# block 1

Block 1, signal wires by layer:
(10 px per um) Only two layers are drawn.
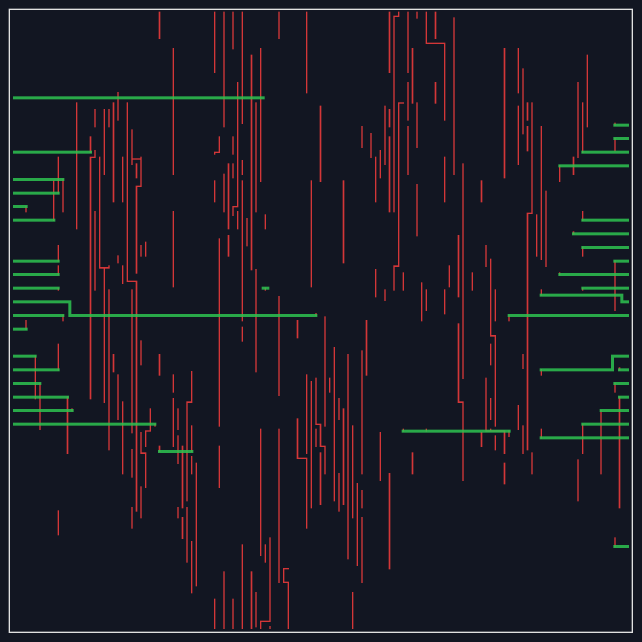
Block 1, clock distribution:
(10 px per um)
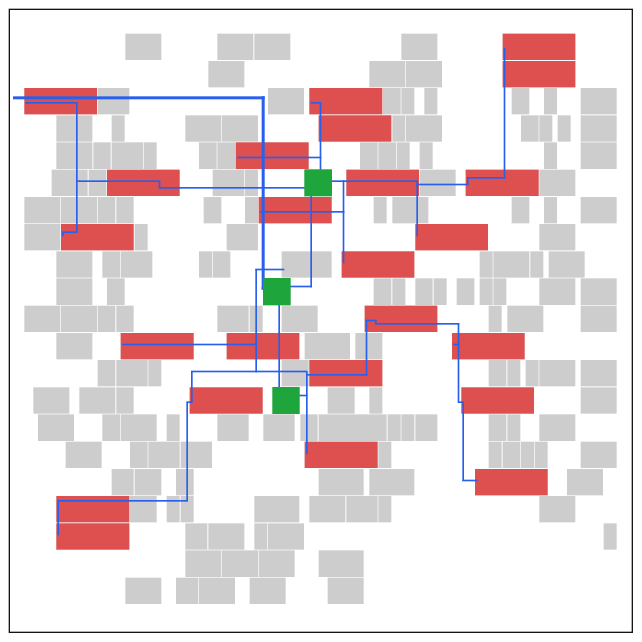
$ cat src/rtl/mac_arbiter.sv
// Two-requester round-robin front end for a shared multiply-accumulate unit.
// Define MAC_ARB_TIMEOUT_EN to build the WAIT-state watchdog.
module mac_arbiter #(
  parameter int TIMEOUT_CYCLES = 64
) (
  input  logic        clk,
  input  logic        rst,
  input  logic        req0,
  input  logic [3:0]  a0,
  input  logic [3:0]  b0,
  output logic        gnt0,
  input  logic        req1,
  input  logic [3:0]  a1,
  input  logic [3:0]  b1,
  output logic        gnt1,
  output logic        mac_go,
  output logic [3:0]  mac_a,
  output logic [3:0]  mac_b,
  input  logic        mac_done,
  input  logic [11:0] mac_out,
  output logic        res_valid,
  output logic        res_id,
  output logic [11:0] res_data,
  output logic        res_err,
  output logic        busy
);

  typedef enum logic [1:0] {
    IDLE  = 2'd0,
    ISSUE = 2'd1,
    WAIT  = 2'd2,
    RESP  = 2'd3
  } state_t;

  state_t      state_q, state_d;
  logic        owner_q, owner_d;
  logic        prio_q, prio_d;
  logic [3:0]  a_q, a_d;
  logic [3:0]  b_q, b_d;
  logic [11:0] data_q, data_d;
  logic        winner;
  logic        expire;

`ifdef MAC_ARB_TIMEOUT_EN
  localparam int CW = $clog2(TIMEOUT_CYCLES + 1);
  logic [CW-1:0] cnt_q, cnt_d;
  logic          err_q, err_d;

  // Fires at the end of the TIMEOUT_CYCLES-th WAIT cycle.
  assign expire = (state_q == WAIT) &&
                  (cnt_q == CW'(TIMEOUT_CYCLES - 1));

  always_comb begin
    cnt_d = cnt_q;
    err_d = err_q;
    if (state_q == ISSUE) begin
      cnt_d = '0;
    end else if (state_q == WAIT) begin
      cnt_d = cnt_q + CW'(1);
      if (mac_done) err_d = 1'b0;
      else if (expire) err_d = 1'b1;
    end
  end

  always_ff @(posedge clk) begin
    if (rst) begin
      cnt_q <= '0;
      err_q <= 1'b0;
    end else begin
      cnt_q <= cnt_d;
      err_q <= err_d;
    end
  end

  assign res_err = err_q;
`else
  logic unused_timeout;
  assign unused_timeout = |TIMEOUT_CYCLES;
  assign expire  = 1'b0;
  assign res_err = 1'b0;
`endif

  // prio_q names the requester that wins a tie.
  assign winner = (req0 & req1) ? prio_q : req1;

  always_ff @(posedge clk) begin
    if (rst) begin
      state_q <= IDLE;
      owner_q <= 1'b0;
      prio_q  <= 1'b0;
      a_q     <= '0;
      b_q     <= '0;
      data_q  <= '0;
    end else begin
      state_q <= state_d;
      owner_q <= owner_d;
      prio_q  <= prio_d;
      a_q     <= a_d;
      b_q     <= b_d;
      data_q  <= data_d;
    end
  end

  always_comb begin
    state_d = state_q;
    case (state_q)
      IDLE:    if (req0 | req1) state_d = ISSUE;
      ISSUE:   state_d = WAIT;
      WAIT:    if (mac_done | expire) state_d = RESP;
      RESP:    state_d = IDLE;
      default: state_d = IDLE;
    endcase
  end

  always_comb begin
    owner_d = owner_q;
    prio_d  = prio_q;
    a_d     = a_q;
    b_d     = b_q;
    data_d  = data_q;
    case (state_q)
      IDLE: begin
        if (req0 | req1) begin
          owner_d = winner;
          a_d     = winner ? a1 : a0;
          b_d     = winner ? b1 : b0;
        end
      end
      WAIT: begin
        if (mac_done) data_d = mac_out;
        else if (expire) data_d = '0;
      end
      RESP:    prio_d = ~owner_q;
      default: ;
    endcase
  end

  always_comb begin
    gnt0      = 1'b0;
    gnt1      = 1'b0;
    mac_go    = 1'b0;
    res_valid = 1'b0;
    busy      = (state_q != IDLE);
    if (state_q == ISSUE) begin
      gnt0   = ~owner_q;
      gnt1   = owner_q;
      mac_go = 1'b1;
    end
    if (state_q == RESP) res_valid = 1'b1;
  end

  assign mac_a    = a_q;
  assign mac_b    = b_q;
  assign res_id   = owner_q;
  assign res_data = data_q;

endmodule

$ cat config.mk
export PLATFORM = sky130hd
export DESIGN_NAME = mac_arbiter
export DESIGN_NICKNAME = d
export VERILOG_FILES = /design/src/rtl/mac_arbiter.sv
export SDC_FILE = /design/constraint.sdc
export NUM_CORES = 1
export LEC_CHECK = 0
export CORE_MARGIN = 1
export CORE_UTILIZATION = 30
export CTS_BUF_LIST = sky130_fd_sc_hd__clkbuf_4 sky130_fd_sc_hd__clkbuf_8
export DETAILED_ROUTE_END_ITERATION = 7
export PLACE_DENSITY_LB_ADDON = 0.08
export SYNTH_ARGS = -nofsm -noshare
export SYNTH_HDL_FRONTEND = slang
export SYNTH_SLANG_ARGS = --single-unit
$ cat constraint.sdc
create_clock -name clk -period 2.8 [get_ports clk]
set_input_delay 0.42 -clock clk [delete_from_list [all_inputs] [get_ports clk]]
set_output_delay 0.42 -clock clk [all_outputs]
set_load 0.005 [all_outputs]
==> Slide: Implementation Results <==
Run Summary

Finish
  • Signal inverters: 5
  • Layout clock buffers: 4
  • Combinational share of cell area: between 30% and 40%
  • Top cell category: buffers
  • Non-clock buffers: just under 60

STA
  • WHS: between 0.4 and 0.5 ns
  • Post-route setup TNS: 0 ns

Synthesis
  • Fa+ha+maj area frac: 5.76%
  • Synth top area share: approximately 44%
  • Seq share, synth: 44.2%

Routing
  • Routed length on met2: roughly 1.2 mm
  • Detailed Routing Iterations Pass 1: 4

Run status
  • Status: completed

Placement
  • # placed instances: around 230

Global route
  • Initial antenna violation count: 0
  • Remaining global-route overflow: 0

Worst setup path
  • CP top delay family: buffers and inverters
  • Crit. End Element: output port

Die
  • FP Rows: 21

Power and ir drop
  • Leak pwr: approximately 0.63 nW
Notes on 'signal wires by layer' of block 1 above:
[green] met3 | wire length: 237 um
[red] met2 | wire length: 1220 um
Routed WL per cell: 11.5 um
Vias: 1045
Tot GR Track Use: 14.4%
WL final: 2.66 mm

Notes on 'clock distribution' of block 1 above:
[blue] clock wires | length: 299 um
[green] cells driving clock nets | count: 3
[red] flip-flops | count: 24
routed clock nets: 4
skew final: 0.00579 ns
Clock group: 179 uW

## power by group through the flow
stage | registers, mW | clock network (mW) | logic (mW)
detailed placement | 0.478 | 0 | 0.549
CTS | 0.471 | 0.191 | 0.552
finish | 0.470 | 0.179 | 0.544
floorplan | 0.475 | 0 | 0.287
global placement | 0.475 | 0 | 0.537
global route | 0.482 | 0.203 | 0.605
## final timing paths
path                    start           to  slack, ns  depth (start not counted)
hold / removal    res_data[0]  res_data[0]       0.46                          2
setup reg to reg   state_q[1]   state_q[0]       1.27                          5
setup / recovery   state_q[0]         busy       0.72                          4
hold reg to reg   res_data[0]  res_data[0]       0.46                          2

# block 2

===== config.mk =====
export PLATFORM = sky130hd
export DESIGN_NAME = axil_master_bridge
export DESIGN_NICKNAME = d
export VERILOG_FILES = /design/src/rtl/axil_master_pkg.sv /design/src/rtl/axil_master_timer.sv /design/src/rtl/axil_master_bridge.sv
export SDC_FILE = /design/constraint.sdc
export NUM_CORES = 1
export LEC_CHECK = 0
export CORE_MARGIN = 2
export CORE_UTILIZATION = 30
export CTS_CLUSTER_SIZE = 10
export DETAILED_ROUTE_END_ITERATION = 8
export GPL_ROUTABILITY_DRIVEN = 0
export GPL_TIMING_DRIVEN = 0
export PLACE_DENSITY = 0.71
export SYNTH_ARGS = -nofsm -noshare
export SYNTH_HDL_FRONTEND = slang
export SYNTH_SLANG_ARGS = --single-unit

===== constraint.sdc =====
create_clock -name M_AXI_ACLK -period 1.5 [get_ports M_AXI_ACLK]
set_input_delay 0.15 -clock M_AXI_ACLK [delete_from_list [all_inputs] [get_ports M_AXI_ACLK]]
set_output_delay 0.15 -clock M_AXI_ACLK [all_outputs]
set_load 0.1 [all_outputs]

===== src/rtl/axil_master_pkg.sv =====
// ---------------------------------------------------------------------------
// axil_master_pkg
// Shared types and constants for the AXI4-Lite master bridge.
//   state_t      : bridge FSM states
//   RESP_*       : AXI response codes
// ---------------------------------------------------------------------------
package axil_master_pkg;

  typedef enum logic [2:0] {
    ST_IDLE,
    ST_WR_REQ,
    ST_WR_RESP,
    ST_RD_REQ,
    ST_RD_RESP,
    ST_RSP
  } state_t;

  localparam logic [1:0] RESP_OKAY   = 2'b00;
  localparam logic [1:0] RESP_EXOKAY = 2'b01;
  localparam logic [1:0] RESP_SLVERR = 2'b10;
  localparam logic [1:0] RESP_DECERR = 2'b11;

endpackage


===== src/rtl/axil_master_timer.sv =====
// ---------------------------------------------------------------------------
// axil_master_timer
// Saturating up-counter used as the response watchdog of the bridge.
// Ports:
//   i_clk      clock
//   i_reset    synchronous active-high reset
//   i_clear    restart the count at zero
//   i_enable   count this cycle
//   o_expired  count has reached C_LIMIT (stays high until cleared)
// ---------------------------------------------------------------------------
module axil_master_timer #(
  parameter int unsigned C_LIMIT = 14
) (
  input  logic i_clk,
  input  logic i_reset,
  input  logic i_clear,
  input  logic i_enable,
  output logic o_expired
);

  localparam int unsigned W = (C_LIMIT < 1) ? 1 : $clog2(C_LIMIT + 1);
  localparam logic [W-1:0] LIMIT = W'(C_LIMIT);

  logic [W-1:0] r_count;

  // Count enabled cycles, holding at the limit so the flag cannot wrap away.
  always_ff @(posedge i_clk) begin
    if (i_reset || i_clear) begin
      r_count <= '0;
    end else if (i_enable && (r_count != LIMIT)) begin
      r_count <= r_count + 1'b1;
    end
  end

  assign o_expired = (r_count == LIMIT);

endmodule


===== src/rtl/axil_master_bridge.sv =====
// ---------------------------------------------------------------------------
// axil_master_bridge
// AXI4-Lite initiator: one single-beat read or write command from the core
// becomes one AXI4-Lite transaction; the bus response is returned to the core.
// One transaction outstanding at a time. All bus outputs are registered.
// Ports:
//   M_AXI_ACLK / M_AXI_ARESET     clock, synchronous active-high reset
//   cmd_*                         core command (valid/ready, write, addr, data, strobe)
//   rsp_*                         core response (valid/ready, rdata, resp, timeout)
//   M_AXI_AW*/W*/B*/AR*/R*        AXI4-Lite master channels
// Build option:
//   AXIL_MASTER_TIMEOUT_EN        adds a watchdog that answers the core with
//                                 DECERR + rsp_timeout after C_TIMEOUT_CYCLES
//                                 (must be >= 3) while the bus still completes.
// ---------------------------------------------------------------------------
module axil_master_bridge
  import axil_master_pkg::*;
#(
  parameter int C_M_AXI_ADDR_WIDTH = 32,
  parameter int C_M_AXI_DATA_WIDTH = 32,
  parameter int C_TIMEOUT_CYCLES   = 1024
) (
  input  logic                            M_AXI_ACLK,
  input  logic                            M_AXI_ARESET,
  input  logic                            cmd_valid,
  output logic                            cmd_ready,
  input  logic                            cmd_write,
  input  logic [C_M_AXI_ADDR_WIDTH-1:0]   cmd_addr,
  input  logic [C_M_AXI_DATA_WIDTH-1:0]   cmd_wdata,
  input  logic [C_M_AXI_DATA_WIDTH/8-1:0] cmd_wstrb,
  output logic                            rsp_valid,
  input  logic                            rsp_ready,
  output logic [C_M_AXI_DATA_WIDTH-1:0]   rsp_rdata,
  output logic [1:0]                      rsp_resp,
  output logic                            rsp_timeout,
  output logic [C_M_AXI_ADDR_WIDTH-1:0]   M_AXI_AWADDR,
  output logic                            M_AXI_AWVALID,
  input  logic                            M_AXI_AWREADY,
  output logic [C_M_AXI_DATA_WIDTH-1:0]   M_AXI_WDATA,
  output logic [C_M_AXI_DATA_WIDTH/8-1:0] M_AXI_WSTRB,
  output logic                            M_AXI_WVALID,
  input  logic                            M_AXI_WREADY,
  input  logic [1:0]                      M_AXI_BRESP,
  input  logic                            M_AXI_BVALID,
  output logic                            M_AXI_BREADY,
  output logic [C_M_AXI_ADDR_WIDTH-1:0]   M_AXI_ARADDR,
  output logic                            M_AXI_ARVALID,
  input  logic                            M_AXI_ARREADY,
  input  logic [C_M_AXI_DATA_WIDTH-1:0]   M_AXI_RDATA,
  input  logic [1:0]                      M_AXI_RRESP,
  input  logic                            M_AXI_RVALID,
  output logic                            M_AXI_RREADY
);

  localparam int AW = C_M_AXI_ADDR_WIDTH;
  localparam int DW = C_M_AXI_DATA_WIDTH;
  localparam int SW = C_M_AXI_DATA_WIDTH / 8;

  state_t          r_state, w_state_next;
  logic            r_cmd_ready, w_cmd_ready_n;
  logic [AW-1:0]   r_addr, w_addr_n;
  logic [DW-1:0]   r_wdata, w_wdata_n;
  logic [SW-1:0]   r_wstrb, w_wstrb_n;
  logic            r_awvalid, w_awvalid_n;
  logic            r_wvalid, w_wvalid_n;
  logic            r_aw_done, w_aw_done_n;
  logic            r_w_done, w_w_done_n;
  logic            r_bready, w_bready_n;
  logic            r_arvalid, w_arvalid_n;
  logic            r_rready, w_rready_n;
  logic            r_rsp_valid, w_rsp_valid_n;
  logic [DW-1:0]   r_rsp_rdata, w_rsp_rdata_n;
  logic [1:0]      r_rsp_resp, w_rsp_resp_n;
  logic            r_rsp_timeout, w_rsp_timeout_n;
  logic            r_timed_out, w_timed_out_n;

  logic w_accept, w_busy;
  logic w_aw_hs, w_w_hs, w_b_hs, w_ar_hs, w_r_hs;

  // The registered ready is 1 out of reset; gating with the reset input keeps
  // it low while reset is held and high from the first cycle afterwards.
  assign cmd_ready = r_cmd_ready & ~M_AXI_ARESET;
  assign w_accept  = (r_state == ST_IDLE) && r_cmd_ready && cmd_valid;
  assign w_busy    = (r_state == ST_WR_REQ) || (r_state == ST_WR_RESP) ||
                     (r_state == ST_RD_REQ) || (r_state == ST_RD_RESP);

  assign w_aw_hs = r_awvalid & M_AXI_AWREADY;
  assign w_w_hs  = r_wvalid  & M_AXI_WREADY;
  assign w_b_hs  = r_bready  & M_AXI_BVALID;
  assign w_ar_hs = r_arvalid & M_AXI_ARREADY;
  assign w_r_hs  = r_rready  & M_AXI_RVALID;

`ifdef AXIL_MASTER_TIMEOUT_EN
  logic w_expired;

  // The count reads 0 in the first busy cycle and the response register adds
  // one more, so flagging at C_TIMEOUT_CYCLES-2 puts rsp_valid exactly
  // C_TIMEOUT_CYCLES cycles after the command was accepted.
  axil_master_timer #(
    .C_LIMIT (C_TIMEOUT_CYCLES - 2)
  ) u_timer (
    .i_clk     (M_AXI_ACLK),
    .i_reset   (M_AXI_ARESET),
    .i_clear   (w_accept),
    .i_enable  (w_busy),
    .o_expired (w_expired)
  );
`endif

  // Next-state and next-output logic. Every bus and core output is a register,
  // so this block decides what each register holds in the following cycle.
  always_comb begin
    w_state_next    = r_state;
    w_cmd_ready_n   = r_cmd_ready;
    w_addr_n        = r_addr;
    w_wdata_n       = r_wdata;
    w_wstrb_n       = r_wstrb;
    w_awvalid_n     = r_awvalid;
    w_wvalid_n      = r_wvalid;
    w_aw_done_n     = r_aw_done;
    w_w_done_n      = r_w_done;
    w_bready_n      = r_bready;
    w_arvalid_n     = r_arvalid;
    w_rready_n      = r_rready;
    w_rsp_valid_n   = r_rsp_valid;
    w_rsp_rdata_n   = r_rsp_rdata;
    w_rsp_resp_n    = r_rsp_resp;
    w_rsp_timeout_n = r_rsp_timeout;
    w_timed_out_n   = r_timed_out;

    case (r_state)
      ST_IDLE: begin
        w_cmd_ready_n = 1'b1;
        if (w_accept) begin
          w_cmd_ready_n = 1'b0;
          w_addr_n      = cmd_addr;
          w_wdata_n     = cmd_wdata;
          w_wstrb_n     = cmd_wstrb;
          w_timed_out_n = 1'b0;
          if (cmd_write) begin
            w_state_next = ST_WR_REQ;
            w_awvalid_n  = 1'b1;
            w_wvalid_n   = 1'b1;
            w_aw_done_n  = 1'b0;
            w_w_done_n   = 1'b0;
          end else begin
            w_state_next = ST_RD_REQ;
            w_arvalid_n  = 1'b1;
          end
        end
      end
      ST_WR_REQ: begin
        if (w_aw_hs) begin
          w_awvalid_n = 1'b0;
          w_aw_done_n = 1'b1;
        end
        if (w_w_hs) begin
          w_wvalid_n = 1'b0;
          w_w_done_n = 1'b1;
        end
        if ((r_aw_done || w_aw_hs) && (r_w_done || w_w_hs)) begin
          w_state_next = ST_WR_RESP;
          w_bready_n   = 1'b1;
          w_aw_done_n  = 1'b0;
          w_w_done_n   = 1'b0;
        end
      end
      ST_WR_RESP: begin
        if (w_b_hs) begin
          w_bready_n = 1'b0;
          if (!r_timed_out) begin
            w_state_next    = ST_RSP;
            w_rsp_valid_n   = 1'b1;
            w_rsp_rdata_n   = '0;
            w_rsp_resp_n    = M_AXI_BRESP;
            w_rsp_timeout_n = 1'b0;
          end else if (r_rsp_valid && !rsp_ready) begin
            w_state_next = ST_RSP;
          end else begin
            w_state_next  = ST_IDLE;
            w_cmd_ready_n = 1'b1;
          end
        end
      end
      ST_RD_REQ: begin
        if (w_ar_hs) begin
          w_arvalid_n  = 1'b0;
          w_rready_n   = 1'b1;
          w_state_next = ST_RD_RESP;
        end
      end
      ST_RD_RESP: begin
        if (w_r_hs) begin
          w_rready_n = 1'b0;
          if (!r_timed_out) begin
            w_state_next    = ST_RSP;
            w_rsp_valid_n   = 1'b1;
            w_rsp_rdata_n   = M_AXI_RDATA;
            w_rsp_resp_n    = M_AXI_RRESP;
            w_rsp_timeout_n = 1'b0;
          end else if (r_rsp_valid && !rsp_ready) begin
            w_state_next = ST_RSP;
          end else begin
            w_state_next  = ST_IDLE;
            w_cmd_ready_n = 1'b1;
          end
        end
      end
      ST_RSP: begin
        if (rsp_ready) begin
          w_state_next    = ST_IDLE;
          w_cmd_ready_n   = 1'b1;
          w_rsp_valid_n   = 1'b0;
          w_rsp_rdata_n   = '0;
          w_rsp_resp_n    = RESP_OKAY;
          w_rsp_timeout_n = 1'b0;
          w_timed_out_n   = 1'b0;
        end
      end
      default: begin
        w_state_next = ST_IDLE;
      end
    endcase

    // A timeout response may be taken by the core while the bus is still busy.
    if (w_busy && r_rsp_valid && rsp_ready) begin
      w_rsp_valid_n   = 1'b0;
      w_rsp_rdata_n   = '0;
      w_rsp_resp_n    = RESP_OKAY;
      w_rsp_timeout_n = 1'b0;
    end

`ifdef AXIL_MASTER_TIMEOUT_EN
    // A final bus handshake in the same cycle beats the watchdog.
    if (w_busy && w_expired && !r_timed_out && !w_b_hs && !w_r_hs) begin
      w_rsp_valid_n   = 1'b1;
      w_rsp_rdata_n   = '0;
      w_rsp_resp_n    = RESP_DECERR;
      w_rsp_timeout_n = 1'b1;
      w_timed_out_n   = 1'b1;
    end
`endif
  end

  // State and output registers; reset aborts any transaction in flight.
  always_ff @(posedge M_AXI_ACLK) begin
    if (M_AXI_ARESET) begin
      r_state       <= ST_IDLE;
      r_cmd_ready   <= 1'b1;
      r_addr        <= '0;
      r_wdata       <= '0;
      r_wstrb       <= '0;
      r_awvalid     <= 1'b0;
      r_wvalid      <= 1'b0;
      r_aw_done     <= 1'b0;
      r_w_done      <= 1'b0;
      r_bready      <= 1'b0;
      r_arvalid     <= 1'b0;
      r_rready      <= 1'b0;
      r_rsp_valid   <= 1'b0;
      r_rsp_rdata   <= '0;
      r_rsp_resp    <= RESP_OKAY;
      r_rsp_timeout <= 1'b0;
      r_timed_out   <= 1'b0;
    end else begin
      r_state       <= w_state_next;
      r_cmd_ready   <= w_cmd_ready_n;
      r_addr        <= w_addr_n;
      r_wdata       <= w_wdata_n;
      r_wstrb       <= w_wstrb_n;
      r_awvalid     <= w_awvalid_n;
      r_wvalid      <= w_wvalid_n;
      r_aw_done     <= w_aw_done_n;
      r_w_done      <= w_w_done_n;
      r_bready      <= w_bready_n;
      r_arvalid     <= w_arvalid_n;
      r_rready      <= w_rready_n;
      r_rsp_valid   <= w_rsp_valid_n;
      r_rsp_rdata   <= w_rsp_rdata_n;
      r_rsp_resp    <= w_rsp_resp_n;
      r_rsp_timeout <= w_rsp_timeout_n;
      r_timed_out   <= w_timed_out_n;
    end
  end

  assign M_AXI_AWADDR  = r_addr;
  assign M_AXI_ARADDR  = r_addr;
  assign M_AXI_WDATA   = r_wdata;
  assign M_AXI_WSTRB   = r_wstrb;
  assign M_AXI_AWVALID = r_awvalid;
  assign M_AXI_WVALID  = r_wvalid;
  assign M_AXI_BREADY  = r_bready;
  assign M_AXI_ARVALID = r_arvalid;
  assign M_AXI_RREADY  = r_rready;
  assign rsp_valid     = r_rsp_valid;
  assign rsp_rdata     = r_rsp_rdata;
  assign rsp_resp      = r_rsp_resp;

`ifdef AXIL_MASTER_TIMEOUT_EN
  assign rsp_timeout = r_rsp_timeout;
`else
  assign rsp_timeout = 1'b0;
`endif

endmodule

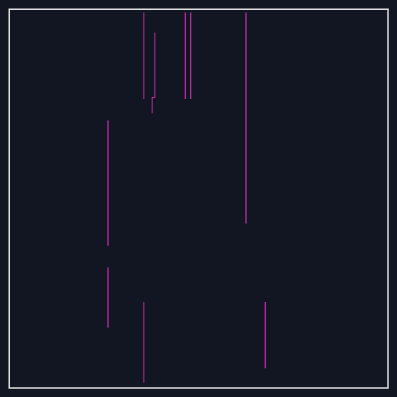
Block 2: met4 routing
(3 px per um)
wire length on this layer: 293 um
longest straight run: 70.0 um
share of all routed wire: 1.8%
main direction: vertical
WL final: 15.9 mm
Vias: 4801

==> Slide: Implementation Results <==
Run Summary

Worst setup path
  • CP top delay family: simple AND/OR/NAND/NOR gates
  • Setup slack, reg-to-reg: -0.14 ns
  • Worst-path fanout max: 5

STA
  • Final setup margin: -0.142 ns
  • Post-layout min period: around 1.6 ns
  • Final setup violation count: 63

Routing
  • DRT met1 WL: 6.26 mm
  • DRC: 0
  • Via density: about 4.7

Finish
  • Gate Area: 2280 um^2
  • Diodes inserted: 0
  • Combinational share of cell area: a little over a quarter
  • Most frequent cells in the layout: 113 x clkdlybuf4s50_1, 108 x nand2_1, 80 x buf_2
  • Fin cells: 1030
  • Signal inverters: 2
  • Most frequent logic cell in the layout: clkdlybuf4s50_1

Placement
  • Setup Slack @ Placement: -1.42 ns
  • Port bufs: ~250

Global route
  • Initial antenna violation count: 0
  • M2 GR Usage: 33.7%

Run status
  • Status: complete, but fails checks
  • Failing checks: setup timing

Die
  • Tap Count: between 150 and 200

CTS
  • Clock sink count: about 110

Synthesis
  • Seq share, synth: 51.3%
  • Synthesized area: roughly 4400 um^2

Min path
  • Hold_sp: cmd_addr[25]
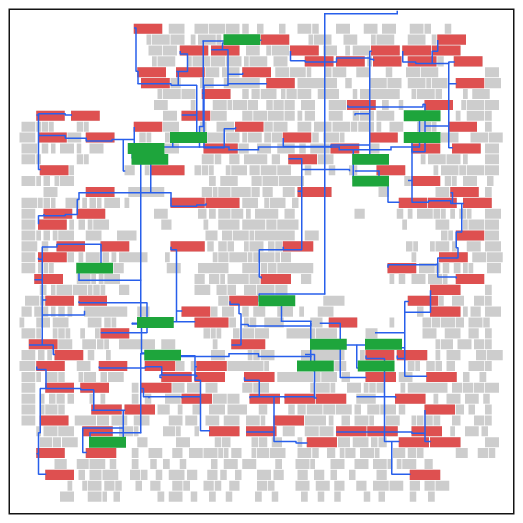
Block 2: clock distribution
(4 px per um)
[red] flip-flops | count: 114
[blue] clock wires | length: 1590 um
[green] cells driving clock nets | count: 17
routed clock nets: 18
flops lie: widely spread
Clock power frac: 24.0%
Late-Pin Clk Latency: 0.41 ns
skew final: 0.0108 ns

[report_power, final]
part / total (mW) / switching (mW) / internal [mW]
Clock: 4.13 / 1.44 / 2.69
Combinational: 9.09 / 6.36 / 2.73
Sequential: 3.94 / 0.405 / 3.54
[logic make-up (layout without fill, tap and decap cells)]
group	Yosys count	count (layout)	share of synthesized area (%)
AND/OR/NAND/NOR	212	212	19.8
AND-OR/OR-AND	130	131	18.3
flip-flops	114	114	51.3
buffers and inverters	75	387	10.3
other	1	1	0.0844
XOR/XNOR	1	1	0.197

# block 3

Block 3, cell density map:
(2 px per um) 11 x 15 tiles, from white (low) to dark blue (high), 0 to 100% covered.
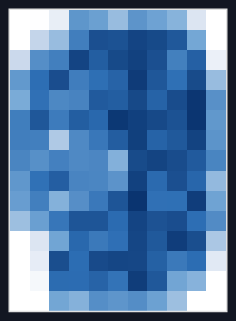
Block 3, PDN straps and rails:
(3 px per um) Pins as bars on the die edge.
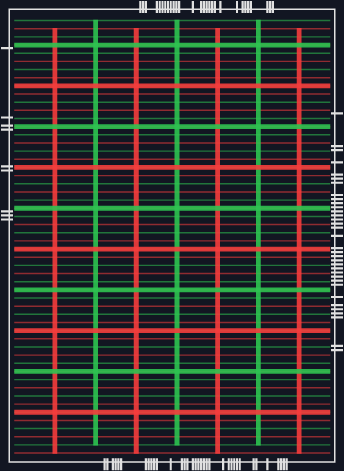
Block 3, routing congestion map:
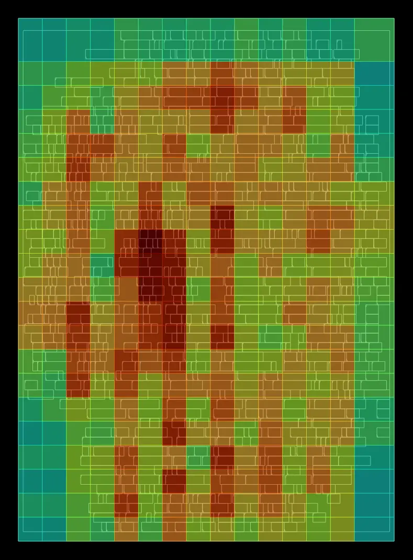
File: src/rtl/rainbow_pkg.sv
// Shared definitions for the rainbow pattern generator.
//   HUE_MAX / HUE_W : hue wheel size (0..767) and width
//   PIXEL_W         : bits per packed {G,R,B} pixel
//   mode_e          : frame modes, state_e : generator FSM states
//   hue_add         : modular hue addition without a modulo operator
package rainbow_pkg;

  localparam int unsigned HUE_MAX = 768;
  localparam int unsigned HUE_W   = 10;
  localparam int unsigned PIXEL_W = 24;

  typedef enum logic [1:0] {
    ModeHold    = 2'd0,
    ModeRainbow = 2'd1,
    ModeSolid   = 2'd2,
    ModeChase   = 2'd3
  } mode_e;

  typedef enum logic [1:0] {
    StIdle   = 2'd0,
    StCalc   = 2'd1,
    StCommit = 2'd2
  } state_e;

  // Both operands are below HUE_MAX, so one conditional subtract wraps the sum.
  function automatic logic [HUE_W-1:0] hue_add(input logic [HUE_W-1:0] a,
                                               input logic [HUE_W-1:0] b);
    logic [HUE_W:0] sum;
    sum = {1'b0, a} + {1'b0, b};
    if (sum >= (HUE_W+1)'(HUE_MAX)) begin
      sum = sum - (HUE_W+1)'(HUE_MAX);
    end
    return sum[HUE_W-1:0];
  endfunction

endpackage

File: src/rtl/rainbow_pattern_gen_if.sv
// Control/frame bundle between a controller and the rainbow pattern generator.
//   tickIn      : slow update strobe/level (rising edge counts)
//   mode        : frame mode, sampled at frame start
//   brightShift : per-channel right shift, sampled at frame start
//   colorOut    : packed frame, LED i at [24i+23:24i] as {G,R,B}
//   frameValid  : one-cycle pulse when colorOut updates
//   busy        : frame computation in progress
// master = controller side, slave = generator side.
interface rainbow_pattern_gen_if
  import rainbow_pkg::*;
#(
  parameter int unsigned NUM_LEDS = 4
);
  logic                          tickIn;
  logic [1:0]                    mode;
  logic [2:0]                    brightShift;
  logic [PIXEL_W*NUM_LEDS-1:0]   colorOut;
  logic                          frameValid;
  logic                          busy;

  modport master (
    output tickIn, mode, brightShift,
    input  colorOut, frameValid, busy
  );

  modport slave (
    input  tickIn, mode, brightShift,
    output colorOut, frameValid, busy
  );
endinterface

File: src/rtl/hue_to_grb.sv
// Colour wheel: maps a hue in 0..767 to a {G,R,B} pixel, then dims every
// channel by a right shift.
//   i_hue   : hue, 0..767 (values above 767 give black)
//   i_shift : brightness right-shift, 0..7
//   o_grb   : {G,R,B} pixel
module hue_to_grb
  import rainbow_pkg::*;
(
  input  logic [HUE_W-1:0]   i_hue,
  input  logic [2:0]         i_shift,
  output logic [PIXEL_W-1:0] o_grb
);

  logic [7:0] w_r;
  logic [7:0] w_g;
  logic [7:0] w_b;
  logic [7:0] w_lo;

  // Within each 256-wide segment, "255 - offset" is just the inverted low byte.
  assign w_lo = i_hue[7:0];

  always_comb begin
    w_r = 8'd0;
    w_g = 8'd0;
    w_b = 8'd0;
    unique case (i_hue[9:8])
      2'd0: begin
        w_r = ~w_lo;
        w_g = w_lo;
      end
      2'd1: begin
        w_g = ~w_lo;
        w_b = w_lo;
      end
      2'd2: begin
        w_b = ~w_lo;
        w_r = w_lo;
      end
      default: ;
    endcase
  end

  assign o_grb = {w_g >> i_shift, w_r >> i_shift, w_b >> i_shift};

endmodule

File: src/rtl/rainbow_pattern_gen.sv
// Rainbow pattern generator for a WS2812B chain.
// Each rising edge of bus.tickIn starts a frame: one LED is computed per clock
// into a shadow buffer, then the whole frame is committed to bus.colorOut at once
// with a one-cycle bus.frameValid pulse. A tick arriving mid-frame is remembered
// (at most one) and starts the next frame as soon as the generator is idle.
//   clk   : system clock
//   reset : synchronous, active-low reset
//   bus   : rainbow_pattern_gen_if slave (tick/mode/shift in, frame/status out)
// NUM_LEDS must match the NUM_LEDS of the connected interface.
module rainbow_pattern_gen
  import rainbow_pkg::*;
#(
  parameter int unsigned NUM_LEDS    = 4,
  parameter int unsigned HUE_STEP    = 8,
  parameter int unsigned LED_SPACING = 64
) (
  input  logic                  clk,
  input  logic                  reset,
  rainbow_pattern_gen_if.slave  bus
);

  localparam int unsigned     IdxW       = (NUM_LEDS > 1) ? $clog2(NUM_LEDS) : 1;
  localparam logic [IdxW-1:0] LastIdx    = IdxW'(NUM_LEDS - 1);
  localparam logic [HUE_W-1:0] HueStep    = HUE_W'(HUE_STEP);
  localparam logic [HUE_W-1:0] LedSpacing = HUE_W'(LED_SPACING);

  state_e                      r_state;
  mode_e                       r_mode;
  logic [2:0]                  r_shift;
  logic [HUE_W-1:0]            r_base_hue;
  logic [HUE_W-1:0]            r_led_hue;
  logic [IdxW-1:0]             r_idx;
  logic [IdxW-1:0]             r_chase_pos;
  logic                        r_pending;
  logic                        r_tick_prev;
  logic [PIXEL_W*NUM_LEDS-1:0] r_color;
  logic                        r_frame_valid;
  logic [PIXEL_W-1:0]          r_shadow [NUM_LEDS];

  logic                        w_tick_rise;
  logic [HUE_W-1:0]            w_next_base;
  logic [PIXEL_W-1:0]          w_grb;
  logic [PIXEL_W-1:0]          w_pixel;
  logic [PIXEL_W*NUM_LEDS-1:0] w_shadow_flat;
  mode_e                       w_mode_in;

  assign w_tick_rise = bus.tickIn & ~r_tick_prev;
  assign w_next_base = hue_add(r_base_hue, HueStep);
  assign w_mode_in   = mode_e'(bus.mode);

  hue_to_grb u_hue_to_grb (
    .i_hue   (r_led_hue),
    .i_shift (r_shift),
    .o_grb   (w_grb)
  );

  // In chase mode only the LED at the chase position is lit.
  assign w_pixel = (r_mode == ModeChase && r_idx != r_chase_pos) ? '0 : w_grb;

  always_comb begin
    w_shadow_flat = '0;
    for (int i = 0; i < int'(NUM_LEDS); i++) begin
      w_shadow_flat[i*PIXEL_W +: PIXEL_W] = r_shadow[i];
    end
  end

  // Shadow buffer needs no reset: it is fully rewritten before every commit.
  always_ff @(posedge clk) begin
    if (r_state == StCalc) begin
      r_shadow[r_idx] <= w_pixel;
    end
  end

  always_ff @(posedge clk) begin
    if (!reset) begin
      r_state       <= StIdle;
      r_mode        <= ModeHold;
      r_shift       <= 3'd0;
      r_base_hue    <= '0;
      r_led_hue     <= '0;
      r_idx         <= '0;
      r_chase_pos   <= '0;
      r_pending     <= 1'b0;
      r_tick_prev   <= 1'b0;
      r_color       <= '0;
      r_frame_valid <= 1'b0;
    end else begin
      r_tick_prev   <= bus.tickIn;
      r_frame_valid <= 1'b0;
      unique case (r_state)
        StIdle: begin
          if (w_tick_rise || r_pending) begin
            r_pending <= 1'b0;
            r_mode    <= w_mode_in;
            r_shift   <= bus.brightShift;
            r_idx     <= '0;
            if (w_mode_in == ModeHold) begin
              r_led_hue <= r_base_hue;
            end else begin
              r_base_hue <= w_next_base;
              r_led_hue  <= w_next_base;
            end
            if (w_mode_in == ModeChase) begin
              r_chase_pos <= (r_chase_pos == LastIdx) ? '0 : r_chase_pos + 1'b1;
            end
            r_state <= StCalc;
          end
        end
        StCalc: begin
          if (w_tick_rise) begin
            r_pending <= 1'b1;
          end
          if (r_mode == ModeRainbow) begin
            r_led_hue <= hue_add(r_led_hue, LedSpacing);
          end
          if (r_idx == LastIdx) begin
            r_state <= StCommit;
          end else begin
            r_idx <= r_idx + 1'b1;
          end
        end
        StCommit: begin
          if (w_tick_rise) begin
            r_pending <= 1'b1;
          end
          r_color       <= w_shadow_flat;
          r_frame_valid <= 1'b1;
          r_state       <= StIdle;
        end
        default: r_state <= StIdle;
      endcase
    end
  end

  assign bus.colorOut   = r_color;
  assign bus.frameValid = r_frame_valid;
  assign bus.busy       = (r_state != StIdle);

endmodule

File: src/flat_wrapper.sv
// flat-port wrapper written by rule: the top's interface ports become plain ports
module rainbow_pattern_gen_flat import rainbow_pkg::*;
#(
  parameter int unsigned NUM_LEDS    = 4,
  parameter int unsigned HUE_STEP    = 8,
  parameter int unsigned LED_SPACING = 64
)
  (clk, reset, bus_tickIn, bus_mode, bus_brightShift, bus_colorOut, bus_frameValid, bus_busy);
  rainbow_pattern_gen_if #(.NUM_LEDS(NUM_LEDS)) bus_i ();
  input  logic clk;
  input  logic reset;
  input wire logic [$bits(bus_i.tickIn)-1:0] bus_tickIn;
  input wire logic [$bits(bus_i.mode)-1:0] bus_mode;
  input wire logic [$bits(bus_i.brightShift)-1:0] bus_brightShift;
  output wire logic [$bits(bus_i.colorOut)-1:0] bus_colorOut;
  output wire logic [$bits(bus_i.frameValid)-1:0] bus_frameValid;
  output wire logic [$bits(bus_i.busy)-1:0] bus_busy;
  assign bus_i.tickIn = bus_tickIn;
  assign bus_i.mode = bus_mode;
  assign bus_i.brightShift = bus_brightShift;
  assign bus_colorOut = bus_i.colorOut;
  assign bus_frameValid = bus_i.frameValid;
  assign bus_busy = bus_i.busy;
  rainbow_pattern_gen #(.NUM_LEDS(NUM_LEDS), .HUE_STEP(HUE_STEP), .LED_SPACING(LED_SPACING)) u_core (.clk(clk), .reset(reset), .bus(bus_i));
endmodule
File: config.mk
export PLATFORM = sky130hd
export DESIGN_NAME = rainbow_pattern_gen_flat
export DESIGN_NICKNAME = d
export VERILOG_FILES = /design/src/rtl/rainbow_pkg.sv /design/src/rtl/rainbow_pattern_gen_if.sv /design/src/rtl/hue_to_grb.sv /design/src/rtl/rainbow_pattern_gen.sv /design/src/flat_wrapper.sv
export SDC_FILE = /design/constraint.sdc
export NUM_CORES = 1
export LEC_CHECK = 0
export CAP_MARGIN = 20
export CORE_ASPECT_RATIO = 1.4
export CORE_UTILIZATION = 55
export CTS_CLUSTER_SIZE = 16
export DETAILED_ROUTE_END_ITERATION = 8
export PLACE_DENSITY = 0.85
export SETUP_SLACK_MARGIN = 0.1
export SYNTH_ARGS = -nofsm -noshare
export SYNTH_HDL_FRONTEND = slang
export SYNTH_SLANG_ARGS = --single-unit
File: constraint.sdc
create_clock -name clk -period 2.93 [get_ports clk]
set_input_delay 0.586 -clock clk [delete_from_list [all_inputs] [get_ports clk]]
set_output_delay 0.586 -clock clk [all_outputs]
set_load 0.005 [all_outputs]
==> Slide: Implementation Results <==
Run Summary

Global route
  • Largest net degree at the start of global routing: 77
  • Tot GR Track Use: ~25%

Finish
  • Area Growth Syn to Fin: 23.0%
  • Multi-input combinational cell count: ~450
  • Signal inverters: 11
  • Fraction of layout cells with a size suffix above 1: about 8.4%

Power and ir drop
  • Clock power frac: roughly two fifths
  • Flop+latch power: 3.38 mW

Synthesis
  • Main flop type: dfxtp_1
  • Yosys cell count: 720
  • Synthesized area: a little under 9000 um^2
  • Top cells by count: 144 x nor2_1, 124 x dfxtp_1, 108 x mux2i_1
  • Xor/xnor share: 2.43%

Run status
  • Status: completed

Worst setup path
  • CP Depth: 4
  • Crit path launch type: flip-flop
  • Crit Path Class: reg2out

Routing
  • DRC: 0

STA
  • Least-Margin Pin Slew: ~0.74 ns
  • RSZ-0062 raised after global routing: no

CTS
  • Number of setup buffers added after CTS: 0

Die
  • I/O pin cnt: ~110
Notes on 'cell density map' of block 3 above:
fullest tile: 98%
emptiest ninth of the die: south-west
tiles over 75% full: 42%
mean over tiles: 64%
Core ar.: 15200 um^2
Core Util, Final: 70.1%
fp util: 57.0%

Notes on 'PDN straps and rails' of block 3 above:
[green] VDD
[red] VSS
met5 straps: 10
met1 rails: 54
met4 straps: 7
die height: 150 um
chip width: 108 um
VDD IR max: 0.459 mV

Notes on 'routing congestion map' of block 3 above:
M2 GR Usage: 47.3%
GR Util met1: 27.7%
met3 usage: 2.90%

layout by cell type, fill, tap and decap left out, drive strengths merged, types with 3 or more instances in the layout:
cell	count
or3	5
clkdlybuf4s50	105
clkinv	6
nor2b	5
nor2	144
dfxtp	124
nor3	10
or4	3
a211oi	4
xnor2	16
clkbuf	27
xor2	8
and2	7
a21oi	20
nor4	3
ha	14
nand2	20
mux2i	108
nand3	6
buf	20
or2	5
o21ai	20
a22o	3
o22ai	5
and3	3
edfxtp	96
inv	11
nand2b	5

# block 4

==> src/rtl/flash_boot_loader_pkg.sv <==
// Shared types and constants for the SPI flash boot loader.
package flash_boot_pkg;

  typedef enum logic [2:0] {
    IDLE,
    CS_SETUP,
    CMD,
    DATA,
    CS_HOLD,
    DONE
  } boot_state_t;

  localparam logic [7:0] FLASH_CMD_READ = 8'h03;
  localparam int         CMD_BITS       = 32;
  localparam int         WORD_BITS      = 32;

  // Bytes arrive MSB first but are packed little-endian into the word.
  function automatic logic [4:0] byte_lane_bit(input logic [4:0] bit_idx);
    return {bit_idx[4:3], ~bit_idx[2:0]};
  endfunction

endpackage

==> src/rtl/flash_boot_loader_sclk_gen.sv <==
// SPI mode 0 serial clock generator with one-cycle rise/fall strobes.
module flash_boot_sclk_gen #(
  parameter int SCLK_DIV = 2
) (
  input  logic clk_i,
  input  logic reset_n,
  input  logic enable,
  output logic sclk_o,
  output logic rise_stb,
  output logic fall_stb
);

  localparam int                CNT_W    = $clog2(SCLK_DIV + 1);
  localparam logic [CNT_W-1:0]  HALF_END = CNT_W'(SCLK_DIV - 1);

  logic [CNT_W-1:0] half_cnt;
  logic             toggle;

  // Strobes mark the cycle whose closing edge flips sclk_o.
  always_comb begin
    toggle   = enable && (half_cnt == HALF_END);
    rise_stb = toggle && !sclk_o;
    fall_stb = toggle && sclk_o;
  end

  always_ff @(posedge clk_i or negedge reset_n) begin
    if (!reset_n) begin
      half_cnt <= '0;
      sclk_o   <= 1'b0;
    end else if (!enable) begin
      half_cnt <= '0;
      sclk_o   <= 1'b0;
    end else if (toggle) begin
      half_cnt <= '0;
      sclk_o   <= ~sclk_o;
    end else begin
      half_cnt <= half_cnt + 1'b1;
    end
  end

endmodule

==> src/rtl/flash_boot_loader.sv <==
// Copies IMEM_DEPTH words from SPI flash into instruction memory, then
// releases the core from reset.
module flash_boot_loader
  import flash_boot_pkg::*;
#(
  parameter int          IMEM_DEPTH = 128,
  parameter logic [23:0] FLASH_BASE = 24'h000000,
  parameter int          SCLK_DIV   = 2,
  parameter int          ADDR_W     = (IMEM_DEPTH > 1) ? $clog2(IMEM_DEPTH) : 1
) (
  input  logic              clk_i,
  input  logic              reset_n,
  input  logic              boot_en_i,
  output logic              sclk_o,
  output logic              cs_n_o,
  output logic              mosi_o,
  input  logic              miso_i,
  output logic              imem_we_o,
  output logic [ADDR_W-1:0] imem_addr_o,
  output logic [31:0]       imem_wdata_o,
  output logic              core_reset_n_o,
  output logic              boot_busy_o,
  output logic              boot_done_o
);

  localparam int                WAIT_W     = $clog2(2 * SCLK_DIV + 1);
  localparam logic [WAIT_W-1:0] SETUP_LAST = WAIT_W'(SCLK_DIV - 1);
  localparam logic [WAIT_W-1:0] HOLD_LAST  = WAIT_W'(2 * SCLK_DIV - 1);
  localparam logic [4:0]        CMD_LAST   = 5'(CMD_BITS - 1);
  localparam logic [4:0]        WORD_LAST  = 5'(WORD_BITS - 1);
  localparam logic [ADDR_W:0]   LAST_WORD  = (ADDR_W + 1)'(IMEM_DEPTH - 1);
  localparam logic [31:0]       FRAME      = {FLASH_CMD_READ, FLASH_BASE};

  boot_state_t       state_q, state_d;
  logic [WAIT_W-1:0] wait_cnt;
  logic [4:0]        bit_cnt;
  logic [ADDR_W:0]   word_cnt;
  logic [31:0]       word_q, word_next;
  logic              sclk_en, rise_stb, fall_stb;

  flash_boot_sclk_gen #(
    .SCLK_DIV(SCLK_DIV)
  ) u_sclk_gen (
    .clk_i   (clk_i),
    .reset_n (reset_n),
    .enable  (sclk_en),
    .sclk_o  (sclk_o),
    .rise_stb(rise_stb),
    .fall_stb(fall_stb)
  );

  always_comb begin
    sclk_en   = (state_q == CMD) || (state_q == DATA);
    word_next = word_q;
    word_next[byte_lane_bit(bit_cnt)] = miso_i;
  end

  always_comb begin
    state_d = state_q;
    case (state_q)
      IDLE:     state_d = boot_en_i ? CS_SETUP : DONE;
      CS_SETUP: if (wait_cnt == SETUP_LAST) state_d = CMD;
      CMD:      if (fall_stb && bit_cnt == CMD_LAST) state_d = DATA;
      DATA:     if (rise_stb && bit_cnt == WORD_LAST && word_cnt == LAST_WORD) state_d = CS_HOLD;
      CS_HOLD:  if (wait_cnt == HOLD_LAST) state_d = DONE;
      DONE:     state_d = DONE;
      default:  state_d = IDLE;
    endcase
  end

  always_ff @(posedge clk_i or negedge reset_n) begin
    if (!reset_n) state_q <= IDLE;
    else          state_q <= state_d;
  end

  // The bit counter wraps naturally from the command into each data word.
  always_ff @(posedge clk_i or negedge reset_n) begin
    if (!reset_n) begin
      wait_cnt <= '0;
      bit_cnt  <= '0;
      word_cnt <= '0;
      word_q   <= '0;
    end else begin
      if (state_d != state_q)
        wait_cnt <= '0;
      else if (state_q == CS_SETUP || state_q == CS_HOLD)
        wait_cnt <= wait_cnt + 1'b1;

      if (!sclk_en)
        bit_cnt <= '0;
      else if ((state_q == CMD && fall_stb) || (state_q == DATA && rise_stb))
        bit_cnt <= bit_cnt + 1'b1;

      if (state_q != DATA) begin
        word_cnt <= '0;
      end else if (rise_stb) begin
        word_q <= word_next;
        if (bit_cnt == WORD_LAST) word_cnt <= word_cnt + 1'b1;
      end
    end
  end

  always_ff @(posedge clk_i or negedge reset_n) begin
    if (!reset_n) begin
      cs_n_o         <= 1'b1;
      mosi_o         <= 1'b0;
      imem_we_o      <= 1'b0;
      imem_addr_o    <= '0;
      imem_wdata_o   <= '0;
      core_reset_n_o <= 1'b0;
      boot_busy_o    <= 1'b0;
      boot_done_o    <= 1'b0;
    end else begin
      imem_we_o      <= 1'b0;
      cs_n_o         <= !(state_q == CS_SETUP || state_q == CMD || state_q == DATA);
      boot_busy_o    <= (state_q == CS_SETUP || state_q == CMD ||
                         state_q == DATA || state_q == CS_HOLD);
      core_reset_n_o <= (state_q == DONE);
      boot_done_o    <= (state_q == DONE);
      case (state_q)
        CS_SETUP: mosi_o <= FRAME[31];
        CMD: begin
          if (fall_stb) mosi_o <= (bit_cnt == CMD_LAST) ? 1'b0 : FRAME[5'd30 - bit_cnt];
        end
        DATA: begin
          mosi_o <= 1'b0;
          if (rise_stb && bit_cnt == WORD_LAST) begin
            imem_we_o    <= 1'b1;
            imem_addr_o  <= word_cnt[ADDR_W-1:0];
            imem_wdata_o <= word_next;
          end
        end
        default:  mosi_o <= 1'b0;
      endcase
    end
  end

endmodule

==> config.mk <==
export PLATFORM = sky130hd
export DESIGN_NAME = flash_boot_loader
export DESIGN_NICKNAME = d
export VERILOG_FILES = /design/src/rtl/flash_boot_loader_pkg.sv /design/src/rtl/flash_boot_loader_sclk_gen.sv /design/src/rtl/flash_boot_loader.sv
export SDC_FILE = /design/constraint.sdc
export NUM_CORES = 1
export LEC_CHECK = 0
export ABC_AREA = 1
export CAP_MARGIN = 10
export CORE_ASPECT_RATIO = 0.5
export CORE_MARGIN = 5
export CORE_UTILIZATION = 45
export DETAILED_ROUTE_END_ITERATION = 16
export GPL_TIMING_DRIVEN = 0
export PLACE_DENSITY = 0.73
export SETUP_SLACK_MARGIN = 0.15
export SYNTH_ARGS = -nofsm -noshare
export SYNTH_HDL_FRONTEND = slang
export SYNTH_SLANG_ARGS = --single-unit
==> constraint.sdc <==
create_clock -name clk_i -period 4.95 [get_ports clk_i]
set_input_delay 0.99 -clock clk_i [delete_from_list [all_inputs] [get_ports clk_i]]
set_output_delay 0.99 -clock clk_i [all_outputs]
set_load 0.02 [all_outputs]
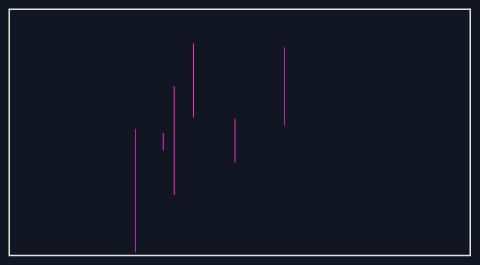
Block 4: met4 routing
(3 px per um)
longest straight run: 40.8 um
share of all routed wire: 1.4%
nets with wire on the layer: 5
Vias: 3875
WL final: 10.3 mm

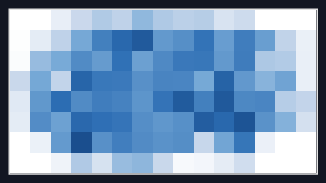
Block 4: cell density map
(2 px per um) 15 x 8 tiles, from white (low) to dark blue (high), 0 to 100% covered.
densest ninth of the die: centre
tiles over 75% full: 10%
nearly empty tiles: 12%
Core Util, Final: 55.1%
fp util: 45.6%
Core ar.: 10100 um^2

==> Slide: Implementation Results <==
Run Summary

Worst setup path
  • CP cell instances: clkdlybuf4s50_1
  • CP endpoint: cs_n_o
  • Max stage delay on crit path: around 0.59 ns
  • Critical Path AT: ~1.4 ns
  • RR Startpoint: bit_cnt[2]
  • Critical path buffers and inverters: 1

STA
  • Least-Margin Pin Slew: 0.796 ns
  • Final setup margin: 2.52 ns
  • Crit share post-route: between 40% and 50%

Finish
  • Combinational share of cell area: between 30 and 40%
  • Fraction of layout cells with a size suffix above 1: about 5%
  • Area Growth Syn to Fin: 20.9%
  • Largest regs: imem_wdata_o (32), word_q (32), word_cnt (8)
  • Top cell category: registers

Power and ir drop
  • Share of power burned in registers: a little over half
  • Power Density: 267 nW/um^2
  • Sw Pwr: around 300 uW

Global route
  • Vias in the first global route: 3781
  • Initial antenna violation count: 0
  • Met3 usage: under 10%
  • Largest net degree at the start of global routing: 62
  • Busiest grt layer: met2

CTS
  • Total CTS buffers: 9
  • Root Buffer: clkbuf_16
  • Clock sink count: a little under 100

Run status
  • Status: completed

Routing
  • Routed WL per cell: between 10 and 15 um
  • DR top layer: met4
  • Detailed Routing Iterations Pass 1: 5
  • DRT met1 WL: approximately 4.8 mm

Synthesis
  • Syn_nets: roughly 590
==> synthesized netlist by cell type (all sizes together) <==
master and number:
inv 47, o221ai 1, ha 10, o22ai 3, nor2 35, dfstp 1
dfrtp 97, nand3 16, a31oi 14, xor2 4, a21oi 15, o21a 1
o41ai 1, nand4 2, clkbuf 15, nor3 10, xnor2 2, o21ai 45
buf 10, nand2 248
==> logic make-up after synthesis <==
family	share of synthesized area, %
AND/OR/NAND/NOR	26.9
flip-flops	53.2
AND-OR/OR-AND	9.36
buffers and inverters	6.70
adder cells (fa/ha/maj)	2.71
XOR/XNOR	1.14

# block 5

==> config.mk <==
export PLATFORM = sky130hd
export DESIGN_NAME = noc_router_sync
export DESIGN_NICKNAME = d
export VERILOG_FILES = /design/src/rtl/noc_pkg.sv /design/src/rtl/noc_fifo.sv /design/src/rtl/noc_router_sync.sv
export SDC_FILE = /design/constraint.sdc
export NUM_CORES = 2
export LEC_CHECK = 0
export CAP_MARGIN = 20
export CORE_MARGIN = 2
export CORE_UTILIZATION = 35
export DETAILED_ROUTE_END_ITERATION = 8
export PLACE_DENSITY_LB_ADDON = 0.3
export SYNTH_ARGS = -nofsm -noshare
export SYNTH_HDL_FRONTEND = slang
export SYNTH_HIERARCHICAL = 1
export SYNTH_SLANG_ARGS = --single-unit
export TNS_END_PERCENT = 100
==> constraint.sdc <==
create_clock -name clk -period 12.18 [get_ports clk]
set_input_delay 2.436 -clock clk [delete_from_list [all_inputs] [get_ports clk]]
set_output_delay 2.436 -clock clk [all_outputs]
set_load 0.05 [all_outputs]
==> src/rtl/noc_pkg.sv <==
// Shared definitions for the clocked mesh router: port indices,
// dimension-ordered route decode and round-robin pick.
package noc_pkg;

    localparam int NPORT   = 5;
    localparam int P_N     = 0;
    localparam int P_E     = 1;
    localparam int P_S     = 2;
    localparam int P_W     = 3;
    localparam int P_L     = 4;
    localparam int HOP_MAX = 8;

    typedef logic [2:0] port_t;

    typedef struct packed {
        logic  found;
        port_t idx;
    } pick_t;

    // X first, then Y, else deliver locally
    function automatic port_t route_port(
        input logic               dir_x,
        input logic               dir_y,
        input logic [HOP_MAX-1:0] x_hop,
        input logic [HOP_MAX-1:0] y_hop
    );
        if (x_hop != '0)
            return dir_x ? port_t'(P_W) : port_t'(P_E);
        if (y_hop != '0)
            return dir_y ? port_t'(P_S) : port_t'(P_N);
        return port_t'(P_L);
    endfunction

    // first requester at or after ptr; descending scan keeps the nearest
    function automatic pick_t rr_pick(
        input logic [NPORT-1:0] req,
        input port_t            ptr
    );
        pick_t r;
        int    j;
        r = '0;
        for (int k = NPORT - 1; k >= 0; k--) begin
            j = (int'(ptr) + k) % NPORT;
            if (req[j]) begin
                r.found = 1'b1;
                r.idx   = port_t'(j);
            end
        end
        return r;
    endfunction

endpackage

==> src/rtl/noc_fifo.sv <==
// Input buffer: sync FIFO with registered ready; a freshly written
// entry becomes readable one cycle after its push.
module noc_fifo #(
    parameter int W     = 8,
    parameter int DEPTH = 4
) (
    input  logic         clk,
    input  logic         rst_n,
    input  logic         push,
    input  logic [W-1:0] din,
    input  logic         pop,
    output logic         ready,
    output logic         avail,
    output logic [W-1:0] dout
);

    localparam int AW = $clog2(DEPTH);

    logic [W-1:0]  mem_q [DEPTH];
    logic [AW-1:0] wr_q, wr_d;
    logic [AW-1:0] rd_q, rd_d;
    logic [AW:0]   cnt_q, cnt_d;
    logic          ready_q, ready_d;
    logic          pushed_q, pushed_d;

    always_comb begin
        wr_d     = wr_q + AW'(push);
        rd_d     = rd_q + AW'(pop);
        cnt_d    = cnt_q + (AW+1)'(push) - (AW+1)'(pop);
        ready_d  = (cnt_d != (AW+1)'(DEPTH));
        pushed_d = push;
    end

    always_ff @(posedge clk or negedge rst_n) begin
        if (!rst_n) begin
            wr_q     <= '0;
            rd_q     <= '0;
            cnt_q    <= '0;
            ready_q  <= 1'b0;
            pushed_q <= 1'b0;
        end else begin
            wr_q     <= wr_d;
            rd_q     <= rd_d;
            cnt_q    <= cnt_d;
            ready_q  <= ready_d;
            pushed_q <= pushed_d;
        end
    end

    always_ff @(posedge clk) begin
        if (push)
            mem_q[wr_q] <= din;
    end

    assign ready = ready_q;
    assign avail = (cnt_q > (AW+1)'(pushed_q));
    assign dout  = mem_q[rd_q];

endmodule

==> src/rtl/noc_router_sync.sv <==
// Single-flit 5-port mesh node: buffered inputs, XY routing,
// round-robin arbitration into registered valid/ready outputs.
module noc_router_sync
    import noc_pkg::*;
#(
    parameter  int PAYLOAD_W = 32,
    parameter  int XHW       = 3,
    parameter  int YHW       = 3,
    parameter  int DEPTH     = 4,
    localparam int FLIT_W    = 2 + XHW + YHW + PAYLOAD_W
) (
    input  logic                    clk,
    input  logic                    rst_n,
    input  logic [NPORT-1:0]        in_valid,
    output logic [NPORT-1:0]        in_ready,
    input  logic [NPORT*FLIT_W-1:0] in_data,
    output logic [NPORT-1:0]        out_valid,
    input  logic [NPORT-1:0]        out_ready,
    output logic [NPORT*FLIT_W-1:0] out_data,
    output logic                    err_uturn
);

    localparam int YLSB = PAYLOAD_W;
    localparam int XLSB = PAYLOAD_W + YHW;

    logic [FLIT_W-1:0] head [NPORT];
    logic [FLIT_W-1:0] fwd  [NPORT];
    port_t             route [NPORT];
    logic [NPORT-1:0]  avail, pop, uturn;
    logic [NPORT-1:0]  req [NPORT];
    pick_t             pick [NPORT];
    logic [NPORT-1:0]  load, grant;

    logic [NPORT-1:0]  ov_q, ov_d;
    logic [FLIT_W-1:0] od_q [NPORT];
    logic [FLIT_W-1:0] od_d [NPORT];
    port_t             rr_q [NPORT];
    port_t             rr_d [NPORT];
    logic              err_q, err_d;

    for (genvar g = 0; g < NPORT; g++) begin : g_port
        noc_fifo #(
            .W     (FLIT_W),
            .DEPTH (DEPTH)
        ) u_fifo (
            .clk   (clk),
            .rst_n (rst_n),
            .push  (in_valid[g] && in_ready[g]),
            .din   (in_data[g*FLIT_W +: FLIT_W]),
            .pop   (pop[g]),
            .ready (in_ready[g]),
            .avail (avail[g]),
            .dout  (head[g])
        );
        assign out_data[g*FLIT_W +: FLIT_W] = od_q[g];
    end

    always_comb begin
        for (int i = 0; i < NPORT; i++) begin
            route[i] = route_port(head[i][FLIT_W-1], head[i][FLIT_W-2],
                                  HOP_MAX'(head[i][XLSB +: XHW]),
                                  HOP_MAX'(head[i][YLSB +: YHW]));
            fwd[i] = head[i];
            if (head[i][XLSB +: XHW] != '0)
                fwd[i][XLSB +: XHW] = head[i][XLSB +: XHW] >> 1;
            else if (head[i][YLSB +: YHW] != '0)
                fwd[i][YLSB +: YHW] = head[i][YLSB +: YHW] >> 1;
            uturn[i] = avail[i] && (route[i] == port_t'(i));
        end
    end

    // U-turn heads are discarded without ever requesting an output
    always_comb begin
        pop = uturn;
        for (int p = 0; p < NPORT; p++) begin
            for (int i = 0; i < NPORT; i++)
                req[p][i] = avail[i] && !uturn[i] && (route[i] == port_t'(p));
            load[p]  = !ov_q[p] || out_ready[p];
            pick[p]  = rr_pick(req[p], rr_q[p]);
            grant[p] = load[p] && pick[p].found;
            if (grant[p])
                pop[pick[p].idx] = 1'b1;
        end
    end

    always_comb begin
        ov_d  = ov_q;
        od_d  = od_q;
        rr_d  = rr_q;
        err_d = err_q || (uturn != '0);
        for (int p = 0; p < NPORT; p++) begin
            if (load[p])
                ov_d[p] = grant[p];
            if (grant[p]) begin
                od_d[p] = fwd[pick[p].idx];
                rr_d[p] = (pick[p].idx == port_t'(P_L)) ? '0 : pick[p].idx + 3'd1;
            end
        end
    end

    always_ff @(posedge clk or negedge rst_n) begin
        if (!rst_n) begin
            ov_q  <= '0;
            od_q  <= '{default: '0};
            rr_q  <= '{default: '0};
            err_q <= 1'b0;
        end else begin
            ov_q  <= ov_d;
            od_q  <= od_d;
            rr_q  <= rr_d;
            err_q <= err_d;
        end
    end

    assign out_valid = ov_q;
    assign err_uturn = err_q;

endmodule

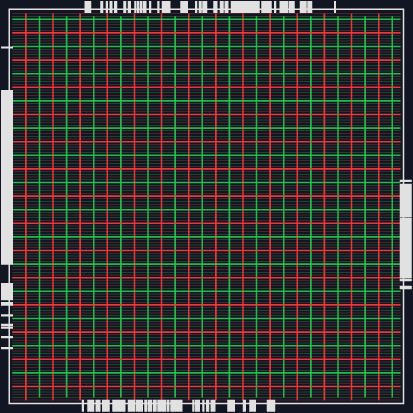
Block 5: PDN straps and rails
(1 px per um) Pins as bars on the die edge.
[red] VSS
[green] VDD
met5 straps: 28
met4 straps: 28
Core ar.: 150000 um^2
die height: 393 um

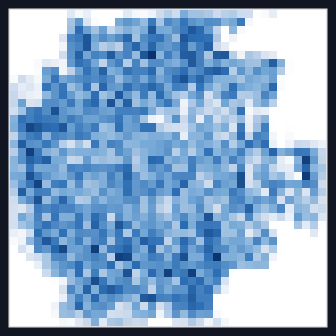
Block 5: cell density map
39 x 39 tiles, from white (low) to dark blue (high), 0 to 100% covered.
emptiest ninth of the die: south-east
mean over tiles: 39%
nearly empty tiles: 22%
fullest tile: 99%
tiles over 75% full: 7.4%
fp util: 35.3%
Core Util, Final: 41.9%

==> Slide: Implementation Results <==
Run Summary

Run status
  • Status: completed

Synthesis
  • Main flop type: edfxtp_1
  • Synthesized area: 52900 um^2
  • Tally of yosys warning messages: 6
  • Syn avg cell area: around 14 um^2

Worst setup path
  • Setup slack, reg-to-reg: between 3 and 4 ns
  • Critical path origin: rr_q[10]
  • CP top delay family: adder cells
  • Cells on worst reg2reg path: 24
  • CP endpoint: g_port[2].u_fifo/ready

STA
  • Peak Freq: between 100 and 150 MHz
  • Final Max Tran Viols: 0
  • Final hold vios: 0

Placement
  • Final HPWL DP: 133 mm
  • Gpl congestion: a little over 0.9

Finish
  • Flop share of the area: between 40% and 50%

Routing
  • Vias: between 30k and 40k
  • Iteration-0 DRC Markers: approximately 3.7k
  • Routed length on met2: 87.3 mm

CTS
  • PostCTS Resize Cnt: 0
  • Htree depth: 3

Global route
  • Busiest grt layer: met2

Job
  • Max capacitance violation total: 0
  • Tool warnings: approximately 96

Die
  • FP Rows: around 140
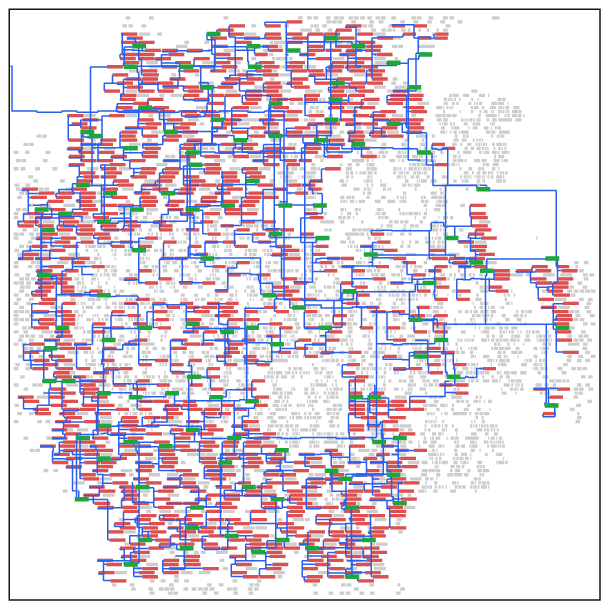
Block 5: clock distribution
(1.5 px per um)
[blue] clock wires | length: 13800 um
[green] cells driving clock nets | count: 116
[red] flip-flops | count: 1066
routed clock nets: 117
Late-Pin Clk Latency: 0.78 ns
skew final: 0.0854 ns

==> kinds of logic after synthesis <==
logic type	after synthesis	share of synthesized area [%]
flip-flops	1066	58.0
multiplexers	433	13.0
AND/OR/NAND/NOR	833	8.38
adder cells (fa/ha/maj)	152	3.67
buffers and inverters	379	3.79
XOR/XNOR	54	0.922
AND-OR/OR-AND	933	12.3

# block 6

Block 6, PDN straps and rails:
(4 px per um) Pins as bars on the die edge.
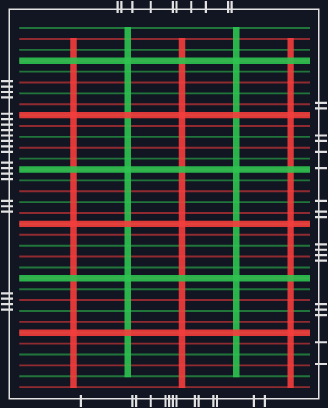
Block 6, met4 routing:
(4 px per um)
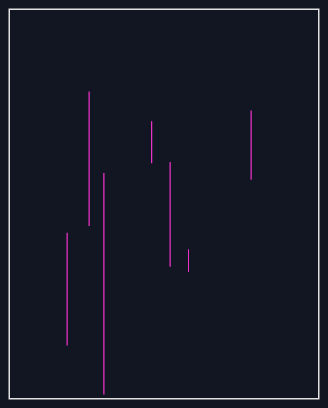
## src/rtl/parity_check_arbiter_if.sv

```systemverilog
// Request/result bundle between four nibble sources and the shared parity-check arbiter.
// The master side drives requests; the slave side (the arbiter) returns grants, results and counters.
interface parity_check_arbiter_if #(
    parameter int CNT_W = 8
);
    logic                 en;
    logic                 clr_cnt;
    logic [3:0]           req;
    logic [15:0]          data_in;
    logic [3:0]           ack;
    logic                 busy;
    logic                 res_valid;
    logic [1:0]           res_id;
    logic                 res_err;
    logic [4*CNT_W-1:0]   err_cnt;

    modport master (
        output en, clr_cnt, req, data_in,
        input  ack, busy, res_valid, res_id, res_err, err_cnt
    );

    modport slave (
        input  en, clr_cnt, req, data_in,
        output ack, busy, res_valid, res_id, res_err, err_cnt
    );
endinterface

```

## src/rtl/parity_check_arbiter.sv

```systemverilog
// Round-robin arbiter sharing one 4-bit parity checker between four requesters,
// with a tagged one-cycle result strobe and saturating per-requester error counters.
module parity_check_arbiter #(
    parameter int CNT_W = 8
) (
    input  logic                   clk,
    input  logic                   rst_n,
    parity_check_arbiter_if.slave  bus
);
    typedef enum logic {IDLE, CHECK} state_t;

    localparam logic [CNT_W-1:0] CNT_MAX = '1;

    state_t           state_q, state_d;
    logic [1:0]       ptr_q, ptr_d;
    logic [3:0]       hold_data_q, hold_data_d;
    logic [1:0]       hold_id_q, hold_id_d;
    logic [3:0]       ack_q, ack_d;
    logic             res_valid_q, res_valid_d;
    logic [1:0]       res_id_q, res_id_d;
    logic             res_err_q, res_err_d;
    logic [CNT_W-1:0] cnt_q [4];
    logic [CNT_W-1:0] cnt_d [4];

    logic             found;
    logic [1:0]       win;
    logic [1:0]       idx;

    // Scan from the stored pointer upward with wrap; the first set request wins.
    always_comb begin
        // NOTE: every always_comb output gets a default first so no path leaves it unassigned (no latch).
        found = 1'b0;
        win   = '0;
        idx   = '0;
        for (int k = 0; k < 4; k++) begin
            idx = ptr_q + 2'(k);
            if (!found && bus.req[idx]) begin
                found = 1'b1;
                win   = idx;
            end
        end
    end

    always_comb begin
        state_d     = state_q;
        ptr_d       = ptr_q;
        hold_data_d = hold_data_q;
        hold_id_d   = hold_id_q;
        ack_d       = '0;
        res_valid_d = 1'b0;
        res_id_d    = res_id_q;
        res_err_d   = res_err_q;
        cnt_d       = cnt_q;

        unique case (state_q)
            IDLE: begin
                if (bus.en && found) begin
                    state_d     = CHECK;
                    hold_data_d = bus.data_in[{win, 2'b00} +: 4];
                    hold_id_d   = win;
                    ack_d       = 4'b0001 << win;
                end
            end
            CHECK: begin
                state_d     = IDLE;
                res_valid_d = 1'b1;
                res_id_d    = hold_id_q;
                res_err_d   = ^hold_data_q;
                ptr_d       = hold_id_q + 2'd1;
                if (^hold_data_q && cnt_q[hold_id_q] != CNT_MAX)
                    cnt_d[hold_id_q] = cnt_q[hold_id_q] + 1'b1;
            end
            default: state_d = IDLE;
        endcase

        // Clear takes priority over an increment landing on the same edge.
        if (bus.clr_cnt)
            for (int i = 0; i < 4; i++) cnt_d[i] = '0;
    end

    always_ff @(posedge clk or negedge rst_n) begin
        if (!rst_n) begin
            state_q     <= IDLE;
            ptr_q       <= '0;
            hold_data_q <= '0;
            hold_id_q   <= '0;
            ack_q       <= '0;
            res_valid_q <= 1'b0;
            res_id_q    <= '0;
            res_err_q   <= 1'b0;
            // NOTE: the counter array is architecturally visible, so it is reset like any other register.
            for (int i = 0; i < 4; i++) cnt_q[i] <= '0;
        end else begin
            // NOTE: sequential state uses non-blocking assignments so all registers update from pre-edge values.
            state_q     <= state_d;
            ptr_q       <= ptr_d;
            hold_data_q <= hold_data_d;
            hold_id_q   <= hold_id_d;
            ack_q       <= ack_d;
            res_valid_q <= res_valid_d;
            res_id_q    <= res_id_d;
            res_err_q   <= res_err_d;
            cnt_q       <= cnt_d;
        end
    end

    assign bus.ack       = ack_q;
    assign bus.busy      = (state_q == CHECK);
    assign bus.res_valid = res_valid_q;
    assign bus.res_id    = res_id_q;
    assign bus.res_err   = res_err_q;

    for (genvar i = 0; i < 4; i++) begin : g_cnt_out
        assign bus.err_cnt[CNT_W*i +: CNT_W] = cnt_q[i];
    end
endmodule

```

## src/flat_wrapper.sv

```systemverilog
// flat-port wrapper written by rule: the top's interface ports become plain ports
module parity_check_arbiter_flat 
#(
    parameter int CNT_W = 8
)
  (clk, rst_n, bus_en, bus_clr_cnt, bus_req, bus_data_in, bus_ack, bus_busy, bus_res_valid, bus_res_id, bus_res_err, bus_err_cnt);
  parity_check_arbiter_if #(.CNT_W(CNT_W)) bus_i ();
  input  logic clk;
  input  logic rst_n;
  input wire logic [$bits(bus_i.en)-1:0] bus_en;
  input wire logic [$bits(bus_i.clr_cnt)-1:0] bus_clr_cnt;
  input wire logic [$bits(bus_i.req)-1:0] bus_req;
  input wire logic [$bits(bus_i.data_in)-1:0] bus_data_in;
  output wire logic [$bits(bus_i.ack)-1:0] bus_ack;
  output wire logic [$bits(bus_i.busy)-1:0] bus_busy;
  output wire logic [$bits(bus_i.res_valid)-1:0] bus_res_valid;
  output wire logic [$bits(bus_i.res_id)-1:0] bus_res_id;
  output wire logic [$bits(bus_i.res_err)-1:0] bus_res_err;
  output wire logic [$bits(bus_i.err_cnt)-1:0] bus_err_cnt;
  assign bus_i.en = bus_en;
  assign bus_i.clr_cnt = bus_clr_cnt;
  assign bus_i.req = bus_req;
  assign bus_i.data_in = bus_data_in;
  assign bus_ack = bus_i.ack;
  assign bus_busy = bus_i.busy;
  assign bus_res_valid = bus_i.res_valid;
  assign bus_res_id = bus_i.res_id;
  assign bus_res_err = bus_i.res_err;
  assign bus_err_cnt = bus_i.err_cnt;
  parity_check_arbiter #(.CNT_W(CNT_W)) u_core (.clk(clk), .rst_n(rst_n), .bus(bus_i));
endmodule
```

## config.mk

```make
export PLATFORM = sky130hd
export DESIGN_NAME = parity_check_arbiter_flat
export DESIGN_NICKNAME = d
export VERILOG_FILES = /design/src/rtl/parity_check_arbiter_if.sv /design/src/rtl/parity_check_arbiter.sv /design/src/flat_wrapper.sv
export SDC_FILE = /design/constraint.sdc
export NUM_CORES = 1
export LEC_CHECK = 0
export ABC_AREA = 1
export CORE_AREA = 2 2 75 95
export CTS_CLUSTER_DIAMETER = 30
export DETAILED_ROUTE_END_ITERATION = 10
export DIE_AREA = 0 0 77 97
export PLACE_DENSITY_LB_ADDON = 0.25
export SLEW_MARGIN = 10
export SYNTH_ARGS = -nofsm -noshare
export SYNTH_HDL_FRONTEND = slang
export SYNTH_SLANG_ARGS = --single-unit
```

## constraint.sdc

```tcl
create_clock -name clk -period 1.9 [get_ports clk]
set_input_delay 0.475 -clock clk [delete_from_list [all_inputs] [get_ports clk]]
set_output_delay 0.475 -clock clk [all_outputs]
set_load 0.005 [all_outputs]
```

==> Slide: Implementation Results <==
Run Summary

Run status
  • Status: completed

Finish
  • Non-clk buf share: ~23%
  • Layout clock buffers: 7
  • Signal inverters: just over 40

Power and ir drop
  • Share of power burned in registers: about a quarter
  • Clock power frac: 12.3%
  • Overall power: slightly above 6 mW

Worst setup path
  • Crit path launch type: flip-flop
  • Critical Path AT: around 2.1 ns
  • Critical path origin: u_core.hold_id_q[0]

Global route
  • Vias in the first global route: roughly 2.9k
  • Wire length of the first global-routing pass: 13.1 mm

CTS
  • Longest Clk Path Bufs: 2
  • Root Buffer: clkbuf_8
  • Htree depth: 2

Die
  • FP Rows: 33

Synthesis
  • Top cells by area: dfrtp_1 42%, nand2_1 13%, nand3_1 11%
  • Yosys cell count: between 300 and 400
  • Synth top area share: between 40% and 50%

Routing
  • DRC: 0
  • DR top layer: met4

STA
  • Final hold vios: 0
  • Final Max Tran Viols: 0
Notes on 'PDN straps and rails' of block 6 above:
[red] VSS
[green] VDD
met1 rails: 34
met5 straps: 6
die height: 97 um
VDD IR max: 0.999 mV
chip width: 77 um
Core ar.: 6520 um^2

Notes on 'met4 routing' of block 6 above:
share of all routed wire: 2.2%
main direction: vertical
wire length on this layer: 175 um
longest straight run: 55.1 um
Vias: 2950
WL final: 7.97 mm

## cell usage in the layout (no fill, tap or decap), types with 5 or more instances in the layout
cell	synthesis	layout
nand2_1	105	91
buf_4	2	30
clkbuf_8	0	6
nand2_2	15	27
nand3_1	65	53
nand3_2	4	14
nor2_4	2	6
inv_2	3	12
nand2_4	9	7
nor2_1	18	12
o21ai_1	1	25
inv_1	33	25
o21ai_0	33	5
nor2_2	3	5
o21ai_2	3	5
clkdlybuf4s50_1	0	59
dfrtp_1	49	45

# block 7

===== src/rtl/uart_fifo_loopback.sv =====
// uart_fifo_loopback: UART echo block. Bytes received on i_uart_rx with a good stop bit
// are queued in a byte FIFO and retransmitted in order on o_uart_tx.
//
// Parameters:
//   CLKS_PER_BIT  clock cycles per UART bit (>= 4)
//   FIFO_DEPTH    FIFO entries (power of two, >= 2)
//
// Ports:
//   i_Clk         main clock
//   i_Rst         synchronous active-high reset
//   i_uart_rx     serial RX line (asynchronous, idle high)
//   i_Pause       holds off new TX frames; a frame in progress completes
//   o_uart_tx     serial TX line (idle high)
//   o_tx_active   high from TX start bit through stop bit
//   o_rx_dv       one-cycle pulse per good received byte (stored or dropped)
//   o_frame_err   one-cycle pulse when the RX stop bit samples low
//   o_overflow    sticky; a good byte was dropped because the FIFO was full
//   o_fifo_count  current FIFO occupancy
//
// Build option: define UART_LOOPBACK_CASE_FLIP_EN to invert bit 5 of ASCII letters as they
// are loaded into the transmitter ('a' <-> 'A'). Undefined: bytes echo unmodified.

module uart_fifo_loopback #(
  parameter int unsigned CLKS_PER_BIT = 217,
  parameter int unsigned FIFO_DEPTH   = 16
) (
  input  logic                          i_Clk,
  input  logic                          i_Rst,
  input  logic                          i_uart_rx,
  input  logic                          i_Pause,
  output logic                          o_uart_tx,
  output logic                          o_tx_active,
  output logic                          o_rx_dv,
  output logic                          o_frame_err,
  output logic                          o_overflow,
  output logic [$clog2(FIFO_DEPTH):0]   o_fifo_count
);

  localparam int unsigned AddrW = $clog2(FIFO_DEPTH);
  localparam int unsigned CntW  = $clog2(CLKS_PER_BIT);

  localparam logic [CntW-1:0]  BitLast   = CntW'(CLKS_PER_BIT - 1);
  // Start bit is re-sampled near its middle to reject glitches and centre later samples.
  localparam logic [CntW-1:0]  HalfLast  = CntW'((CLKS_PER_BIT - 1) / 2);
  localparam logic [AddrW:0]   CountFull = (AddrW + 1)'(FIFO_DEPTH);

  typedef enum logic [1:0] {RxIdle, RxStart, RxData, RxStop} rx_state_e;
  typedef enum logic [1:0] {TxIdle, TxStart, TxData, TxStop} tx_state_e;

  // ---------------------------------------------------------------------------
  // RX synchroniser
  // ---------------------------------------------------------------------------
  logic rx_meta_q, rx_sync_q;

  always_ff @(posedge i_Clk) begin
    if (i_Rst) begin
      rx_meta_q <= 1'b1;
      rx_sync_q <= 1'b1;
    end else begin
      rx_meta_q <= i_uart_rx;
      rx_sync_q <= rx_meta_q;
    end
  end

  // ---------------------------------------------------------------------------
  // RX FSM
  // ---------------------------------------------------------------------------
  rx_state_e       rx_state_q, rx_state_d;
  logic [CntW-1:0] rx_cnt_q, rx_cnt_d;
  logic [2:0]      rx_bit_q, rx_bit_d;
  logic [7:0]      rx_shift_q, rx_shift_d;
  logic            rx_dv_q, frame_err_q;
  logic            rx_good, rx_bad;

  always_ff @(posedge i_Clk) begin
    if (i_Rst) begin
      rx_state_q  <= RxIdle;
      rx_cnt_q    <= '0;
      rx_bit_q    <= '0;
      rx_shift_q  <= '0;
      rx_dv_q     <= 1'b0;
      frame_err_q <= 1'b0;
    end else begin
      rx_state_q  <= rx_state_d;
      rx_cnt_q    <= rx_cnt_d;
      rx_bit_q    <= rx_bit_d;
      rx_shift_q  <= rx_shift_d;
      rx_dv_q     <= rx_good;
      frame_err_q <= rx_bad;
    end
  end

  always_comb begin
    rx_state_d = rx_state_q;
    rx_cnt_d   = rx_cnt_q;
    rx_bit_d   = rx_bit_q;
    rx_shift_d = rx_shift_q;
    unique case (rx_state_q)
      RxIdle: begin
        if (!rx_sync_q) begin
          rx_state_d = RxStart;
          rx_cnt_d   = '0;
        end
      end
      RxStart: begin
        if (rx_cnt_q == HalfLast) begin
          rx_cnt_d   = '0;
          rx_bit_d   = '0;
          rx_state_d = rx_sync_q ? RxIdle : RxData;
        end else begin
          rx_cnt_d = rx_cnt_q + 1'b1;
        end
      end
      RxData: begin
        if (rx_cnt_q == BitLast) begin
          rx_cnt_d   = '0;
          rx_shift_d = {rx_sync_q, rx_shift_q[7:1]};
          if (rx_bit_q == 3'd7) rx_state_d = RxStop;
          else                  rx_bit_d   = rx_bit_q + 1'b1;
        end else begin
          rx_cnt_d = rx_cnt_q + 1'b1;
        end
      end
      RxStop: begin
        if (rx_cnt_q == BitLast) begin
          rx_cnt_d   = '0;
          rx_state_d = RxIdle;
        end else begin
          rx_cnt_d = rx_cnt_q + 1'b1;
        end
      end
      default: rx_state_d = RxIdle;
    endcase
  end

  // Stop-bit verdict; the FIFO push happens on this same edge so the count and
  // the registered o_rx_dv pulse become visible together.
  always_comb begin
    rx_good = 1'b0;
    rx_bad  = 1'b0;
    if (rx_state_q == RxStop && rx_cnt_q == BitLast) begin
      rx_good = rx_sync_q;
      rx_bad  = ~rx_sync_q;
    end
  end

  // ---------------------------------------------------------------------------
  // FIFO
  // ---------------------------------------------------------------------------
  logic [7:0]       mem_q [FIFO_DEPTH];
  logic [AddrW-1:0] wr_ptr_q, rd_ptr_q;
  logic [AddrW:0]   count_q, count_d;
  logic             overflow_q;
  logic             fifo_full, push_ok, tx_pop;
  logic [7:0]       head_byte, load_byte;

  assign fifo_full = (count_q == CountFull);
  // A pop in the same cycle frees the slot, so a push into a full FIFO still succeeds.
  assign push_ok   = rx_good & (~fifo_full | tx_pop);
  assign head_byte = mem_q[rd_ptr_q];

  always_comb begin
    count_d = count_q;
    unique case ({push_ok, tx_pop})
      2'b10:   count_d = count_q + 1'b1;
      2'b01:   count_d = count_q - 1'b1;
      default: count_d = count_q;
    endcase
  end

  always_ff @(posedge i_Clk) begin
    if (i_Rst) begin
      wr_ptr_q   <= '0;
      rd_ptr_q   <= '0;
      count_q    <= '0;
      overflow_q <= 1'b0;
    end else begin
      if (push_ok) wr_ptr_q <= wr_ptr_q + 1'b1;
      if (tx_pop)  rd_ptr_q <= rd_ptr_q + 1'b1;
      count_q <= count_d;
      if (rx_good && !push_ok) overflow_q <= 1'b1;
    end
  end

  always_ff @(posedge i_Clk) begin
    if (push_ok) mem_q[wr_ptr_q] <= rx_shift_q;
  end

`ifdef UART_LOOPBACK_CASE_FLIP_EN
  logic is_letter;
  assign is_letter = ((head_byte >= 8'h41) && (head_byte <= 8'h5A)) ||
                     ((head_byte >= 8'h61) && (head_byte <= 8'h7A));
  assign load_byte = is_letter ? (head_byte ^ 8'h20) : head_byte;
`else
  assign load_byte = head_byte;
`endif

  // ---------------------------------------------------------------------------
  // TX FSM
  // ---------------------------------------------------------------------------
  tx_state_e       tx_state_q, tx_state_d;
  logic [CntW-1:0] tx_cnt_q, tx_cnt_d;
  logic [2:0]      tx_bit_q, tx_bit_d;
  logic [7:0]      tx_shift_q, tx_shift_d;
  logic            can_start;

  assign can_start = (count_q != '0) & ~i_Pause;

  always_ff @(posedge i_Clk) begin
    if (i_Rst) begin
      tx_state_q <= TxIdle;
      tx_cnt_q   <= '0;
      tx_bit_q   <= '0;
      tx_shift_q <= '0;
    end else begin
      tx_state_q <= tx_state_d;
      tx_cnt_q   <= tx_cnt_d;
      tx_bit_q   <= tx_bit_d;
      tx_shift_q <= tx_shift_d;
    end
  end

  always_comb begin
    tx_state_d = tx_state_q;
    tx_cnt_d   = tx_cnt_q;
    tx_bit_d   = tx_bit_q;
    tx_shift_d = tx_shift_q;
    unique case (tx_state_q)
      TxIdle: begin
        if (tx_pop) begin
          tx_state_d = TxStart;
          tx_cnt_d   = '0;
          tx_shift_d = load_byte;
        end
      end
      TxStart: begin
        if (tx_cnt_q == BitLast) begin
          tx_cnt_d   = '0;
          tx_bit_d   = '0;
          tx_state_d = TxData;
        end else begin
          tx_cnt_d = tx_cnt_q + 1'b1;
        end
      end
      TxData: begin
        if (tx_cnt_q == BitLast) begin
          tx_cnt_d   = '0;
          tx_shift_d = {1'b0, tx_shift_q[7:1]};
          if (tx_bit_q == 3'd7) tx_state_d = TxStop;
          else                  tx_bit_d   = tx_bit_q + 1'b1;
        end else begin
          tx_cnt_d = tx_cnt_q + 1'b1;
        end
      end
      TxStop: begin
        if (tx_cnt_q == BitLast) begin
          tx_cnt_d = '0;
          // Chain straight into the next start bit so back-to-back frames have no gap.
          if (tx_pop) begin
            tx_state_d = TxStart;
            tx_shift_d = load_byte;
          end else begin
            tx_state_d = TxIdle;
          end
        end else begin
          tx_cnt_d = tx_cnt_q + 1'b1;
        end
      end
      default: tx_state_d = TxIdle;
    endcase
  end

  always_comb begin
    o_uart_tx   = 1'b1;
    o_tx_active = 1'b1;
    tx_pop      = 1'b0;
    unique case (tx_state_q)
      TxIdle: begin
        o_tx_active = 1'b0;
        tx_pop      = can_start;
      end
      TxStart: o_uart_tx = 1'b0;
      TxData:  o_uart_tx = tx_shift_q[0];
      TxStop:  tx_pop    = can_start & (tx_cnt_q == BitLast);
      default: o_tx_active = 1'b0;
    endcase
  end

  assign o_rx_dv      = rx_dv_q;
  assign o_frame_err  = frame_err_q;
  assign o_overflow   = overflow_q;
  assign o_fifo_count = count_q;

endmodule


===== config.mk =====
export PLATFORM = sky130hd
export DESIGN_NAME = uart_fifo_loopback
export DESIGN_NICKNAME = d
export VERILOG_FILES = /design/src/rtl/uart_fifo_loopback.sv
export SDC_FILE = /design/constraint.sdc
export NUM_CORES = 1
export LEC_CHECK = 0
export CAP_MARGIN = 15
export CORE_MARGIN = 8
export CORE_UTILIZATION = 50
export DETAILED_ROUTE_END_ITERATION = 8
export HOLD_SLACK_MARGIN = 0.05
export PLACE_DENSITY_LB_ADDON = 0.1
export SETUP_SLACK_MARGIN = 0.5
export SLEW_MARGIN = 5
export SYNTH_ARGS = -nofsm -noshare
export SYNTH_HDL_FRONTEND = slang
export SYNTH_SLANG_ARGS = --single-unit

===== constraint.sdc =====
create_clock -name i_Clk -period 3.29 [get_ports i_Clk]
set_clock_uncertainty 0.1 [all_clocks]
set_input_delay 0.658 -clock i_Clk [delete_from_list [all_inputs] [get_ports i_Clk]]
set_output_delay 0.658 -clock i_Clk [all_outputs]
set_load 0.01 [all_outputs]

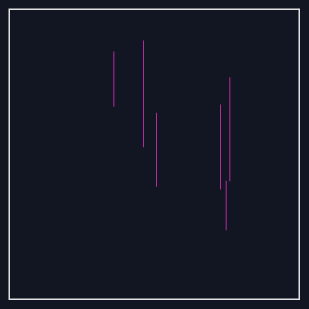
Block 7: met4 routing
(2 px per um)
wire length on this layer: 235 um
main direction: vertical
nets with wire on the layer: 4
share of all routed wire: 1.4%
longest straight run: 53.0 um
Vias: 5022
WL final: 16.9 mm

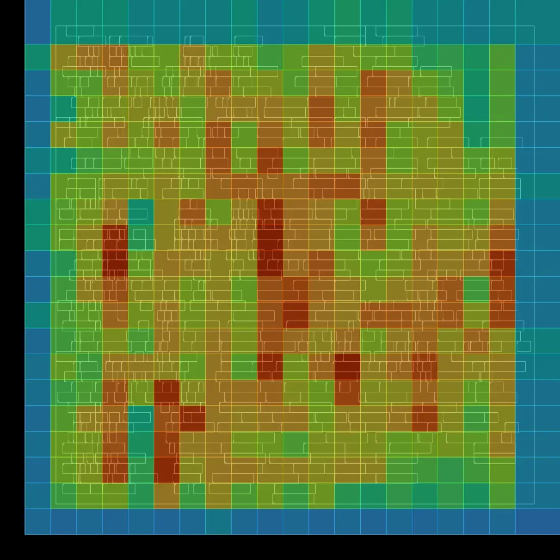
Block 7: routing congestion map
Core Util, Final: 57.7%
busiest grt layer: met2
GR Util met1: 21.9%

==> Slide: Implementation Results <==
Run Summary

Run status
  • Status: completed

Finish
  • Gate Area: 3010 um^2
  • Most frequent cells in the layout: 128 x edfxtp_1, 60 x dfxtp_1, 53 x nor2_1
  • Non-clock buffers: about 42
  • Combinational share of cell area: between 30% and 40%

Worst setup path
  • Worst-path fanout max: 6
  • Crit Path Class: reg2reg

CTS
  • Htree depth: 4
  • Longest Clk Path Bufs: 2
  • Clock sink count: 192
  • PostCTS Resize Cnt: 10

STA
  • RSZ-0062 raised after global routing: no

Synthesis
  • Yosys cell types: about 64
  • Fa+ha+maj area frac: under 10%
  • Syn avg cell area: approximately 14 um^2
  • Seq share, synth: approximately 62%
  • YS chip area: 8230 um^2
  • Xor/xnor share: roughly 1.4%

Power and ir drop
  • Clock group: just over 2 mW
  • P_comb: around 850 uW

Die
  • Tap Count: around 220
-- metrics by stage --
stage | std cells | setup slack (ns) | instance area [um^2] | utilization, %
after CTS | 872 | 0.504 | 9340 | 57.1
after global routing | 875 | 0.503 | 9440 | 57.7
final | 875 | 0.621 | 9440 | 57.7
after global placement | 839 | 0.371 | 8720 | 53.3
after floorplan | 607 | 0.550 | 8230 | -
after detailed placement | 839 | 0.274 | 8720 | 53.3
-- routing by layer --
metal / part of all wire, % / global-route usage, %
met1: 45 / 21.9
met2: 51 / 29.1
met3: 3.1 / 3.99
met4: 1.4 / 6.08
met5: 0 / 0

# block 8

Block 8, PDN straps and rails:
(6 px per um) Pins as bars on the die edge.
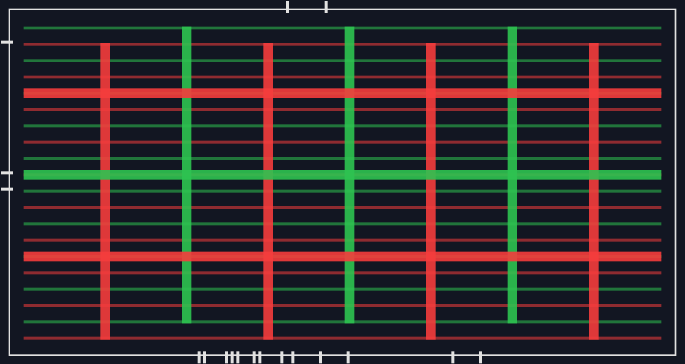
## config.mk

```make
export PLATFORM = sky130hd
export DESIGN_NAME = modulo_condicionador_botoes
export DESIGN_NICKNAME = d
export VERILOG_FILES = /design/src/rtl/modulo_condicionador_botoes.sv
export SDC_FILE = /design/constraint.sdc
export NUM_CORES = 1
export LEC_CHECK = 0
export ABC_AREA = 1
export CORE_ASPECT_RATIO = 0.5
export CORE_MARGIN = 2
export CORE_UTILIZATION = 60
export CTS_CLUSTER_DIAMETER = 80
export CTS_CLUSTER_SIZE = 30
export DETAILED_ROUTE_END_ITERATION = 10
export PLACE_DENSITY = 0.8
export SYNTH_ARGS = -nofsm -noshare
export SYNTH_HDL_FRONTEND = slang
export SYNTH_SLANG_ARGS = --single-unit
```

## constraint.sdc

```tcl
create_clock -name clk -period 3.2 [get_ports clk]
set_clock_uncertainty 0.2 [all_clocks]
set_input_delay 0.48 -clock clk [delete_from_list [all_inputs] [get_ports clk]]
set_output_delay 0.48 -clock clk [all_outputs]
set_load 0.05 [all_outputs]
```

## src/rtl/modulo_condicionador_botoes.sv

```systemverilog
// Operator-input conditioning: per-channel 2-flop synchronizer, debounce, press/release
// pulses and optional auto-repeat for held keys.
module modulo_condicionador_botoes #(
   parameter int               N_BTN         = 4,
   parameter int               DB_CYCLES     = 4,
   parameter int               HOLD_CYCLES   = 16,
   parameter int               REPEAT_CYCLES = 4,
   parameter logic [N_BTN-1:0] ACTIVE_LOW    = 4'b1111,
   parameter logic [N_BTN-1:0] REPEAT_MASK   = 4'b0010
) (
   input  logic             clk,
   input  logic             reset,
   input  logic [N_BTN-1:0] raw_in,
   output logic [N_BTN-1:0] level,
   output logic [N_BTN-1:0] press,
   // "release" is a reserved word in SystemVerilog, hence the longer name
   output logic [N_BTN-1:0] release_pulse
);

   localparam logic [7:0]  DB_LAST   = 8'(DB_CYCLES - 1);
   localparam logic [15:0] HOLD_LAST = 16'(HOLD_CYCLES - 1);
   localparam logic [15:0] REP_LAST  = 16'(REPEAT_CYCLES - 1);

   typedef enum logic [1:0] {
      IDLE      = 2'd0,
      WAIT_HOLD = 2'd1,
      REPEATING = 2'd2
   } rep_state_t;

   for (genvar i = 0; i < N_BTN; i++) begin : g_ch
      logic       sync1;
      logic       sync2;
      logic [7:0] db_cnt;
      logic [7:0] db_next;
      logic [15:0] rep_cnt;
      logic [15:0] rep_next;
      rep_state_t state;
      rep_state_t state_next;
      logic       s;
      logic       level_next;
      logic       edge_press;
      logic       edge_release;
      logic       rep_pulse;

      always_comb begin
         s            = sync2 ^ ACTIVE_LOW[i];
         db_next      = db_cnt;
         level_next   = level[i];
         edge_press   = 1'b0;
         edge_release = 1'b0;
         if (s == level[i]) begin
            db_next = 8'd0;
         end else if (db_cnt == DB_LAST) begin
            level_next   = s;
            db_next      = 8'd0;
            edge_press   = s;
            edge_release = ~s;
         end else begin
            db_next = db_cnt + 8'd1;
         end
      end

      // Release wins over a repeat that falls due on the same edge.
      always_comb begin
         state_next = state;
         rep_next   = rep_cnt;
         rep_pulse  = 1'b0;
         if (REPEAT_MASK[i]) begin
            case (state)
               IDLE: begin
                  if (edge_press) begin
                     state_next = WAIT_HOLD;
                     rep_next   = 16'd0;
                  end
               end
               WAIT_HOLD: begin
                  if (edge_release) begin
                     state_next = IDLE;
                     rep_next   = 16'd0;
                  end else if (rep_cnt == HOLD_LAST) begin
                     state_next = REPEATING;
                     rep_next   = 16'd0;
                     rep_pulse  = 1'b1;
                  end else begin
                     rep_next = rep_cnt + 16'd1;
                  end
               end
               REPEATING: begin
                  if (edge_release) begin
                     state_next = IDLE;
                     rep_next   = 16'd0;
                  end else if (rep_cnt == REP_LAST) begin
                     rep_next  = 16'd0;
                     rep_pulse = 1'b1;
                  end else begin
                     rep_next = rep_cnt + 16'd1;
                  end
               end
               default: begin
                  state_next = IDLE;
                  rep_next   = 16'd0;
               end
            endcase
         end
      end

      // Synchronizers reset to the released level so no spurious press follows reset.
      always_ff @(posedge clk) begin
         if (reset) begin
            sync1            <= ACTIVE_LOW[i];
            sync2            <= ACTIVE_LOW[i];
            db_cnt           <= 8'd0;
            rep_cnt          <= 16'd0;
            state            <= IDLE;
            level[i]         <= 1'b0;
            press[i]         <= 1'b0;
            release_pulse[i] <= 1'b0;
         end else begin
            sync1            <= raw_in[i];
            sync2            <= sync1;
            db_cnt           <= db_next;
            rep_cnt          <= rep_next;
            state            <= state_next;
            level[i]         <= level_next;
            press[i]         <= edge_press | rep_pulse;
            release_pulse[i] <= edge_release;
         end
      end
   end

endmodule

```

==> Slide: Implementation Results <==
Run Summary

Placement
  • Setup Slack @ Placement: 1.09 ns
  • Placed Area: between 3000 and 4000 um^2
  • Final HPWL DP: between 4 and 5 mm
  • # placed instances: 562

CTS
  • Late-Pin Clk Latency: 0.33 ns
  • PostCTS Resize Cnt: 0
  • Hold buffer count at CTS: 0
  • Longest Clk Path Bufs: 2
  • Total CTS buffers: 9

Worst setup path
  • CP Depth: 1
  • Crit Path Class: reg2out
  • Crit path launch type: flip-flop
  • Setup slack, reg-to-reg: 1.10 ns
  • CP cell instances: clkdlybuf4s50_1

Power and ir drop
  • Leak pwr: approximately 1.5 nW

Routing
  • Iteration-0 DRC Markers: between 100 and 150
  • Antenna Nets Post-Route: 0

STA
  • Final setup margin: around 0.94 ns
  • WHS: 0.205 ns

Finish
  • Layout clock area frac: between 7 and 8%
  • Area Growth Syn to Fin: 14.8%
  • Core Util, Final: 71.6%
  • Fin cells: just under 600
  • Signal inverters: 78
  • Top cell category: combinational gates
  • Combinational share of cell area: 42.8%
  • Sequential cell area: around 1400 um^2
  • Finished Cell Area: 3930 um^2

Synthesis
  • Largest area contributor in the netlist: dfxtp_1
  • EDFF count, synth: 0
  • Seq share, synth: between 40% and 50%
  • Main flop type: dfxtp_1
  • YS chip area: approximately 3400 um^2

Global route
  • Vias in the first global route: between 2k and 3k

Die
  • Die footprint: around 6400 um^2

Run status
  • Status: completed
About 'PDN straps and rails' of block 8:
[green] VDD
[red] VSS
met1 rails: 20
rows: 19
signal pins: 18
met4 straps: 7
met5 straps: 3
VDD IR max: 0.416 mV
Core ar.: 5490 um^2
chip width: 111 um
die height: 57.4 um

[where the power goes]
group / internal [mW] / switching, mW
Combinational: 0.0801 / 0.222
Sequential: 0.889 / 0.00922
Clock: 0.560 / 0.354
[kinds of logic after synthesis]
kind of cell / count (synthesis) / synth area share (%)
xor+xnor: 2 / 0.512
buf+inv: 84 / 9.91
flops: 70 / 41.0
fa+ha+maj: 8 / 2.93
simple gates: 259 / 36.5
compound gates: 53 / 9.18
[per-layer routing]
metal  wire length (um)  share of wire [%]  track usage (%)
met1               3100                 49             26.4
met2               2960                 46             38.7
met3                247                3.9             8.82
met4                 68                1.1             6.96
met5                  0                  0                0

# block 9

Block 9, routing congestion map:
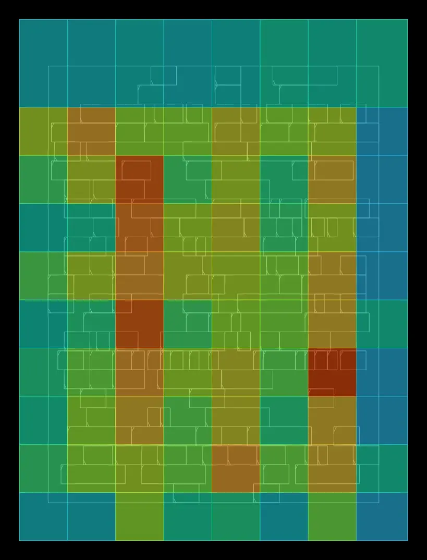
Block 9, clock distribution:
(8 px per um)
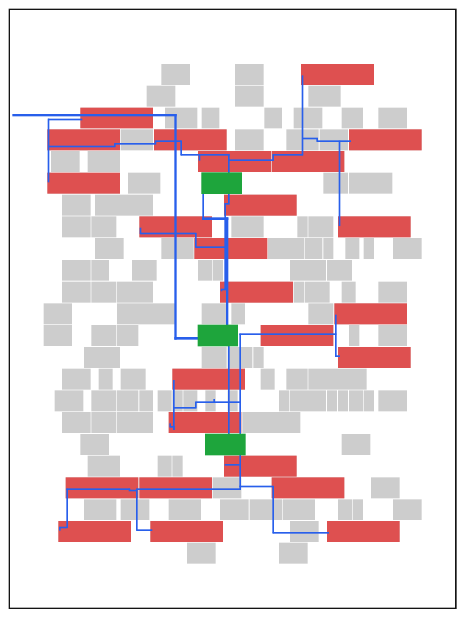
==> config.mk <==
export PLATFORM = sky130hd
export DESIGN_NAME = adder_pipe_nbit_flat
export DESIGN_NICKNAME = d
export VERILOG_FILES = /design/src/rtl/adder_pkg.sv /design/src/rtl/adder_pipe_nbit_if.sv /design/src/rtl/adder_nbit.sv /design/src/rtl/adder_pipe_nbit.sv /design/src/flat_wrapper.sv
export SDC_FILE = /design/constraint.sdc
export NUM_CORES = 1
export LEC_CHECK = 0
export CORE_ASPECT_RATIO = 1.4
export CORE_MARGIN = 4
export CORE_UTILIZATION = 40
export CTS_CLUSTER_SIZE = 10
export DETAILED_ROUTE_END_ITERATION = 8
export PLACE_DENSITY_LB_ADDON = 0.08
export SYNTH_ARGS = -nofsm -noshare
export SYNTH_HDL_FRONTEND = slang
export SYNTH_SLANG_ARGS = --single-unit
==> constraint.sdc <==
create_clock -name clk -period 4.45 [get_ports clk]
set_clock_uncertainty 0.15 [all_clocks]
set_input_delay 0.89 -clock clk [delete_from_list [all_inputs] [get_ports clk]]
set_output_delay 0.89 -clock clk [all_outputs]
set_load 0.02 [all_outputs]
==> src/rtl/adder_pkg.sv <==
// Shared types and elaboration helpers for the pipelined adder family.
// Latency: none (package only).
// Backpressure: not applicable.
package adder_pkg;

  typedef enum logic {OP_ADD = 1'b0, OP_SUB = 1'b1} op_e;

  // True when the width/stage combination can be split into equal chunks.
  function automatic bit params_ok(input int n, input int s);
    return (n >= 2) && (s >= 1) && (s <= n) && ((n % s) == 0);
  endfunction

endpackage

==> src/rtl/adder_pipe_nbit_if.sv <==
// Operand/result handshake bundle for adder_pipe_nbit.
// Latency: none (wiring only).
// Backpressure: out_ready from consumer, in_ready toward producer.
interface adder_pipe_nbit_if
  import adder_pkg::*;
#(
  parameter int N = 8
);
  logic         in_valid;
  logic         in_ready;
  logic [N-1:0] a;
  logic [N-1:0] b;
  logic         cin;
  op_e          op;
  logic         out_valid;
  logic         out_ready;
  logic [N-1:0] sum;
  logic         cout;
  logic         ovf;

  // Producer/consumer side (drives operands, accepts results).
  modport master (
    output in_valid, a, b, cin, op, out_ready,
    input  in_ready, out_valid, sum, cout, ovf
  );

  // Adder side.
  modport slave (
    input  in_valid, a, b, cin, op, out_ready,
    output in_ready, out_valid, sum, cout, ovf
  );
endinterface

==> src/rtl/adder_nbit.sv <==
// Combinational N-bit adder with carry-in/carry-out; used as the chunk adder.
// Latency: 0 cycles (purely combinational).
// Backpressure: none.
module adder_nbit #(
  parameter int N = 8
) (
  input  logic [N-1:0] i_a,
  input  logic [N-1:0] i_b,
  input  logic         i_cin,
  output logic [N-1:0] o_sum,
  output logic         o_cout
);
  assign {o_cout, o_sum} = {1'b0, i_a} + {1'b0, i_b} + {{N{1'b0}}, i_cin};
endmodule

==> src/rtl/adder_pipe_nbit.sv <==
// Pipelined N-bit add/subtract split into S carry-chained chunk stages, with signed overflow.
// Latency: S rising edges from accept to out_valid (no stall); 1 beat/cycle throughput.
// Backpressure: one global enable (!out_valid || out_ready) freezes every stage; in_ready equals it.
module adder_pipe_nbit
  import adder_pkg::*;
#(
  parameter int N = 8,
  parameter int S = 2
) (
  input logic             clk,
  input logic             rst_n,
  adder_pipe_nbit_if.slave bus
);
  localparam int W = N / S;

  if (!params_ok(N, S)) begin : g_param_err
    $error("adder_pipe_nbit: need N >= 2, 1 <= S <= N and N divisible by S");
  end

  logic w_en;
  logic w_last_v;

  // Bubbles advance like full beats, so a single enable keeps ordering strictly FIFO.
  assign w_en         = !w_last_v || bus.out_ready;
  assign bus.in_ready = w_en;

  for (genvar k = 0; k < S; k++) begin : g_stage
    // Width of the not-yet-added operand bits arriving at this stage.
    localparam int IN_W = N - k * W;

    logic [IN_W-1:0]      w_ra;
    logic [IN_W-1:0]      w_rb;
    logic                 w_pc;
    logic                 w_pv;
    logic [W-1:0]         w_chunk;
    logic                 w_co;
    logic [(k+1)*W-1:0]   w_sum_nxt;

    logic                 r_v;
    logic                 r_c;
    logic [(k+1)*W-1:0]   r_s;

    if (k == 0) begin : g_src
      // Subtraction is a + ~b + 1: invert B here and force the chain carry-in.
      assign w_ra      = bus.a;
      assign w_rb      = (bus.op == OP_SUB) ? ~bus.b : bus.b;
      assign w_pc      = (bus.op == OP_SUB) ? 1'b1 : bus.cin;
      assign w_pv      = bus.in_valid;
      assign w_sum_nxt = w_chunk;
    end else begin : g_src
      assign w_ra      = g_stage[k-1].g_rem.r_a;
      assign w_rb      = g_stage[k-1].g_rem.r_b;
      assign w_pc      = g_stage[k-1].r_c;
      assign w_pv      = g_stage[k-1].r_v;
      assign w_sum_nxt = {w_chunk, g_stage[k-1].r_s};
    end

    adder_nbit #(.N(W)) u_add (
      .i_a    (w_ra[W-1:0]),
      .i_b    (w_rb[W-1:0]),
      .i_cin  (w_pc),
      .o_sum  (w_chunk),
      .o_cout (w_co)
    );

    // Stage register: valid, chunk carry and the sum bits completed so far.
    always_ff @(posedge clk or negedge rst_n) begin
      if (!rst_n) begin
        r_v <= 1'b0;
        r_c <= 1'b0;
        r_s <= '0;
      end else if (w_en) begin
        r_v <= w_pv;
        r_c <= w_co;
        r_s <= w_sum_nxt;
      end
    end

    if (k < S - 1) begin : g_rem
      localparam int REM_W = IN_W - W;
      logic [REM_W-1:0] r_a;
      logic [REM_W-1:0] r_b;

      // Carry the untouched upper operand chunks forward to later stages.
      always_ff @(posedge clk or negedge rst_n) begin
        if (!rst_n) begin
          r_a <= '0;
          r_b <= '0;
        end else if (w_en) begin
          r_a <= w_ra[IN_W-1:W];
          r_b <= w_rb[IN_W-1:W];
        end
      end
    end else begin : g_last
      logic w_cmsb;
      logic r_ovf;

      // Carry into the MSB recovered from the MSB full-adder inputs and output.
      assign w_cmsb = w_ra[W-1] ^ w_rb[W-1] ^ w_chunk[W-1];

      // Signed overflow registered alongside the final sum so outputs are flop-driven.
      always_ff @(posedge clk or negedge rst_n) begin
        if (!rst_n) begin
          r_ovf <= 1'b0;
        end else if (w_en) begin
          r_ovf <= w_cmsb ^ w_co;
        end
      end

      assign w_last_v      = r_v;
      assign bus.out_valid = r_v;
      assign bus.sum       = r_s;
      assign bus.cout      = r_c;
      assign bus.ovf       = r_ovf;
    end
  end

endmodule

==> src/flat_wrapper.sv <==
// flat-port wrapper written by rule: the top's interface ports become plain ports
module adder_pipe_nbit_flat import adder_pkg::*;
#(
  parameter int N = 8,
  parameter int S = 2
)
  (clk, rst_n, bus_in_valid, bus_a, bus_b, bus_cin, bus_op, bus_out_ready, bus_in_ready, bus_out_valid, bus_sum, bus_cout, bus_ovf);
  adder_pipe_nbit_if #(.N(N)) bus_i ();
  input logic clk;
  input logic rst_n;
  input wire logic [$bits(bus_i.in_valid)-1:0] bus_in_valid;
  input wire logic [$bits(bus_i.a)-1:0] bus_a;
  input wire logic [$bits(bus_i.b)-1:0] bus_b;
  input wire logic [$bits(bus_i.cin)-1:0] bus_cin;
  input wire logic [$bits(bus_i.op)-1:0] bus_op;
  input wire logic [$bits(bus_i.out_ready)-1:0] bus_out_ready;
  output wire logic [$bits(bus_i.in_ready)-1:0] bus_in_ready;
  output wire logic [$bits(bus_i.out_valid)-1:0] bus_out_valid;
  output wire logic [$bits(bus_i.sum)-1:0] bus_sum;
  output wire logic [$bits(bus_i.cout)-1:0] bus_cout;
  output wire logic [$bits(bus_i.ovf)-1:0] bus_ovf;
  assign bus_i.in_valid = bus_in_valid;
  assign bus_i.a = bus_a;
  assign bus_i.b = bus_b;
  assign bus_i.cin = bus_cin;
  assign bus_i.op = bus_op;
  assign bus_i.out_ready = bus_out_ready;
  assign bus_in_ready = bus_i.in_ready;
  assign bus_out_valid = bus_i.out_valid;
  assign bus_sum = bus_i.sum;
  assign bus_cout = bus_i.cout;
  assign bus_ovf = bus_i.ovf;
  adder_pipe_nbit #(.N(N), .S(S)) u_core (.clk(clk), .rst_n(rst_n), .bus(bus_i));
endmodule
==> Slide: Implementation Results <==
Run Summary

Run status
  • Status: completed

Power and ir drop
  • Sw Pwr: around 250 uW
  • Power Density: about 470 nW/um^2

Synthesis
  • Synthesized area: about 1300 um^2
  • Compound Share, Synth: 7.87%
  • Xor/xnor share: ~9%
  • Syn_nets: between 100 and 150
  • Largest area contributor in the netlist: dfrtp_1
  • EDFF count, synth: 0
  • Tally of yosys warning messages: 0

Routing
  • WL final: approximately 2.2 mm
  • DRC: 0

Global route
  • Remaining global-route overflow: 0

Die
  • I/O pin cnt: 34
  • Die footprint: 4160 um^2

CTS
  • Number of setup buffers added after CTS: 0
  • Hold buffer count at CTS: 0

Min path
  • Hold_sp: u_core.g_stage[0].r_v

Worst setup path
  • Crit Path Class: in2reg
Notes on 'routing congestion map' of block 9 above:
Core Util, Final: 56.2%
met3 usage: 2.40%

Notes on 'clock distribution' of block 9 above:
[blue] clock wires | length: 302 um
[green] cells driving clock nets | count: 3
[red] flip-flops | count: 25
routed clock nets: 4
Late-Pin Clk Latency: 0.26 ns
Clock group: 131 uW
Clock power frac: 16.6%

[power groups by stage]
stage          Sequential [mW]  Clock, mW  Combinational, mW
5_1_grt                  0.337      0.147              0.358
3_5_place_dp             0.333          0              0.334
6_report                 0.327      0.131              0.328
3_3_place_gp             0.331          0              0.330
2_1_floorplan            0.382          0              0.147
4_1_cts                  0.329      0.137              0.336
[critical path: stages]
cell and delay [ns]:
clkdlybuf4s50_1 0.63, or2_2 0.41, fa_1 0.42, fa_1 0.42
a21o_1 0.19, a21oi_1 0.14, a21oi_1 0.08

# block 10

Block 10, clock distribution:
(4 px per um)
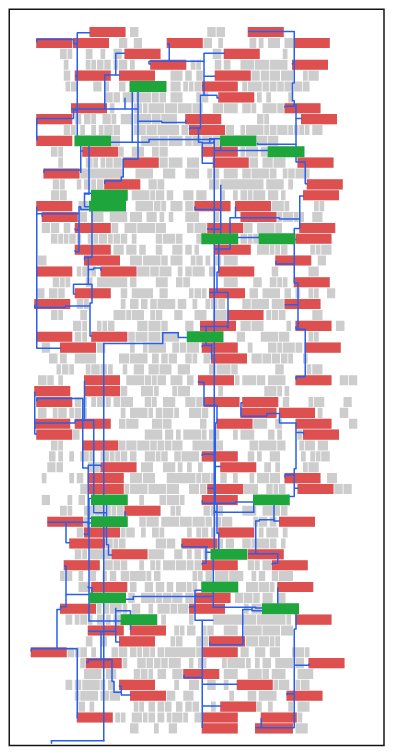
--- src/rtl/rpn_operand_stack.sv ---
// rpn_operand_stack: fixed-depth RPN operand LIFO with single-cycle ops and a shift-add MUL sequencer.
// Exposes top/next and a one-cycle result strobe for downstream load enables.
module rpn_operand_stack #(
  parameter int K     = 16,
  parameter int DEPTH = 4,
  parameter int CW    = 3
) (
  input  logic          clk,
  input  logic          reset,
  input  logic          cmd_valid,
  input  logic [2:0]    cmd,
  input  logic [K-1:0]  din,
  output logic          cmd_ready,
  output logic [K-1:0]  top,
  output logic [K-1:0]  next,
  output logic [CW-1:0] count,
  output logic          result_strobe,
  output logic          err_overflow,
  output logic          err_underflow
);
  localparam int IW = $clog2(K + 1);
  localparam logic [2:0] PUSH = 3'd1, POP = 3'd2, ADD = 3'd3, SUB = 3'd4,
                         MUL = 3'd5, SWAP = 3'd6, CLEAR = 3'd7;
  typedef enum logic {IDLE, MUL_RUN} state_t;
  state_t state, state_d;
  logic [DEPTH-1:0][K-1:0] ent, ent_d, shifted;
  logic [CW-1:0] cnt_d;
  logic stb_d, ovf_d, unf_d;
  logic [K-1:0] mcand, mplier, acc, acc_nxt;
  logic [IW-1:0] iter;
  logic accept, two, full, empty, mul_go, mul_done;
  assign accept   = cmd_valid && cmd_ready;
  assign two      = count >= CW'(2);
  assign full     = count == CW'(DEPTH);
  assign empty    = count == '0;
  assign mul_go   = accept && cmd == MUL && two;
  assign mul_done = state == MUL_RUN && iter == IW'(K - 1);
  assign acc_nxt  = acc + (mplier[0] ? mcand : '0);
  // Pop view: every entry moves one slot toward the top, bottom fills with 0.
  assign shifted  = ent >> K;
  always_ff @(posedge clk or posedge reset) begin
    if (reset) state <= IDLE;
    else state <= state_d;
  end
  always_comb state_d = state == IDLE ? (mul_go ? MUL_RUN : IDLE) : (mul_done ? IDLE : MUL_RUN);
  always_comb begin
    cmd_ready = state == IDLE;
    top       = empty ? '0 : ent[0];
    next      = two ? ent[1] : '0;
  end
  always_comb begin
    ent_d = ent;
    cnt_d = count;
    stb_d = 1'b0;
    ovf_d = err_overflow;
    unf_d = err_underflow;
    if (mul_done) begin
      ent_d    = shifted;
      ent_d[0] = acc_nxt;
      cnt_d    = count - CW'(1);
      stb_d    = 1'b1;
    end else if (accept) begin
      case (cmd)
        PUSH:
          if (full) ovf_d = 1'b1;
          else begin
            ent_d = {ent[DEPTH-2:0], din};
            cnt_d = count + CW'(1);
            stb_d = 1'b1;
          end
        POP:
          if (empty) unf_d = 1'b1;
          else begin
            ent_d = shifted;
            cnt_d = count - CW'(1);
            stb_d = 1'b1;
          end
        ADD, SUB:
          if (!two) unf_d = 1'b1;
          else begin
            ent_d    = shifted;
            ent_d[0] = cmd == ADD ? ent[1] + ent[0] : ent[1] - ent[0];
            cnt_d    = count - CW'(1);
            stb_d    = 1'b1;
          end
        SWAP:
          if (!two) unf_d = 1'b1;
          else begin
            ent_d[0] = ent[1];
            ent_d[1] = ent[0];
            stb_d    = 1'b1;
          end
        MUL:     unf_d = err_underflow || !two;
        CLEAR: begin
          ent_d = '0;
          cnt_d = '0;
          ovf_d = 1'b0;
          unf_d = 1'b0;
        end
        default: ;
      endcase
    end
  end
  always_ff @(posedge clk or posedge reset) begin
    if (reset) begin
      ent           <= '0;
      count         <= '0;
      result_strobe <= 1'b0;
      err_overflow  <= 1'b0;
      err_underflow <= 1'b0;
    end else begin
      ent           <= ent_d;
      count         <= cnt_d;
      result_strobe <= stb_d;
      err_overflow  <= ovf_d;
      err_underflow <= unf_d;
    end
  end
  // Shift-add multiplier: one multiplier bit per cycle, product truncated to K bits.
  always_ff @(posedge clk or posedge reset) begin
    if (reset) begin
      mcand  <= '0;
      mplier <= '0;
      acc    <= '0;
      iter   <= '0;
    end else if (mul_go) begin
      mcand  <= ent[1];
      mplier <= ent[0];
      acc    <= '0;
      iter   <= '0;
    end else if (state == MUL_RUN) begin
      acc    <= acc_nxt;
      mcand  <= mcand << 1;
      mplier <= mplier >> 1;
      iter   <= iter + IW'(1);
    end
  end
endmodule

--- config.mk ---
export PLATFORM = sky130hd
export DESIGN_NAME = rpn_operand_stack
export DESIGN_NICKNAME = d
export VERILOG_FILES = /design/src/rtl/rpn_operand_stack.sv
export SDC_FILE = /design/constraint.sdc
export NUM_CORES = 1
export LEC_CHECK = 0
export CORE_ASPECT_RATIO = 2
export CORE_MARGIN = 1.5
export CORE_UTILIZATION = 50
export DETAILED_ROUTE_END_ITERATION = 6
export DONT_BUFFER_PORTS = 1
export PLACE_DENSITY = 0.76
export REMOVE_ABC_BUFFERS = 1
export SLEW_MARGIN = 40
export SYNTH_ARGS = -nofsm -noshare
export SYNTH_HDL_FRONTEND = slang
export SYNTH_SLANG_ARGS = --single-unit
--- constraint.sdc ---
create_clock -name clk -period 7.2 [get_ports clk]
set_clock_uncertainty 0.2 [all_clocks]
set_input_delay 1.8 -clock clk [delete_from_list [all_inputs] [get_ports clk]]
set_output_delay 1.8 -clock clk [all_outputs]
set_load 0.02 [all_outputs]
==> Slide: Implementation Results <==
Run Summary

Run status
  • Status: completed

Routing
  • WL final: between 20 and 25 mm
  • Antenna Nets Post-Route: 0
  • Routed WL per cell: around 19 um
  • Vias: roughly 7.3k

Worst setup path
  • Worst path slowest cell: fa_1
  • Crit path launch type: primary input
  • Critical Path AT: 5.05 ns
  • Worst-path fanout max: 21

Power and ir drop
  • Flop+latch power: roughly 1.4 mW
  • Internal power: 2.38 mW
  • VDD IR max: 0.215 mV
  • Share of power burned in registers: a little under a third
  • Logic pwr share: 48.8%

Synthesis
  • Mux frac, synth: under 10%
  • Yosys cell count: between 900 and 1k
  • Syn avg cell area: slightly above 8 um^2
  • Synth top area share: 38.0%
  • Largest area contributor in the netlist: dfrtp_1

Min path
  • Hold-critical path depth: 2
  • Min-Delay Path Class: reg2reg

CTS
  • Hold buffer count at CTS: 0
  • Total CTS buffers: 17
  • Htree depth: 4
  • Clock slew at reported path FFs: 0.06 ns

Placement
  • Final HPWL DP: roughly 16 mm
  • Port bufs: 0

Die
  • Core ar.: roughly 16000 um^2
  • Die height: 184 um

Finish
  • Area Growth Syn to Fin: 8.68%
  • Fraction of layout cells with a size suffix above 1: 6.91%
  • Register name with the most flops: ent
  • Diodes inserted: 0

Global route
  • Initial antenna violation count: 0

STA
  • Peak Freq: approximately 200 MHz
  • Crit share post-route: between 60 and 70%

Job
  • Tool warnings: 30
About 'clock distribution' of block 10:
[red] flip-flops | count: 124
[blue] clock wires | length: 1740 um
[green] cells driving clock nets | count: 17
flops lie: widely spread
routed clock nets: 18
Clock power frac: 19.7%
Late-Pin Clk Latency: 0.42 ns
Clock group: 875 uW

-- routing by layer --
layer / GRT usage, % / share of wire [%] / wire, um
met2: 47.2 / 52 / 11500
met5: 0 / 0 / 0
met4: 19.8 / 6.7 / 1500
met3: 5.54 / 5.3 / 1180
met1: 28.0 / 37 / 8180
-- cell type report --
cell class / instances / area, um^2
well taps: 201 / 251
repair buffers: 13 / 116
flip-flops and latches: 124 / 3100
inverters: 25 / 98.8
clock inverters: 14 / 170
clock buffers: 18 / 429
fillers: 1397 / 6990
multi-input cells: 776 / 4700

# block 11

===== config.mk =====
export PLATFORM = sky130hd
export DESIGN_NAME = usb_wr_arbiter
export DESIGN_NICKNAME = d
export VERILOG_FILES = /design/src/rtl/usb_wr_arbiter.sv
export SDC_FILE = /design/constraint.sdc
export NUM_CORES = 1
export LEC_CHECK = 0
export CAP_MARGIN = 15
export CORE_MARGIN = 1
export CORE_UTILIZATION = 36
export CTS_CLUSTER_DIAMETER = 50
export DETAILED_ROUTE_END_ITERATION = 10
export PLACE_DENSITY = 0.81
export SYNTH_ARGS = -nofsm -noshare
export SYNTH_HDL_FRONTEND = slang
export SYNTH_SLANG_ARGS = --single-unit

===== constraint.sdc =====
create_clock -name clk -period 2.8 [get_ports clk]
set_input_delay 0.42 -clock clk [delete_from_list [all_inputs] [get_ports clk]]
set_output_delay 0.42 -clock clk [all_outputs]
set_load 0.01 [all_outputs]

===== src/rtl/usb_wr_arbiter.sv =====
// usb_wr_arbiter: round-robin arbiter sharing the single USB write FIFO port
// between up to four streaming sources (CPU/regs, INA, INB, loopback).
// One source is granted at a time for a burst bounded by req_last, BURST_MAX
// or the source being disabled. Granted words leave as registered
// usb_wr_data/usb_wr_be/usb_wr_en beats. usb_wr_push marks the end of each
// non-empty burst.
//
// Optional feature: define USB_WR_ARB_TIMEOUT_EN to flush a burst that has
// seen TIMEOUT_CYCLES consecutive cycles without a transfer.
//
// Handshake: a word moves in a cycle exactly when req_valid[grant] and
// req_ready[grant] are both high. req_ready is combinational. It is high only
// for the granted source, only in GRANT, and only while usb_wr_fifo_full is
// low. A source may drop req_valid at any time without losing its grant.
//
// dbg_state exposes the FSM state (0=IDLE, 1=GRANT, 2=PUSH).
module usb_wr_arbiter #(
  parameter int NREQ           = 4,
  parameter int BURST_MAX      = 256,
  parameter int TIMEOUT_CYCLES = 4096
) (
  input  logic               clk,
  input  logic               reset,
  input  logic [NREQ-1:0]    req_en,
  input  logic [NREQ-1:0]    req_valid,
  input  logic [32*NREQ-1:0] req_data,
  input  logic [4*NREQ-1:0]  req_be,
  input  logic [NREQ-1:0]    req_last,
  output logic [NREQ-1:0]    req_ready,
  output logic [31:0]        usb_wr_data,
  output logic [3:0]         usb_wr_be,
  output logic               usb_wr_en,
  input  logic               usb_wr_fifo_full,
  output logic               usb_wr_push,
  output logic [1:0]         grant,
  output logic               busy,
  output logic [1:0]         dbg_state
);

  typedef enum logic [1:0] {
    ST_IDLE  = 2'd0,
    ST_GRANT = 2'd1,
    ST_PUSH  = 2'd2
  } state_e;

  localparam int            CW        = $clog2(BURST_MAX + 1);
  localparam logic [1:0]    GRANT_RST = 2'(NREQ - 1);
  localparam logic [CW-1:0] CNT_LAST  = CW'(BURST_MAX - 1);

  // Reject configurations outside the supported range at elaboration.
  if (NREQ < 2 || NREQ > 4 || BURST_MAX < 1 || TIMEOUT_CYCLES < 1) begin : g_bad_param
    $error("usb_wr_arbiter: illegal parameter value");
  end

  state_e        state_q, state_d;
  logic [1:0]    grant_q, grant_d;
  logic [CW-1:0] cnt_q, cnt_d;
  logic [31:0]   data_q, data_d;
  logic [3:0]    be_q, be_d;
  logic          en_q, en_d;
  logic          push_q, push_d;

  // Four-wide views so the granted index can address every vector safely.
  logic [3:0]    en_w, valid_w, last_w, cand_w, ready_w;
  logic [127:0]  data_w;
  logic [15:0]   be_w;
  logic [31:0]   data_a [4];
  logic [3:0]    be_a [4];

  logic          xfer;
  logic          burst_end;
  logic          idle_flush;
  logic          hit;
  logic [1:0]    pick;

  assign en_w    = 4'(req_en);
  assign valid_w = 4'(req_valid);
  assign last_w  = 4'(req_last);
  assign data_w  = 128'(req_data);
  assign be_w    = 16'(req_be);
  assign cand_w  = en_w & valid_w;

  // Split the flat word/byte-enable buses into per-source lanes.
  always_comb begin
    for (int i = 0; i < 4; i++) begin
      data_a[i] = data_w[32*i +: 32];
      be_a[i]   = be_w[4*i +: 4];
    end
  end

  assign xfer      = (state_q == ST_GRANT) && valid_w[grant_q] && !usb_wr_fifo_full;
  assign ready_w   = (state_q == ST_GRANT && !usb_wr_fifo_full) ? (4'b0001 << grant_q) : 4'b0000;
  assign req_ready = ready_w[NREQ-1:0];
  // The word moving this cycle closes the burst if marked last or if it fills the burst.
  assign burst_end = last_w[grant_q] || (cnt_q == CNT_LAST);

  // Round-robin search: first candidate starting after the last grant.
  always_comb begin : rr_search
    int idx;
    idx  = 0;
    hit  = 1'b0;
    pick = grant_q;
    for (int k = NREQ; k >= 1; k--) begin
      idx = (int'(grant_q) + k) % NREQ;
      if (cand_w[idx[1:0]]) begin
        hit  = 1'b1;
        pick = idx[1:0];
      end
    end
  end

`ifdef USB_WR_ARB_TIMEOUT_EN
  localparam int            TW        = $clog2(TIMEOUT_CYCLES + 1);
  localparam logic [TW-1:0] IDLE_LAST = TW'(TIMEOUT_CYCLES - 1);

  logic [TW-1:0] idle_q, idle_d;

  // Count consecutive granted cycles without a transfer; cleared outside GRANT.
  always_comb begin
    idle_d = '0;
    if (state_q == ST_GRANT && !xfer) begin
      idle_d = idle_q + TW'(1);
    end
  end

  // Idle counter register.
  always_ff @(posedge clk) begin
    if (reset) begin
      idle_q <= '0;
    end else begin
      idle_q <= idle_d;
    end
  end

  assign idle_flush = (state_q == ST_GRANT) && !xfer && (idle_q == IDLE_LAST);
`else
  assign idle_flush = 1'b0;
`endif

  // State register with grant pointer and burst word counter.
  always_ff @(posedge clk) begin
    if (reset) begin
      state_q <= ST_IDLE;
      grant_q <= GRANT_RST;
      cnt_q   <= '0;
    end else begin
      state_q <= state_d;
      grant_q <= grant_d;
      cnt_q   <= cnt_d;
    end
  end

  // Next-state logic: arbitration, burst termination and push sequencing.
  always_comb begin
    state_d = state_q;
    grant_d = grant_q;
    cnt_d   = cnt_q;
    unique case (state_q)
      ST_IDLE: begin
        if (hit) begin
          state_d = ST_GRANT;
          grant_d = pick;
          cnt_d   = '0;
        end
      end
      ST_GRANT: begin
        if (xfer) begin
          cnt_d = cnt_q + CW'(1);
          if (burst_end) begin
            state_d = ST_PUSH;
          end
        end else if (!en_w[grant_q] || idle_flush) begin
          // An empty burst is released silently; a partial one is committed.
          state_d = (cnt_q != '0) ? ST_PUSH : ST_IDLE;
        end
      end
      ST_PUSH: begin
        state_d = ST_IDLE;
      end
      default: begin
        state_d = ST_IDLE;
      end
    endcase
  end

  // Output next-values: capture the granted word on a transfer, push after PUSH.
  always_comb begin
    data_d = data_q;
    be_d   = be_q;
    en_d   = 1'b0;
    push_d = (state_q == ST_PUSH);
    if (xfer) begin
      data_d = data_a[grant_q];
      be_d   = be_a[grant_q];
      en_d   = 1'b1;
    end
  end

  // Registered FIFO-side outputs.
  always_ff @(posedge clk) begin
    if (reset) begin
      data_q <= '0;
      be_q   <= '0;
      en_q   <= 1'b0;
      push_q <= 1'b0;
    end else begin
      data_q <= data_d;
      be_q   <= be_d;
      en_q   <= en_d;
      push_q <= push_d;
    end
  end

  assign usb_wr_data = data_q;
  assign usb_wr_be   = be_q;
  assign usb_wr_en   = en_q;
  assign usb_wr_push = push_q;
  assign grant       = grant_q;
  assign busy        = (state_q != ST_IDLE);
  assign dbg_state   = state_q;

endmodule


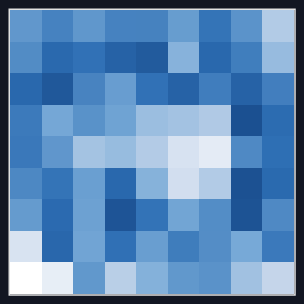
Block 11: cell density map
(3 px per um) 9 x 9 tiles, from white (low) to dark blue (high), 0 to 100% covered.
mean over tiles: 58%
tiles over 75% full: 21%
fullest tile: 87%
nearly empty tiles: 1.2%
Core Util, Final: 64.7%
Core ar.: 8260 um^2
fp util: 37.5%

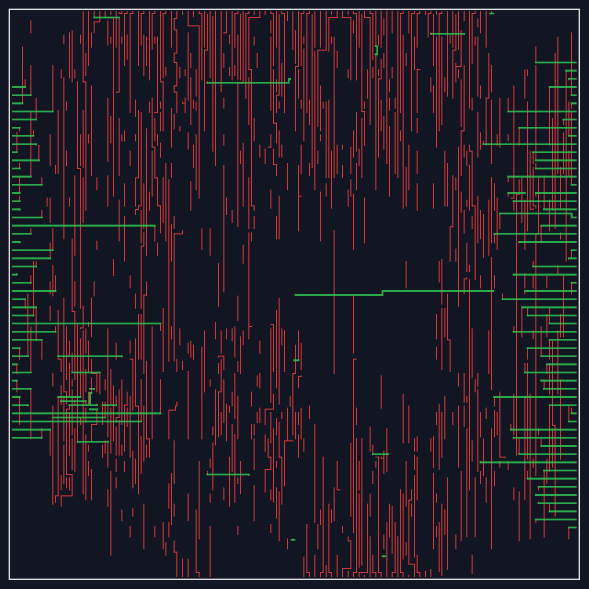
Block 11: signal wires by layer
(6 px per um) Only two layers are drawn.
[red] met2 | wire length: 5130 um
[green] met3 | wire length: 725 um
Vias: 3268
Routed WL per cell: 15.8 um
Tot GR Track Use: 21.4%
WL final: 9.87 mm

==> critical path: stages <==
cell and delay, ns:
clkdlybuf4s50_1 0.40, nor3b_1 0.39, and2_1 0.19, clkdlybuf4s50_1 0.54
==> flip-flops by register name, summed over array words and instances, names as in the netlist <==
signal / flops
usb_wr_push: 1
cnt_q: 9
usb_wr_en: 1
usb_wr_be: 4
grant: 2
dbg_state: 2
usb_wr_data: 32
==> layer usage <==
metal,vias to the layer above,track usage (%)
li1,1567,-
met1,1552,24.2
met2,141,40.7
met3,8,4.43
met4,0,4.92
met5,-,0
==> Slide: Implementation Results <==
Run Summary

Run status
  • Status: completed

Placement
  • # placed instances: slightly above 600

Job
  • Max capacitance violation total: 0

Min path
  • Min-Delay Path Class: reg2reg
  • Hold-critical path depth: 2

Finish
  • Fill cells: ~690
  • Sequential cell area: ~1000 um^2
  • Top cell category: buffers
  • Diodes inserted: 0

Synthesis
  • Synth Instances: 322
  • Seq share, synth: 33.0%

Worst setup path
  • Crit path launch type: primary input
  • Crit. End Element: output port

Routing
  • DRC: 0
  • Detailed Routing Iterations Pass 1: 4

CTS
  • Root Buffer: clkbuf_8

STA
  • Final setup violation count: 0
  • RSZ-0062 raised after global routing: no
  • Skew final: ~0.008 ns
  • Crit share post-route: 84.2%

Power and ir drop
  • Internal power: about 1.5 mW

# block 12

<file path="config.mk">
export PLATFORM = sky130hd
export DESIGN_NAME = debug_dump_sequencer
export DESIGN_NICKNAME = d
export VERILOG_FILES = /design/src/rtl/debug_dump_sequencer.sv
export SDC_FILE = /design/constraint.sdc
export NUM_CORES = 1
export LEC_CHECK = 0
export CAP_MARGIN = 30
export CELL_PAD_IN_SITES_DETAIL_PLACEMENT = 0
export CELL_PAD_IN_SITES_GLOBAL_PLACEMENT = 1
export CORE_MARGIN = 2
export CORE_UTILIZATION = 30
export DETAILED_ROUTE_END_ITERATION = 10
export GPL_TIMING_DRIVEN = 0
export PLACE_DENSITY = 0.8
export SETUP_SLACK_MARGIN = 0.15
export SYNTH_ARGS = -nofsm -noshare
export SYNTH_HDL_FRONTEND = slang
export SYNTH_SLANG_ARGS = --single-unit
</file>
<file path="constraint.sdc">
create_clock -name i_clock -period 2.1 [get_ports i_clock]
set_input_delay 0.42 -clock i_clock [delete_from_list [all_inputs] [get_ports i_clock]]
set_output_delay 0.42 -clock i_clock [all_outputs]
set_load 0.01 [all_outputs]
</file>
<file path="src/rtl/debug_dump_sequencer.sv">
// Halt-time debug dump: streams PC, cycle count, registers and dirty
// data-memory words to the UART transmitter, one byte per handshake.
module debug_dump_sequencer #(
    parameter int                NB_DATA     = 32,
    parameter int                NB_REG_ADDR = 5,
    parameter int                NB_MEM_ADDR = 7,
    parameter int                NB_BYTE     = 8,
    parameter logic [NB_BYTE-1:0] END_MARK   = 8'hFF
) (
    input  logic                   i_clock,
    input  logic                   i_reset,
    input  logic                   i_start,
    input  logic [NB_DATA-1:0]     i_pc,
    input  logic [NB_DATA-1:0]     i_cant_cycles,
    input  logic [NB_DATA-1:0]     i_reg_data,
    input  logic [NB_DATA-1:0]     i_mem_data,
    input  logic                   i_mem_dirty,
    input  logic                   i_tx_done,
    output logic                   o_tx_start,
    output logic [NB_BYTE-1:0]     o_tx_data,
    output logic [NB_REG_ADDR-1:0] o_addr_reg,
    output logic                   o_ctrl_read_reg,
    output logic [NB_MEM_ADDR-1:0] o_addr_mem,
    output logic                   o_ctrl_mem,
    output logic                   o_busy,
    output logic                   o_done
);

    localparam int N_WORD_BYTES = NB_DATA / NB_BYTE;
    localparam int BC_W         = $clog2(N_WORD_BYTES);
    localparam logic [BC_W-1:0] LAST_BYTE = BC_W'(N_WORD_BYTES - 1);

    typedef enum logic [3:0] {
        IDLE,
        SEND_PC,
        SEND_CYC,
        REG_RD,
        REG_WAIT,
        REG_SEND,
        MEM_RD,
        MEM_WAIT,
        MEM_CHK,
        MEM_SEND_ADDR,
        MEM_SEND,
        SEND_END,
        DONE
    } state_t;

    state_t             state;
    logic [NB_DATA-1:0] word;
    logic [NB_DATA-1:0] cyc_q;
    logic [BC_W-1:0]    byte_cnt;
    logic               dirty_q;

    logic tx_ack;
    logic word_last;
    logic word_state;
    logic last_reg;
    logic last_mem;

    function automatic logic [NB_DATA-1:0] shl_byte(input logic [NB_DATA-1:0] w);
        return {w[NB_DATA-NB_BYTE-1:0], {NB_BYTE{1'b0}}};
    endfunction

    // A done tick in the same cycle as our own start pulse cannot belong to
    // the byte just launched, so it is not taken as an acknowledge.
    assign tx_ack     = i_tx_done & ~o_tx_start;
    assign word_last  = (byte_cnt == LAST_BYTE);
    assign word_state = (state == SEND_PC) || (state == SEND_CYC) ||
                        (state == REG_SEND) || (state == MEM_SEND);
    assign last_reg   = &o_addr_reg;
    assign last_mem   = &o_addr_mem;

    always_ff @(posedge i_clock) begin
        if (i_reset) begin
            state           <= IDLE;
            word            <= '0;
            cyc_q           <= '0;
            byte_cnt        <= '0;
            dirty_q         <= 1'b0;
            o_tx_start      <= 1'b0;
            o_tx_data       <= '0;
            o_addr_reg      <= '0;
            o_ctrl_read_reg <= 1'b0;
            o_addr_mem      <= '0;
            o_ctrl_mem      <= 1'b0;
            o_busy          <= 1'b0;
            o_done          <= 1'b0;
        end else begin
            o_tx_start <= 1'b0;
            o_done     <= 1'b0;
            if (word_state && tx_ack && !word_last) begin
                // next byte of the word currently on the wire
                o_tx_start <= 1'b1;
                o_tx_data  <= word[NB_DATA-1 -: NB_BYTE];
                word       <= shl_byte(word);
                byte_cnt   <= byte_cnt + 1'b1;
            end else begin
                unique case (state)
                    IDLE: begin
                        if (i_start) begin
                            cyc_q      <= i_cant_cycles;
                            o_busy     <= 1'b1;
                            o_tx_start <= 1'b1;
                            o_tx_data  <= i_pc[NB_DATA-1 -: NB_BYTE];
                            word       <= shl_byte(i_pc);
                            byte_cnt   <= '0;
                            state      <= SEND_PC;
                        end
                    end
                    SEND_PC: begin
                        if (tx_ack) begin
                            o_tx_start <= 1'b1;
                            o_tx_data  <= cyc_q[NB_DATA-1 -: NB_BYTE];
                            word       <= shl_byte(cyc_q);
                            byte_cnt   <= '0;
                            state      <= SEND_CYC;
                        end
                    end
                    SEND_CYC: begin
                        if (tx_ack) begin
                            o_addr_reg      <= '0;
                            o_ctrl_read_reg <= 1'b1;
                            state           <= REG_RD;
                        end
                    end
                    REG_RD: begin
                        state <= REG_WAIT;
                    end
                    REG_WAIT: begin
                        o_tx_start <= 1'b1;
                        o_tx_data  <= i_reg_data[NB_DATA-1 -: NB_BYTE];
                        word       <= shl_byte(i_reg_data);
                        byte_cnt   <= '0;
                        state      <= REG_SEND;
                    end
                    REG_SEND: begin
                        if (tx_ack) begin
                            if (last_reg) begin
                                o_ctrl_read_reg <= 1'b0;
                                o_addr_mem      <= '0;
                                o_ctrl_mem      <= 1'b1;
                                state           <= MEM_RD;
                            end else begin
                                o_addr_reg <= o_addr_reg + 1'b1;
                                state      <= REG_RD;
                            end
                        end
                    end
                    MEM_RD: begin
                        state <= MEM_WAIT;
                    end
                    MEM_WAIT: begin
                        word    <= i_mem_data;
                        dirty_q <= i_mem_dirty;
                        state   <= MEM_CHK;
                    end
                    MEM_CHK: begin
                        if (dirty_q) begin
                            o_tx_start <= 1'b1;
                            o_tx_data  <= NB_BYTE'(o_addr_mem);
                            state      <= MEM_SEND_ADDR;
                        end else if (last_mem) begin
                            o_ctrl_mem <= 1'b0;
                            o_tx_start <= 1'b1;
                            o_tx_data  <= END_MARK;
                            state      <= SEND_END;
                        end else begin
                            o_addr_mem <= o_addr_mem + 1'b1;
                            state      <= MEM_RD;
                        end
                    end
                    MEM_SEND_ADDR: begin
                        if (tx_ack) begin
                            o_tx_start <= 1'b1;
                            o_tx_data  <= word[NB_DATA-1 -: NB_BYTE];
                            word       <= shl_byte(word);
                            byte_cnt   <= '0;
                            state      <= MEM_SEND;
                        end
                    end
                    MEM_SEND: begin
                        if (tx_ack) begin
                            if (last_mem) begin
                                o_ctrl_mem <= 1'b0;
                                o_tx_start <= 1'b1;
                                o_tx_data  <= END_MARK;
                                state      <= SEND_END;
                            end else begin
                                o_addr_mem <= o_addr_mem + 1'b1;
                                state      <= MEM_RD;
                            end
                        end
                    end
                    SEND_END: begin
                        if (tx_ack) begin
                            o_done <= 1'b1;
                            o_busy <= 1'b0;
                            state  <= DONE;
                        end
                    end
                    DONE: begin
                        o_addr_reg <= '0;
                        o_addr_mem <= '0;
                        state      <= IDLE;
                    end
                    default: begin
                        state <= IDLE;
                    end
                endcase
            end
        end
    end

endmodule

</file>
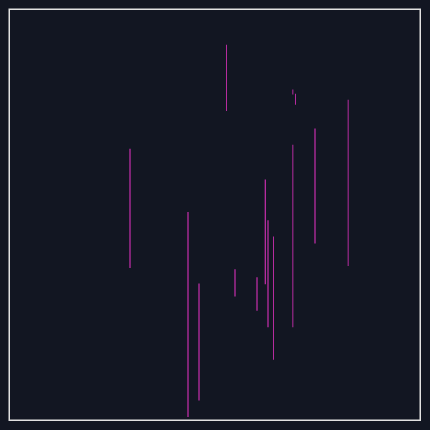
Block 12: met4 routing
(3 px per um)
nets with wire on the layer: 13
wire length on this layer: 457 um
WL final: 22.3 mm
Vias: 6257

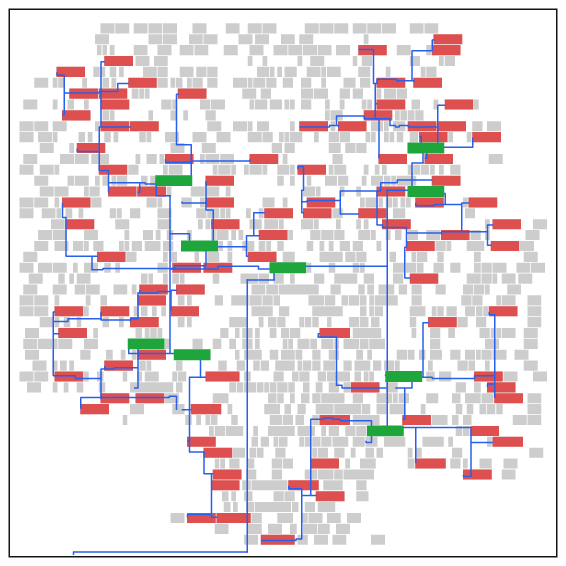
Block 12: clock distribution
(4 px per um)
[green] cells driving clock nets | count: 9
[red] flip-flops | count: 96
[blue] clock wires | length: 1310 um
routed clock nets: 10
Clock group: 1.72 mW
Late-Pin Clk Latency: 0.35 ns
Clock power frac: 15.6%
skew final: 0.0135 ns

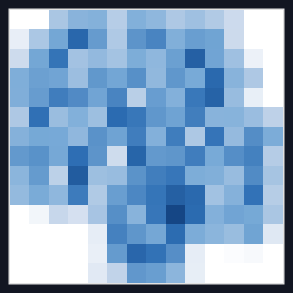
Block 12: cell density map
(2 px per um) 14 x 14 tiles, from white (low) to dark blue (high), 0 to 100% covered.
emptiest ninth of the die: south-west
nearly empty tiles: 15%
fullest tile: 91%
mean over tiles: 42%
tiles over 75% full: 6.6%
Core ar.: 17200 um^2
Core Util, Final: 46.9%

## critical path, stage by stage (launching register included)
cell and delay, ns:
dfxtp_2 0.46, nand4bb_1 0.33, a21o_1 0.29, and2_4 0.18, a21o_4 0.23, or4_1 0.46
nand2_1 0.06
## power groups by stage
stage / combinational (mW) / sequential (mW) / clock, mW
after floorplan: 3.57 / 2.65 / 0
after global placement: 5.36 / 2.77 / 0
after detailed placement: 5.36 / 2.77 / 0
after CTS: 5.83 / 2.74 / 1.74
after global routing: 7.04 / 2.84 / 1.81
final: 6.52 / 2.80 / 1.72
==> Slide: Implementation Results <==
Run Summary

Run status
  • Status: completed

Worst setup path
  • Crit path launch type: flip-flop
  • Cells on worst reg2reg path: 6
  • FF-to-FF End: o_addr_mem[2]

CTS
  • Total CTS buffers: 9
  • Number of setup buffers added after CTS: 12

Die
  • I/O pin cnt: ~160
  • Die footprint: 18600 um^2

Synthesis
  • Yosys cell count: 706
  • Ys async rst share: 0%
  • Compound Share, Synth: about 33%
  • Synthesized area: approximately 5300 um^2
  • Synth top area share: approximately 36%
  • Top logic family: AND-OR/OR-AND gates
  • Largest area contributor in the netlist: dfxtp_1

Global route
  • Largest net degree at the start of global routing: 17
  • Met3 usage: 3.22%
  • Wire length of the first global-routing pass: between 30 and 40 mm

STA
  • Final Max Tran Viols: 0
  • Post-layout min period: 2.08 ns
  • Crit share post-route: between 90% and 100%
  • Least-Margin Pin Slew: approximately 0.66 ns

Finish
  • Top cell category: combinational gates
  • Sequential cell area: just under 2000 um^2
  • Signal inverters: 8

Min path
  • Hold_sp: cyc_q[8]

Placement
  • # placed instances: 1089

Routing
  • Iteration-0 DRC Markers: 570

Power and ir drop
  • Power Density: 1360 nW/um^2

# block 13

$ cat src/rtl/instr_prefetch.sv
// instr_prefetch: instruction prefetch buffer with a 1-cycle memory interface.
// It keeps a DEPTH-entry {word, pc} FIFO toward decode and handles redirect flushes.
`timescale 1ns/1ps
`ifndef ADDR_W
`define ADDR_W 32
`endif
`ifndef WORD_W
`define WORD_W 32
`endif

`default_nettype none

module instr_prefetch #(
    parameter int                ADDR_W   = `ADDR_W,
    parameter int                WORD_W   = `WORD_W,
    parameter int                DEPTH    = 4,
    parameter logic [ADDR_W-1:0] RESET_PC = '0
) (
    input  logic              clk,
    input  logic              areset,
    output logic [ADDR_W-1:0] o_instr_req_addr,
    output logic              o_instr_req_en,
    input  logic [WORD_W-1:0] i_instr_res_data,
    input  logic              i_redirect_en,
    input  logic [ADDR_W-1:0] i_redirect_addr,
    output logic              o_instr_valid,
    output logic [WORD_W-1:0] o_instr_data,
    output logic [ADDR_W-1:0] o_instr_pc,
    input  logic              i_instr_ready
);

    localparam int              PTR_W   = (DEPTH > 1) ? $clog2(DEPTH) : 1;
    localparam int              CNT_W   = PTR_W + 1;
    localparam logic [CNT_W:0]  DEPTH_C = (CNT_W + 1)'(DEPTH);

    logic [ADDR_W-1:0] fetch_pc_q, fetch_pc_d;
    logic [ADDR_W-1:0] inflight_pc_q, inflight_pc_d;
    logic              inflight_q, inflight_d;
    logic [PTR_W-1:0]  wr_ptr_q, wr_ptr_d;
    logic [PTR_W-1:0]  rd_ptr_q, rd_ptr_d;
    logic [CNT_W-1:0]  count_q, count_d;

    logic [WORD_W-1:0] buf_word_q [DEPTH];
    logic [ADDR_W-1:0] buf_pc_q   [DEPTH];

    logic [CNT_W:0]    occupancy;
    logic              req_en;
    logic              push;
    logic              pop;

    // The pop in the current cycle is deliberately not credited toward free space.
    assign occupancy = {1'b0, count_q} + {{CNT_W{1'b0}}, inflight_q};
    assign req_en    = !areset && !i_redirect_en && (occupancy < DEPTH_C);
    assign push      = inflight_q && !i_redirect_en;
    assign pop       = o_instr_valid && i_instr_ready && !i_redirect_en;

    assign o_instr_req_addr = fetch_pc_q;
    assign o_instr_req_en   = req_en;
    assign o_instr_valid    = (count_q != '0);
    assign o_instr_data     = o_instr_valid ? buf_word_q[rd_ptr_q] : '0;
    assign o_instr_pc       = o_instr_valid ? buf_pc_q[rd_ptr_q]   : '0;

    always_comb begin
        fetch_pc_d    = fetch_pc_q;
        inflight_pc_d = inflight_pc_q;
        inflight_d    = 1'b0;
        wr_ptr_d      = wr_ptr_q;
        rd_ptr_d      = rd_ptr_q;
        count_d       = count_q;

        if (i_redirect_en) begin
            fetch_pc_d = i_redirect_addr;
            wr_ptr_d   = '0;
            rd_ptr_d   = '0;
            count_d    = '0;
        end else begin
            if (req_en) begin
                inflight_d    = 1'b1;
                inflight_pc_d = fetch_pc_q;
                fetch_pc_d    = fetch_pc_q + ADDR_W'(4);
            end
            if (push) begin
                wr_ptr_d = wr_ptr_q + PTR_W'(1);
            end
            if (pop) begin
                rd_ptr_d = rd_ptr_q + PTR_W'(1);
            end
            case ({push, pop})
                2'b10:   count_d = count_q + CNT_W'(1);
                2'b01:   count_d = count_q - CNT_W'(1);
                default: count_d = count_q;
            endcase
        end
    end

    always_ff @(posedge clk or posedge areset) begin
        if (areset) begin
            fetch_pc_q    <= RESET_PC;
            inflight_pc_q <= '0;
            inflight_q    <= 1'b0;
            wr_ptr_q      <= '0;
            rd_ptr_q      <= '0;
            count_q       <= '0;
        end else begin
            fetch_pc_q    <= fetch_pc_d;
            inflight_pc_q <= inflight_pc_d;
            inflight_q    <= inflight_d;
            wr_ptr_q      <= wr_ptr_d;
            rd_ptr_q      <= rd_ptr_d;
            count_q       <= count_d;
        end
    end

    // Storage needs no reset: reads are masked whenever the count is zero.
    always_ff @(posedge clk) begin
        if (push) begin
            buf_word_q[wr_ptr_q] <= i_instr_res_data;
            buf_pc_q[wr_ptr_q]   <= inflight_pc_q;
        end
    end

endmodule

`default_nettype wire
$ cat config.mk
export PLATFORM = sky130hd
export DESIGN_NAME = instr_prefetch
export DESIGN_NICKNAME = d
export VERILOG_FILES = /design/src/rtl/instr_prefetch.sv
export SDC_FILE = /design/constraint.sdc
export NUM_CORES = 1
export LEC_CHECK = 0
export CAP_MARGIN = 20
export CORE_MARGIN = 5
export CORE_UTILIZATION = 60
export DETAILED_ROUTE_END_ITERATION = 8
export PLACE_DENSITY = 0.84
export SETUP_SLACK_MARGIN = 0.05
export SLEW_MARGIN = 20
export SYNTH_ARGS = -nofsm -noshare
export SYNTH_HDL_FRONTEND = slang
export SYNTH_SLANG_ARGS = --single-unit
$ cat constraint.sdc
create_clock -name clk -period 5.27 [get_ports clk]
set_input_delay 1.054 -clock clk [delete_from_list [all_inputs] [get_ports clk]]
set_output_delay 1.054 -clock clk [all_outputs]
set_load 0.02 [all_outputs]
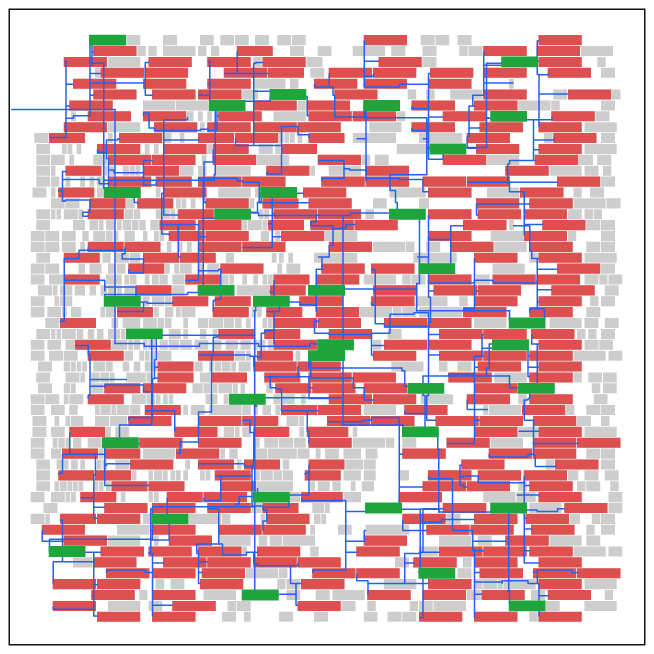
Block 13: clock distribution
(4 px per um)
[red] flip-flops | count: 328
[green] cells driving clock nets | count: 34
[blue] clock wires | length: 3520 um
routed clock nets: 35
flops lie: widely spread
Clock group: 2.58 mW
skew final: 0.0148 ns
Late-Pin Clk Latency: 0.50 ns
Clock power frac: 30.4%

==> Slide: Implementation Results <==
Run Summary

STA
  • Worst slew margin: roughly a third
  • RSZ-0062 raised after global routing: no
  • Post-route setup TNS: 0 ns
  • WHS: 0.515 ns
  • Crit share post-route: between 70% and 80%

Die
  • I/O pin cnt: between 150 and 200
  • FP Rows: between 50 and 60
  • Die footprint: 25100 um^2
  • Tap Count: 280

Routing
  • Routed WL per cell: 21.7 um
  • DR WL met3: 2.55 mm

Finish
  • Non-clock buffers: between 150 and 200
  • Layout clock buffers: 53
  • Diodes inserted: 0
  • Fin cells: ~1.3k
  • Layout clock area frac: ~7.5%

CTS
  • Htree depth: 2
  • Total CTS buffers: 34
  • Clock slew at reported path FFs: around 0.060 ns

Placement
  • # placed instances: between 1k and 1.5k
  • Placed Area: roughly 15000 um^2

Job
  • Tool warnings: 29

Synthesis
  • Top cells by count: 256 x edfxtp_1, 133 x nand2_1, 74 x and2_1
  • Synth top area share: ~58%
  • Syn avg cell area: 16.4 um^2
  • FF+latch count, synth: 328
  • Yosys cell count: between 800 and 900
  • Top cells by area: edfxtp_1 58%, dfrtp_1 14%, mux4_2 11%

Worst setup path
  • CP top delay family: buffers and inverters
  • Worst-path fanout max: 30
  • RR Startpoint: count_q[1]

Run status
  • Status: completed

Global route
  • Met3 usage: 6.58%
  • Remaining global-route overflow: 0

Power and ir drop
  • Power Density: a little over 500 nW/um^2
[worst reg2reg max path, delay by kind of cell (launching register included)]
family                     cells  cell delay (ns)
xor gates and xnor gates       1             0.15
adders and majority gates      1             0.42
DFF                            1             0.41
muxes                          1             0.17
and+or+nand+nor                5             1.71
[power by group through the flow]
stage	Combinational (mW)	Clock, mW	Sequential [mW]
after floorplan	1.49	0	3.39
after global placement	2.41	0	3.50
after detailed placement	2.45	0	3.53
after CTS	2.46	2.62	3.48
after global routing	2.62	2.74	3.52
final	2.42	2.58	3.47

# block 14

Block 14, PDN straps and rails:
(2 px per um) Pins as bars on the die edge.
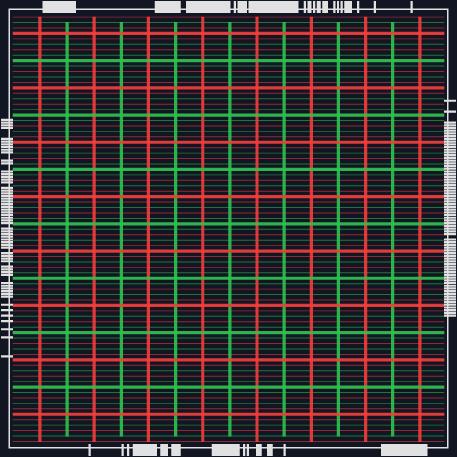
Block 14, cell density map:
(1 px per um) 22 x 22 tiles, from white (low) to dark blue (high), 0 to 100% covered.
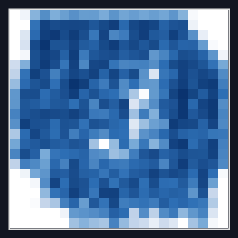
`src/rtl/aes_word_packer_if.sv`:
```
// Word-stream handshake and block-issue bundle between the upstream feeder,
// the word packer and the AES pipeline input.
interface aes_word_packer_if #(
    parameter int WORD_LEN = 32,
    parameter int DATA_LEN = 128,
    parameter int KEY_LEN  = 128
);
    logic                in_valid;
    logic                in_ready;
    logic [WORD_LEN-1:0] in_word;
    logic                in_sel;
    logic                hold;
    logic                data_valid_in;
    logic                key_valid_in;
    logic [DATA_LEN-1:0] plain_text;
    logic [KEY_LEN-1:0]  cipher_key;
    logic                key_loaded;
    logic                err_no_key;
    logic                err_frame;
    logic [15:0]         blk_count;

    modport master (
        output in_valid, in_word, in_sel, hold,
        input  in_ready, data_valid_in, key_valid_in, plain_text, cipher_key,
               key_loaded, err_no_key, err_frame, blk_count
    );

    modport slave (
        input  in_valid, in_word, in_sel, hold,
        output in_ready, data_valid_in, key_valid_in, plain_text, cipher_key,
               key_loaded, err_no_key, err_frame, blk_count
    );
endinterface

```
`src/rtl/aes_word_packer.sv`:
```
// Packs a 32-bit key/plaintext word stream into 128-bit blocks and issues each
// completed plaintext block with the stored key as a one-cycle pulse.
module aes_word_packer #(
    parameter int WORD_LEN = 32,
    parameter int DATA_LEN = 128,
    parameter int KEY_LEN  = 128
) (
    input  logic              clk,
    input  logic              reset,
    aes_word_packer_if.slave  bus
);
    localparam int WPB = DATA_LEN / WORD_LEN;
    localparam int CW  = (WPB > 1) ? $clog2(WPB) : 1;

    typedef enum logic {S_FILL, S_HOLD} state_t;

    state_t              r_state, w_state_nxt;
    logic [DATA_LEN-1:0] r_asm, r_pend, r_pt;
    logic [KEY_LEN-1:0]  r_key, r_ck;
    logic [CW-1:0]       r_wcnt;
    logic                r_cur_sel, r_key_loaded, r_dv, r_err_nk, r_err_fr;
    logic [15:0]         r_blk_cnt;

    logic                w_ready, w_acc, w_switch, w_last;
    logic                w_key_done, w_data_done;
    logic                w_issue_now, w_issue_pend, w_to_hold, w_drop;
    logic [CW-1:0]       w_pos;
    logic [DATA_LEN-1:0] w_asm_nxt;

    assign w_ready     = (r_state == S_FILL) && reset;
    assign w_acc       = bus.in_valid && w_ready;
    assign w_switch    = w_acc && (r_wcnt != '0) && (bus.in_sel != r_cur_sel);
    // A type switch restarts the assembly, so the accepted word counts as word 0.
    assign w_pos       = w_switch ? '0 : r_wcnt;
    assign w_last      = w_acc && (w_pos == CW'(WPB - 1));
    assign w_asm_nxt   = {r_asm[DATA_LEN-WORD_LEN-1:0], bus.in_word};
    assign w_key_done  = w_last && bus.in_sel;
    assign w_data_done = w_last && !bus.in_sel;

    always_comb begin
        w_state_nxt  = r_state;
        w_issue_now  = 1'b0;
        w_issue_pend = 1'b0;
        w_to_hold    = 1'b0;
        w_drop       = 1'b0;
        case (r_state)
            S_FILL: begin
                if (w_data_done) begin
                    if (!r_key_loaded) begin
                        w_drop = 1'b1;
                    end else if (!bus.hold) begin
                        w_issue_now = 1'b1;
                    end else begin
                        w_to_hold   = 1'b1;
                        w_state_nxt = S_HOLD;
                    end
                end
            end
            S_HOLD: begin
                if (!bus.hold) begin
                    w_issue_pend = 1'b1;
                    w_state_nxt  = S_FILL;
                end
            end
            default: w_state_nxt = S_FILL;
        endcase
    end

    always_ff @(posedge clk) begin
        if (!reset) begin
            r_state      <= S_FILL;
            r_asm        <= '0;
            r_pend       <= '0;
            r_pt         <= '0;
            r_key        <= '0;
            r_ck         <= '0;
            r_wcnt       <= '0;
            r_cur_sel    <= 1'b0;
            r_key_loaded <= 1'b0;
            r_dv         <= 1'b0;
            r_err_nk     <= 1'b0;
            r_err_fr     <= 1'b0;
            r_blk_cnt    <= '0;
        end else begin
            r_state  <= w_state_nxt;
            r_dv     <= w_issue_now || w_issue_pend;
            r_err_fr <= w_switch;
            r_err_nk <= w_drop;
            if (w_acc) begin
                r_asm     <= w_asm_nxt;
                r_cur_sel <= bus.in_sel;
                r_wcnt    <= w_last ? '0 : w_pos + CW'(1);
            end
            if (w_key_done) begin
                r_key        <= w_asm_nxt;
                r_key_loaded <= 1'b1;
            end
            if (w_to_hold) r_pend <= w_asm_nxt;
            if (w_issue_now) begin
                r_pt <= w_asm_nxt;
                r_ck <= r_key;
            end else if (w_issue_pend) begin
                r_pt <= r_pend;
                r_ck <= r_key;
            end
            if (w_issue_now || w_issue_pend) r_blk_cnt <= r_blk_cnt + 16'd1;
        end
    end

    assign bus.in_ready      = w_ready;
    assign bus.data_valid_in = r_dv;
    assign bus.key_valid_in  = r_dv;
    assign bus.plain_text    = r_pt;
    assign bus.cipher_key    = r_ck;
    assign bus.key_loaded    = r_key_loaded;
    assign bus.err_no_key    = r_err_nk;
    assign bus.err_frame     = r_err_fr;
    assign bus.blk_count     = r_blk_cnt;
endmodule

```
`src/flat_wrapper.sv`:
```
// flat-port wrapper written by rule: the top's interface ports become plain ports
module aes_word_packer_flat 
#(
    parameter int WORD_LEN = 32,
    parameter int DATA_LEN = 128,
    parameter int KEY_LEN  = 128
)
  (clk, reset, bus_in_valid, bus_in_word, bus_in_sel, bus_hold, bus_in_ready, bus_data_valid_in, bus_key_valid_in, bus_plain_text, bus_cipher_key, bus_key_loaded, bus_err_no_key, bus_err_frame, bus_blk_count);
  aes_word_packer_if #(.WORD_LEN(WORD_LEN), .DATA_LEN(DATA_LEN), .KEY_LEN(KEY_LEN)) bus_i ();
  input  logic clk;
  input  logic reset;
  input wire logic [$bits(bus_i.in_valid)-1:0] bus_in_valid;
  input wire logic [$bits(bus_i.in_word)-1:0] bus_in_word;
  input wire logic [$bits(bus_i.in_sel)-1:0] bus_in_sel;
  input wire logic [$bits(bus_i.hold)-1:0] bus_hold;
  output wire logic [$bits(bus_i.in_ready)-1:0] bus_in_ready;
  output wire logic [$bits(bus_i.data_valid_in)-1:0] bus_data_valid_in;
  output wire logic [$bits(bus_i.key_valid_in)-1:0] bus_key_valid_in;
  output wire logic [$bits(bus_i.plain_text)-1:0] bus_plain_text;
  output wire logic [$bits(bus_i.cipher_key)-1:0] bus_cipher_key;
  output wire logic [$bits(bus_i.key_loaded)-1:0] bus_key_loaded;
  output wire logic [$bits(bus_i.err_no_key)-1:0] bus_err_no_key;
  output wire logic [$bits(bus_i.err_frame)-1:0] bus_err_frame;
  output wire logic [$bits(bus_i.blk_count)-1:0] bus_blk_count;
  assign bus_i.in_valid = bus_in_valid;
  assign bus_i.in_word = bus_in_word;
  assign bus_i.in_sel = bus_in_sel;
  assign bus_i.hold = bus_hold;
  assign bus_in_ready = bus_i.in_ready;
  assign bus_data_valid_in = bus_i.data_valid_in;
  assign bus_key_valid_in = bus_i.key_valid_in;
  assign bus_plain_text = bus_i.plain_text;
  assign bus_cipher_key = bus_i.cipher_key;
  assign bus_key_loaded = bus_i.key_loaded;
  assign bus_err_no_key = bus_i.err_no_key;
  assign bus_err_frame = bus_i.err_frame;
  assign bus_blk_count = bus_i.blk_count;
  aes_word_packer #(.WORD_LEN(WORD_LEN), .DATA_LEN(DATA_LEN), .KEY_LEN(KEY_LEN)) u_core (.clk(clk), .reset(reset), .bus(bus_i));
endmodule
```
`config.mk`:
```
export PLATFORM = sky130hd
export DESIGN_NAME = aes_word_packer_flat
export DESIGN_NICKNAME = d
export VERILOG_FILES = /design/src/rtl/aes_word_packer_if.sv /design/src/rtl/aes_word_packer.sv /design/src/flat_wrapper.sv
export SDC_FILE = /design/constraint.sdc
export NUM_CORES = 1
export LEC_CHECK = 0
export CAP_MARGIN = 30
export CORE_UTILIZATION = 49
export CTS_CLUSTER_SIZE = 30
export DETAILED_ROUTE_END_ITERATION = 10
export GPL_TIMING_DRIVEN = 0
export PLACE_DENSITY = 0.82
export SYNTH_ARGS = -nofsm -noshare
export SYNTH_HDL_FRONTEND = slang
export SYNTH_SLANG_ARGS = --single-unit
```
`constraint.sdc`:
```
create_clock -name clk -period 2.1 [get_ports clk]
set_input_delay 0.315 -clock clk [delete_from_list [all_inputs] [get_ports clk]]
set_output_delay 0.315 -clock clk [all_outputs]
set_load 0.01 [all_outputs]
```
==> Slide: Implementation Results <==
Run Summary

Run status
  • Status: complete, but fails checks
  • Failing checks: setup timing

Worst setup path
  • FF-to-FF End: u_core.bus.plain_text[115]
  • Crit path launch type: flip-flop
  • CP cell instances: nand3b_1 > nor3_2 > nor2b_1 > ha_2 > and3b_2 > nand3b_1 > buf_6 > buf_12 > buf_16 > buf_8 > buf_16 > a311oi_1
  • Worst path slowest cell: dfxtp_4
  • Crit. End Element: flip-flop
  • Critical path origin: u_core.r_state
  • Worst-path fanout max: 7

Synthesis
  • Syn_nets: 2969
  • Synth Instances: around 2.9k
  • Top logic family: simple AND/OR/NAND/NOR gates
  • YS chip area: between 20000 and 25000 um^2
  • Synthesized area: between 20000 and 25000 um^2
  • Tally of yosys warning messages: 0
  • Seq share, synth: between 50 and 60%
  • AND/OR/NAND/NOR Cells, Area Fraction: between 20 and 30%

Routing
  • DR WL met3: 8.61 mm
  • DR top layer: met4
  • Vias: between 20k and 25k
  • Routed length on met2: just under 40 mm

CTS
  • TritonCTS clock tree: yes
  • Number of setup buffers added after CTS: 27
  • Clock sink count: ~630
  • Hold buffer count at CTS: 0
  • Htree depth: 2

Min path
  • Hold_sp: bus_hold
  • Hold path endpoint: u_core.r_state

Finish
  • Gate Area: 10500 um^2
  • Sequential cell area: between 10000 and 15000 um^2
  • Final net count: 3414

STA
  • Post-route setup TNS: -89.05 ns
  • Final setup margin: -0.416 ns
  • Final hold vios: 0
  • Peak Freq: approximately 400 MHz
  • Final setup violation count: around 430
  • WHS: between 0.04 and 0.05 ns
  • Worst slew margin: 39.6%

Global route
  • GR Util met1: between 30% and 40%
  • M2 GR Usage: 49.2%
  • Vias in the first global route: between 20k and 25k
  • Busiest grt layer: met2

Placement
  • # placed instances: approximately 3.8k
  • Port bufs: 312

Power and ir drop
  • Power Density: roughly 750 nW/um^2
About 'PDN straps and rails' of block 14:
[green] VDD
[red] VSS
signal pins: 315
met4 straps: 15
met1 rails: 79
chip width: 218 um
Core ar.: 45800 um^2
die height: 218 um

About 'cell density map' of block 14:
fullest tile: 99%
nearly empty tiles: 8.7%
tiles over 75% full: 53%
mean over tiles: 66%
emptiest ninth of the die: south-west
fp util: 50.2%
Core Util, Final: 70.0%

-- final cells by class --
| type | instances | share of cell area (%) |
|---|---|---|
| sequential | 632 | 39.5 |
| clock inverter | 17 | 0.695 |
| buffer | 233 | 5.16 |
| multi-input combinational | 2056 | 32.8 |
| inverter | 5 | 0.0586 |
| tap | 600 | 2.34 |
| timing repair buffer | 386 | 13.9 |
| clock buffer | 90 | 5.51 |
| antenna | 3 | 0.0234 |
-- report_power, final --
part | internal [mW] | total [mW] | switching, mW
Clock | 6.39 | 11.1 | 4.68
Sequential | 12.1 | 12.3 | 0.226
Combinational | 0.173 | 0.642 | 0.469

# block 15

Block 15, clock distribution:
(3 px per um)
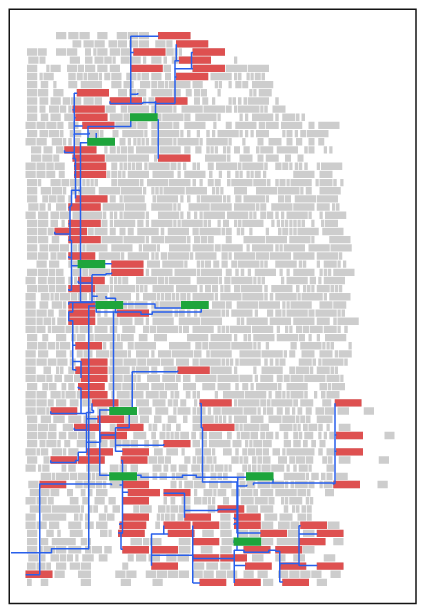
Block 15, cells coloured by instance:
(2 px per um)
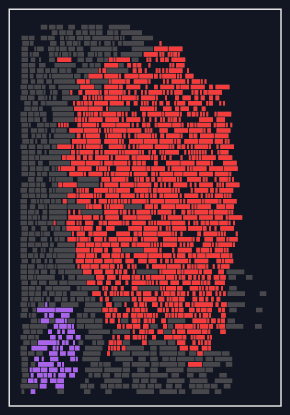
**src/rtl/mul16_pkg.sv**
```systemverilog
// Shared types, widths and the round-robin pick function for the shared-multiplier scheduler.
package mul16_pkg;

    localparam int OP_W      = 16;
    localparam int RES_W     = 32;
    localparam int CNT_W     = 16;
    localparam int MAX_REQ   = 8;
    localparam int PTR_MAX_W = 3;

    // One-hot grant for the first set bit of valid, scanning ptr, ptr+1, ... modulo n.
    function automatic logic [MAX_REQ-1:0] rr_pick(input logic [MAX_REQ-1:0]   valid,
                                                   input logic [PTR_MAX_W-1:0] ptr,
                                                   input int                   n);
        logic [MAX_REQ-1:0] gnt;
        logic               found;
        int                 idx;
        gnt   = '0;
        found = 1'b0;
        for (int i = 0; i < MAX_REQ; i++) begin
            if (i < n && !found) begin
                idx = (int'(ptr) + i) % n;
                if (valid[idx]) begin
                    gnt[idx] = 1'b1;
                    found    = 1'b1;
                end
            end
        end
        return gnt;
    endfunction

endpackage

```
**src/rtl/Mul_16b.sv**
```systemverilog
// Combinational 16x16 unsigned multiplier with a full 32-bit product.
module Mul_16b (
    input  logic [15:0] a,
    input  logic [15:0] b,
    output logic [31:0] p
);

    assign p = 32'(a) * 32'(b);

endmodule

```
**src/rtl/rr_arbiter.sv**
```systemverilog
// Round-robin arbiter: one-hot grant from the priority pointer, pointer advances past each winner.
module rr_arbiter
    import mul16_pkg::*;
#(
    parameter int N_REQ = 4,
    localparam int PTR_W = $clog2(N_REQ)
) (
    input  logic             clk,
    input  logic             rst_n,
    input  logic             en,
    input  logic [N_REQ-1:0] req,
    output logic [N_REQ-1:0] gnt,
    output logic [PTR_W-1:0] ptr
);

    logic [MAX_REQ-1:0] pick;
    logic [PTR_W-1:0]   ptr_nxt;
    logic               unused_pick;

    // Grant selection; nothing is granted while en is low.
    always_comb begin
        // NOTE: every always_comb output gets a default first so no path leaves it unassigned (no latch).
        pick = '0;
        if (en) pick = rr_pick(MAX_REQ'(req), PTR_MAX_W'(ptr), N_REQ);
    end

    assign gnt         = pick[N_REQ-1:0];
    assign unused_pick = ^pick;

    // Next pointer: one past the granted index, wrapping at N_REQ; holds without a grant.
    always_comb begin
        ptr_nxt = ptr;
        for (int i = 0; i < N_REQ; i++) begin
            if (gnt[i]) ptr_nxt = (i == N_REQ - 1) ? '0 : PTR_W'(i + 1);
        end
    end

    // Priority pointer register.
    always_ff @(posedge clk or negedge rst_n) begin
        // NOTE: sequential state uses non-blocking assignments so all flops update from pre-edge values.
        if (!rst_n) ptr <= '0;
        else        ptr <= ptr_nxt;
    end

endmodule

```
**src/rtl/mul16_rr_sched.sv**
```systemverilog
// Round-robin scheduler sharing one 16x16 multiplier between N_REQ requesters, fixed 2-cycle latency.
module mul16_rr_sched
    import mul16_pkg::*;
#(
    parameter int N_REQ = 4
) (
    input  logic                  clk,
    input  logic                  rst_n,
    input  logic                  en,
    input  logic [N_REQ-1:0]      req_valid,
    input  logic [N_REQ*OP_W-1:0] req_a,
    input  logic [N_REQ*OP_W-1:0] req_b,
    output logic [N_REQ-1:0]      req_ready,
    output logic [N_REQ-1:0]      rsp_valid,
    output logic [RES_W-1:0]      rsp_data,
    output logic                  busy,
    output logic [CNT_W-1:0]      ops_cnt
);

    localparam int PTR_W = $clog2(N_REQ);

    logic [N_REQ-1:0] gnt;
    logic [PTR_W-1:0] unused_arb_ptr;
    logic [OP_W-1:0]  mux_a, mux_b;
    logic             s1_v, s2_v;
    logic [N_REQ-1:0] s1_tag, s2_tag;
    logic [OP_W-1:0]  s1_a, s1_b;
    logic [RES_W-1:0] prod, s2_data;

    rr_arbiter #(.N_REQ(N_REQ)) u_arb (
        .clk   (clk),
        .rst_n (rst_n),
        .en    (en),
        .req   (req_valid),
        .gnt   (gnt),
        .ptr   (unused_arb_ptr)
    );

    assign req_ready = gnt;

    // Operand mux: select the granted requester's operand slice.
    always_comb begin
        mux_a = '0;
        mux_b = '0;
        for (int i = 0; i < N_REQ; i++) begin
            if (gnt[i]) begin
                mux_a = req_a[i*OP_W +: OP_W];
                mux_b = req_b[i*OP_W +: OP_W];
            end
        end
    end

    // Issue stage control: valid and one-hot tag of the accepted request.
    always_ff @(posedge clk or negedge rst_n) begin
        if (!rst_n) begin
            s1_v   <= 1'b0;
            s1_tag <= '0;
        end else begin
            s1_v   <= |gnt;
            s1_tag <= gnt;
        end
    end

    // Issue stage operands, captured only on a handshake.
    // NOTE: pure datapath registers are left unreset; s1_v qualifies them, so reset buys nothing.
    always_ff @(posedge clk) begin
        if (|gnt) begin
            s1_a <= mux_a;
            s1_b <= mux_b;
        end
    end

    Mul_16b u_mul (
        .a (s1_a),
        .b (s1_b),
        .p (prod)
    );

    // Result stage: product and tag load only for a valid issue so rsp_data holds otherwise.
    always_ff @(posedge clk or negedge rst_n) begin
        if (!rst_n) begin
            s2_v    <= 1'b0;
            s2_tag  <= '0;
            s2_data <= '0;
        end else begin
            s2_v <= s1_v;
            if (s1_v) begin
                s2_tag  <= s1_tag;
                s2_data <= prod;
            end
        end
    end

    // Completed-operation counter, wraps naturally at 2^16.
    always_ff @(posedge clk or negedge rst_n) begin
        if (!rst_n)    ops_cnt <= '0;
        else if (s2_v) ops_cnt <= ops_cnt + 1'b1;
    end

    assign rsp_valid = s2_v ? s2_tag : '0;
    assign rsp_data  = s2_data;
    assign busy      = s1_v | s2_v;

endmodule

```
**config.mk**
```make
export PLATFORM = sky130hd
export DESIGN_NAME = mul16_rr_sched
export DESIGN_NICKNAME = d
export VERILOG_FILES = /design/src/rtl/mul16_pkg.sv /design/src/rtl/Mul_16b.sv /design/src/rtl/rr_arbiter.sv /design/src/rtl/mul16_rr_sched.sv
export SDC_FILE = /design/constraint.sdc
export NUM_CORES = 1
export LEC_CHECK = 0
export CAP_MARGIN = 5
export CORE_ASPECT_RATIO = 1.5
export CORE_MARGIN = 5
export CORE_UTILIZATION = 57
export CTS_CLUSTER_SIZE = 14
export DETAILED_ROUTE_END_ITERATION = 16
export PLACE_DENSITY = 0.91
export SLEW_MARGIN = 20
export SYNTH_ARGS = -nofsm -noshare
export SYNTH_HDL_FRONTEND = slang
export SYNTH_HIERARCHICAL = 1
export SYNTH_SLANG_ARGS = --single-unit
```
**constraint.sdc**
```tcl
create_clock -name clk -period 7.5 [get_ports clk]
set_clock_uncertainty 0.05 [all_clocks]
set_input_delay 1.125 -clock clk [delete_from_list [all_inputs] [get_ports clk]]
set_output_delay 1.125 -clock clk [all_outputs]
set_load 0.02 [all_outputs]
```
==> Slide: Implementation Results <==
Run Summary

Routing
  • Detailed Routing Iterations Pass 1: 6
  • Iteration-0 DRC Markers: approximately 830
  • Vias: ~11k
  • Routed WL per cell: approximately 20 um

STA
  • Peak Freq: approximately 150 MHz
  • Crit share post-route: about nine tenths
  • Least-Margin Pin Slew: 0.760 ns
  • Worst slew margin: 49.3%

Synthesis
  • Most frequent cell after synthesis: inv_1
  • Tally of yosys warning messages: 6
  • Seq share, synth: a little under a fifth
  • Main flop type: dfrtp_1
  • Compound Share, Synth: ~9.7%
  • Fa+ha+maj area frac: about 40%

Finish
  • FFs & Latches: a little over 90
  • Non-clk buf share: between 10% and 20%
  • Fill cells: between 1.5k and 2k
  • Top cell category: combinational gates
  • Diodes inserted: 0

Placement
  • Port bufs: around 190
  • # placed instances: 1845
  • Placed Area: about 15000 um^2
  • Gpl congestion: approximately 0.94

Global route
  • Vias in the first global route: between 10k and 15k

CTS
  • Clock sink count: a little over 90
  • Clock slew at reported path FFs: ~0.080 ns
  • Hold buffer count at CTS: 0
  • Number of setup buffers added after CTS: 0

Worst setup path
  • CP required: approximately 7.7 ns
  • Critical Path AT: just under 7 ns
  • Worst path slowest cell: edfxtp_1
  • Critical path buffers and inverters: 6
  • FF-to-FF End: rsp_data[25]

Run status
  • Status: completed

Die
  • I/O pin cnt: 192
  • Die height: 198 um

Min path
  • Hold-critical path depth: 1
## Picture notes: 'clock distribution' of block 15
[green] cells driving clock nets | count: 9
[blue] clock wires | length: 1270 um
[red] flip-flops | count: 92
routed clock nets: 10
Late-Pin Clk Latency: 0.37 ns

## Picture notes: 'cells coloured by instance' of block 15
[purple] `u_arb` | cells: 65 | where: south-west
[red] `u_mul` | cells: 962
fin cells: 1861
die footprint: 26700 um^2
Core Util, Final: 68.2%

[stage by stage]
stage / setup slack (ns) / hold slack [ns]
after floorplan: 1.50 / 0.299
after global placement: 1.17 / 0.410
after detailed placement: 0.937 / 0.411
after CTS: 0.918 / 0.432
after global routing: 0.535 / 0.447
final: 0.870 / 0.431
[metal layers]
layer | vias to the layer above | global-route usage [%] | wire length (um)
met1 | 5328 | 28.3 | 12000
met3 | 213 | 5.48 | 2510
li1 | 4799 | - | -
met2 | 621 | 50.4 | 19500
met5 | - | 0 | 0
met4 | 0 | 21.2 | 3130

# block 16

==> config.mk <==
export PLATFORM = sky130hd
export DESIGN_NAME = load_store_unit_flat
export DESIGN_NICKNAME = d
export VERILOG_FILES = /design/src/rtl/lsu_pkg.sv /design/src/rtl/load_store_unit_if.sv /design/src/rtl/lsu_align.sv /design/src/rtl/load_store_unit.sv /design/src/flat_wrapper.sv
export SDC_FILE = /design/constraint.sdc
export NUM_CORES = 1
export LEC_CHECK = 0
export ABC_AREA = 1
export CAP_MARGIN = 20
export CORE_MARGIN = 4
export CORE_UTILIZATION = 50
export CTS_BUF_LIST = sky130_fd_sc_hd__clkbuf_4
export DETAILED_ROUTE_END_ITERATION = 16
export DONT_BUFFER_PORTS = 1
export PLACE_DENSITY = 0.68
export SYNTH_ARGS = -nofsm -noshare
export SYNTH_HDL_FRONTEND = slang
export SYNTH_SLANG_ARGS = --single-unit
==> constraint.sdc <==
create_clock -name clk -period 1.7 [get_ports clk]
set_clock_uncertainty 0.15 [all_clocks]
set_input_delay 0.17 -clock clk [delete_from_list [all_inputs] [get_ports clk]]
set_output_delay 0.17 -clock clk [all_outputs]
set_load 0.03 [all_outputs]
==> src/rtl/lsu_pkg.sv <==
// Shared definitions for the load/store unit: funct3 encodings, FSM states,
// and the access-legality and byte-enable helpers.
package lsu_pkg;

    localparam int XLEN = 32;
    typedef logic [XLEN-1:0] word_t;

    localparam logic [2:0] F3_B  = 3'b000;
    localparam logic [2:0] F3_H  = 3'b001;
    localparam logic [2:0] F3_W  = 3'b010;
    localparam logic [2:0] F3_BU = 3'b100;
    localparam logic [2:0] F3_HU = 3'b101;

    typedef enum logic [1:0] {
        ST_IDLE = 2'd0,
        ST_BUS  = 2'd1,
        ST_DONE = 2'd2
    } lsu_state_e;

    // Misaligned halfword/word, reserved encodings, or unsigned-store forms.
    function automatic logic access_fault(input logic [2:0] f3,
                                          input logic [1:0] off,
                                          input logic       we);
        logic fault;
        case (f3)
            F3_B:    fault = 1'b0;
            F3_BU:   fault = we;
            F3_H:    fault = off[0];
            F3_HU:   fault = off[0] | we;
            F3_W:    fault = (off != 2'b00);
            default: fault = 1'b1;
        endcase
        return fault;
    endfunction

    function automatic logic [3:0] byte_enable(input logic [2:0] f3,
                                               input logic [1:0] off,
                                               input logic       we);
        logic [3:0] be;
        if (!we) begin
            be = 4'b0000;
        end else begin
            case (f3)
                F3_B:    be = 4'b0001 << off;
                F3_H:    be = off[1] ? 4'b1100 : 4'b0011;
                F3_W:    be = 4'b1111;
                default: be = 4'b0000;
            endcase
        end
        return be;
    endfunction

endpackage

==> src/rtl/load_store_unit_if.sv <==
// Word-wide memory bus between the load/store unit (master) and memory (slave).
interface load_store_unit_if;
    import lsu_pkg::*;

    logic       mem_req;
    logic       mem_we;
    word_t      mem_addr;
    word_t      mem_wdata;
    logic [3:0] mem_be;
    logic       mem_ack;
    word_t      mem_rdata;

    modport master (
        output mem_req, mem_we, mem_addr, mem_wdata, mem_be,
        input  mem_ack, mem_rdata
    );

    modport slave (
        input  mem_req, mem_we, mem_addr, mem_wdata, mem_be,
        output mem_ack, mem_rdata
    );
endinterface

==> src/rtl/lsu_align.sv <==
// Combinational lane logic: replicates store data across lanes and extracts
// plus sign/zero-extends the addressed lane of a loaded word.
module lsu_align
    import lsu_pkg::*;
(
    input  logic [2:0] st_funct3_i,
    input  word_t      st_data_i,
    input  logic [2:0] ld_funct3_i,
    input  logic [1:0] ld_off_i,
    input  word_t      ld_word_i,
    output word_t      st_word_o,
    output word_t      ld_data_o
);

    logic [7:0]  ld_byte;
    logic [15:0] ld_half;

    // NOTE: every output of a combinational block gets a default first so no path can infer a latch.
    always_comb begin
        st_word_o = st_data_i;
        case (st_funct3_i)
            F3_B, F3_BU: st_word_o = {4{st_data_i[7:0]}};
            F3_H, F3_HU: st_word_o = {2{st_data_i[15:0]}};
            default:     st_word_o = st_data_i;
        endcase
    end

    always_comb begin
        ld_byte = ld_word_i[7:0];
        case (ld_off_i)
            2'd0: ld_byte = ld_word_i[7:0];
            2'd1: ld_byte = ld_word_i[15:8];
            2'd2: ld_byte = ld_word_i[23:16];
            2'd3: ld_byte = ld_word_i[31:24];
            default: ld_byte = ld_word_i[7:0];
        endcase
        ld_half = ld_off_i[1] ? ld_word_i[31:16] : ld_word_i[15:0];

        ld_data_o = ld_word_i;
        case (ld_funct3_i)
            F3_B:    ld_data_o = {{24{ld_byte[7]}}, ld_byte};
            F3_BU:   ld_data_o = {24'd0, ld_byte};
            F3_H:    ld_data_o = {{16{ld_half[15]}}, ld_half};
            F3_HU:   ld_data_o = {16'd0, ld_half};
            default: ld_data_o = ld_word_i;
        endcase
    end

endmodule

==> src/rtl/load_store_unit.sv <==
// Load/store unit: accepts one memory instruction from the core, runs a single
// bus transaction with timeout, and returns the extended load result.
module load_store_unit
    import lsu_pkg::*;
#(
    parameter int unsigned TIMEOUT = 255
) (
    input  logic        clk,
    input  logic        reset_n,
    input  logic        valid,
    input  logic        memWrite,
    input  logic [2:0]  funct3,
    input  word_t       addr,
    input  word_t       writeData,
    output word_t       readData,
    output logic        stall,
    output logic        addr_fault,
    output logic        bus_err,
    load_store_unit_if.master bus
);

    localparam logic [7:0] TO_LAST = 8'(TIMEOUT - 1);

    lsu_state_e state_q;
    logic [7:0] cnt_q;
    logic [2:0] f3_q;
    logic [1:0] off_q;
    logic       we_q;
    logic       req_q;
    logic       bus_err_q;
    logic [3:0] be_q;
    word_t      addr_q;
    word_t      wdata_q;
    word_t      rdata_q;

    logic  idle_valid;
    logic  fault;
    word_t st_word;
    word_t ld_data;

    lsu_align u_align (
        .st_funct3_i (funct3),
        .st_data_i   (writeData),
        .ld_funct3_i (f3_q),
        .ld_off_i    (off_q),
        .ld_word_i   (bus.mem_rdata),
        .st_word_o   (st_word),
        .ld_data_o   (ld_data)
    );

    // Gated by reset_n so a held-high valid cannot stall or fault the core during reset.
    assign idle_valid = reset_n && (state_q == ST_IDLE) && valid;
    assign fault      = access_fault(funct3, addr[1:0], memWrite);
    assign addr_fault = idle_valid && fault;
    assign stall      = (idle_valid && !fault) || (state_q == ST_BUS);

    // NOTE: sequential state uses non-blocking assignments so all registers update together at the edge.
    always_ff @(posedge clk or negedge reset_n) begin
        if (!reset_n) begin
            state_q   <= ST_IDLE;
            cnt_q     <= 8'd0;
            f3_q      <= 3'd0;
            off_q     <= 2'd0;
            we_q      <= 1'b0;
            req_q     <= 1'b0;
            bus_err_q <= 1'b0;
            be_q      <= 4'd0;
            addr_q    <= '0;
            wdata_q   <= '0;
            rdata_q   <= '0;
        end else begin
            bus_err_q <= 1'b0;
            case (state_q)
                ST_IDLE: begin
                    if (valid && !fault) begin
                        addr_q  <= {addr[XLEN-1:2], 2'b00};
                        be_q    <= byte_enable(funct3, addr[1:0], memWrite);
                        wdata_q <= st_word;
                        f3_q    <= funct3;
                        off_q   <= addr[1:0];
                        we_q    <= memWrite;
                        req_q   <= 1'b1;
                        cnt_q   <= 8'd0;
                        state_q <= ST_BUS;
                    end
                end
                ST_BUS: begin
                    if (bus.mem_ack) begin
                        if (!we_q) rdata_q <= ld_data;
                        req_q   <= 1'b0;
                        we_q    <= 1'b0;
                        state_q <= ST_DONE;
                    end else if (cnt_q == TO_LAST) begin
                        if (!we_q) rdata_q <= '0;
                        cnt_q     <= cnt_q + 8'd1;
                        bus_err_q <= 1'b1;
                        req_q     <= 1'b0;
                        we_q      <= 1'b0;
                        state_q   <= ST_DONE;
                    end else begin
                        cnt_q <= cnt_q + 8'd1;
                    end
                end
                ST_DONE: state_q <= ST_IDLE;
                default: state_q <= ST_IDLE;
            endcase
        end
    end

    assign readData      = rdata_q;
    assign bus_err       = bus_err_q;
    assign bus.mem_req   = req_q;
    assign bus.mem_we    = we_q;
    assign bus.mem_addr  = addr_q;
    assign bus.mem_wdata = wdata_q;
    assign bus.mem_be    = be_q;

endmodule

==> src/flat_wrapper.sv <==
// flat-port wrapper written by rule: the top's interface ports become plain ports
module load_store_unit_flat import lsu_pkg::*;
#(
    parameter int unsigned TIMEOUT = 255
)
  (clk, reset_n, valid, memWrite, funct3, addr, writeData, readData, stall, addr_fault, bus_err, bus_mem_req, bus_mem_we, bus_mem_addr, bus_mem_wdata, bus_mem_be, bus_mem_ack, bus_mem_rdata);
  load_store_unit_if bus_i ();
  input  logic clk;
  input  logic reset_n;
  input  logic valid;
  input  logic memWrite;
  input  logic [2:0] funct3;
  input  word_t addr;
  input  word_t writeData;
  output word_t readData;
  output logic stall;
  output logic addr_fault;
  output logic bus_err;
  output wire logic [$bits(bus_i.mem_req)-1:0] bus_mem_req;
  output wire logic [$bits(bus_i.mem_we)-1:0] bus_mem_we;
  output wire logic [$bits(bus_i.mem_addr)-1:0] bus_mem_addr;
  output wire logic [$bits(bus_i.mem_wdata)-1:0] bus_mem_wdata;
  output wire logic [$bits(bus_i.mem_be)-1:0] bus_mem_be;
  input wire logic [$bits(bus_i.mem_ack)-1:0] bus_mem_ack;
  input wire logic [$bits(bus_i.mem_rdata)-1:0] bus_mem_rdata;
  assign bus_mem_req = bus_i.mem_req;
  assign bus_mem_we = bus_i.mem_we;
  assign bus_mem_addr = bus_i.mem_addr;
  assign bus_mem_wdata = bus_i.mem_wdata;
  assign bus_mem_be = bus_i.mem_be;
  assign bus_i.mem_ack = bus_mem_ack;
  assign bus_i.mem_rdata = bus_mem_rdata;
  load_store_unit #(.TIMEOUT(TIMEOUT)) u_core (.clk(clk), .reset_n(reset_n), .valid(valid), .memWrite(memWrite), .funct3(funct3), .addr(addr), .writeData(writeData), .readData(readData), .stall(stall), .addr_fault(addr_fault), .bus_err(bus_err), .bus(bus_i));
endmodule
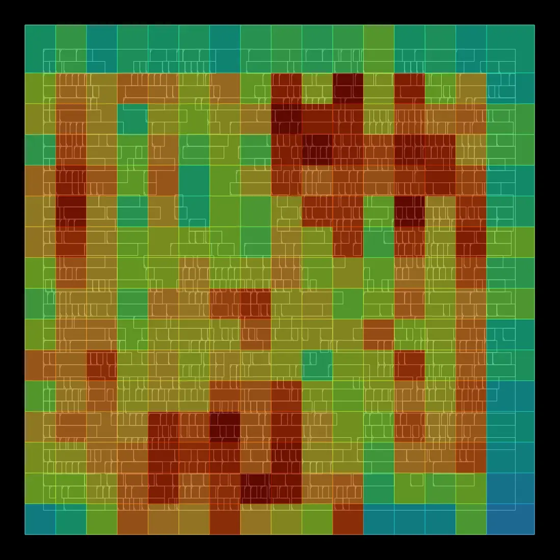
Block 16: routing congestion map
busiest grt layer: met2
GR Util met1: 33.4%
Tot GR Track Use: 28.2%
Core Util, Final: 73.3%

==> Slide: Implementation Results <==
Run Summary

Run status
  • Status: complete, but fails checks
  • Failing checks: hold timing, setup timing

STA
  • Final Max Tran Viols: 0
  • WHS: -0.819 ns
  • Least-Margin Pin Slew: 0.562 ns
  • Final setup margin: -0.124 ns
  • Final hold vios: about 120
  • Final setup violation count: 34

Die
  • Chip width: between 100 and 150 um

Synthesis
  • Largest area contributor in the netlist: dfrtp_1
  • Yosys cell count: between 700 and 800
  • Seq share, synth: around half
  • Tally of yosys warning messages: 0
  • Top cells by count: 386 x nand2_1, 116 x dfrtp_1, 47 x o21ai_0
  • Main flop type: dfrtp_1

Routing
  • DR top layer: met4
  • DR WL met3: about 1.9 mm
  • DRT met1 WL: slightly above 7 mm

CTS
  • PostCTS Resize Cnt: 12
  • Htree depth: 4

Power and ir drop
  • Flop+latch power: 6.17 mW

Finish
  • Most frequent cells in the layout: 344 x nand2_1, 125 x dlygate4sd3_1, 114 x dfrtp_1

Placement
  • Gpl congestion: 0.869
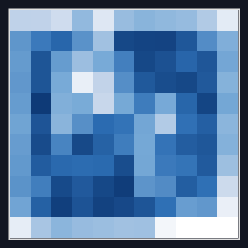
Block 16: cell density map
(2 px per um) 11 x 11 tiles, from white (low) to dark blue (high), 0 to 100% covered.
fullest tile: 96%
nearly empty tiles: 2.5%
emptiest ninth of the die: south-east
tiles over 75% full: 36%
mean over tiles: 60%
fp util: 51.6%
Core ar.: 10900 um^2

[worst min-delay path by stage]
stage	start	slack [ns]	to	cells after the start
global route	reset_n	-0.88	u_core.bus.mem_req	0
floorplan	reset_n	-0.28	u_core.bus.mem_addr[10]	0
global placement	reset_n	-0.27	u_core.cnt_q[2]	0
finish	reset_n	-0.82	u_core.readData[25]	0
detailed placement	reset_n	-0.27	u_core.cnt_q[6]	0
CTS	reset_n	-0.86	u_core.bus.mem_req	0

# block 17

Block 17, cell density map:
(1.5 px per um) 17 x 17 tiles, from white (low) to dark blue (high), 0 to 100% covered.
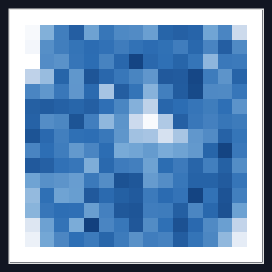
[config.mk]
export PLATFORM = sky130hd
export DESIGN_NAME = ntm_fnn_sequencer
export DESIGN_NICKNAME = d
export VERILOG_FILES = /design/src/rtl/ntm_fnn_pkg.sv /design/src/rtl/ntm_fnn_index_counter.sv /design/src/rtl/ntm_fnn_sequencer.sv
export SDC_FILE = /design/constraint.sdc
export NUM_CORES = 1
export LEC_CHECK = 0
export CAP_MARGIN = 20
export CORE_MARGIN = 10
export CORE_UTILIZATION = 52
export DETAILED_ROUTE_END_ITERATION = 16
export PLACE_DENSITY = 0.82
export SYNTH_ARGS = -nofsm -noshare
export SYNTH_HDL_FRONTEND = slang
export SYNTH_SLANG_ARGS = --single-unit
[constraint.sdc]
create_clock -name CLK -period 3.6 [get_ports CLK]
set_input_delay 0.36 -clock CLK [delete_from_list [all_inputs] [get_ports CLK]]
set_output_delay 0.36 -clock CLK [all_outputs]
set_load 0.01 [all_outputs]
[src/rtl/ntm_fnn_pkg.sv]
// Shared definitions for the standard FNN layer sequencer: widths, op-codes,
// FSM state and phase enums, and small helpers for phase ordering.
package ntm_fnn_pkg;

    localparam int DATA_SIZE    = 64;
    localparam int CONTROL_SIZE = 4;

    typedef logic [CONTROL_SIZE-1:0] opcode_t;

    localparam opcode_t OP_MAC_W = opcode_t'(0);
    localparam opcode_t OP_MAC_K = opcode_t'(1);
    localparam opcode_t OP_MAC_U = opcode_t'(2);
    localparam opcode_t OP_ADD_B = opcode_t'(3);
    localparam opcode_t OP_ACT   = opcode_t'(4);

    typedef enum logic [2:0] {
        ST_IDLE,
        ST_ISSUE,
        ST_WAIT,
        ST_STORE,
        ST_FINISH
    } state_e;

    typedef enum logic [2:0] {
        PH_W,
        PH_K,
        PH_U,
        PH_B,
        PH_ACT
    } phase_e;

    function automatic int max3(input int a, input int b, input int c);
        int m;
        m = (a > b) ? a : b;
        return (m > c) ? m : c;
    endfunction

    // First phase of a neuron; U is never empty while a pass is running.
    function automatic phase_e first_phase(input logic x_empty, input logic r_empty);
        if (!x_empty) return PH_W;
        if (!r_empty) return PH_K;
        return PH_U;
    endfunction

    // Phase following a completed one, skipping an empty K phase.
    function automatic phase_e next_phase(input phase_e p, input logic r_empty);
        case (p)
            PH_W:    return r_empty ? PH_U : PH_K;
            PH_K:    return PH_U;
            PH_U:    return PH_B;
            default: return PH_ACT;
        endcase
    endfunction

    function automatic opcode_t phase_to_op(input phase_e p);
        case (p)
            PH_W:    return OP_MAC_W;
            PH_K:    return OP_MAC_K;
            PH_U:    return OP_MAC_U;
            PH_B:    return OP_ADD_B;
            default: return OP_ACT;
        endcase
    endfunction

endpackage

[src/rtl/ntm_fnn_index_counter.sv]
// Bounded up-counter: counts 0..limit-1, flags the last value and wraps to 0.
module ntm_fnn_index_counter #(
    parameter int W = 7
) (
    input  logic         clk,
    input  logic         rst,
    input  logic         clear,
    input  logic         inc,
    input  logic [W-1:0] limit,
    output logic [W-1:0] count,
    output logic         wrap
);

    logic [W-1:0] count_q;
    logic [W-1:0] count_d;

    // Next count: clear has priority, increment wraps after limit-1.
    always_comb begin
        // NOTE: every combinational output gets a default first so no path leaves it unassigned (no latch).
        count_d = count_q;
        wrap    = (count_q == limit - W'(1));
        if (clear) begin
            count_d = '0;
        end else if (inc) begin
            count_d = wrap ? '0 : count_q + W'(1);
        end
    end

    // Count register with synchronous reset.
    always_ff @(posedge clk) begin
        // NOTE: state is written with <= so every flop samples pre-edge values, independent of block order.
        if (rst) count_q <= '0;
        else     count_q <= count_d;
    end

    assign count = count_q;

endmodule

[src/rtl/ntm_fnn_sequencer.sv]
// Standard-FNN layer sequencer: walks neurons l and operands j through the
// W, K, U, B and ACT phases, issuing one op at a time to a shared arithmetic
// unit, accumulating returned terms and writing each activated neuron output.
module ntm_fnn_sequencer #(
    parameter int   DATA_SIZE    = ntm_fnn_pkg::DATA_SIZE,
    parameter int   CONTROL_SIZE = ntm_fnn_pkg::CONTROL_SIZE,
    parameter int   X            = 64,
    parameter int   R            = 64,
    parameter int   L            = 64,
    localparam int  IW           = $clog2(ntm_fnn_pkg::max3(X, R, L) + 1)
) (
    input  logic                    CLK,
    input  logic                    RST,
    input  logic                    START,
    input  logic [IW-1:0]           SIZE_X_IN,
    input  logic [IW-1:0]           SIZE_R_IN,
    input  logic [IW-1:0]           SIZE_L_IN,
    output logic                    READY,
    output logic                    OP_VALID,
    input  logic                    OP_READY,
    output logic [CONTROL_SIZE-1:0] OP_CODE,
    output logic [IW-1:0]           OP_L,
    output logic [IW-1:0]           OP_J,
    output logic [DATA_SIZE-1:0]    OP_DATA,
    input  logic                    RESULT_VALID,
    input  logic [DATA_SIZE-1:0]    RESULT_IN,
    output logic                    H_OUT_ENABLE,
    output logic [IW-1:0]           H_OUT_L,
    output logic [DATA_SIZE-1:0]    H_OUT
);

    import ntm_fnn_pkg::*;

    function automatic logic [IW-1:0] clamp(input logic [IW-1:0] v, input int lim);
        return (int'(v) > lim) ? IW'(lim) : v;
    endfunction

    state_e                 state_q, state_d;
    phase_e                 phase_q, phase_d;
    logic [DATA_SIZE-1:0]   acc_q, acc_d;
    logic [DATA_SIZE-1:0]   act_q, act_d;
    logic [IW-1:0]          size_x_q, size_x_d;
    logic [IW-1:0]          size_r_q, size_r_d;
    logic [IW-1:0]          size_l_q, size_l_d;

    logic [IW-1:0]          cx, cr, cl;
    logic [IW-1:0]          j_limit, j_count, l_count;
    logic                   j_clear, j_inc, j_wrap;
    logic                   l_clear, l_inc, l_wrap;

    ntm_fnn_index_counter #(.W(IW)) u_j_cnt (
        .clk   (CLK),
        .rst   (RST),
        .clear (j_clear),
        .inc   (j_inc),
        .limit (j_limit),
        .count (j_count),
        .wrap  (j_wrap)
    );

    ntm_fnn_index_counter #(.W(IW)) u_l_cnt (
        .clk   (CLK),
        .rst   (RST),
        .clear (l_clear),
        .inc   (l_inc),
        .limit (size_l_q),
        .count (l_count),
        .wrap  (l_wrap)
    );

    // Operand count of the current phase; B and ACT issue a single op.
    always_comb begin
        cx = clamp(SIZE_X_IN, X);
        cr = clamp(SIZE_R_IN, R);
        cl = clamp(SIZE_L_IN, L);
        case (phase_q)
            PH_W:    j_limit = size_x_q;
            PH_K:    j_limit = size_r_q;
            PH_U:    j_limit = size_l_q;
            default: j_limit = IW'(1);
        endcase
    end

    // Next-state, phase, accumulator and counter control.
    always_comb begin
        state_d  = state_q;
        phase_d  = phase_q;
        acc_d    = acc_q;
        act_d    = act_q;
        size_x_d = size_x_q;
        size_r_d = size_r_q;
        size_l_d = size_l_q;
        j_clear  = 1'b0;
        j_inc    = 1'b0;
        l_clear  = 1'b0;
        l_inc    = 1'b0;
        case (state_q)
            ST_IDLE: begin
                if (START) begin
                    size_x_d = cx;
                    size_r_d = cr;
                    size_l_d = cl;
                    acc_d    = '0;
                    j_clear  = 1'b1;
                    l_clear  = 1'b1;
                    phase_d  = first_phase(cx == '0, cr == '0);
                    state_d  = (cl == '0) ? ST_FINISH : ST_ISSUE;
                end
            end
            ST_ISSUE: begin
                if (OP_READY) state_d = ST_WAIT;
            end
            ST_WAIT: begin
                if (RESULT_VALID) begin
                    j_inc = 1'b1;
                    if (phase_q == PH_ACT) begin
                        act_d   = RESULT_IN;
                        state_d = ST_STORE;
                    end else begin
                        acc_d   = acc_q + RESULT_IN;
                        state_d = ST_ISSUE;
                        if (j_wrap) phase_d = next_phase(phase_q, size_r_q == '0);
                    end
                end
            end
            ST_STORE: begin
                acc_d   = '0;
                l_inc   = 1'b1;
                phase_d = first_phase(size_x_q == '0, size_r_q == '0);
                state_d = l_wrap ? ST_FINISH : ST_ISSUE;
            end
            ST_FINISH: begin
                state_d = ST_IDLE;
            end
            default: begin
                state_d = ST_IDLE;
            end
        endcase
    end

    // State, phase, accumulator and latched-size registers.
    always_ff @(posedge CLK) begin
        // NOTE: the accumulator and result hold are datapath regs but must reset so an aborted pass leaves nothing behind.
        if (RST) begin
            state_q  <= ST_IDLE;
            phase_q  <= PH_W;
            acc_q    <= '0;
            act_q    <= '0;
            size_x_q <= '0;
            size_r_q <= '0;
            size_l_q <= '0;
        end else begin
            state_q  <= state_d;
            phase_q  <= phase_d;
            acc_q    <= acc_d;
            act_q    <= act_d;
            size_x_q <= size_x_d;
            size_r_q <= size_r_d;
            size_l_q <= size_l_d;
        end
    end

    // Moore outputs: request fields only in ISSUE, write port only in STORE.
    always_comb begin
        READY        = (state_q == ST_FINISH);
        OP_VALID     = (state_q == ST_ISSUE);
        OP_CODE      = '0;
        OP_L         = '0;
        OP_J         = '0;
        OP_DATA      = '0;
        H_OUT_ENABLE = 1'b0;
        H_OUT_L      = '0;
        H_OUT        = '0;
        if (state_q == ST_ISSUE) begin
            OP_CODE = CONTROL_SIZE'(phase_to_op(phase_q));
            OP_L    = l_count;
            OP_J    = j_count;
            if (phase_q == PH_ACT) OP_DATA = acc_q;
        end
        if (state_q == ST_STORE) begin
            H_OUT_ENABLE = 1'b1;
            H_OUT_L      = l_count;
            H_OUT        = act_q;
        end
    end

endmodule

==> Slide: Implementation Results <==
Run Summary

Run status
  • Status: completed

Synthesis
  • Synth Instances: 1536
  • FF+latch count, synth: ~170
  • Ys async rst share: 0%
  • Syn avg cell area: between 7 and 8 um^2
  • Largest area contributor in the netlist: dfxtp_1
  • Top cells by count: 253 x nand2_1, 177 x a21oi_1, 169 x dfxtp_1

Power and ir drop
  • Overall power: roughly 5.2 mW
  • Power Density: around 350 nW/um^2

Global route
  • Largest net degree at the start of global routing: roughly 81
  • Remaining global-route overflow: 0

Job
  • Tool warnings: 26

Finish
  • Flop share of the area: 22.8%
  • Diodes inserted: 0
  • Most frequent logic cell in the layout: nand2_1
  • Largest regs: acc_q (64), act_q (64)
  • Fraction of layout cells with a size suffix above 1: 6.18%
  • Gate Area: ~7600 um^2

STA
  • Skew final: 0.0216 ns
  • Final hold vios: 0
  • Post-route setup TNS: 0 ns
  • Crit share post-route: slightly above 90%
  • Final setup violation count: 0

Die
  • Die footprint: approximately 28000 um^2

CTS
  • Hold buffer count at CTS: 0

Worst setup path
  • Setup slack, reg-to-reg: 0.38 ns
  • Max stage delay on crit path: approximately 0.44 ns
  • Worst-path fanout max: 4
  • Crit path launch type: primary input
  • Critical path buffers and inverters: 4

Routing
  • Routed WL per cell: 18.9 um
  • WL final: 38.7 mm
  • Detailed Routing Iterations Pass 1: 5

Placement
  • Setup Slack @ Placement: -0.0552 ns
About 'cell density map' of block 17:
mean over tiles: 51%
nearly empty tiles: 23%
fullest tile: 94%
tiles over 75% full: 25%
Core Util, Final: 68.2%
Core ar.: 21800 um^2
fp util: 52.6%

==> routing by layer <==
| metal | track usage, % | share of wire (%) | up-vias |
|---|---|---|---|
| li1 | - | - | 5858 |
| met1 | 34.0 | 44 | 5667 |
| met2 | 42.8 | 46 | 456 |
| met3 | 4.59 | 7.1 | 63 |
| met4 | 7.87 | 2.2 | 0 |
| met5 | 0 | 0 | - |
==> worst paths after layout <==
check / startpoint / endpoint / cells after the start
setup / recovery: RESULT_IN[0] / acc_q[48] / 16
hold reg to reg: act_q[58] / act_q[58] / 2
setup reg to reg: acc_q[0] / acc_q[48] / 15
hold / removal: act_q[58] / act_q[58] / 2

# block 18

Block 18, PDN straps and rails:
(6 px per um) Pins as bars on the die edge.
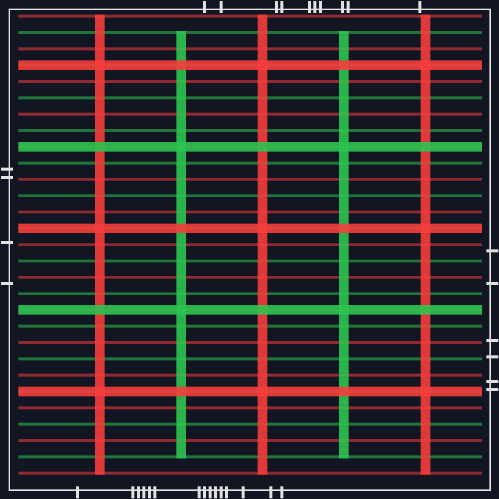
Block 18, cell density map:
(3 px per um) 8 x 8 tiles, from white (low) to dark blue (high), 0 to 100% covered.
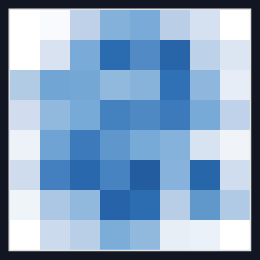
## config.mk

```make
export PLATFORM = sky130hd
export DESIGN_NAME = vaccine_hit_tracker
export DESIGN_NICKNAME = d
export VERILOG_FILES = /design/src/rtl/game_pkg.sv /design/src/rtl/frame_down_counter.sv /design/src/rtl/vaccine_hit_tracker.sv
export SDC_FILE = /design/constraint.sdc
export NUM_CORES = 1
export LEC_CHECK = 0
export CAP_MARGIN = 20
export CORE_UTILIZATION = 35
export CTS_CLUSTER_SIZE = 25
export DETAILED_ROUTE_END_ITERATION = 8
export PLACE_DENSITY = 0.61
export SYNTH_ARGS = -nofsm -noshare
export SYNTH_HDL_FRONTEND = slang
export SYNTH_HIERARCHICAL = 1
export SYNTH_SLANG_ARGS = --single-unit
```

## constraint.sdc

```tcl
create_clock -name clk -period 5.2 [get_ports clk]
set_input_delay 1.04 -clock clk [delete_from_list [all_inputs] [get_ports clk]]
set_output_delay 1.04 -clock clk [all_outputs]
set_load 0.02 [all_outputs]
```

## src/rtl/game_pkg.sv

```systemverilog
// rtl/game_pkg.sv - shared types and constants for the vaccine collision path
package game_pkg;

  localparam int unsigned NUM_VACCINES_DEF = 10;

  typedef logic [3:0] vac_idx_t;

  // Index value the game controller sends when a collision could not be resolved.
  localparam vac_idx_t IDX_ERR = 4'hF;

  typedef enum logic [2:0] {
    IDLE,
    ARMED,
    HIT,
    LOCKED,
    CLEAR
  } hit_state_t;

  // An index is unusable if it is the explicit error code or points past the last slot.
  function automatic logic idx_invalid(input vac_idx_t idx, input int unsigned num);
    return (idx == IDX_ERR) || (32'(idx) >= num);
  endfunction

endpackage

```

## src/rtl/frame_down_counter.sv

```systemverilog
// rtl/frame_down_counter.sv - loadable frame counter, done pulses on the LOAD-th tick
module frame_down_counter #(
  parameter int unsigned WIDTH = 6,
  parameter int unsigned LOAD  = 60
) (
  input  logic clk,
  input  logic rst,
  input  logic load,
  input  logic tick,
  output logic done
);

  logic [WIDTH-1:0] cnt_q, cnt_d;

  // Load wins over a coincident tick; done fires in the same cycle as the final tick.
  always_comb begin
    cnt_d = cnt_q;
    done  = 1'b0;
    if (load) begin
      cnt_d = WIDTH'(LOAD);
    end else if (tick && (cnt_q != '0)) begin
      cnt_d = cnt_q - WIDTH'(1);
      done  = (cnt_q == WIDTH'(1));
    end
  end

  // Count register.
  always_ff @(posedge clk or posedge rst) begin
    if (rst) cnt_q <= '0;
    else     cnt_q <= cnt_d;
  end

endmodule

```

## src/rtl/vaccine_hit_tracker.sv

```systemverilog
// rtl/vaccine_hit_tracker.sv - vaccine alive mask, score and level-clear tracking; HIT_STRETCH_EN adds hit_flash
module vaccine_hit_tracker
  import game_pkg::*;
#(
  parameter int unsigned NUM_VACCINES = NUM_VACCINES_DEF,
  parameter int unsigned SCORE_W      = 10,
  parameter int unsigned POINTS       = 5,
  parameter int unsigned CLEAR_FRAMES = 60,
  parameter int unsigned FLASH_FRAMES = 8
) (
  input  logic                    clk,
  input  logic                    reset,
  input  logic                    startOfFrame,
  input  logic                    hit_valid,
  input  logic [3:0]              hit_index,
  output logic [NUM_VACCINES-1:0] vaccine_alive,
  output logic [SCORE_W-1:0]      score,
  output logic                    hit_pulse,
  output logic                    level_clear,
  output logic [3:0]              err_cnt,
  output logic                    hit_flash
);

  localparam logic [NUM_VACCINES-1:0] ALL_ALIVE = '1;
  localparam logic [SCORE_W-1:0]      SCORE_MAX = '1;
  localparam int unsigned             CLR_W     = $clog2(CLEAR_FRAMES + 1);

  hit_state_t                state_q, state_d;
  vac_idx_t                  idx_q, idx_d;
  logic [NUM_VACCINES-1:0]   alive_q, alive_d;
  logic [SCORE_W-1:0]        score_q, score_d;
  logic [3:0]                err_q, err_d;
  logic                      hit_pulse_q, hit_pulse_d;

  logic [NUM_VACCINES-1:0]   hit_onehot, idx_onehot, alive_after;
  logic [SCORE_W:0]          score_sum;
  logic                      clear_load, clear_tick, clear_done;

  assign hit_onehot  = NUM_VACCINES'(1) << hit_index;
  assign idx_onehot  = NUM_VACCINES'(1) << idx_q;
  assign alive_after = alive_q & ~idx_onehot;
  assign score_sum   = {1'b0, score_q} + (SCORE_W + 1)'(POINTS);
  assign clear_tick  = startOfFrame && (state_q == CLEAR);

  frame_down_counter #(
    .WIDTH (CLR_W),
    .LOAD  (CLEAR_FRAMES)
  ) u_clear_cnt (
    .clk  (clk),
    .rst  (reset),
    .load (clear_load),
    .tick (clear_tick),
    .done (clear_done)
  );

  // Next-state and commit logic: latch in ARMED, commit mask/score in HIT, reload after CLEAR.
  always_comb begin
    state_d     = state_q;
    idx_d       = idx_q;
    alive_d     = alive_q;
    score_d     = score_q;
    err_d       = err_q;
    hit_pulse_d = 1'b0;
    clear_load  = 1'b0;
    case (state_q)
      IDLE: begin
        if (startOfFrame) state_d = ARMED;
      end
      ARMED: begin
        if (hit_valid) begin
          if (idx_invalid(hit_index, NUM_VACCINES)) begin
            if (err_q != 4'hF) err_d = err_q + 4'd1;
          end else if ((alive_q & hit_onehot) != '0) begin
            idx_d   = hit_index;
            state_d = HIT;
          end
        end
      end
      HIT: begin
        alive_d     = alive_after;
        score_d     = (score_sum > {1'b0, SCORE_MAX}) ? SCORE_MAX : score_sum[SCORE_W-1:0];
        hit_pulse_d = 1'b1;
        if (alive_after == '0) begin
          state_d    = CLEAR;
          clear_load = 1'b1;
        end else if (startOfFrame) begin
          state_d = ARMED;
        end else begin
          state_d = LOCKED;
        end
      end
      LOCKED: begin
        if (startOfFrame) state_d = ARMED;
      end
      CLEAR: begin
        if (clear_done) begin
          alive_d = ALL_ALIVE;
          state_d = ARMED;
        end
      end
      default: state_d = IDLE;
    endcase
  end

  // State and datapath registers; reset discards any latched index.
  always_ff @(posedge clk or posedge reset) begin
    if (reset) begin
      state_q     <= IDLE;
      idx_q       <= '0;
      alive_q     <= ALL_ALIVE;
      score_q     <= '0;
      err_q       <= '0;
      hit_pulse_q <= 1'b0;
    end else begin
      state_q     <= state_d;
      idx_q       <= idx_d;
      alive_q     <= alive_d;
      score_q     <= score_d;
      err_q       <= err_d;
      hit_pulse_q <= hit_pulse_d;
    end
  end

  assign vaccine_alive = alive_q;
  assign score         = score_q;
  assign err_cnt       = err_q;
  assign hit_pulse     = hit_pulse_q;
  assign level_clear   = (state_q == CLEAR);

`ifdef HIT_STRETCH_EN
  localparam int unsigned FLASH_W = $clog2(FLASH_FRAMES + 1);

  logic flash_q, flash_d, flash_load, flash_done;

  assign flash_load = (state_q == HIT);

  frame_down_counter #(
    .WIDTH (FLASH_W),
    .LOAD  (FLASH_FRAMES)
  ) u_flash_cnt (
    .clk  (clk),
    .rst  (reset),
    .load (flash_load),
    .tick (startOfFrame),
    .done (flash_done)
  );

  // Flash rises with the hit commit and drops after the configured number of frames.
  always_comb begin
    flash_d = flash_q;
    if (flash_load)      flash_d = 1'b1;
    else if (flash_done) flash_d = 1'b0;
  end

  // Flash register.
  always_ff @(posedge clk or posedge reset) begin
    if (reset) flash_q <= 1'b0;
    else       flash_q <= flash_d;
  end

  assign hit_flash = flash_q;
`else
  logic unused_flash_cfg;
  assign unused_flash_cfg = (FLASH_FRAMES == 0);
  assign hit_flash        = 1'b0;
`endif

endmodule

```

==> Slide: Implementation Results <==
Run Summary

Synthesis
  • Xor/xnor share: 0.824%
  • Top cells by count: 28 x dfrtp_1, 26 x nand2_1, 20 x o21ai_0
  • Synthesized area: between 2000 and 2500 um^2
  • Syn avg cell area: just under 10 um^2
  • AND/OR/NAND/NOR Cells, Area Fraction: between 20% and 30%
  • Main flop type: dfrtp_1
  • Mux frac, synth: around 8.6%

Placement
  • Final HPWL DP: 3.34 mm
  • Setup Slack @ Placement: 1.95 ns

Worst setup path
  • Crit. End Element: flip-flop
  • CP endpoint: idx_q[3]
  • Setup slack, reg-to-reg: approximately 2.3 ns
  • RR Startpoint: idx_q[1]
  • Max stage delay on crit path: between 0.5 and 0.6 ns

Routing
  • Iteration-0 DRC Markers: about 50
  • DRC: 0
  • Via density: approximately 5.3
  • Antenna Nets Post-Route: 0

CTS
  • PostCTS Resize Cnt: 0
  • Htree depth: 2
  • Longest Clk Path Bufs: 2

STA
  • Final hold vios: 0
  • Skew final: between 0.006 and 0.007 ns
  • Crit share post-route: approximately 56%

Power and ir drop
  • Share of power burned in registers: 42.5%
  • Logic pwr share: roughly two fifths
  • Leak pwr: 1.06 nW

Run status
  • Status: completed

Finish
  • Finished Cell Area: approximately 2600 um^2
  • Fin cells: approximately 330
## Picture notes: 'PDN straps and rails' of block 18
[red] VSS
[green] VDD
signal pins: 35
met5 straps: 5
met4 straps: 5
met1 rails: 29
die height: 79.9 um
VDD IR max: 0.199 mV
chip width: 79.9 um
Core ar.: 5890 um^2

## Picture notes: 'cell density map' of block 18
emptiest ninth of the die: north-west
fullest tile: 82%
nearly empty tiles: 7.8%
mean over tiles: 40%
Core Util, Final: 44.6%
fp util: 36.1%

-- area by class of cell --
cell class,count,area [um^2],area share [%]
Multi-Input combinational cell,162,1090,41.6
Timing Repair Buffer,35,345,13.1
Clock inverter,1,5.00,0.190
Tap cell,75,93.8,3.57
Clock buffer,7,86.3,3.29
Sequential cell,38,963,36.7
Inverter,11,41.3,1.57
-- layer usage --
metal | track usage (%) | routed length (um) | up-vias
li1 | - | - | 867
met1 | 21.8 | 2280 | 834
met2 | 26.0 | 2130 | 25
met3 | 2.74 | 118 | 8
met4 | 8.39 | 86 | 0
met5 | 0 | 0 | -

# block 19

[src/rtl/bnn_pkg.sv]
// Shared types and constants for the binarized CNN layer sequencer.
package bnn_pkg;

  localparam int N_CLASS = 10;
  localparam int CLS_W   = 4;
  localparam int SCORE_W = 17;

  typedef logic signed [SCORE_W-1:0] score_t;

  typedef enum logic [2:0] {
    ST_IDLE,
    ST_CONV1,
    ST_CONV2,
    ST_FC,
    ST_ARGMAX,
    ST_OUT,
    ST_ERR
  } seq_state_t;

  localparam logic [1:0] LAYER_NONE  = 2'd0;
  localparam logic [1:0] LAYER_CONV1 = 2'd1;
  localparam logic [1:0] LAYER_CONV2 = 2'd2;
  localparam logic [1:0] LAYER_FC    = 2'd3;

endpackage

[src/rtl/bnn_argmax_scan.sv]
// Serial running-max over the fc scores, one index per cycle.
// Index 0 loads unconditionally; later indices win only on a strictly
// greater signed score, so ties keep the lower index.
module bnn_argmax_scan #(
  parameter int N_CLASS = 10,
  parameter int CLS_W   = 4,
  parameter int SCORE_W = 17
) (
  input  logic                      clk,
  input  logic                      rst_n,
  input  logic                      start,
  input  logic signed [SCORE_W-1:0] score,
  output logic [CLS_W-1:0]          idx,
  output logic [CLS_W-1:0]          best_idx,
  output logic                      last
);

  logic                      running_q;
  logic [CLS_W-1:0]          step_q;
  logic [CLS_W-1:0]          best_idx_q;
  logic signed [SCORE_W-1:0] best_val_q;

  function automatic logic beats(input logic signed [SCORE_W-1:0] cand,
                                 input logic signed [SCORE_W-1:0] best);
    return cand > best;
  endfunction

  assign idx      = running_q ? step_q : '0;
  assign last     = running_q && (step_q == CLS_W'(N_CLASS - 1));
  assign best_idx = best_idx_q;

  // Step counter and best value/index registers for one scan pass.
  always_ff @(posedge clk or negedge rst_n) begin
    if (!rst_n) begin
      running_q  <= 1'b0;
      step_q     <= '0;
      best_idx_q <= '0;
      best_val_q <= '0;
    end else if (start) begin
      running_q <= 1'b1;
      step_q    <= '0;
    end else if (running_q) begin
      if ((step_q == '0) || beats(score, best_val_q)) begin
        best_val_q <= score;
        best_idx_q <= step_q;
      end
      if (last) begin
        running_q <= 1'b0;
        step_q    <= '0;
      end else begin
        step_q <= step_q + 1'b1;
      end
    end
  end

endmodule

[src/rtl/bnn_layer_sequencer.sv]
// Top-level scheduler: accepts an image, runs conv1 -> conv2 -> fc with a
// per-layer timeout, scans the fc scores for the winning class and holds it
// on a valid/ready output.
module bnn_layer_sequencer #(
  parameter int N_CLASS     = 10,
  parameter int SCORE_W     = 17,
  parameter int CLS_W       = 4,
  parameter int TIMEOUT_CYC = 4096
) (
  input  logic                      clk,
  input  logic                      rst_n,
  input  logic                      cfg_busy,
  input  logic                      image_in_valid,
  output logic                      image_in_ready,
  output logic                      img_load,
  output logic                      conv1_start,
  input  logic                      conv1_done,
  output logic                      conv2_start,
  input  logic                      conv2_done,
  output logic                      fc_start,
  input  logic                      fc_done,
  output logic [CLS_W-1:0]          fc_score_idx,
  input  logic signed [SCORE_W-1:0] fc_score,
  output logic                      class_out_valid,
  input  logic                      class_out_ready,
  output logic [CLS_W-1:0]          class_out,
  output logic                      err,
  output logic [1:0]                err_layer,
  input  logic                      clear_err
);
  import bnn_pkg::*;

  localparam int CNT_W = (TIMEOUT_CYC > 1) ? $clog2(TIMEOUT_CYC) : 1;

  seq_state_t       state_q, state_d;
  logic [CNT_W-1:0] cnt_q;
  logic             alive_q;
  logic             err_q;
  logic [1:0]       err_layer_q;
  logic [1:0]       timeout_layer;
  logic             in_layer, layer_first, timeout_hit;
  logic             scan_start, scan_last;

  assign in_layer    = (state_q == ST_CONV1) || (state_q == ST_CONV2) || (state_q == ST_FC);
  assign layer_first = (cnt_q == '0);
  assign timeout_hit = (cnt_q == CNT_W'(TIMEOUT_CYC - 1));
  assign err         = err_q;
  assign err_layer   = err_layer_q;

  bnn_argmax_scan #(
    .N_CLASS (N_CLASS),
    .CLS_W   (CLS_W),
    .SCORE_W (SCORE_W)
  ) u_scan (
    .clk      (clk),
    .rst_n    (rst_n),
    .start    (scan_start),
    .score    (fc_score),
    .idx      (fc_score_idx),
    .best_idx (class_out),
    .last     (scan_last)
  );

  // Next-state and strobe decode; done wins over a same-cycle timeout.
  always_comb begin
    state_d         = state_q;
    image_in_ready  = 1'b0;
    img_load        = 1'b0;
    conv1_start     = 1'b0;
    conv2_start     = 1'b0;
    fc_start        = 1'b0;
    class_out_valid = 1'b0;
    scan_start      = 1'b0;
    timeout_layer   = LAYER_NONE;
    case (state_q)
      ST_IDLE: begin
        image_in_ready = alive_q && !cfg_busy;
        if (image_in_ready && image_in_valid) begin
          img_load = 1'b1;
          state_d  = ST_CONV1;
        end
      end
      ST_CONV1: begin
        conv1_start = layer_first;
        if (!layer_first && conv1_done) begin
          state_d = ST_CONV2;
        end else if (timeout_hit) begin
          state_d       = ST_ERR;
          timeout_layer = LAYER_CONV1;
        end
      end
      ST_CONV2: begin
        conv2_start = layer_first;
        if (!layer_first && conv2_done) begin
          state_d = ST_FC;
        end else if (timeout_hit) begin
          state_d       = ST_ERR;
          timeout_layer = LAYER_CONV2;
        end
      end
      ST_FC: begin
        fc_start = layer_first;
        if (!layer_first && fc_done) begin
          state_d    = ST_ARGMAX;
          scan_start = 1'b1;
        end else if (timeout_hit) begin
          state_d       = ST_ERR;
          timeout_layer = LAYER_FC;
        end
      end
      ST_ARGMAX: begin
        if (scan_last) state_d = ST_OUT;
      end
      ST_OUT: begin
        class_out_valid = 1'b1;
        if (class_out_ready) state_d = ST_IDLE;
      end
      ST_ERR: begin
        if (clear_err) state_d = ST_IDLE;
      end
      default: state_d = ST_IDLE;
    endcase
  end

  // State register; alive_q keeps image_in_ready low until the first clock after reset.
  always_ff @(posedge clk or negedge rst_n) begin
    if (!rst_n) begin
      state_q <= ST_IDLE;
      alive_q <= 1'b0;
    end else begin
      state_q <= state_d;
      alive_q <= 1'b1;
    end
  end

  // Per-layer cycle counter, cleared on every state entry.
  always_ff @(posedge clk or negedge rst_n) begin
    if (!rst_n) begin
      cnt_q <= '0;
    end else if (!in_layer || (state_d != state_q)) begin
      cnt_q <= '0;
    end else begin
      cnt_q <= cnt_q + 1'b1;
    end
  end

  // Sticky error flag and failing-layer code, cleared only by clear_err in ERR.
  always_ff @(posedge clk or negedge rst_n) begin
    if (!rst_n) begin
      err_q       <= 1'b0;
      err_layer_q <= LAYER_NONE;
    end else if ((state_q == ST_ERR) && clear_err) begin
      err_q       <= 1'b0;
      err_layer_q <= LAYER_NONE;
    end else if (timeout_layer != LAYER_NONE) begin
      err_q       <= 1'b1;
      err_layer_q <= timeout_layer;
    end
  end

endmodule

[config.mk]
export PLATFORM = sky130hd
export DESIGN_NAME = bnn_layer_sequencer
export DESIGN_NICKNAME = d
export VERILOG_FILES = /design/src/rtl/bnn_pkg.sv /design/src/rtl/bnn_argmax_scan.sv /design/src/rtl/bnn_layer_sequencer.sv
export SDC_FILE = /design/constraint.sdc
export NUM_CORES = 1
export LEC_CHECK = 0
export ABC_AREA = 1
export CAP_MARGIN = 20
export CORE_MARGIN = 2
export CORE_UTILIZATION = 45
export DETAILED_ROUTE_END_ITERATION = 7
export PLACE_DENSITY = 0.65
export REMOVE_ABC_BUFFERS = 1
export SETUP_SLACK_MARGIN = 0.02
export SYNTH_ARGS = -nofsm -noshare
export SYNTH_HDL_FRONTEND = slang
export SYNTH_HIERARCHICAL = 1
export SYNTH_SLANG_ARGS = --single-unit
[constraint.sdc]
create_clock -name clk -period 3.7 [get_ports clk]
set_input_delay 0.74 -clock clk [delete_from_list [all_inputs] [get_ports clk]]
set_output_delay 0.74 -clock clk [all_outputs]
set_load 0.05 [all_outputs]
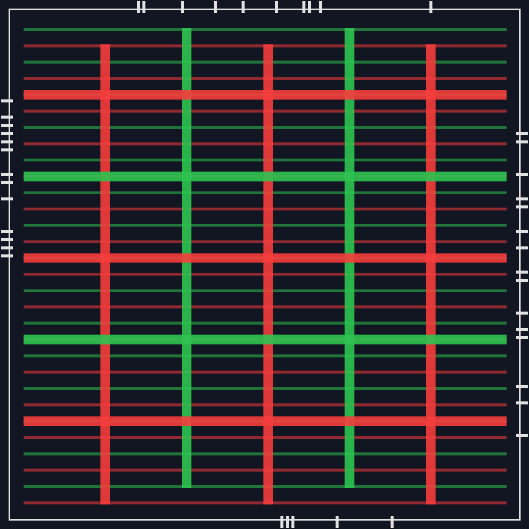
Block 19: PDN straps and rails
(6 px per um) Pins as bars on the die edge.
[red] VSS
[green] VDD
met1 rails: 30
signal pins: 43
met5 straps: 5
met4 straps: 5
Core ar.: 6350 um^2
die height: 84.9 um
VDD IR max: 0.384 mV

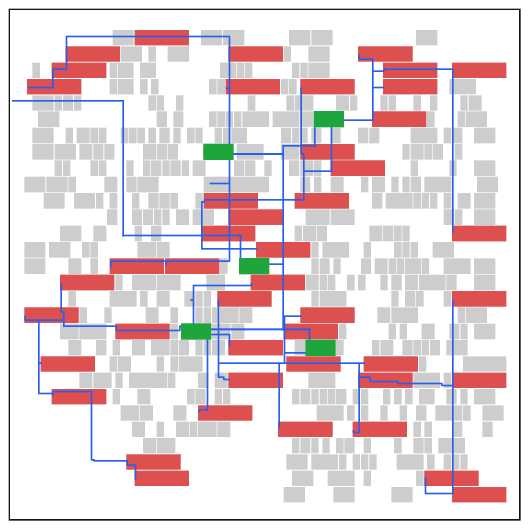
Block 19: clock distribution
(6 px per um)
[green] cells driving clock nets | count: 5
[red] flip-flops | count: 45
[blue] clock wires | length: 644 um
flops lie: widely spread
Late-Pin Clk Latency: 0.30 ns
Clock group: 365 uW
skew final: 0.00719 ns
Clock power frac: 14.6%

==> Slide: Implementation Results <==
Run Summary

Run status
  • Status: completed

Worst setup path
  • Max stage delay on crit path: ~0.85 ns
  • CP endpoint: conv1_start
  • RR Startpoint: u_scan/best_val_q[12]
  • Worst-path fanout max: 4
  • Crit path launch type: flip-flop
  • CP required: a little under 3 ns

Die
  • Die footprint: 7200 um^2
  • Tap Count: approximately 77
  • Fp util: a little under half

Power and ir drop
  • Leak pwr: ~1.8 nW
  • P_comb: 1.32 mW
  • Max power group: combinational cells

Global route
  • Largest net degree at the start of global routing: between 40 and 50
  • Initial antenna violation count: 0

STA
  • Crit share post-route: 86.2%
  • RSZ-0062 raised after global routing: no
  • Final setup margin: 0.511 ns
  • Worst slew margin: between 60% and 70%

Synthesis
  • FF+latch count, synth: 45
  • Main flop type: dfrtp_1
  • Yosys cell count: around 380
  • Tally of yosys warning messages: 6
  • EDFF count, synth: 0
  • Fa+ha+maj area frac: 9.36%

Finish
  • FFs & Latches: between 40 and 50
  • Final net count: roughly 470
  • Finished Cell Area: between 3000 and 4000 um^2
  • Signal inverters: 64
  • Non-clock buffers: about 44

Routing
  • Iteration-0 DRC Markers: approximately 120
  • Routed length on met2: 2.64 mm
  • Vias: between 2k and 2.5k

Job
  • Max capacitance violation total: 0

Min path
  • Min-Delay Path Class: in2async
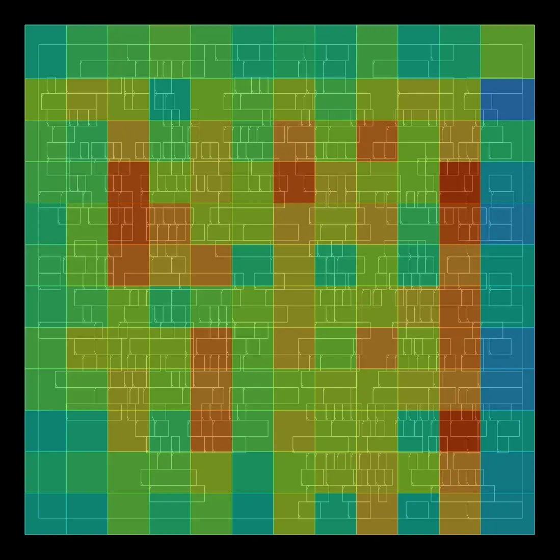
Block 19: routing congestion map
busiest grt layer: met2
GR Util met1: 22.0%
Tot GR Track Use: 17.0%
M2 GR Usage: 29.5%
Core Util, Final: 55.2%

-- worst min-delay path by stage --
stage | start | end | slack (ns)
floorplan | rst_n | alive_q | 0.44
global placement | u_scan/best_val_q[7] | u_scan/best_val_q[7] | 0.45
detailed placement | u_scan/best_val_q[1] | u_scan/best_val_q[1] | 0.46
CTS | u_scan/best_val_q[1] | u_scan/best_val_q[1] | 0.48
global route | rst_n | u_scan/best_val_q[11] | 0.30
finish | rst_n | u_scan/best_val_q[5] | 0.30

# block 20

**config.mk**
```make
export PLATFORM = sky130hd
export DESIGN_NAME = issue_scoreboard_flat
export DESIGN_NICKNAME = d
export VERILOG_FILES = /design/src/rtl/scoreboard_pkg.sv /design/src/rtl/issue_scoreboard_if.sv /design/src/rtl/sb_fu_slot.sv /design/src/rtl/issue_scoreboard.sv /design/src/flat_wrapper.sv
export SDC_FILE = /design/constraint.sdc
export NUM_CORES = 1
export LEC_CHECK = 0
export CORE_ASPECT_RATIO = 0.75
export CORE_UTILIZATION = 30
export DETAILED_ROUTE_END_ITERATION = 10
export PLACE_DENSITY = 0.56
export RECOVER_POWER = 100
export SYNTH_ARGS = -nofsm -noshare
export SYNTH_HDL_FRONTEND = slang
export SYNTH_SLANG_ARGS = --single-unit
```
**constraint.sdc**
```tcl
create_clock -name clk -period 2.3 [get_ports clk]
set_clock_uncertainty 0.05 [all_clocks]
set_input_delay 0.46 -clock clk [delete_from_list [all_inputs] [get_ports clk]]
set_output_delay 0.46 -clock clk [all_outputs]
set_load 0.02 [all_outputs]
```
**src/rtl/scoreboard_pkg.sv**
```systemverilog
// Shared types and helpers for the issue scoreboard.
//   fu_state_t : per-FU lifecycle (IDLE -> WAIT_OPS -> EXEC -> WB_WAIT)
//   CLS_MATH / CLS_MEM : instruction/FU class encodings (matches issue_is_mem)
//   no_fu()    : the "no producing FU" code, equal to the FU count
package scoreboard_pkg;

    typedef enum logic [1:0] {
        IDLE     = 2'd0,
        WAIT_OPS = 2'd1,
        EXEC     = 2'd2,
        WB_WAIT  = 2'd3
    } fu_state_t;

    localparam logic CLS_MATH = 1'b0;
    localparam logic CLS_MEM  = 1'b1;

    function automatic int no_fu(input int num_fu);
        return num_fu;
    endfunction

endpackage

```
**src/rtl/issue_scoreboard_if.sv**
```systemverilog
// Decode/FU-side bundle of the issue scoreboard.
//   master : decode + functional units (drive issue request and exec_done)
//   slave  : scoreboard (drives stall/fire/fu and the read/write-back grants)
interface issue_scoreboard_if #(
    parameter int NUM_FU = 3,
    parameter int REG_AW = 3,
    parameter int FU_AW  = 2
);
    logic              issue_valid;
    logic              issue_is_mem;
    logic [REG_AW-1:0] issue_dest;
    logic [REG_AW-1:0] issue_src0;
    logic [REG_AW-1:0] issue_src1;
    logic              issue_stall;
    logic              issue_fire;
    logic [FU_AW-1:0]  issue_fu;
    logic [NUM_FU-1:0] read_grant;
    logic [NUM_FU-1:0] exec_done;
    logic [NUM_FU-1:0] wb_grant;

    modport master (
        output issue_valid, issue_is_mem, issue_dest, issue_src0, issue_src1, exec_done,
        input  issue_stall, issue_fire, issue_fu, read_grant, wb_grant
    );

    modport slave (
        input  issue_valid, issue_is_mem, issue_dest, issue_src0, issue_src1, exec_done,
        output issue_stall, issue_fire, issue_fu, read_grant, wb_grant
    );
endinterface

```
**src/rtl/sb_fu_slot.sv**
```systemverilog
// One functional-unit slot of the scoreboard: lifecycle FSM plus the
// Fi/Fj/Fk register fields, Qj/Qk producer tags and Rj/Rk ready flags.
// Ports:
//   clk, reset      clock, synchronous active-high reset
//   load            this slot is chosen by the issue arbiter this cycle
//   dest/src0/src1  instruction registers captured on load
//   q_src0/q_src1   current register-status producers of the sources
//   exec_done       unit result latched (only honoured in EXEC)
//   wb_all          write-back grants of all slots this cycle
//   idle/waiting/wb_wait  state decodes for the top level
//   read_grant      operand read pulse (WAIT_OPS with both sources ready)
//   fi/fj/fk/rj/rk  fields exported for the WAR check
module sb_fu_slot
    import scoreboard_pkg::*;
#(
    parameter int NUM_FU  = 3,
    parameter int REG_AW  = 3,
    parameter int FU_AW   = 2,
    parameter int SLOT_ID = 0
) (
    input  logic              clk,
    input  logic              reset,
    input  logic              load,
    input  logic [REG_AW-1:0] dest,
    input  logic [REG_AW-1:0] src0,
    input  logic [REG_AW-1:0] src1,
    input  logic [FU_AW-1:0]  q_src0,
    input  logic [FU_AW-1:0]  q_src1,
    input  logic              exec_done,
    input  logic [NUM_FU-1:0] wb_all,
    output logic              idle,
    output logic              waiting,
    output logic              wb_wait,
    output logic              read_grant,
    output logic [REG_AW-1:0] fi,
    output logic [REG_AW-1:0] fj,
    output logic [REG_AW-1:0] fk,
    output logic              rj,
    output logic              rk
);
    localparam logic [FU_AW-1:0] NO_FU = FU_AW'(no_fu(NUM_FU));

    fu_state_t         state_reg;
    logic [REG_AW-1:0] fi_reg, fj_reg, fk_reg;
    logic [FU_AW-1:0]  qj_reg, qk_reg;
    logic              rj_reg, rk_reg;

    // True when producer q is writing back this very cycle.
    function automatic logic q_hit(input logic [FU_AW-1:0] q, input logic [NUM_FU-1:0] wb);
        q_hit = 1'b0;
        for (int k = 0; k < NUM_FU; k++) begin
            if (q == FU_AW'(k) && wb[k]) q_hit = 1'b1;
        end
    endfunction

    always_ff @(posedge clk) begin
        if (reset) begin
            state_reg <= IDLE;
            fi_reg    <= '0;
            fj_reg    <= '0;
            fk_reg    <= '0;
            qj_reg    <= NO_FU;
            qk_reg    <= NO_FU;
            rj_reg    <= 1'b0;
            rk_reg    <= 1'b0;
        end else begin
            // Producer release; the case below overrides on load/read.
            if (q_hit(qj_reg, wb_all)) begin
                rj_reg <= 1'b1;
                qj_reg <= NO_FU;
            end
            if (q_hit(qk_reg, wb_all)) begin
                rk_reg <= 1'b1;
                qk_reg <= NO_FU;
            end
            case (state_reg)
                IDLE: if (load) begin
                    state_reg <= WAIT_OPS;
                    fi_reg    <= dest;
                    fj_reg    <= src0;
                    fk_reg    <= src1;
                    // A producer finishing in the issue cycle counts as already done.
                    qj_reg    <= q_hit(q_src0, wb_all) ? NO_FU : q_src0;
                    qk_reg    <= q_hit(q_src1, wb_all) ? NO_FU : q_src1;
                    rj_reg    <= (q_src0 == NO_FU) || q_hit(q_src0, wb_all);
                    rk_reg    <= (q_src1 == NO_FU) || q_hit(q_src1, wb_all);
                end
                WAIT_OPS: if (rj_reg && rk_reg) begin
                    rj_reg    <= 1'b0;
                    rk_reg    <= 1'b0;
                    state_reg <= EXEC;
                end
                EXEC: if (exec_done) state_reg <= WB_WAIT;
                WB_WAIT: if (wb_all[SLOT_ID]) state_reg <= IDLE;
                default: state_reg <= IDLE;
            endcase
        end
    end

    assign idle       = (state_reg == IDLE);
    assign waiting    = (state_reg == WAIT_OPS);
    assign wb_wait    = (state_reg == WB_WAIT);
    assign read_grant = (state_reg == WAIT_OPS) && rj_reg && rk_reg;
    assign fi = fi_reg;
    assign fj = fj_reg;
    assign fk = fk_reg;
    assign rj = rj_reg;
    assign rk = rk_reg;
endmodule

```
**src/rtl/issue_scoreboard.sv**
```systemverilog
// CDC6600-style issue scoreboard for NUM_FU units and NUM_REGS registers.
// Owns the register-status table, the issue arbiter and the WAR matrix;
// per-unit state lives in sb_fu_slot instances.
// Ports:
//   clk, reset  clock, synchronous active-high reset
//   sb          slave side of issue_scoreboard_if (issue request/decision,
//               read_grant, exec_done, wb_grant)
//   stall_cnt, waw_cnt  saturating stall statistics, present only when
//               SCOREBOARD_STATS_EN is defined
// Register NUM_REGS-1 is a discard target: never reserved, never WAW-stalls.
module issue_scoreboard
    import scoreboard_pkg::*;
#(
    parameter int              NUM_FU      = 3,
    parameter int              NUM_REGS    = 8,
    parameter int              REG_AW      = 3,
    parameter int              FU_AW       = 2,
    parameter logic [NUM_FU-1:0] FU_MEM_MASK = 3'b100
) (
    input  logic clk,
    input  logic reset,
`ifdef SCOREBOARD_STATS_EN
    output logic [15:0] stall_cnt,
    output logic [15:0] waw_cnt,
`endif
    issue_scoreboard_if.slave sb
);
    localparam logic [FU_AW-1:0]  NO_FU   = FU_AW'(no_fu(NUM_FU));
    localparam logic [REG_AW-1:0] DISCARD = REG_AW'(NUM_REGS - 1);

    logic [FU_AW-1:0]  rs_reg [NUM_REGS];
    logic [NUM_FU-1:0] fu_idle, fu_wait, fu_wbw, rd_vec, rj_vec, rk_vec;
    logic [NUM_FU-1:0] cls_ok, free_mask, load_vec, war_hit, wb_grant;
    logic [REG_AW-1:0] fi_arr [NUM_FU];
    logic [REG_AW-1:0] fj_arr [NUM_FU];
    logic [REG_AW-1:0] fk_arr [NUM_FU];
    logic [FU_AW-1:0]  sel;
    logic              waw, fire, dest_discard;

    genvar gi;
    generate
        for (gi = 0; gi < NUM_FU; gi++) begin : g_slot
            assign cls_ok[gi]   = FU_MEM_MASK[gi] ? (sb.issue_is_mem == CLS_MEM)
                                                  : (sb.issue_is_mem == CLS_MATH);
            assign load_vec[gi] = fire && (sel == FU_AW'(gi));

            sb_fu_slot #(
                .NUM_FU(NUM_FU), .REG_AW(REG_AW), .FU_AW(FU_AW), .SLOT_ID(gi)
            ) u_slot (
                .clk        (clk),
                .reset      (reset),
                .load       (load_vec[gi]),
                .dest       (sb.issue_dest),
                .src0       (sb.issue_src0),
                .src1       (sb.issue_src1),
                .q_src0     (rs_reg[sb.issue_src0]),
                .q_src1     (rs_reg[sb.issue_src1]),
                .exec_done  (sb.exec_done[gi]),
                .wb_all     (wb_grant),
                .idle       (fu_idle[gi]),
                .waiting    (fu_wait[gi]),
                .wb_wait    (fu_wbw[gi]),
                .read_grant (rd_vec[gi]),
                .fi         (fi_arr[gi]),
                .fj         (fj_arr[gi]),
                .fk         (fk_arr[gi]),
                .rj         (rj_vec[gi]),
                .rk         (rk_vec[gi])
            );
        end
    endgenerate

    assign free_mask    = fu_idle & cls_ok;
    assign dest_discard = (sb.issue_dest == DISCARD);
    // WAW looks at the registered status only, so a same-cycle release
    // still stalls for this cycle.
    assign waw  = !dest_discard && (rs_reg[sb.issue_dest] != NO_FU);
    assign fire = sb.issue_valid && (|free_mask) && !waw;

    // Lowest-index free unit of the right class.
    always_comb begin
        sel = NO_FU;
        for (int i = NUM_FU - 1; i >= 0; i--) begin
            if (free_mask[i]) sel = FU_AW'(i);
        end
    end

    // Unit i may not write back while some waiting unit still needs the old
    // value of Fi[i] (source marked ready but not yet read).
    always_comb begin
        war_hit = '0;
        for (int i = 0; i < NUM_FU; i++) begin
            for (int j = 0; j < NUM_FU; j++) begin
                if (fu_wait[j] && ((fj_arr[j] == fi_arr[i] && rj_vec[j]) ||
                                   (fk_arr[j] == fi_arr[i] && rk_vec[j])))
                    war_hit[i] = 1'b1;
            end
        end
    end
    assign wb_grant = fu_wbw & ~war_hit;

    always_ff @(posedge clk) begin
        if (reset) begin
            for (int r = 0; r < NUM_REGS; r++) rs_reg[r] <= NO_FU;
        end else begin
            for (int f = 0; f < NUM_FU; f++) begin
                if (wb_grant[f]) rs_reg[fi_arr[f]] <= NO_FU;
            end
            if (fire && !dest_discard) rs_reg[sb.issue_dest] <= sel;
        end
    end

    assign sb.issue_fire  = fire;
    assign sb.issue_stall = sb.issue_valid && !fire;
    assign sb.issue_fu    = fire ? sel : NO_FU;
    assign sb.read_grant  = rd_vec;
    assign sb.wb_grant    = wb_grant;

`ifdef SCOREBOARD_STATS_EN
    logic [15:0] stall_cnt_reg, waw_cnt_reg;
    always_ff @(posedge clk) begin
        if (reset) begin
            stall_cnt_reg <= '0;
            waw_cnt_reg   <= '0;
        end else begin
            if (sb.issue_stall && stall_cnt_reg != 16'hFFFF)
                stall_cnt_reg <= stall_cnt_reg + 16'd1;
            if (sb.issue_stall && (|free_mask) && waw_cnt_reg != 16'hFFFF)
                waw_cnt_reg <= waw_cnt_reg + 16'd1;
        end
    end
    assign stall_cnt = stall_cnt_reg;
    assign waw_cnt   = waw_cnt_reg;
`endif
endmodule

```
**src/flat_wrapper.sv**
```systemverilog
// flat-port wrapper written by rule: the top's interface ports become plain ports
module issue_scoreboard_flat import scoreboard_pkg::*;
#(
    parameter int              NUM_FU      = 3,
    parameter int              NUM_REGS    = 8,
    parameter int              REG_AW      = 3,
    parameter int              FU_AW       = 2,
    parameter logic [NUM_FU-1:0] FU_MEM_MASK = 3'b100
)
  (clk, reset, sb_issue_valid, sb_issue_is_mem, sb_issue_dest, sb_issue_src0, sb_issue_src1, sb_exec_done, sb_issue_stall, sb_issue_fire, sb_issue_fu, sb_read_grant, sb_wb_grant);
  issue_scoreboard_if #(.NUM_FU(NUM_FU), .REG_AW(REG_AW), .FU_AW(FU_AW)) sb_i ();
  input  logic clk;
  input  logic reset;
  input wire logic [$bits(sb_i.issue_valid)-1:0] sb_issue_valid;
  input wire logic [$bits(sb_i.issue_is_mem)-1:0] sb_issue_is_mem;
  input wire logic [$bits(sb_i.issue_dest)-1:0] sb_issue_dest;
  input wire logic [$bits(sb_i.issue_src0)-1:0] sb_issue_src0;
  input wire logic [$bits(sb_i.issue_src1)-1:0] sb_issue_src1;
  input wire logic [$bits(sb_i.exec_done)-1:0] sb_exec_done;
  output wire logic [$bits(sb_i.issue_stall)-1:0] sb_issue_stall;
  output wire logic [$bits(sb_i.issue_fire)-1:0] sb_issue_fire;
  output wire logic [$bits(sb_i.issue_fu)-1:0] sb_issue_fu;
  output wire logic [$bits(sb_i.read_grant)-1:0] sb_read_grant;
  output wire logic [$bits(sb_i.wb_grant)-1:0] sb_wb_grant;
  assign sb_i.issue_valid = sb_issue_valid;
  assign sb_i.issue_is_mem = sb_issue_is_mem;
  assign sb_i.issue_dest = sb_issue_dest;
  assign sb_i.issue_src0 = sb_issue_src0;
  assign sb_i.issue_src1 = sb_issue_src1;
  assign sb_i.exec_done = sb_exec_done;
  assign sb_issue_stall = sb_i.issue_stall;
  assign sb_issue_fire = sb_i.issue_fire;
  assign sb_issue_fu = sb_i.issue_fu;
  assign sb_read_grant = sb_i.read_grant;
  assign sb_wb_grant = sb_i.wb_grant;
  issue_scoreboard #(.NUM_FU(NUM_FU), .NUM_REGS(NUM_REGS), .REG_AW(REG_AW), .FU_AW(FU_AW), .FU_MEM_MASK(FU_MEM_MASK)) u_core (.clk(clk), .reset(reset), .sb(sb_i));
endmodule
```
==> Slide: Implementation Results <==
Run Summary

STA
  • Final setup violation count: 60
  • Final setup margin: -0.368 ns
  • Least-Margin Pin Slew: between 0.8 and 0.9 ns
  • Crit share post-route: 116%

Run status
  • Status: complete, but fails checks
  • Failing checks: setup timing

Synthesis
  • Yosys cell count: between 500 and 600
  • FF+latch count, synth: about 67
  • EDFF count, synth: 16

Global route
  • Initial antenna violation count: 0

Finish
  • Top cell category: combinational gates
  • Layout clock buffers: 11

Power and ir drop
  • Power Density: ~600 nW/um^2
  • Clock power frac: about 27%

Min path
  • Hold-critical path depth: 2
[worst max-delay path: stages, from the launching register on]
cell       delay, ns
edfxtp_1        0.42
mux4_2          0.51
o2bb2ai_4       0.18
a211oi_4        0.06
or2_4           0.27
o21ai_4         0.10
buf_6           0.13
inv_1           0.04
buf_6           0.12
[repair_timing]
action | 4_1_cts | 5_1_grt
cloned | 1 | 2
gates resized | 145 | 113
setup endpoints to repair | 91 | 76
pin swaps | 30 | 53
buffers inserted | 20 | 19
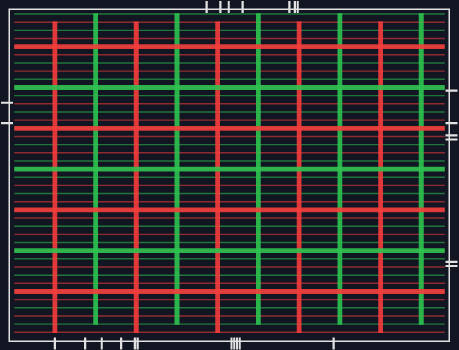
Block 20: PDN straps and rails
(3 px per um) Pins as bars on the die edge.
[green] VDD
[red] VSS
met1 rails: 40
signal pins: 26
met4 straps: 10
met5 straps: 7
rows: 39
chip width: 146 um
VDD IR max: 0.328 mV
die height: 110 um
Core ar.: 15200 um^2

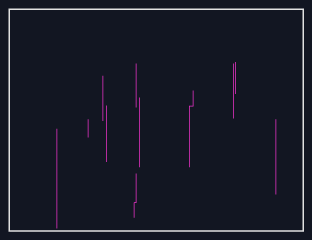
Block 20: met4 routing
(2 px per um)
longest straight run: 49.6 um
share of all routed wire: 1.9%
Vias: 4674
WL final: 16.6 mm


# block 21

Block 21, cell density map:
(4 px per um) 11 x 11 tiles, from white (low) to dark blue (high), 0 to 100% covered.
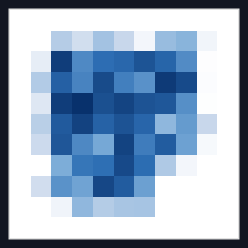
Block 21, PDN straps and rails:
(8 px per um) Pins as bars on the die edge.
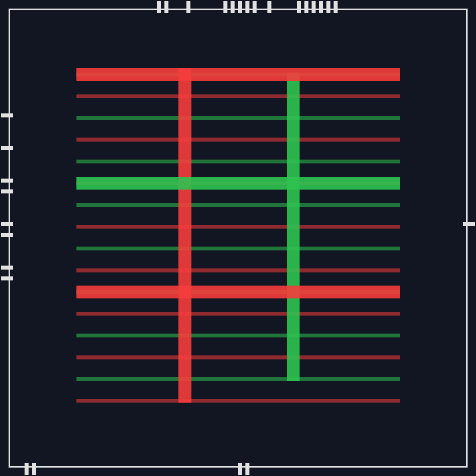
### src/rtl/usr_seq_ctrl.sv
`default_nettype none
// +-----------------------------------------------------------------------+
// | Module   : usr_seq_ctrl                                               |
// | Function : expands load/shift/rotate/ASR commands into mode cycles    |
// |            for a 4-bit universal shift register                       |
// | Revision : 1.0 - initial release                                      |
// +-----------------------------------------------------------------------+
module usr_seq_ctrl (
  input  logic       clk,
  input  logic       reset,
  input  logic       cmd_valid,
  output logic       cmd_ready,
  input  logic [2:0] cmd_op,
  input  logic [1:0] cmd_cnt,
  input  logic [3:0] cmd_data,
  input  logic [3:0] usr_q,
  output logic [1:0] usr_s,
  output logic [3:0] usr_i,
  output logic       usr_sinl,
  output logic       usr_sinr,
  output logic       busy,
  output logic       done,
  output logic       cmd_err
);

  localparam logic [2:0] C_OP_LOAD = 3'b000;
  localparam logic [2:0] C_OP_SHL  = 3'b001;
  localparam logic [2:0] C_OP_SHR  = 3'b010;
  localparam logic [2:0] C_OP_ROL  = 3'b011;
  localparam logic [2:0] C_OP_ROR  = 3'b100;
  localparam logic [2:0] C_OP_ASR  = 3'b101;

  localparam logic [1:0] C_MODE_LOAD = 2'b00;
  localparam logic [1:0] C_MODE_UP   = 2'b01;
  localparam logic [1:0] C_MODE_DOWN = 2'b10;
  localparam logic [1:0] C_MODE_HOLD = 2'b11;

  typedef enum logic [1:0] {
    IDLE = 2'd0,
    EXEC = 2'd1,
    FIN  = 2'd2
  } state_t;

  state_t     r_state;
  state_t     w_next;
  logic [2:0] r_op;
  logic [3:0] r_data;
  logic [2:0] r_rem;
  logic       r_err;
  logic       w_accept;
  logic       w_illegal;

  assign cmd_ready = (r_state == IDLE) & ~reset;
  assign w_accept  = cmd_valid & cmd_ready;
  assign w_illegal = cmd_op[2] & cmd_op[1];

  always_ff @(posedge clk) begin
    if (reset) begin
      r_state <= IDLE;
    end else begin
      r_state <= w_next;
    end
  end

  // Command fields are captured only on the accept edge; r_rem counts
  // the EXEC cycles still to run, including the current one.
  always_ff @(posedge clk) begin
    if (reset) begin
      r_op   <= 3'd0;
      r_data <= 4'd0;
      r_rem  <= 3'd0;
      r_err  <= 1'b0;
    end else if (w_accept) begin
      r_op   <= cmd_op;
      r_data <= cmd_data;
      r_err  <= w_illegal;
      if (w_illegal) begin
        r_rem <= 3'd0;
      end else if (cmd_op == C_OP_LOAD) begin
        r_rem <= 3'd1;
      end else begin
        r_rem <= {1'b0, cmd_cnt} + 3'd1;
      end
    end else if ((r_state == EXEC) && (r_rem != 3'd0)) begin
      r_rem <= r_rem - 3'd1;
    end
  end

  always_comb begin
    w_next   = r_state;
    busy     = (r_state != IDLE);
    done     = 1'b0;
    cmd_err  = 1'b0;
    usr_s    = C_MODE_HOLD;
    usr_i    = 4'd0;
    usr_sinl = 1'b0;
    usr_sinr = 1'b0;

    case (r_state)
      IDLE: begin
        if (w_accept) begin
          w_next = w_illegal ? FIN : EXEC;
        end
      end

      EXEC: begin
        if (r_rem <= 3'd1) begin
          w_next = FIN;
        end
        // Fill bits come straight from usr_q so each repeat sees the
        // value written by the previous edge.
        case (r_op)
          C_OP_LOAD: begin
            usr_s = C_MODE_LOAD;
            usr_i = r_data;
          end
          C_OP_SHL: begin
            usr_s    = C_MODE_UP;
            usr_sinl = 1'b0;
          end
          C_OP_SHR: begin
            usr_s    = C_MODE_DOWN;
            usr_sinr = 1'b0;
          end
          C_OP_ROL: begin
            usr_s    = C_MODE_UP;
            usr_sinl = usr_q[3];
          end
          C_OP_ROR: begin
            usr_s    = C_MODE_DOWN;
            usr_sinr = usr_q[0];
          end
          C_OP_ASR: begin
            usr_s    = C_MODE_DOWN;
            usr_sinr = usr_q[3];
          end
          default: begin
            usr_s = C_MODE_HOLD;
          end
        endcase
      end

      FIN: begin
        w_next  = IDLE;
        // An aborted command must not report completion.
        done    = ~reset;
        cmd_err = r_err & ~reset;
      end

      default: begin
        w_next = IDLE;
      end
    endcase
  end

endmodule
`default_nettype wire

### config.mk
export PLATFORM = sky130hd
export DESIGN_NAME = usr_seq_ctrl
export DESIGN_NICKNAME = d
export VERILOG_FILES = /design/src/rtl/usr_seq_ctrl.sv
export SDC_FILE = /design/constraint.sdc
export NUM_CORES = 1
export LEC_CHECK = 0
export ABC_AREA = 1
export CORE_MARGIN = 8
export CORE_UTILIZATION = 47
export CTS_CLUSTER_SIZE = 8
export DETAILED_ROUTE_END_ITERATION = 8
export PLACE_DENSITY = 0.82
export SYNTH_ARGS = -nofsm -noshare
export SYNTH_HDL_FRONTEND = slang
export SYNTH_SLANG_ARGS = --single-unit
### constraint.sdc
create_clock -name clk -period 2.02 [get_ports clk]
set_input_delay 0.303 -clock clk [delete_from_list [all_inputs] [get_ports clk]]
set_output_delay 0.303 -clock clk [all_outputs]
set_load 0.02 [all_outputs]
==> Slide: Implementation Results <==
Run Summary

Global route
  • Remaining global-route overflow: 0

STA
  • Crit share post-route: about 94%
  • Least-Margin Pin Slew: slightly above 0.3 ns

Job
  • Tool warnings: 30

Power and ir drop
  • Power Density: ~580 nW/um^2
  • Leak pwr: ~0.53 nW

Synthesis
  • Yosys cell count: 116
  • Top cells by area: dfxtp_1 33%, nand2_1 12%, nand3_1 10%
  • Compound Share, Synth: around a tenth
  • Synth top area share: around a third
  • AND/OR/NAND/NOR Cells, Area Fraction: between 40% and 50%
  • Seq share, synth: roughly 33%

CTS
  • Longest Clk Path Bufs: 2
  • Hold buffer count at CTS: 0

Finish
  • Most frequent logic cell in the layout: nand2_1
  • Top cell category: combinational gates
  • Multi-input combinational cell count: 84
  • Area Growth Syn to Fin: 37.7%

Worst setup path
  • CP Depth: 3
  • Setup slack, reg-to-reg: between 0.7 and 0.8 ns
  • RR Startpoint: r_rem[0]

Routing
  • Detailed Routing Iterations Pass 1: 4
  • DR WL met3: 51 um
  • Vias: 843
  • Routed WL per cell: between 10 and 15 um

Run status
  • Status: completed

Min path
  • Hold_sp: r_err

Die
  • Die footprint: 3250 um^2
## Picture notes: 'cell density map' of block 21
mean over tiles: 33%
tiles over 75% full: 22%
fullest tile: 100%
nearly empty tiles: 44%
emptiest ninth of the die: south-east
Core Util, Final: 65.9%
fp util: 47.9%
Core ar.: 1650 um^2

## Picture notes: 'PDN straps and rails' of block 21
[green] VDD
[red] VSS
met1 rails: 16
rows: 15
met5 straps: 3
chip width: 57.0 um
die height: 57.0 um
VDD IR max: 0.363 mV

[report_power, final]
part | leakage [nW] | switching [mW] | internal (mW)
clock network | 0.0150 | 0.0867 | 0.0766
logic | 0.411 | 0.0936 | 0.0771
registers | 0.107 | 0.0162 | 0.277
total | 0.533 | 0.197 | 0.431
[per-stage QoR]
stage	power, mW	instances	TNS [ns]
4_1_cts	0.632	162	0
3_3_place_gp	0.467	158	0
2_1_floorplan	0.405	116	0
3_5_place_dp	0.473	158	-0.0204
5_1_grt	0.676	162	0
6_report	0.628	162	0

# block 22

Block 22, clock distribution:
(6 px per um)
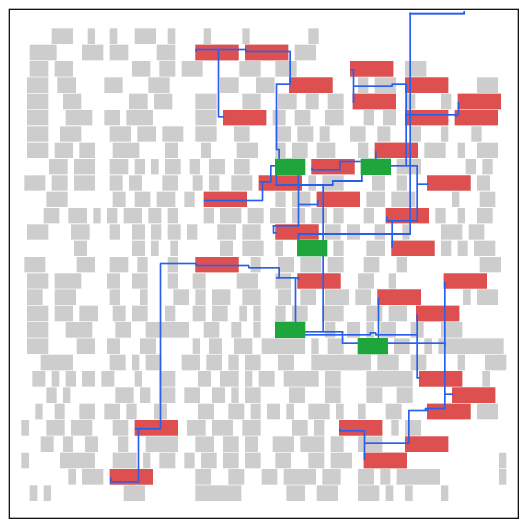
`src/rtl/rtdf_sample_unpacker_if.sv`:
```
// Word-in / sample-out bundle for rtdf_sample_unpacker.
// The master modport drives the word source and enable/flush; the slave modport is the unpacker.
interface rtdf_sample_unpacker_if #(
    parameter int WORD_W   = 16,
    parameter int SAMPLE_W = 3,
    parameter int CNT_W    = 16
);
    localparam int BUF_W = WORD_W + 2 * SAMPLE_W;
    localparam int BC_W  = $clog2(BUF_W + 1);

    logic                enable;
    logic                flush;
    logic                word_empty;
    logic [WORD_W-1:0]   word_data;
    logic                word_read;
    logic [SAMPLE_W-1:0] sample_data;
    logic                sample_valid;
    logic                underrun;
    logic [BC_W-1:0]     bit_count;
    logic [CNT_W-1:0]    underrun_count;

    modport master (
        output enable, flush, word_empty, word_data,
        input  word_read, sample_data, sample_valid, underrun, bit_count, underrun_count
    );

    modport slave (
        input  enable, flush, word_empty, word_data,
        output word_read, sample_data, sample_valid, underrun, bit_count, underrun_count
    );
endinterface

```
`src/rtl/rtdf_sample_unpacker.sv`:
```
// Unpacks WORD_W-bit FWFT words into an LSB-first stream of SAMPLE_W-bit samples.
// Define RTDF_UNPACK_STATS_EN to build the saturating underrun counter.
module rtdf_sample_unpacker #(
    parameter int WORD_W   = 16,
    parameter int SAMPLE_W = 3,
    parameter int CNT_W    = 16
) (
    input  logic                  clk_i,
    input  logic                  reset_i,
    rtdf_sample_unpacker_if.slave bus
);
    localparam int BUF_W = WORD_W + 2 * SAMPLE_W;
    localparam int BC_W  = $clog2(BUF_W + 1);

    localparam logic [BC_W-1:0] SAMPLE_C    = BC_W'(SAMPLE_W);
    localparam logic [BC_W-1:0] WORD_C      = BC_W'(WORD_W);
    localparam logic [BC_W-1:0] LOAD_LIMIT  = BC_W'(BUF_W - WORD_W);

    logic [BUF_W-1:0]    buf_q, buf_d;
    logic [BC_W-1:0]     cnt_q, cnt_d;
    logic [SAMPLE_W-1:0] sample_data_q, sample_data_d;
    logic                sample_valid_q, sample_valid_d;
    logic                underrun_q, underrun_d;

    logic                consume;
    logic                word_read;
    logic [BC_W-1:0]     next_cnt;
    logic [BUF_W-1:0]    shifted;
    logic [BUF_W-1:0]    word_ext;

    // The load lands at the post-shift fill level, so a same-edge consume and load never overlap.
    always_comb begin
        consume   = bus.enable && (cnt_q >= SAMPLE_C);
        next_cnt  = consume ? (cnt_q - SAMPLE_C) : cnt_q;
        word_read = !reset_i && !bus.flush && !bus.word_empty && (next_cnt <= LOAD_LIMIT);
        shifted   = consume ? (buf_q >> SAMPLE_W) : buf_q;
        word_ext  = {{(BUF_W - WORD_W){1'b0}}, bus.word_data};

        buf_d          = shifted;
        cnt_d          = next_cnt;
        sample_data_d  = sample_data_q;
        sample_valid_d = consume;
        underrun_d     = bus.enable && !consume;

        if (word_read) begin
            buf_d = shifted | (word_ext << next_cnt);
            cnt_d = next_cnt + WORD_C;
        end
        if (consume) begin
            sample_data_d = buf_q[SAMPLE_W-1:0];
        end
        if (bus.flush) begin
            buf_d          = '0;
            cnt_d          = '0;
            sample_data_d  = sample_data_q;
            sample_valid_d = 1'b0;
            underrun_d     = 1'b0;
        end
    end

    always_ff @(posedge clk_i) begin
        if (reset_i) begin
            buf_q          <= '0;
            cnt_q          <= '0;
            sample_data_q  <= '0;
            sample_valid_q <= 1'b0;
            underrun_q     <= 1'b0;
        end else begin
            buf_q          <= buf_d;
            cnt_q          <= cnt_d;
            sample_data_q  <= sample_data_d;
            sample_valid_q <= sample_valid_d;
            underrun_q     <= underrun_d;
        end
    end

`ifdef RTDF_UNPACK_STATS_EN
    logic [CNT_W-1:0] ucnt_q;

    // Counts on the same edge that raises underrun, so the count tracks the visible pulses.
    always_ff @(posedge clk_i) begin
        if (reset_i) begin
            ucnt_q <= '0;
        end else if (underrun_d && (ucnt_q != {CNT_W{1'b1}})) begin
            ucnt_q <= ucnt_q + CNT_W'(1);
        end
    end

    assign bus.underrun_count = ucnt_q;
`else
    assign bus.underrun_count = {CNT_W{1'b0}};
`endif

    assign bus.word_read    = word_read;
    assign bus.sample_data  = sample_data_q;
    assign bus.sample_valid = sample_valid_q;
    assign bus.underrun     = underrun_q;
    assign bus.bit_count    = cnt_q;
endmodule
```
`src/flat_wrapper.sv`:
```
// flat-port wrapper written by rule: the top's interface ports become plain ports
module rtdf_sample_unpacker_flat 
#(
    parameter int WORD_W   = 16,
    parameter int SAMPLE_W = 3,
    parameter int CNT_W    = 16
)
  (clk_i, reset_i, bus_enable, bus_flush, bus_word_empty, bus_word_data, bus_word_read, bus_sample_data, bus_sample_valid, bus_underrun, bus_bit_count, bus_underrun_count);
  rtdf_sample_unpacker_if #(.WORD_W(WORD_W), .SAMPLE_W(SAMPLE_W), .CNT_W(CNT_W)) bus_i ();
  input  logic clk_i;
  input  logic reset_i;
  input wire logic [$bits(bus_i.enable)-1:0] bus_enable;
  input wire logic [$bits(bus_i.flush)-1:0] bus_flush;
  input wire logic [$bits(bus_i.word_empty)-1:0] bus_word_empty;
  input wire logic [$bits(bus_i.word_data)-1:0] bus_word_data;
  output wire logic [$bits(bus_i.word_read)-1:0] bus_word_read;
  output wire logic [$bits(bus_i.sample_data)-1:0] bus_sample_data;
  output wire logic [$bits(bus_i.sample_valid)-1:0] bus_sample_valid;
  output wire logic [$bits(bus_i.underrun)-1:0] bus_underrun;
  output wire logic [$bits(bus_i.bit_count)-1:0] bus_bit_count;
  output wire logic [$bits(bus_i.underrun_count)-1:0] bus_underrun_count;
  assign bus_i.enable = bus_enable;
  assign bus_i.flush = bus_flush;
  assign bus_i.word_empty = bus_word_empty;
  assign bus_i.word_data = bus_word_data;
  assign bus_word_read = bus_i.word_read;
  assign bus_sample_data = bus_i.sample_data;
  assign bus_sample_valid = bus_i.sample_valid;
  assign bus_underrun = bus_i.underrun;
  assign bus_bit_count = bus_i.bit_count;
  assign bus_underrun_count = bus_i.underrun_count;
  rtdf_sample_unpacker #(.WORD_W(WORD_W), .SAMPLE_W(SAMPLE_W), .CNT_W(CNT_W)) u_core (.clk_i(clk_i), .reset_i(reset_i), .bus(bus_i));
endmodule
```
`config.mk`:
```
export PLATFORM = sky130hd
export DESIGN_NAME = rtdf_sample_unpacker_flat
export DESIGN_NICKNAME = d
export VERILOG_FILES = /design/src/rtl/rtdf_sample_unpacker_if.sv /design/src/rtl/rtdf_sample_unpacker.sv /design/src/flat_wrapper.sv
export SDC_FILE = /design/constraint.sdc
export NUM_CORES = 1
export LEC_CHECK = 0
export CELL_PAD_IN_SITES_DETAIL_PLACEMENT = 1
export CELL_PAD_IN_SITES_GLOBAL_PLACEMENT = 1
export CORE_UTILIZATION = 40
export DETAILED_ROUTE_END_ITERATION = 12
export PLACE_DENSITY_LB_ADDON = 0.2
export SYNTH_ARGS = -nofsm -noshare
export SYNTH_HDL_FRONTEND = slang
export SYNTH_SLANG_ARGS = --single-unit
```
`constraint.sdc`:
```
create_clock -name clk_i -period 2.8 [get_ports clk_i]
set_input_delay 0.7 -clock clk_i [delete_from_list [all_inputs] [get_ports clk_i]]
set_output_delay 0.7 -clock clk_i [all_outputs]
set_load 0.01 [all_outputs]
```
==> Slide: Implementation Results <==
Run Summary

Synthesis
  • Top logic family: AND-OR/OR-AND gates
  • Synth top area share: approximately a quarter
  • Main flop type: dfxtp_1
  • Fa+ha+maj area frac: less than 1%
  • Top cells by area: dfxtp_1 23%, mux2i_1 10%, o221ai_1 9.3%
  • Mux frac, synth: about 12%

Routing
  • Iteration-0 DRC Markers: around 140
  • DRT met1 WL: around 4.3 mm
  • Routed WL per cell: 19.3 um
  • DRC: 0

Placement
  • Port bufs: 31

Run status
  • Status: completed

Min path
  • Hold-critical path depth: 2

Finish
  • Fill cells: about 810
  • Area Growth Syn to Fin: 28.2%
  • Fraction of layout cells with a size suffix above 1: 19.9%

Die
  • Core ar.: about 6500 um^2
  • I/O pin cnt: ~48
  • Die height: 84.6 um

Power and ir drop
  • Overall power: ~1.3 mW
  • P_comb: 383 uW

CTS
  • Clock sink count: 32

Global route
  • Initial antenna violation count: 0

Worst setup path
  • Crit path launch type: primary input
  • FF-to-FF End: u_core.buf_q[7]
  • Critical path origin: bus_enable
About 'clock distribution' of block 22:
[green] cells driving clock nets | count: 5
[red] flip-flops | count: 32
[blue] clock wires | length: 484 um
routed clock nets: 6
Clock group: 451 uW
Clock power frac: 34.6%
skew final: 0.0119 ns
Late-Pin Clk Latency: 0.29 ns

==> worst max-delay path, cell delays in order <==
cell and delay (ns):
dlygate4sd2_1 0.24, buf_4 0.13, buf_6 0.12, nand2_1 0.08, o22ai_1 0.08, a22o_1 0.29, nor3_4 0.23, buf_2 0.17
==> layout make-up <==
class / instances / area [um^2] / share of cell area, %
timing repair buffer: 77 / 682 / 19.5
multi-input combinational: 272 / 1960 / 56.0
clock buffer: 5 / 68.8 / 1.97
clock inverter: 3 / 42.5 / 1.22
sequential: 32 / 641 / 18.3
tap: 77 / 96.3 / 2.75
inverter: 2 / 7.51 / 0.215

# block 23

==> src/rtl/four_bit_1to2_demux_buf.sv <==
// Registered 1-to-2 demux: each input word is routed by in_sel into one of two DEPTH-entry FIFOs.
// Optional per-channel delivered-word counters are enabled with the DEMUX_COUNT_EN macro.
module four_bit_1to2_demux_buf #(
    parameter int WIDTH = 4,
    parameter int DEPTH = 2
) (
    input  logic             clk,
    input  logic             resetn,
    input  logic             in_valid,
    output logic             in_ready,
    input  logic             in_sel,
    input  logic [WIDTH-1:0] in_data,
    output logic             a_valid,
    input  logic             a_ready,
    output logic [WIDTH-1:0] a_data,
    output logic             b_valid,
    input  logic             b_ready,
    output logic [WIDTH-1:0] b_data
`ifdef DEMUX_COUNT_EN
    ,
    output logic [7:0]       a_count,
    output logic [7:0]       b_count
`endif
);

    localparam int PTR_W = (DEPTH > 1) ? $clog2(DEPTH) : 1;
    localparam int OCC_W = $clog2(DEPTH + 1);
    localparam logic [PTR_W-1:0] PTR_ONE  = PTR_W'(1);
    localparam logic [OCC_W-1:0] OCC_ONE  = OCC_W'(1);
    localparam logic [OCC_W-1:0] OCC_FULL = OCC_W'(DEPTH);

    // Index 0 is channel A, index 1 is channel B.
    logic [WIDTH-1:0] mem_q  [2][DEPTH];
    logic [WIDTH-1:0] mem_d  [2][DEPTH];
    logic [PTR_W-1:0] wptr_q [2];
    logic [PTR_W-1:0] wptr_d [2];
    logic [PTR_W-1:0] rptr_q [2];
    logic [PTR_W-1:0] rptr_d [2];
    logic [OCC_W-1:0] occ_q  [2];
    logic [OCC_W-1:0] occ_d  [2];
    logic [1:0]       full;
    logic [1:0]       push;
    logic [1:0]       pop;
    logic [1:0]       out_ready;

    assign out_ready = {b_ready, a_ready};

    always_comb begin
        for (int c = 0; c < 2; c++) begin
            full[c] = (occ_q[c] == OCC_FULL);
            pop[c]  = (occ_q[c] != '0) && out_ready[c];
        end
        // No full-bypass: a full channel refuses a push even while it is being popped.
        in_ready = resetn && !full[in_sel];
        push[0]  = in_valid && in_ready && !in_sel;
        push[1]  = in_valid && in_ready && in_sel;
    end

    always_comb begin
        mem_d  = mem_q;
        wptr_d = wptr_q;
        rptr_d = rptr_q;
        occ_d  = occ_q;
        for (int c = 0; c < 2; c++) begin
            if (push[c]) begin
                mem_d[c][wptr_q[c]] = in_data;
                wptr_d[c]           = wptr_q[c] + PTR_ONE;
            end
            if (pop[c]) begin
                rptr_d[c] = rptr_q[c] + PTR_ONE;
            end
            if (push[c] && !pop[c]) begin
                occ_d[c] = occ_q[c] + OCC_ONE;
            end else if (pop[c] && !push[c]) begin
                occ_d[c] = occ_q[c] - OCC_ONE;
            end
        end
    end

    always_ff @(posedge clk) begin
        if (!resetn) begin
            for (int c = 0; c < 2; c++) begin
                for (int i = 0; i < DEPTH; i++) begin
                    mem_q[c][i] <= '0;
                end
                wptr_q[c] <= '0;
                rptr_q[c] <= '0;
                occ_q[c]  <= '0;
            end
        end else begin
            mem_q  <= mem_d;
            wptr_q <= wptr_d;
            rptr_q <= rptr_d;
            occ_q  <= occ_d;
        end
    end

    assign a_valid = (occ_q[0] != '0);
    assign b_valid = (occ_q[1] != '0);
    assign a_data  = mem_q[0][rptr_q[0]];
    assign b_data  = mem_q[1][rptr_q[1]];

`ifdef DEMUX_COUNT_EN
    logic [7:0] cnt_q [2];
    logic [7:0] cnt_d [2];

    // Counters wrap naturally at 255 -> 0.
    always_comb begin
        for (int c = 0; c < 2; c++) begin
            cnt_d[c] = pop[c] ? cnt_q[c] + 8'd1 : cnt_q[c];
        end
    end

    always_ff @(posedge clk) begin
        if (!resetn) begin
            cnt_q[0] <= '0;
            cnt_q[1] <= '0;
        end else begin
            cnt_q <= cnt_d;
        end
    end

    assign a_count = cnt_q[0];
    assign b_count = cnt_q[1];
`endif

endmodule

==> config.mk <==
export PLATFORM = sky130hd
export DESIGN_NAME = four_bit_1to2_demux_buf
export DESIGN_NICKNAME = d
export VERILOG_FILES = /design/src/rtl/four_bit_1to2_demux_buf.sv
export SDC_FILE = /design/constraint.sdc
export NUM_CORES = 1
export LEC_CHECK = 0
export ABC_AREA = 1
export CORE_MARGIN = 3
export CORE_UTILIZATION = 47
export DETAILED_ROUTE_END_ITERATION = 7
export PLACE_DENSITY = 0.75
export SYNTH_ARGS = -nofsm -noshare
export SYNTH_HDL_FRONTEND = slang
export SYNTH_SLANG_ARGS = --single-unit
==> constraint.sdc <==
create_clock -name clk -period 1.7 [get_ports clk]
set_input_delay 0.34 -clock clk [delete_from_list [all_inputs] [get_ports clk]]
set_output_delay 0.34 -clock clk [all_outputs]
set_load 0.05 [all_outputs]
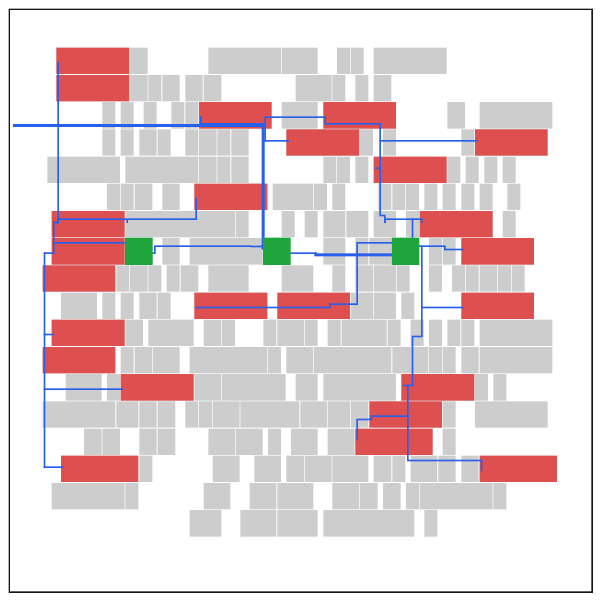
Block 23: clock distribution
(10 px per um)
[blue] clock wires | length: 271 um
[red] flip-flops | count: 24
[green] cells driving clock nets | count: 3
routed clock nets: 4
Clock power frac: 24.7%
Late-Pin Clk Latency: 0.32 ns
Clock group: 413 uW

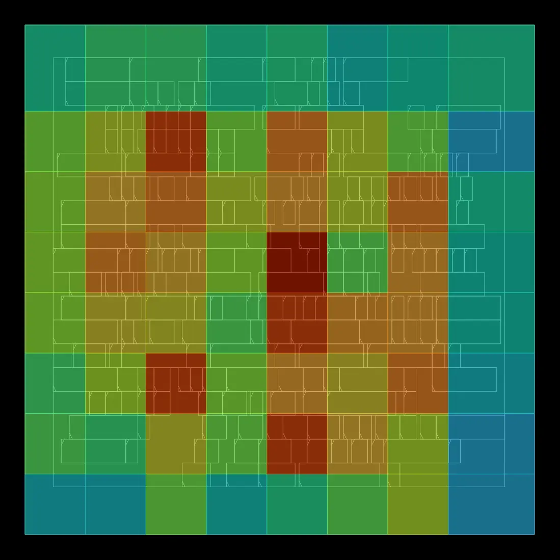
Block 23: routing congestion map
Routed WL per cell: 11.9 um
M2 GR Usage: 35.5%
GR Util met1: 20.2%
met3 usage: 5.79%

==> Slide: Implementation Results <==
Run Summary

Die
  • FP Rows: 18
  • Die footprint: approximately 3400 um^2

Power and ir drop
  • P_comb: approximately 600 uW
  • Share of power burned in registers: approximately two fifths

Finish
  • Layout clock area frac: 2.90%
  • Most frequent cells in the layout: 36 x nand2_1, 26 x inv_1, 21 x dfxtp_1
  • FFs & Latches: 24
  • Multi-input combinational cell count: around 120
  • Most frequent logic cell in the layout: nand2_1

Synthesis
  • Tally of yosys warning messages: 0
  • Top logic family: simple AND/OR/NAND/NOR gates
  • Synthesized area: between 1000 and 1500 um^2
  • Mux frac, synth: 0%

Worst setup path
  • Max stage delay on crit path: roughly 0.35 ns
  • Crit Path Class: reg2out

STA
  • Peak Freq: about 610 MHz
  • Post-layout min period: between 1.5 and 2 ns

Global route
  • Initial antenna violation count: 0
  • Vias in the first global route: approximately 1.1k

CTS
  • Total CTS buffers: 3

Routing
  • Via density: 4.87
  • DR WL met3: around 100 um

Run status
  • Status: completed

Min path
  • Min-Delay Path Class: reg2reg

Placement
  • Port bufs: 20
-- registers in the layout, summed over array words and instances, names as in the netlist --
name	count
occ_q	4
rptr_q	2
wptr_q	2
mem_q	16
-- routing by layer --
layer / GRT usage [%] / up-vias
met5: 0 / -
met1: 20.2 / 521
li1: - / 641
met3: 5.79 / 6
met4: 4.64 / 0
met2: 35.5 / 20
-- repair_timing --
action / in CTS / in global routing
hold endpoints to repair: 0 / 0
pin swaps: 0 / 3
resized: 4 / 9
endpoints found under the setup margin: 3 / 5
buffers inserted: 1 / 1


==> screenshots <==
Clock distribution.
panel A
(6 px per um)
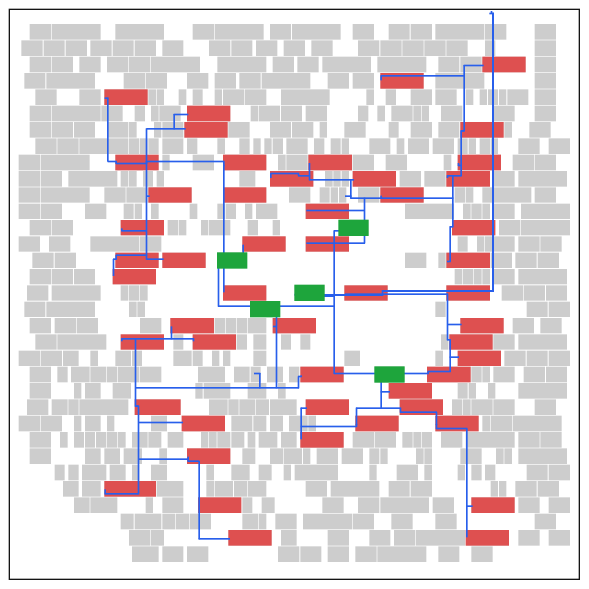
panel B
(4 px per um)
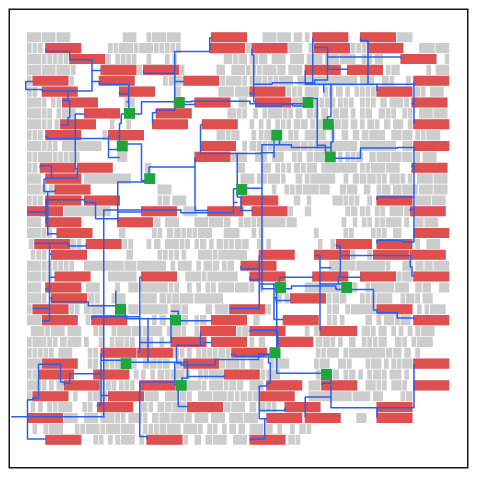
panel C
(4 px per um)
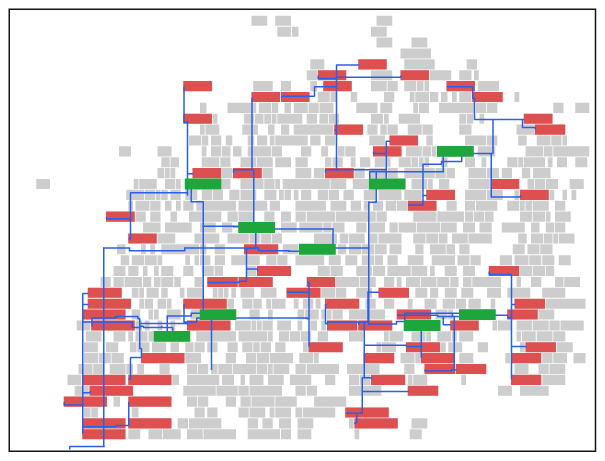
panel D
(6 px per um)
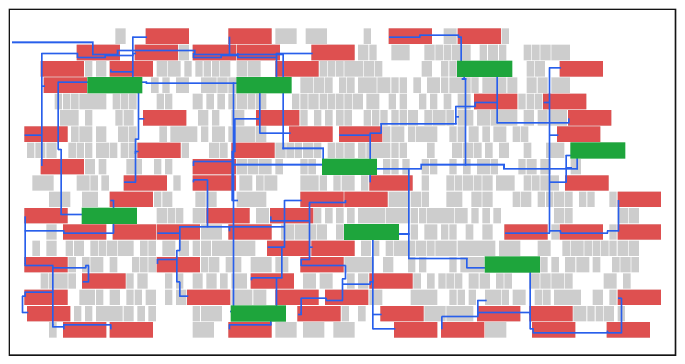
panel E
(10 px per um)
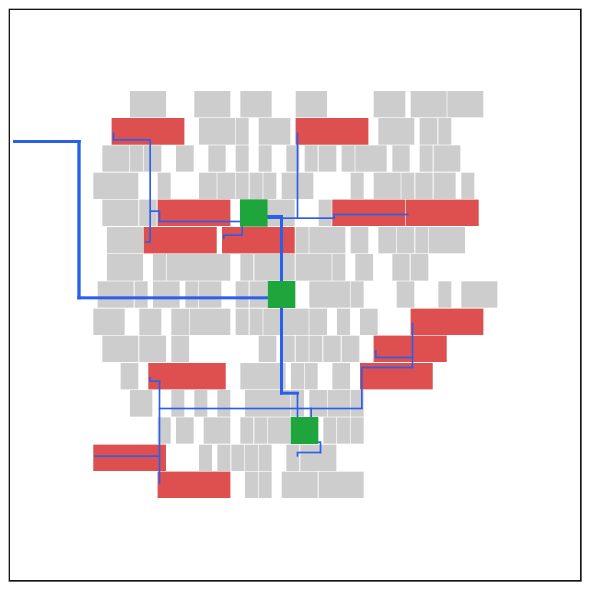
panel F
(2 px per um)
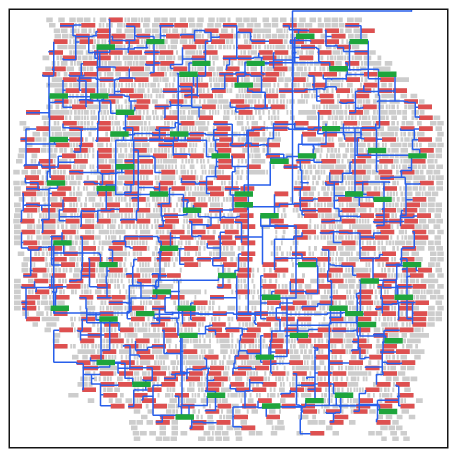
block 20 -> panel C
block 16 -> panel B
block 8 -> panel D
block 21 -> panel E
block 11 -> panel A
block 14 -> panel F
The one with the most sequential cells is panel F.

Key to panel F:
[green] cells driving clock nets | count: 61
[red] flip-flops | count: 632
[blue] clock wires | length: 7000 um
flops lie: widely spread


==> gallery <==
PDN straps and rails.
(a)
(4 px per um) Pins as bars on the die edge.
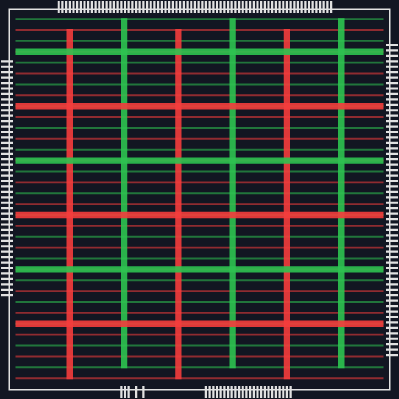
(b)
(8 px per um) Pins as bars on the die edge.
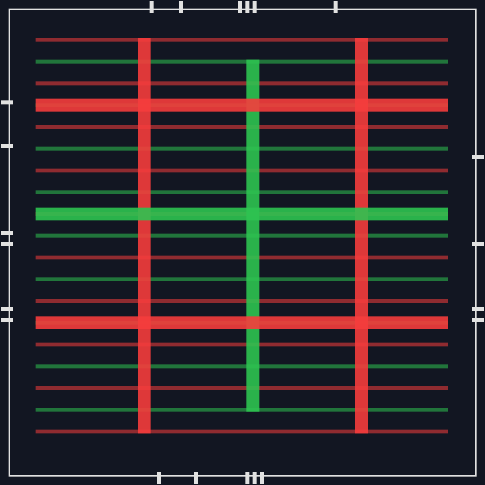
(c)
(8 px per um) Pins as bars on the die edge.
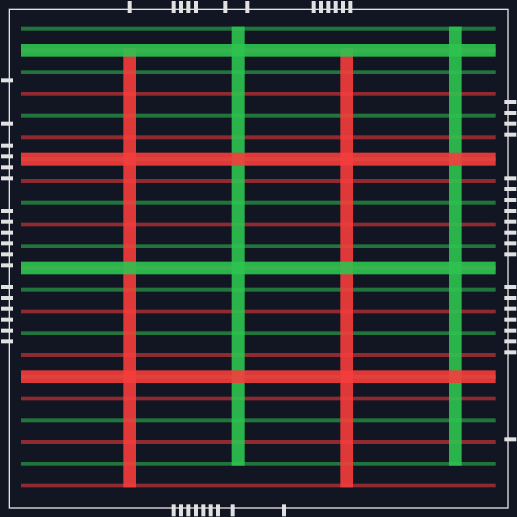
(d)
(3 px per um) Pins as bars on the die edge.
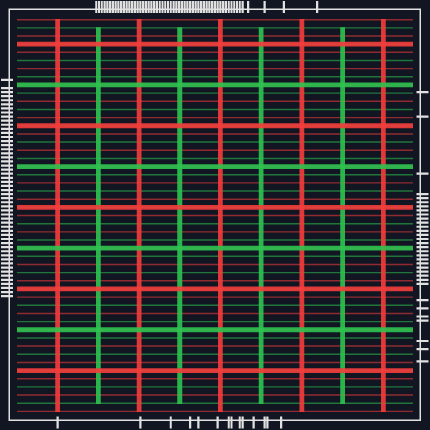
(e)
(4 px per um) Pins as bars on the die edge.
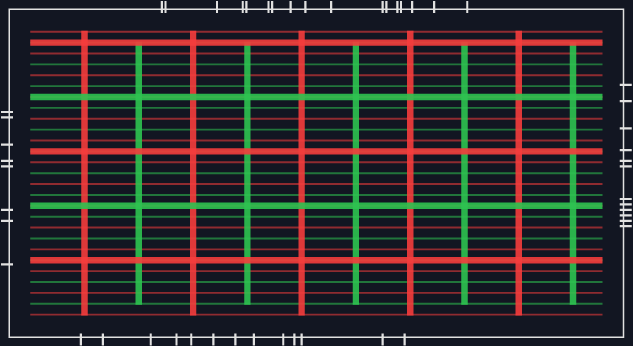
(f)
(4 px per um) Pins as bars on the die edge.
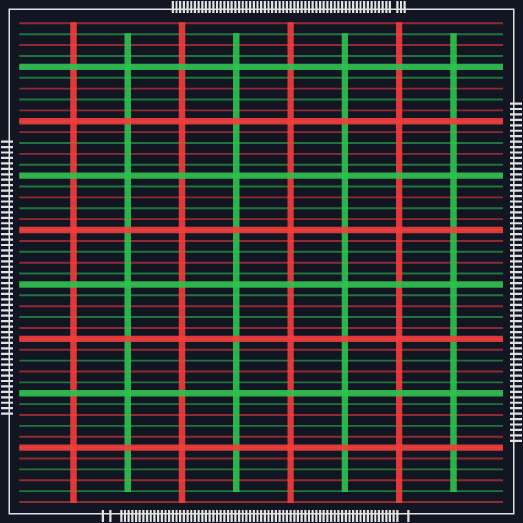
- block 12 = (d)
- block 1 = (c)
- block 4 = (e)
- block 23 = (b)
- block 11 = (a)
- block 2 = (f)
- most pins: (f)
- fewest pins: (b)

Key to (d):
[green] VDD
[red] VSS
met5 straps: 9
met1 rails: 49
rows: 48
met4 straps: 9
signal pins: 158

Power and IR drop assume default switching activity.
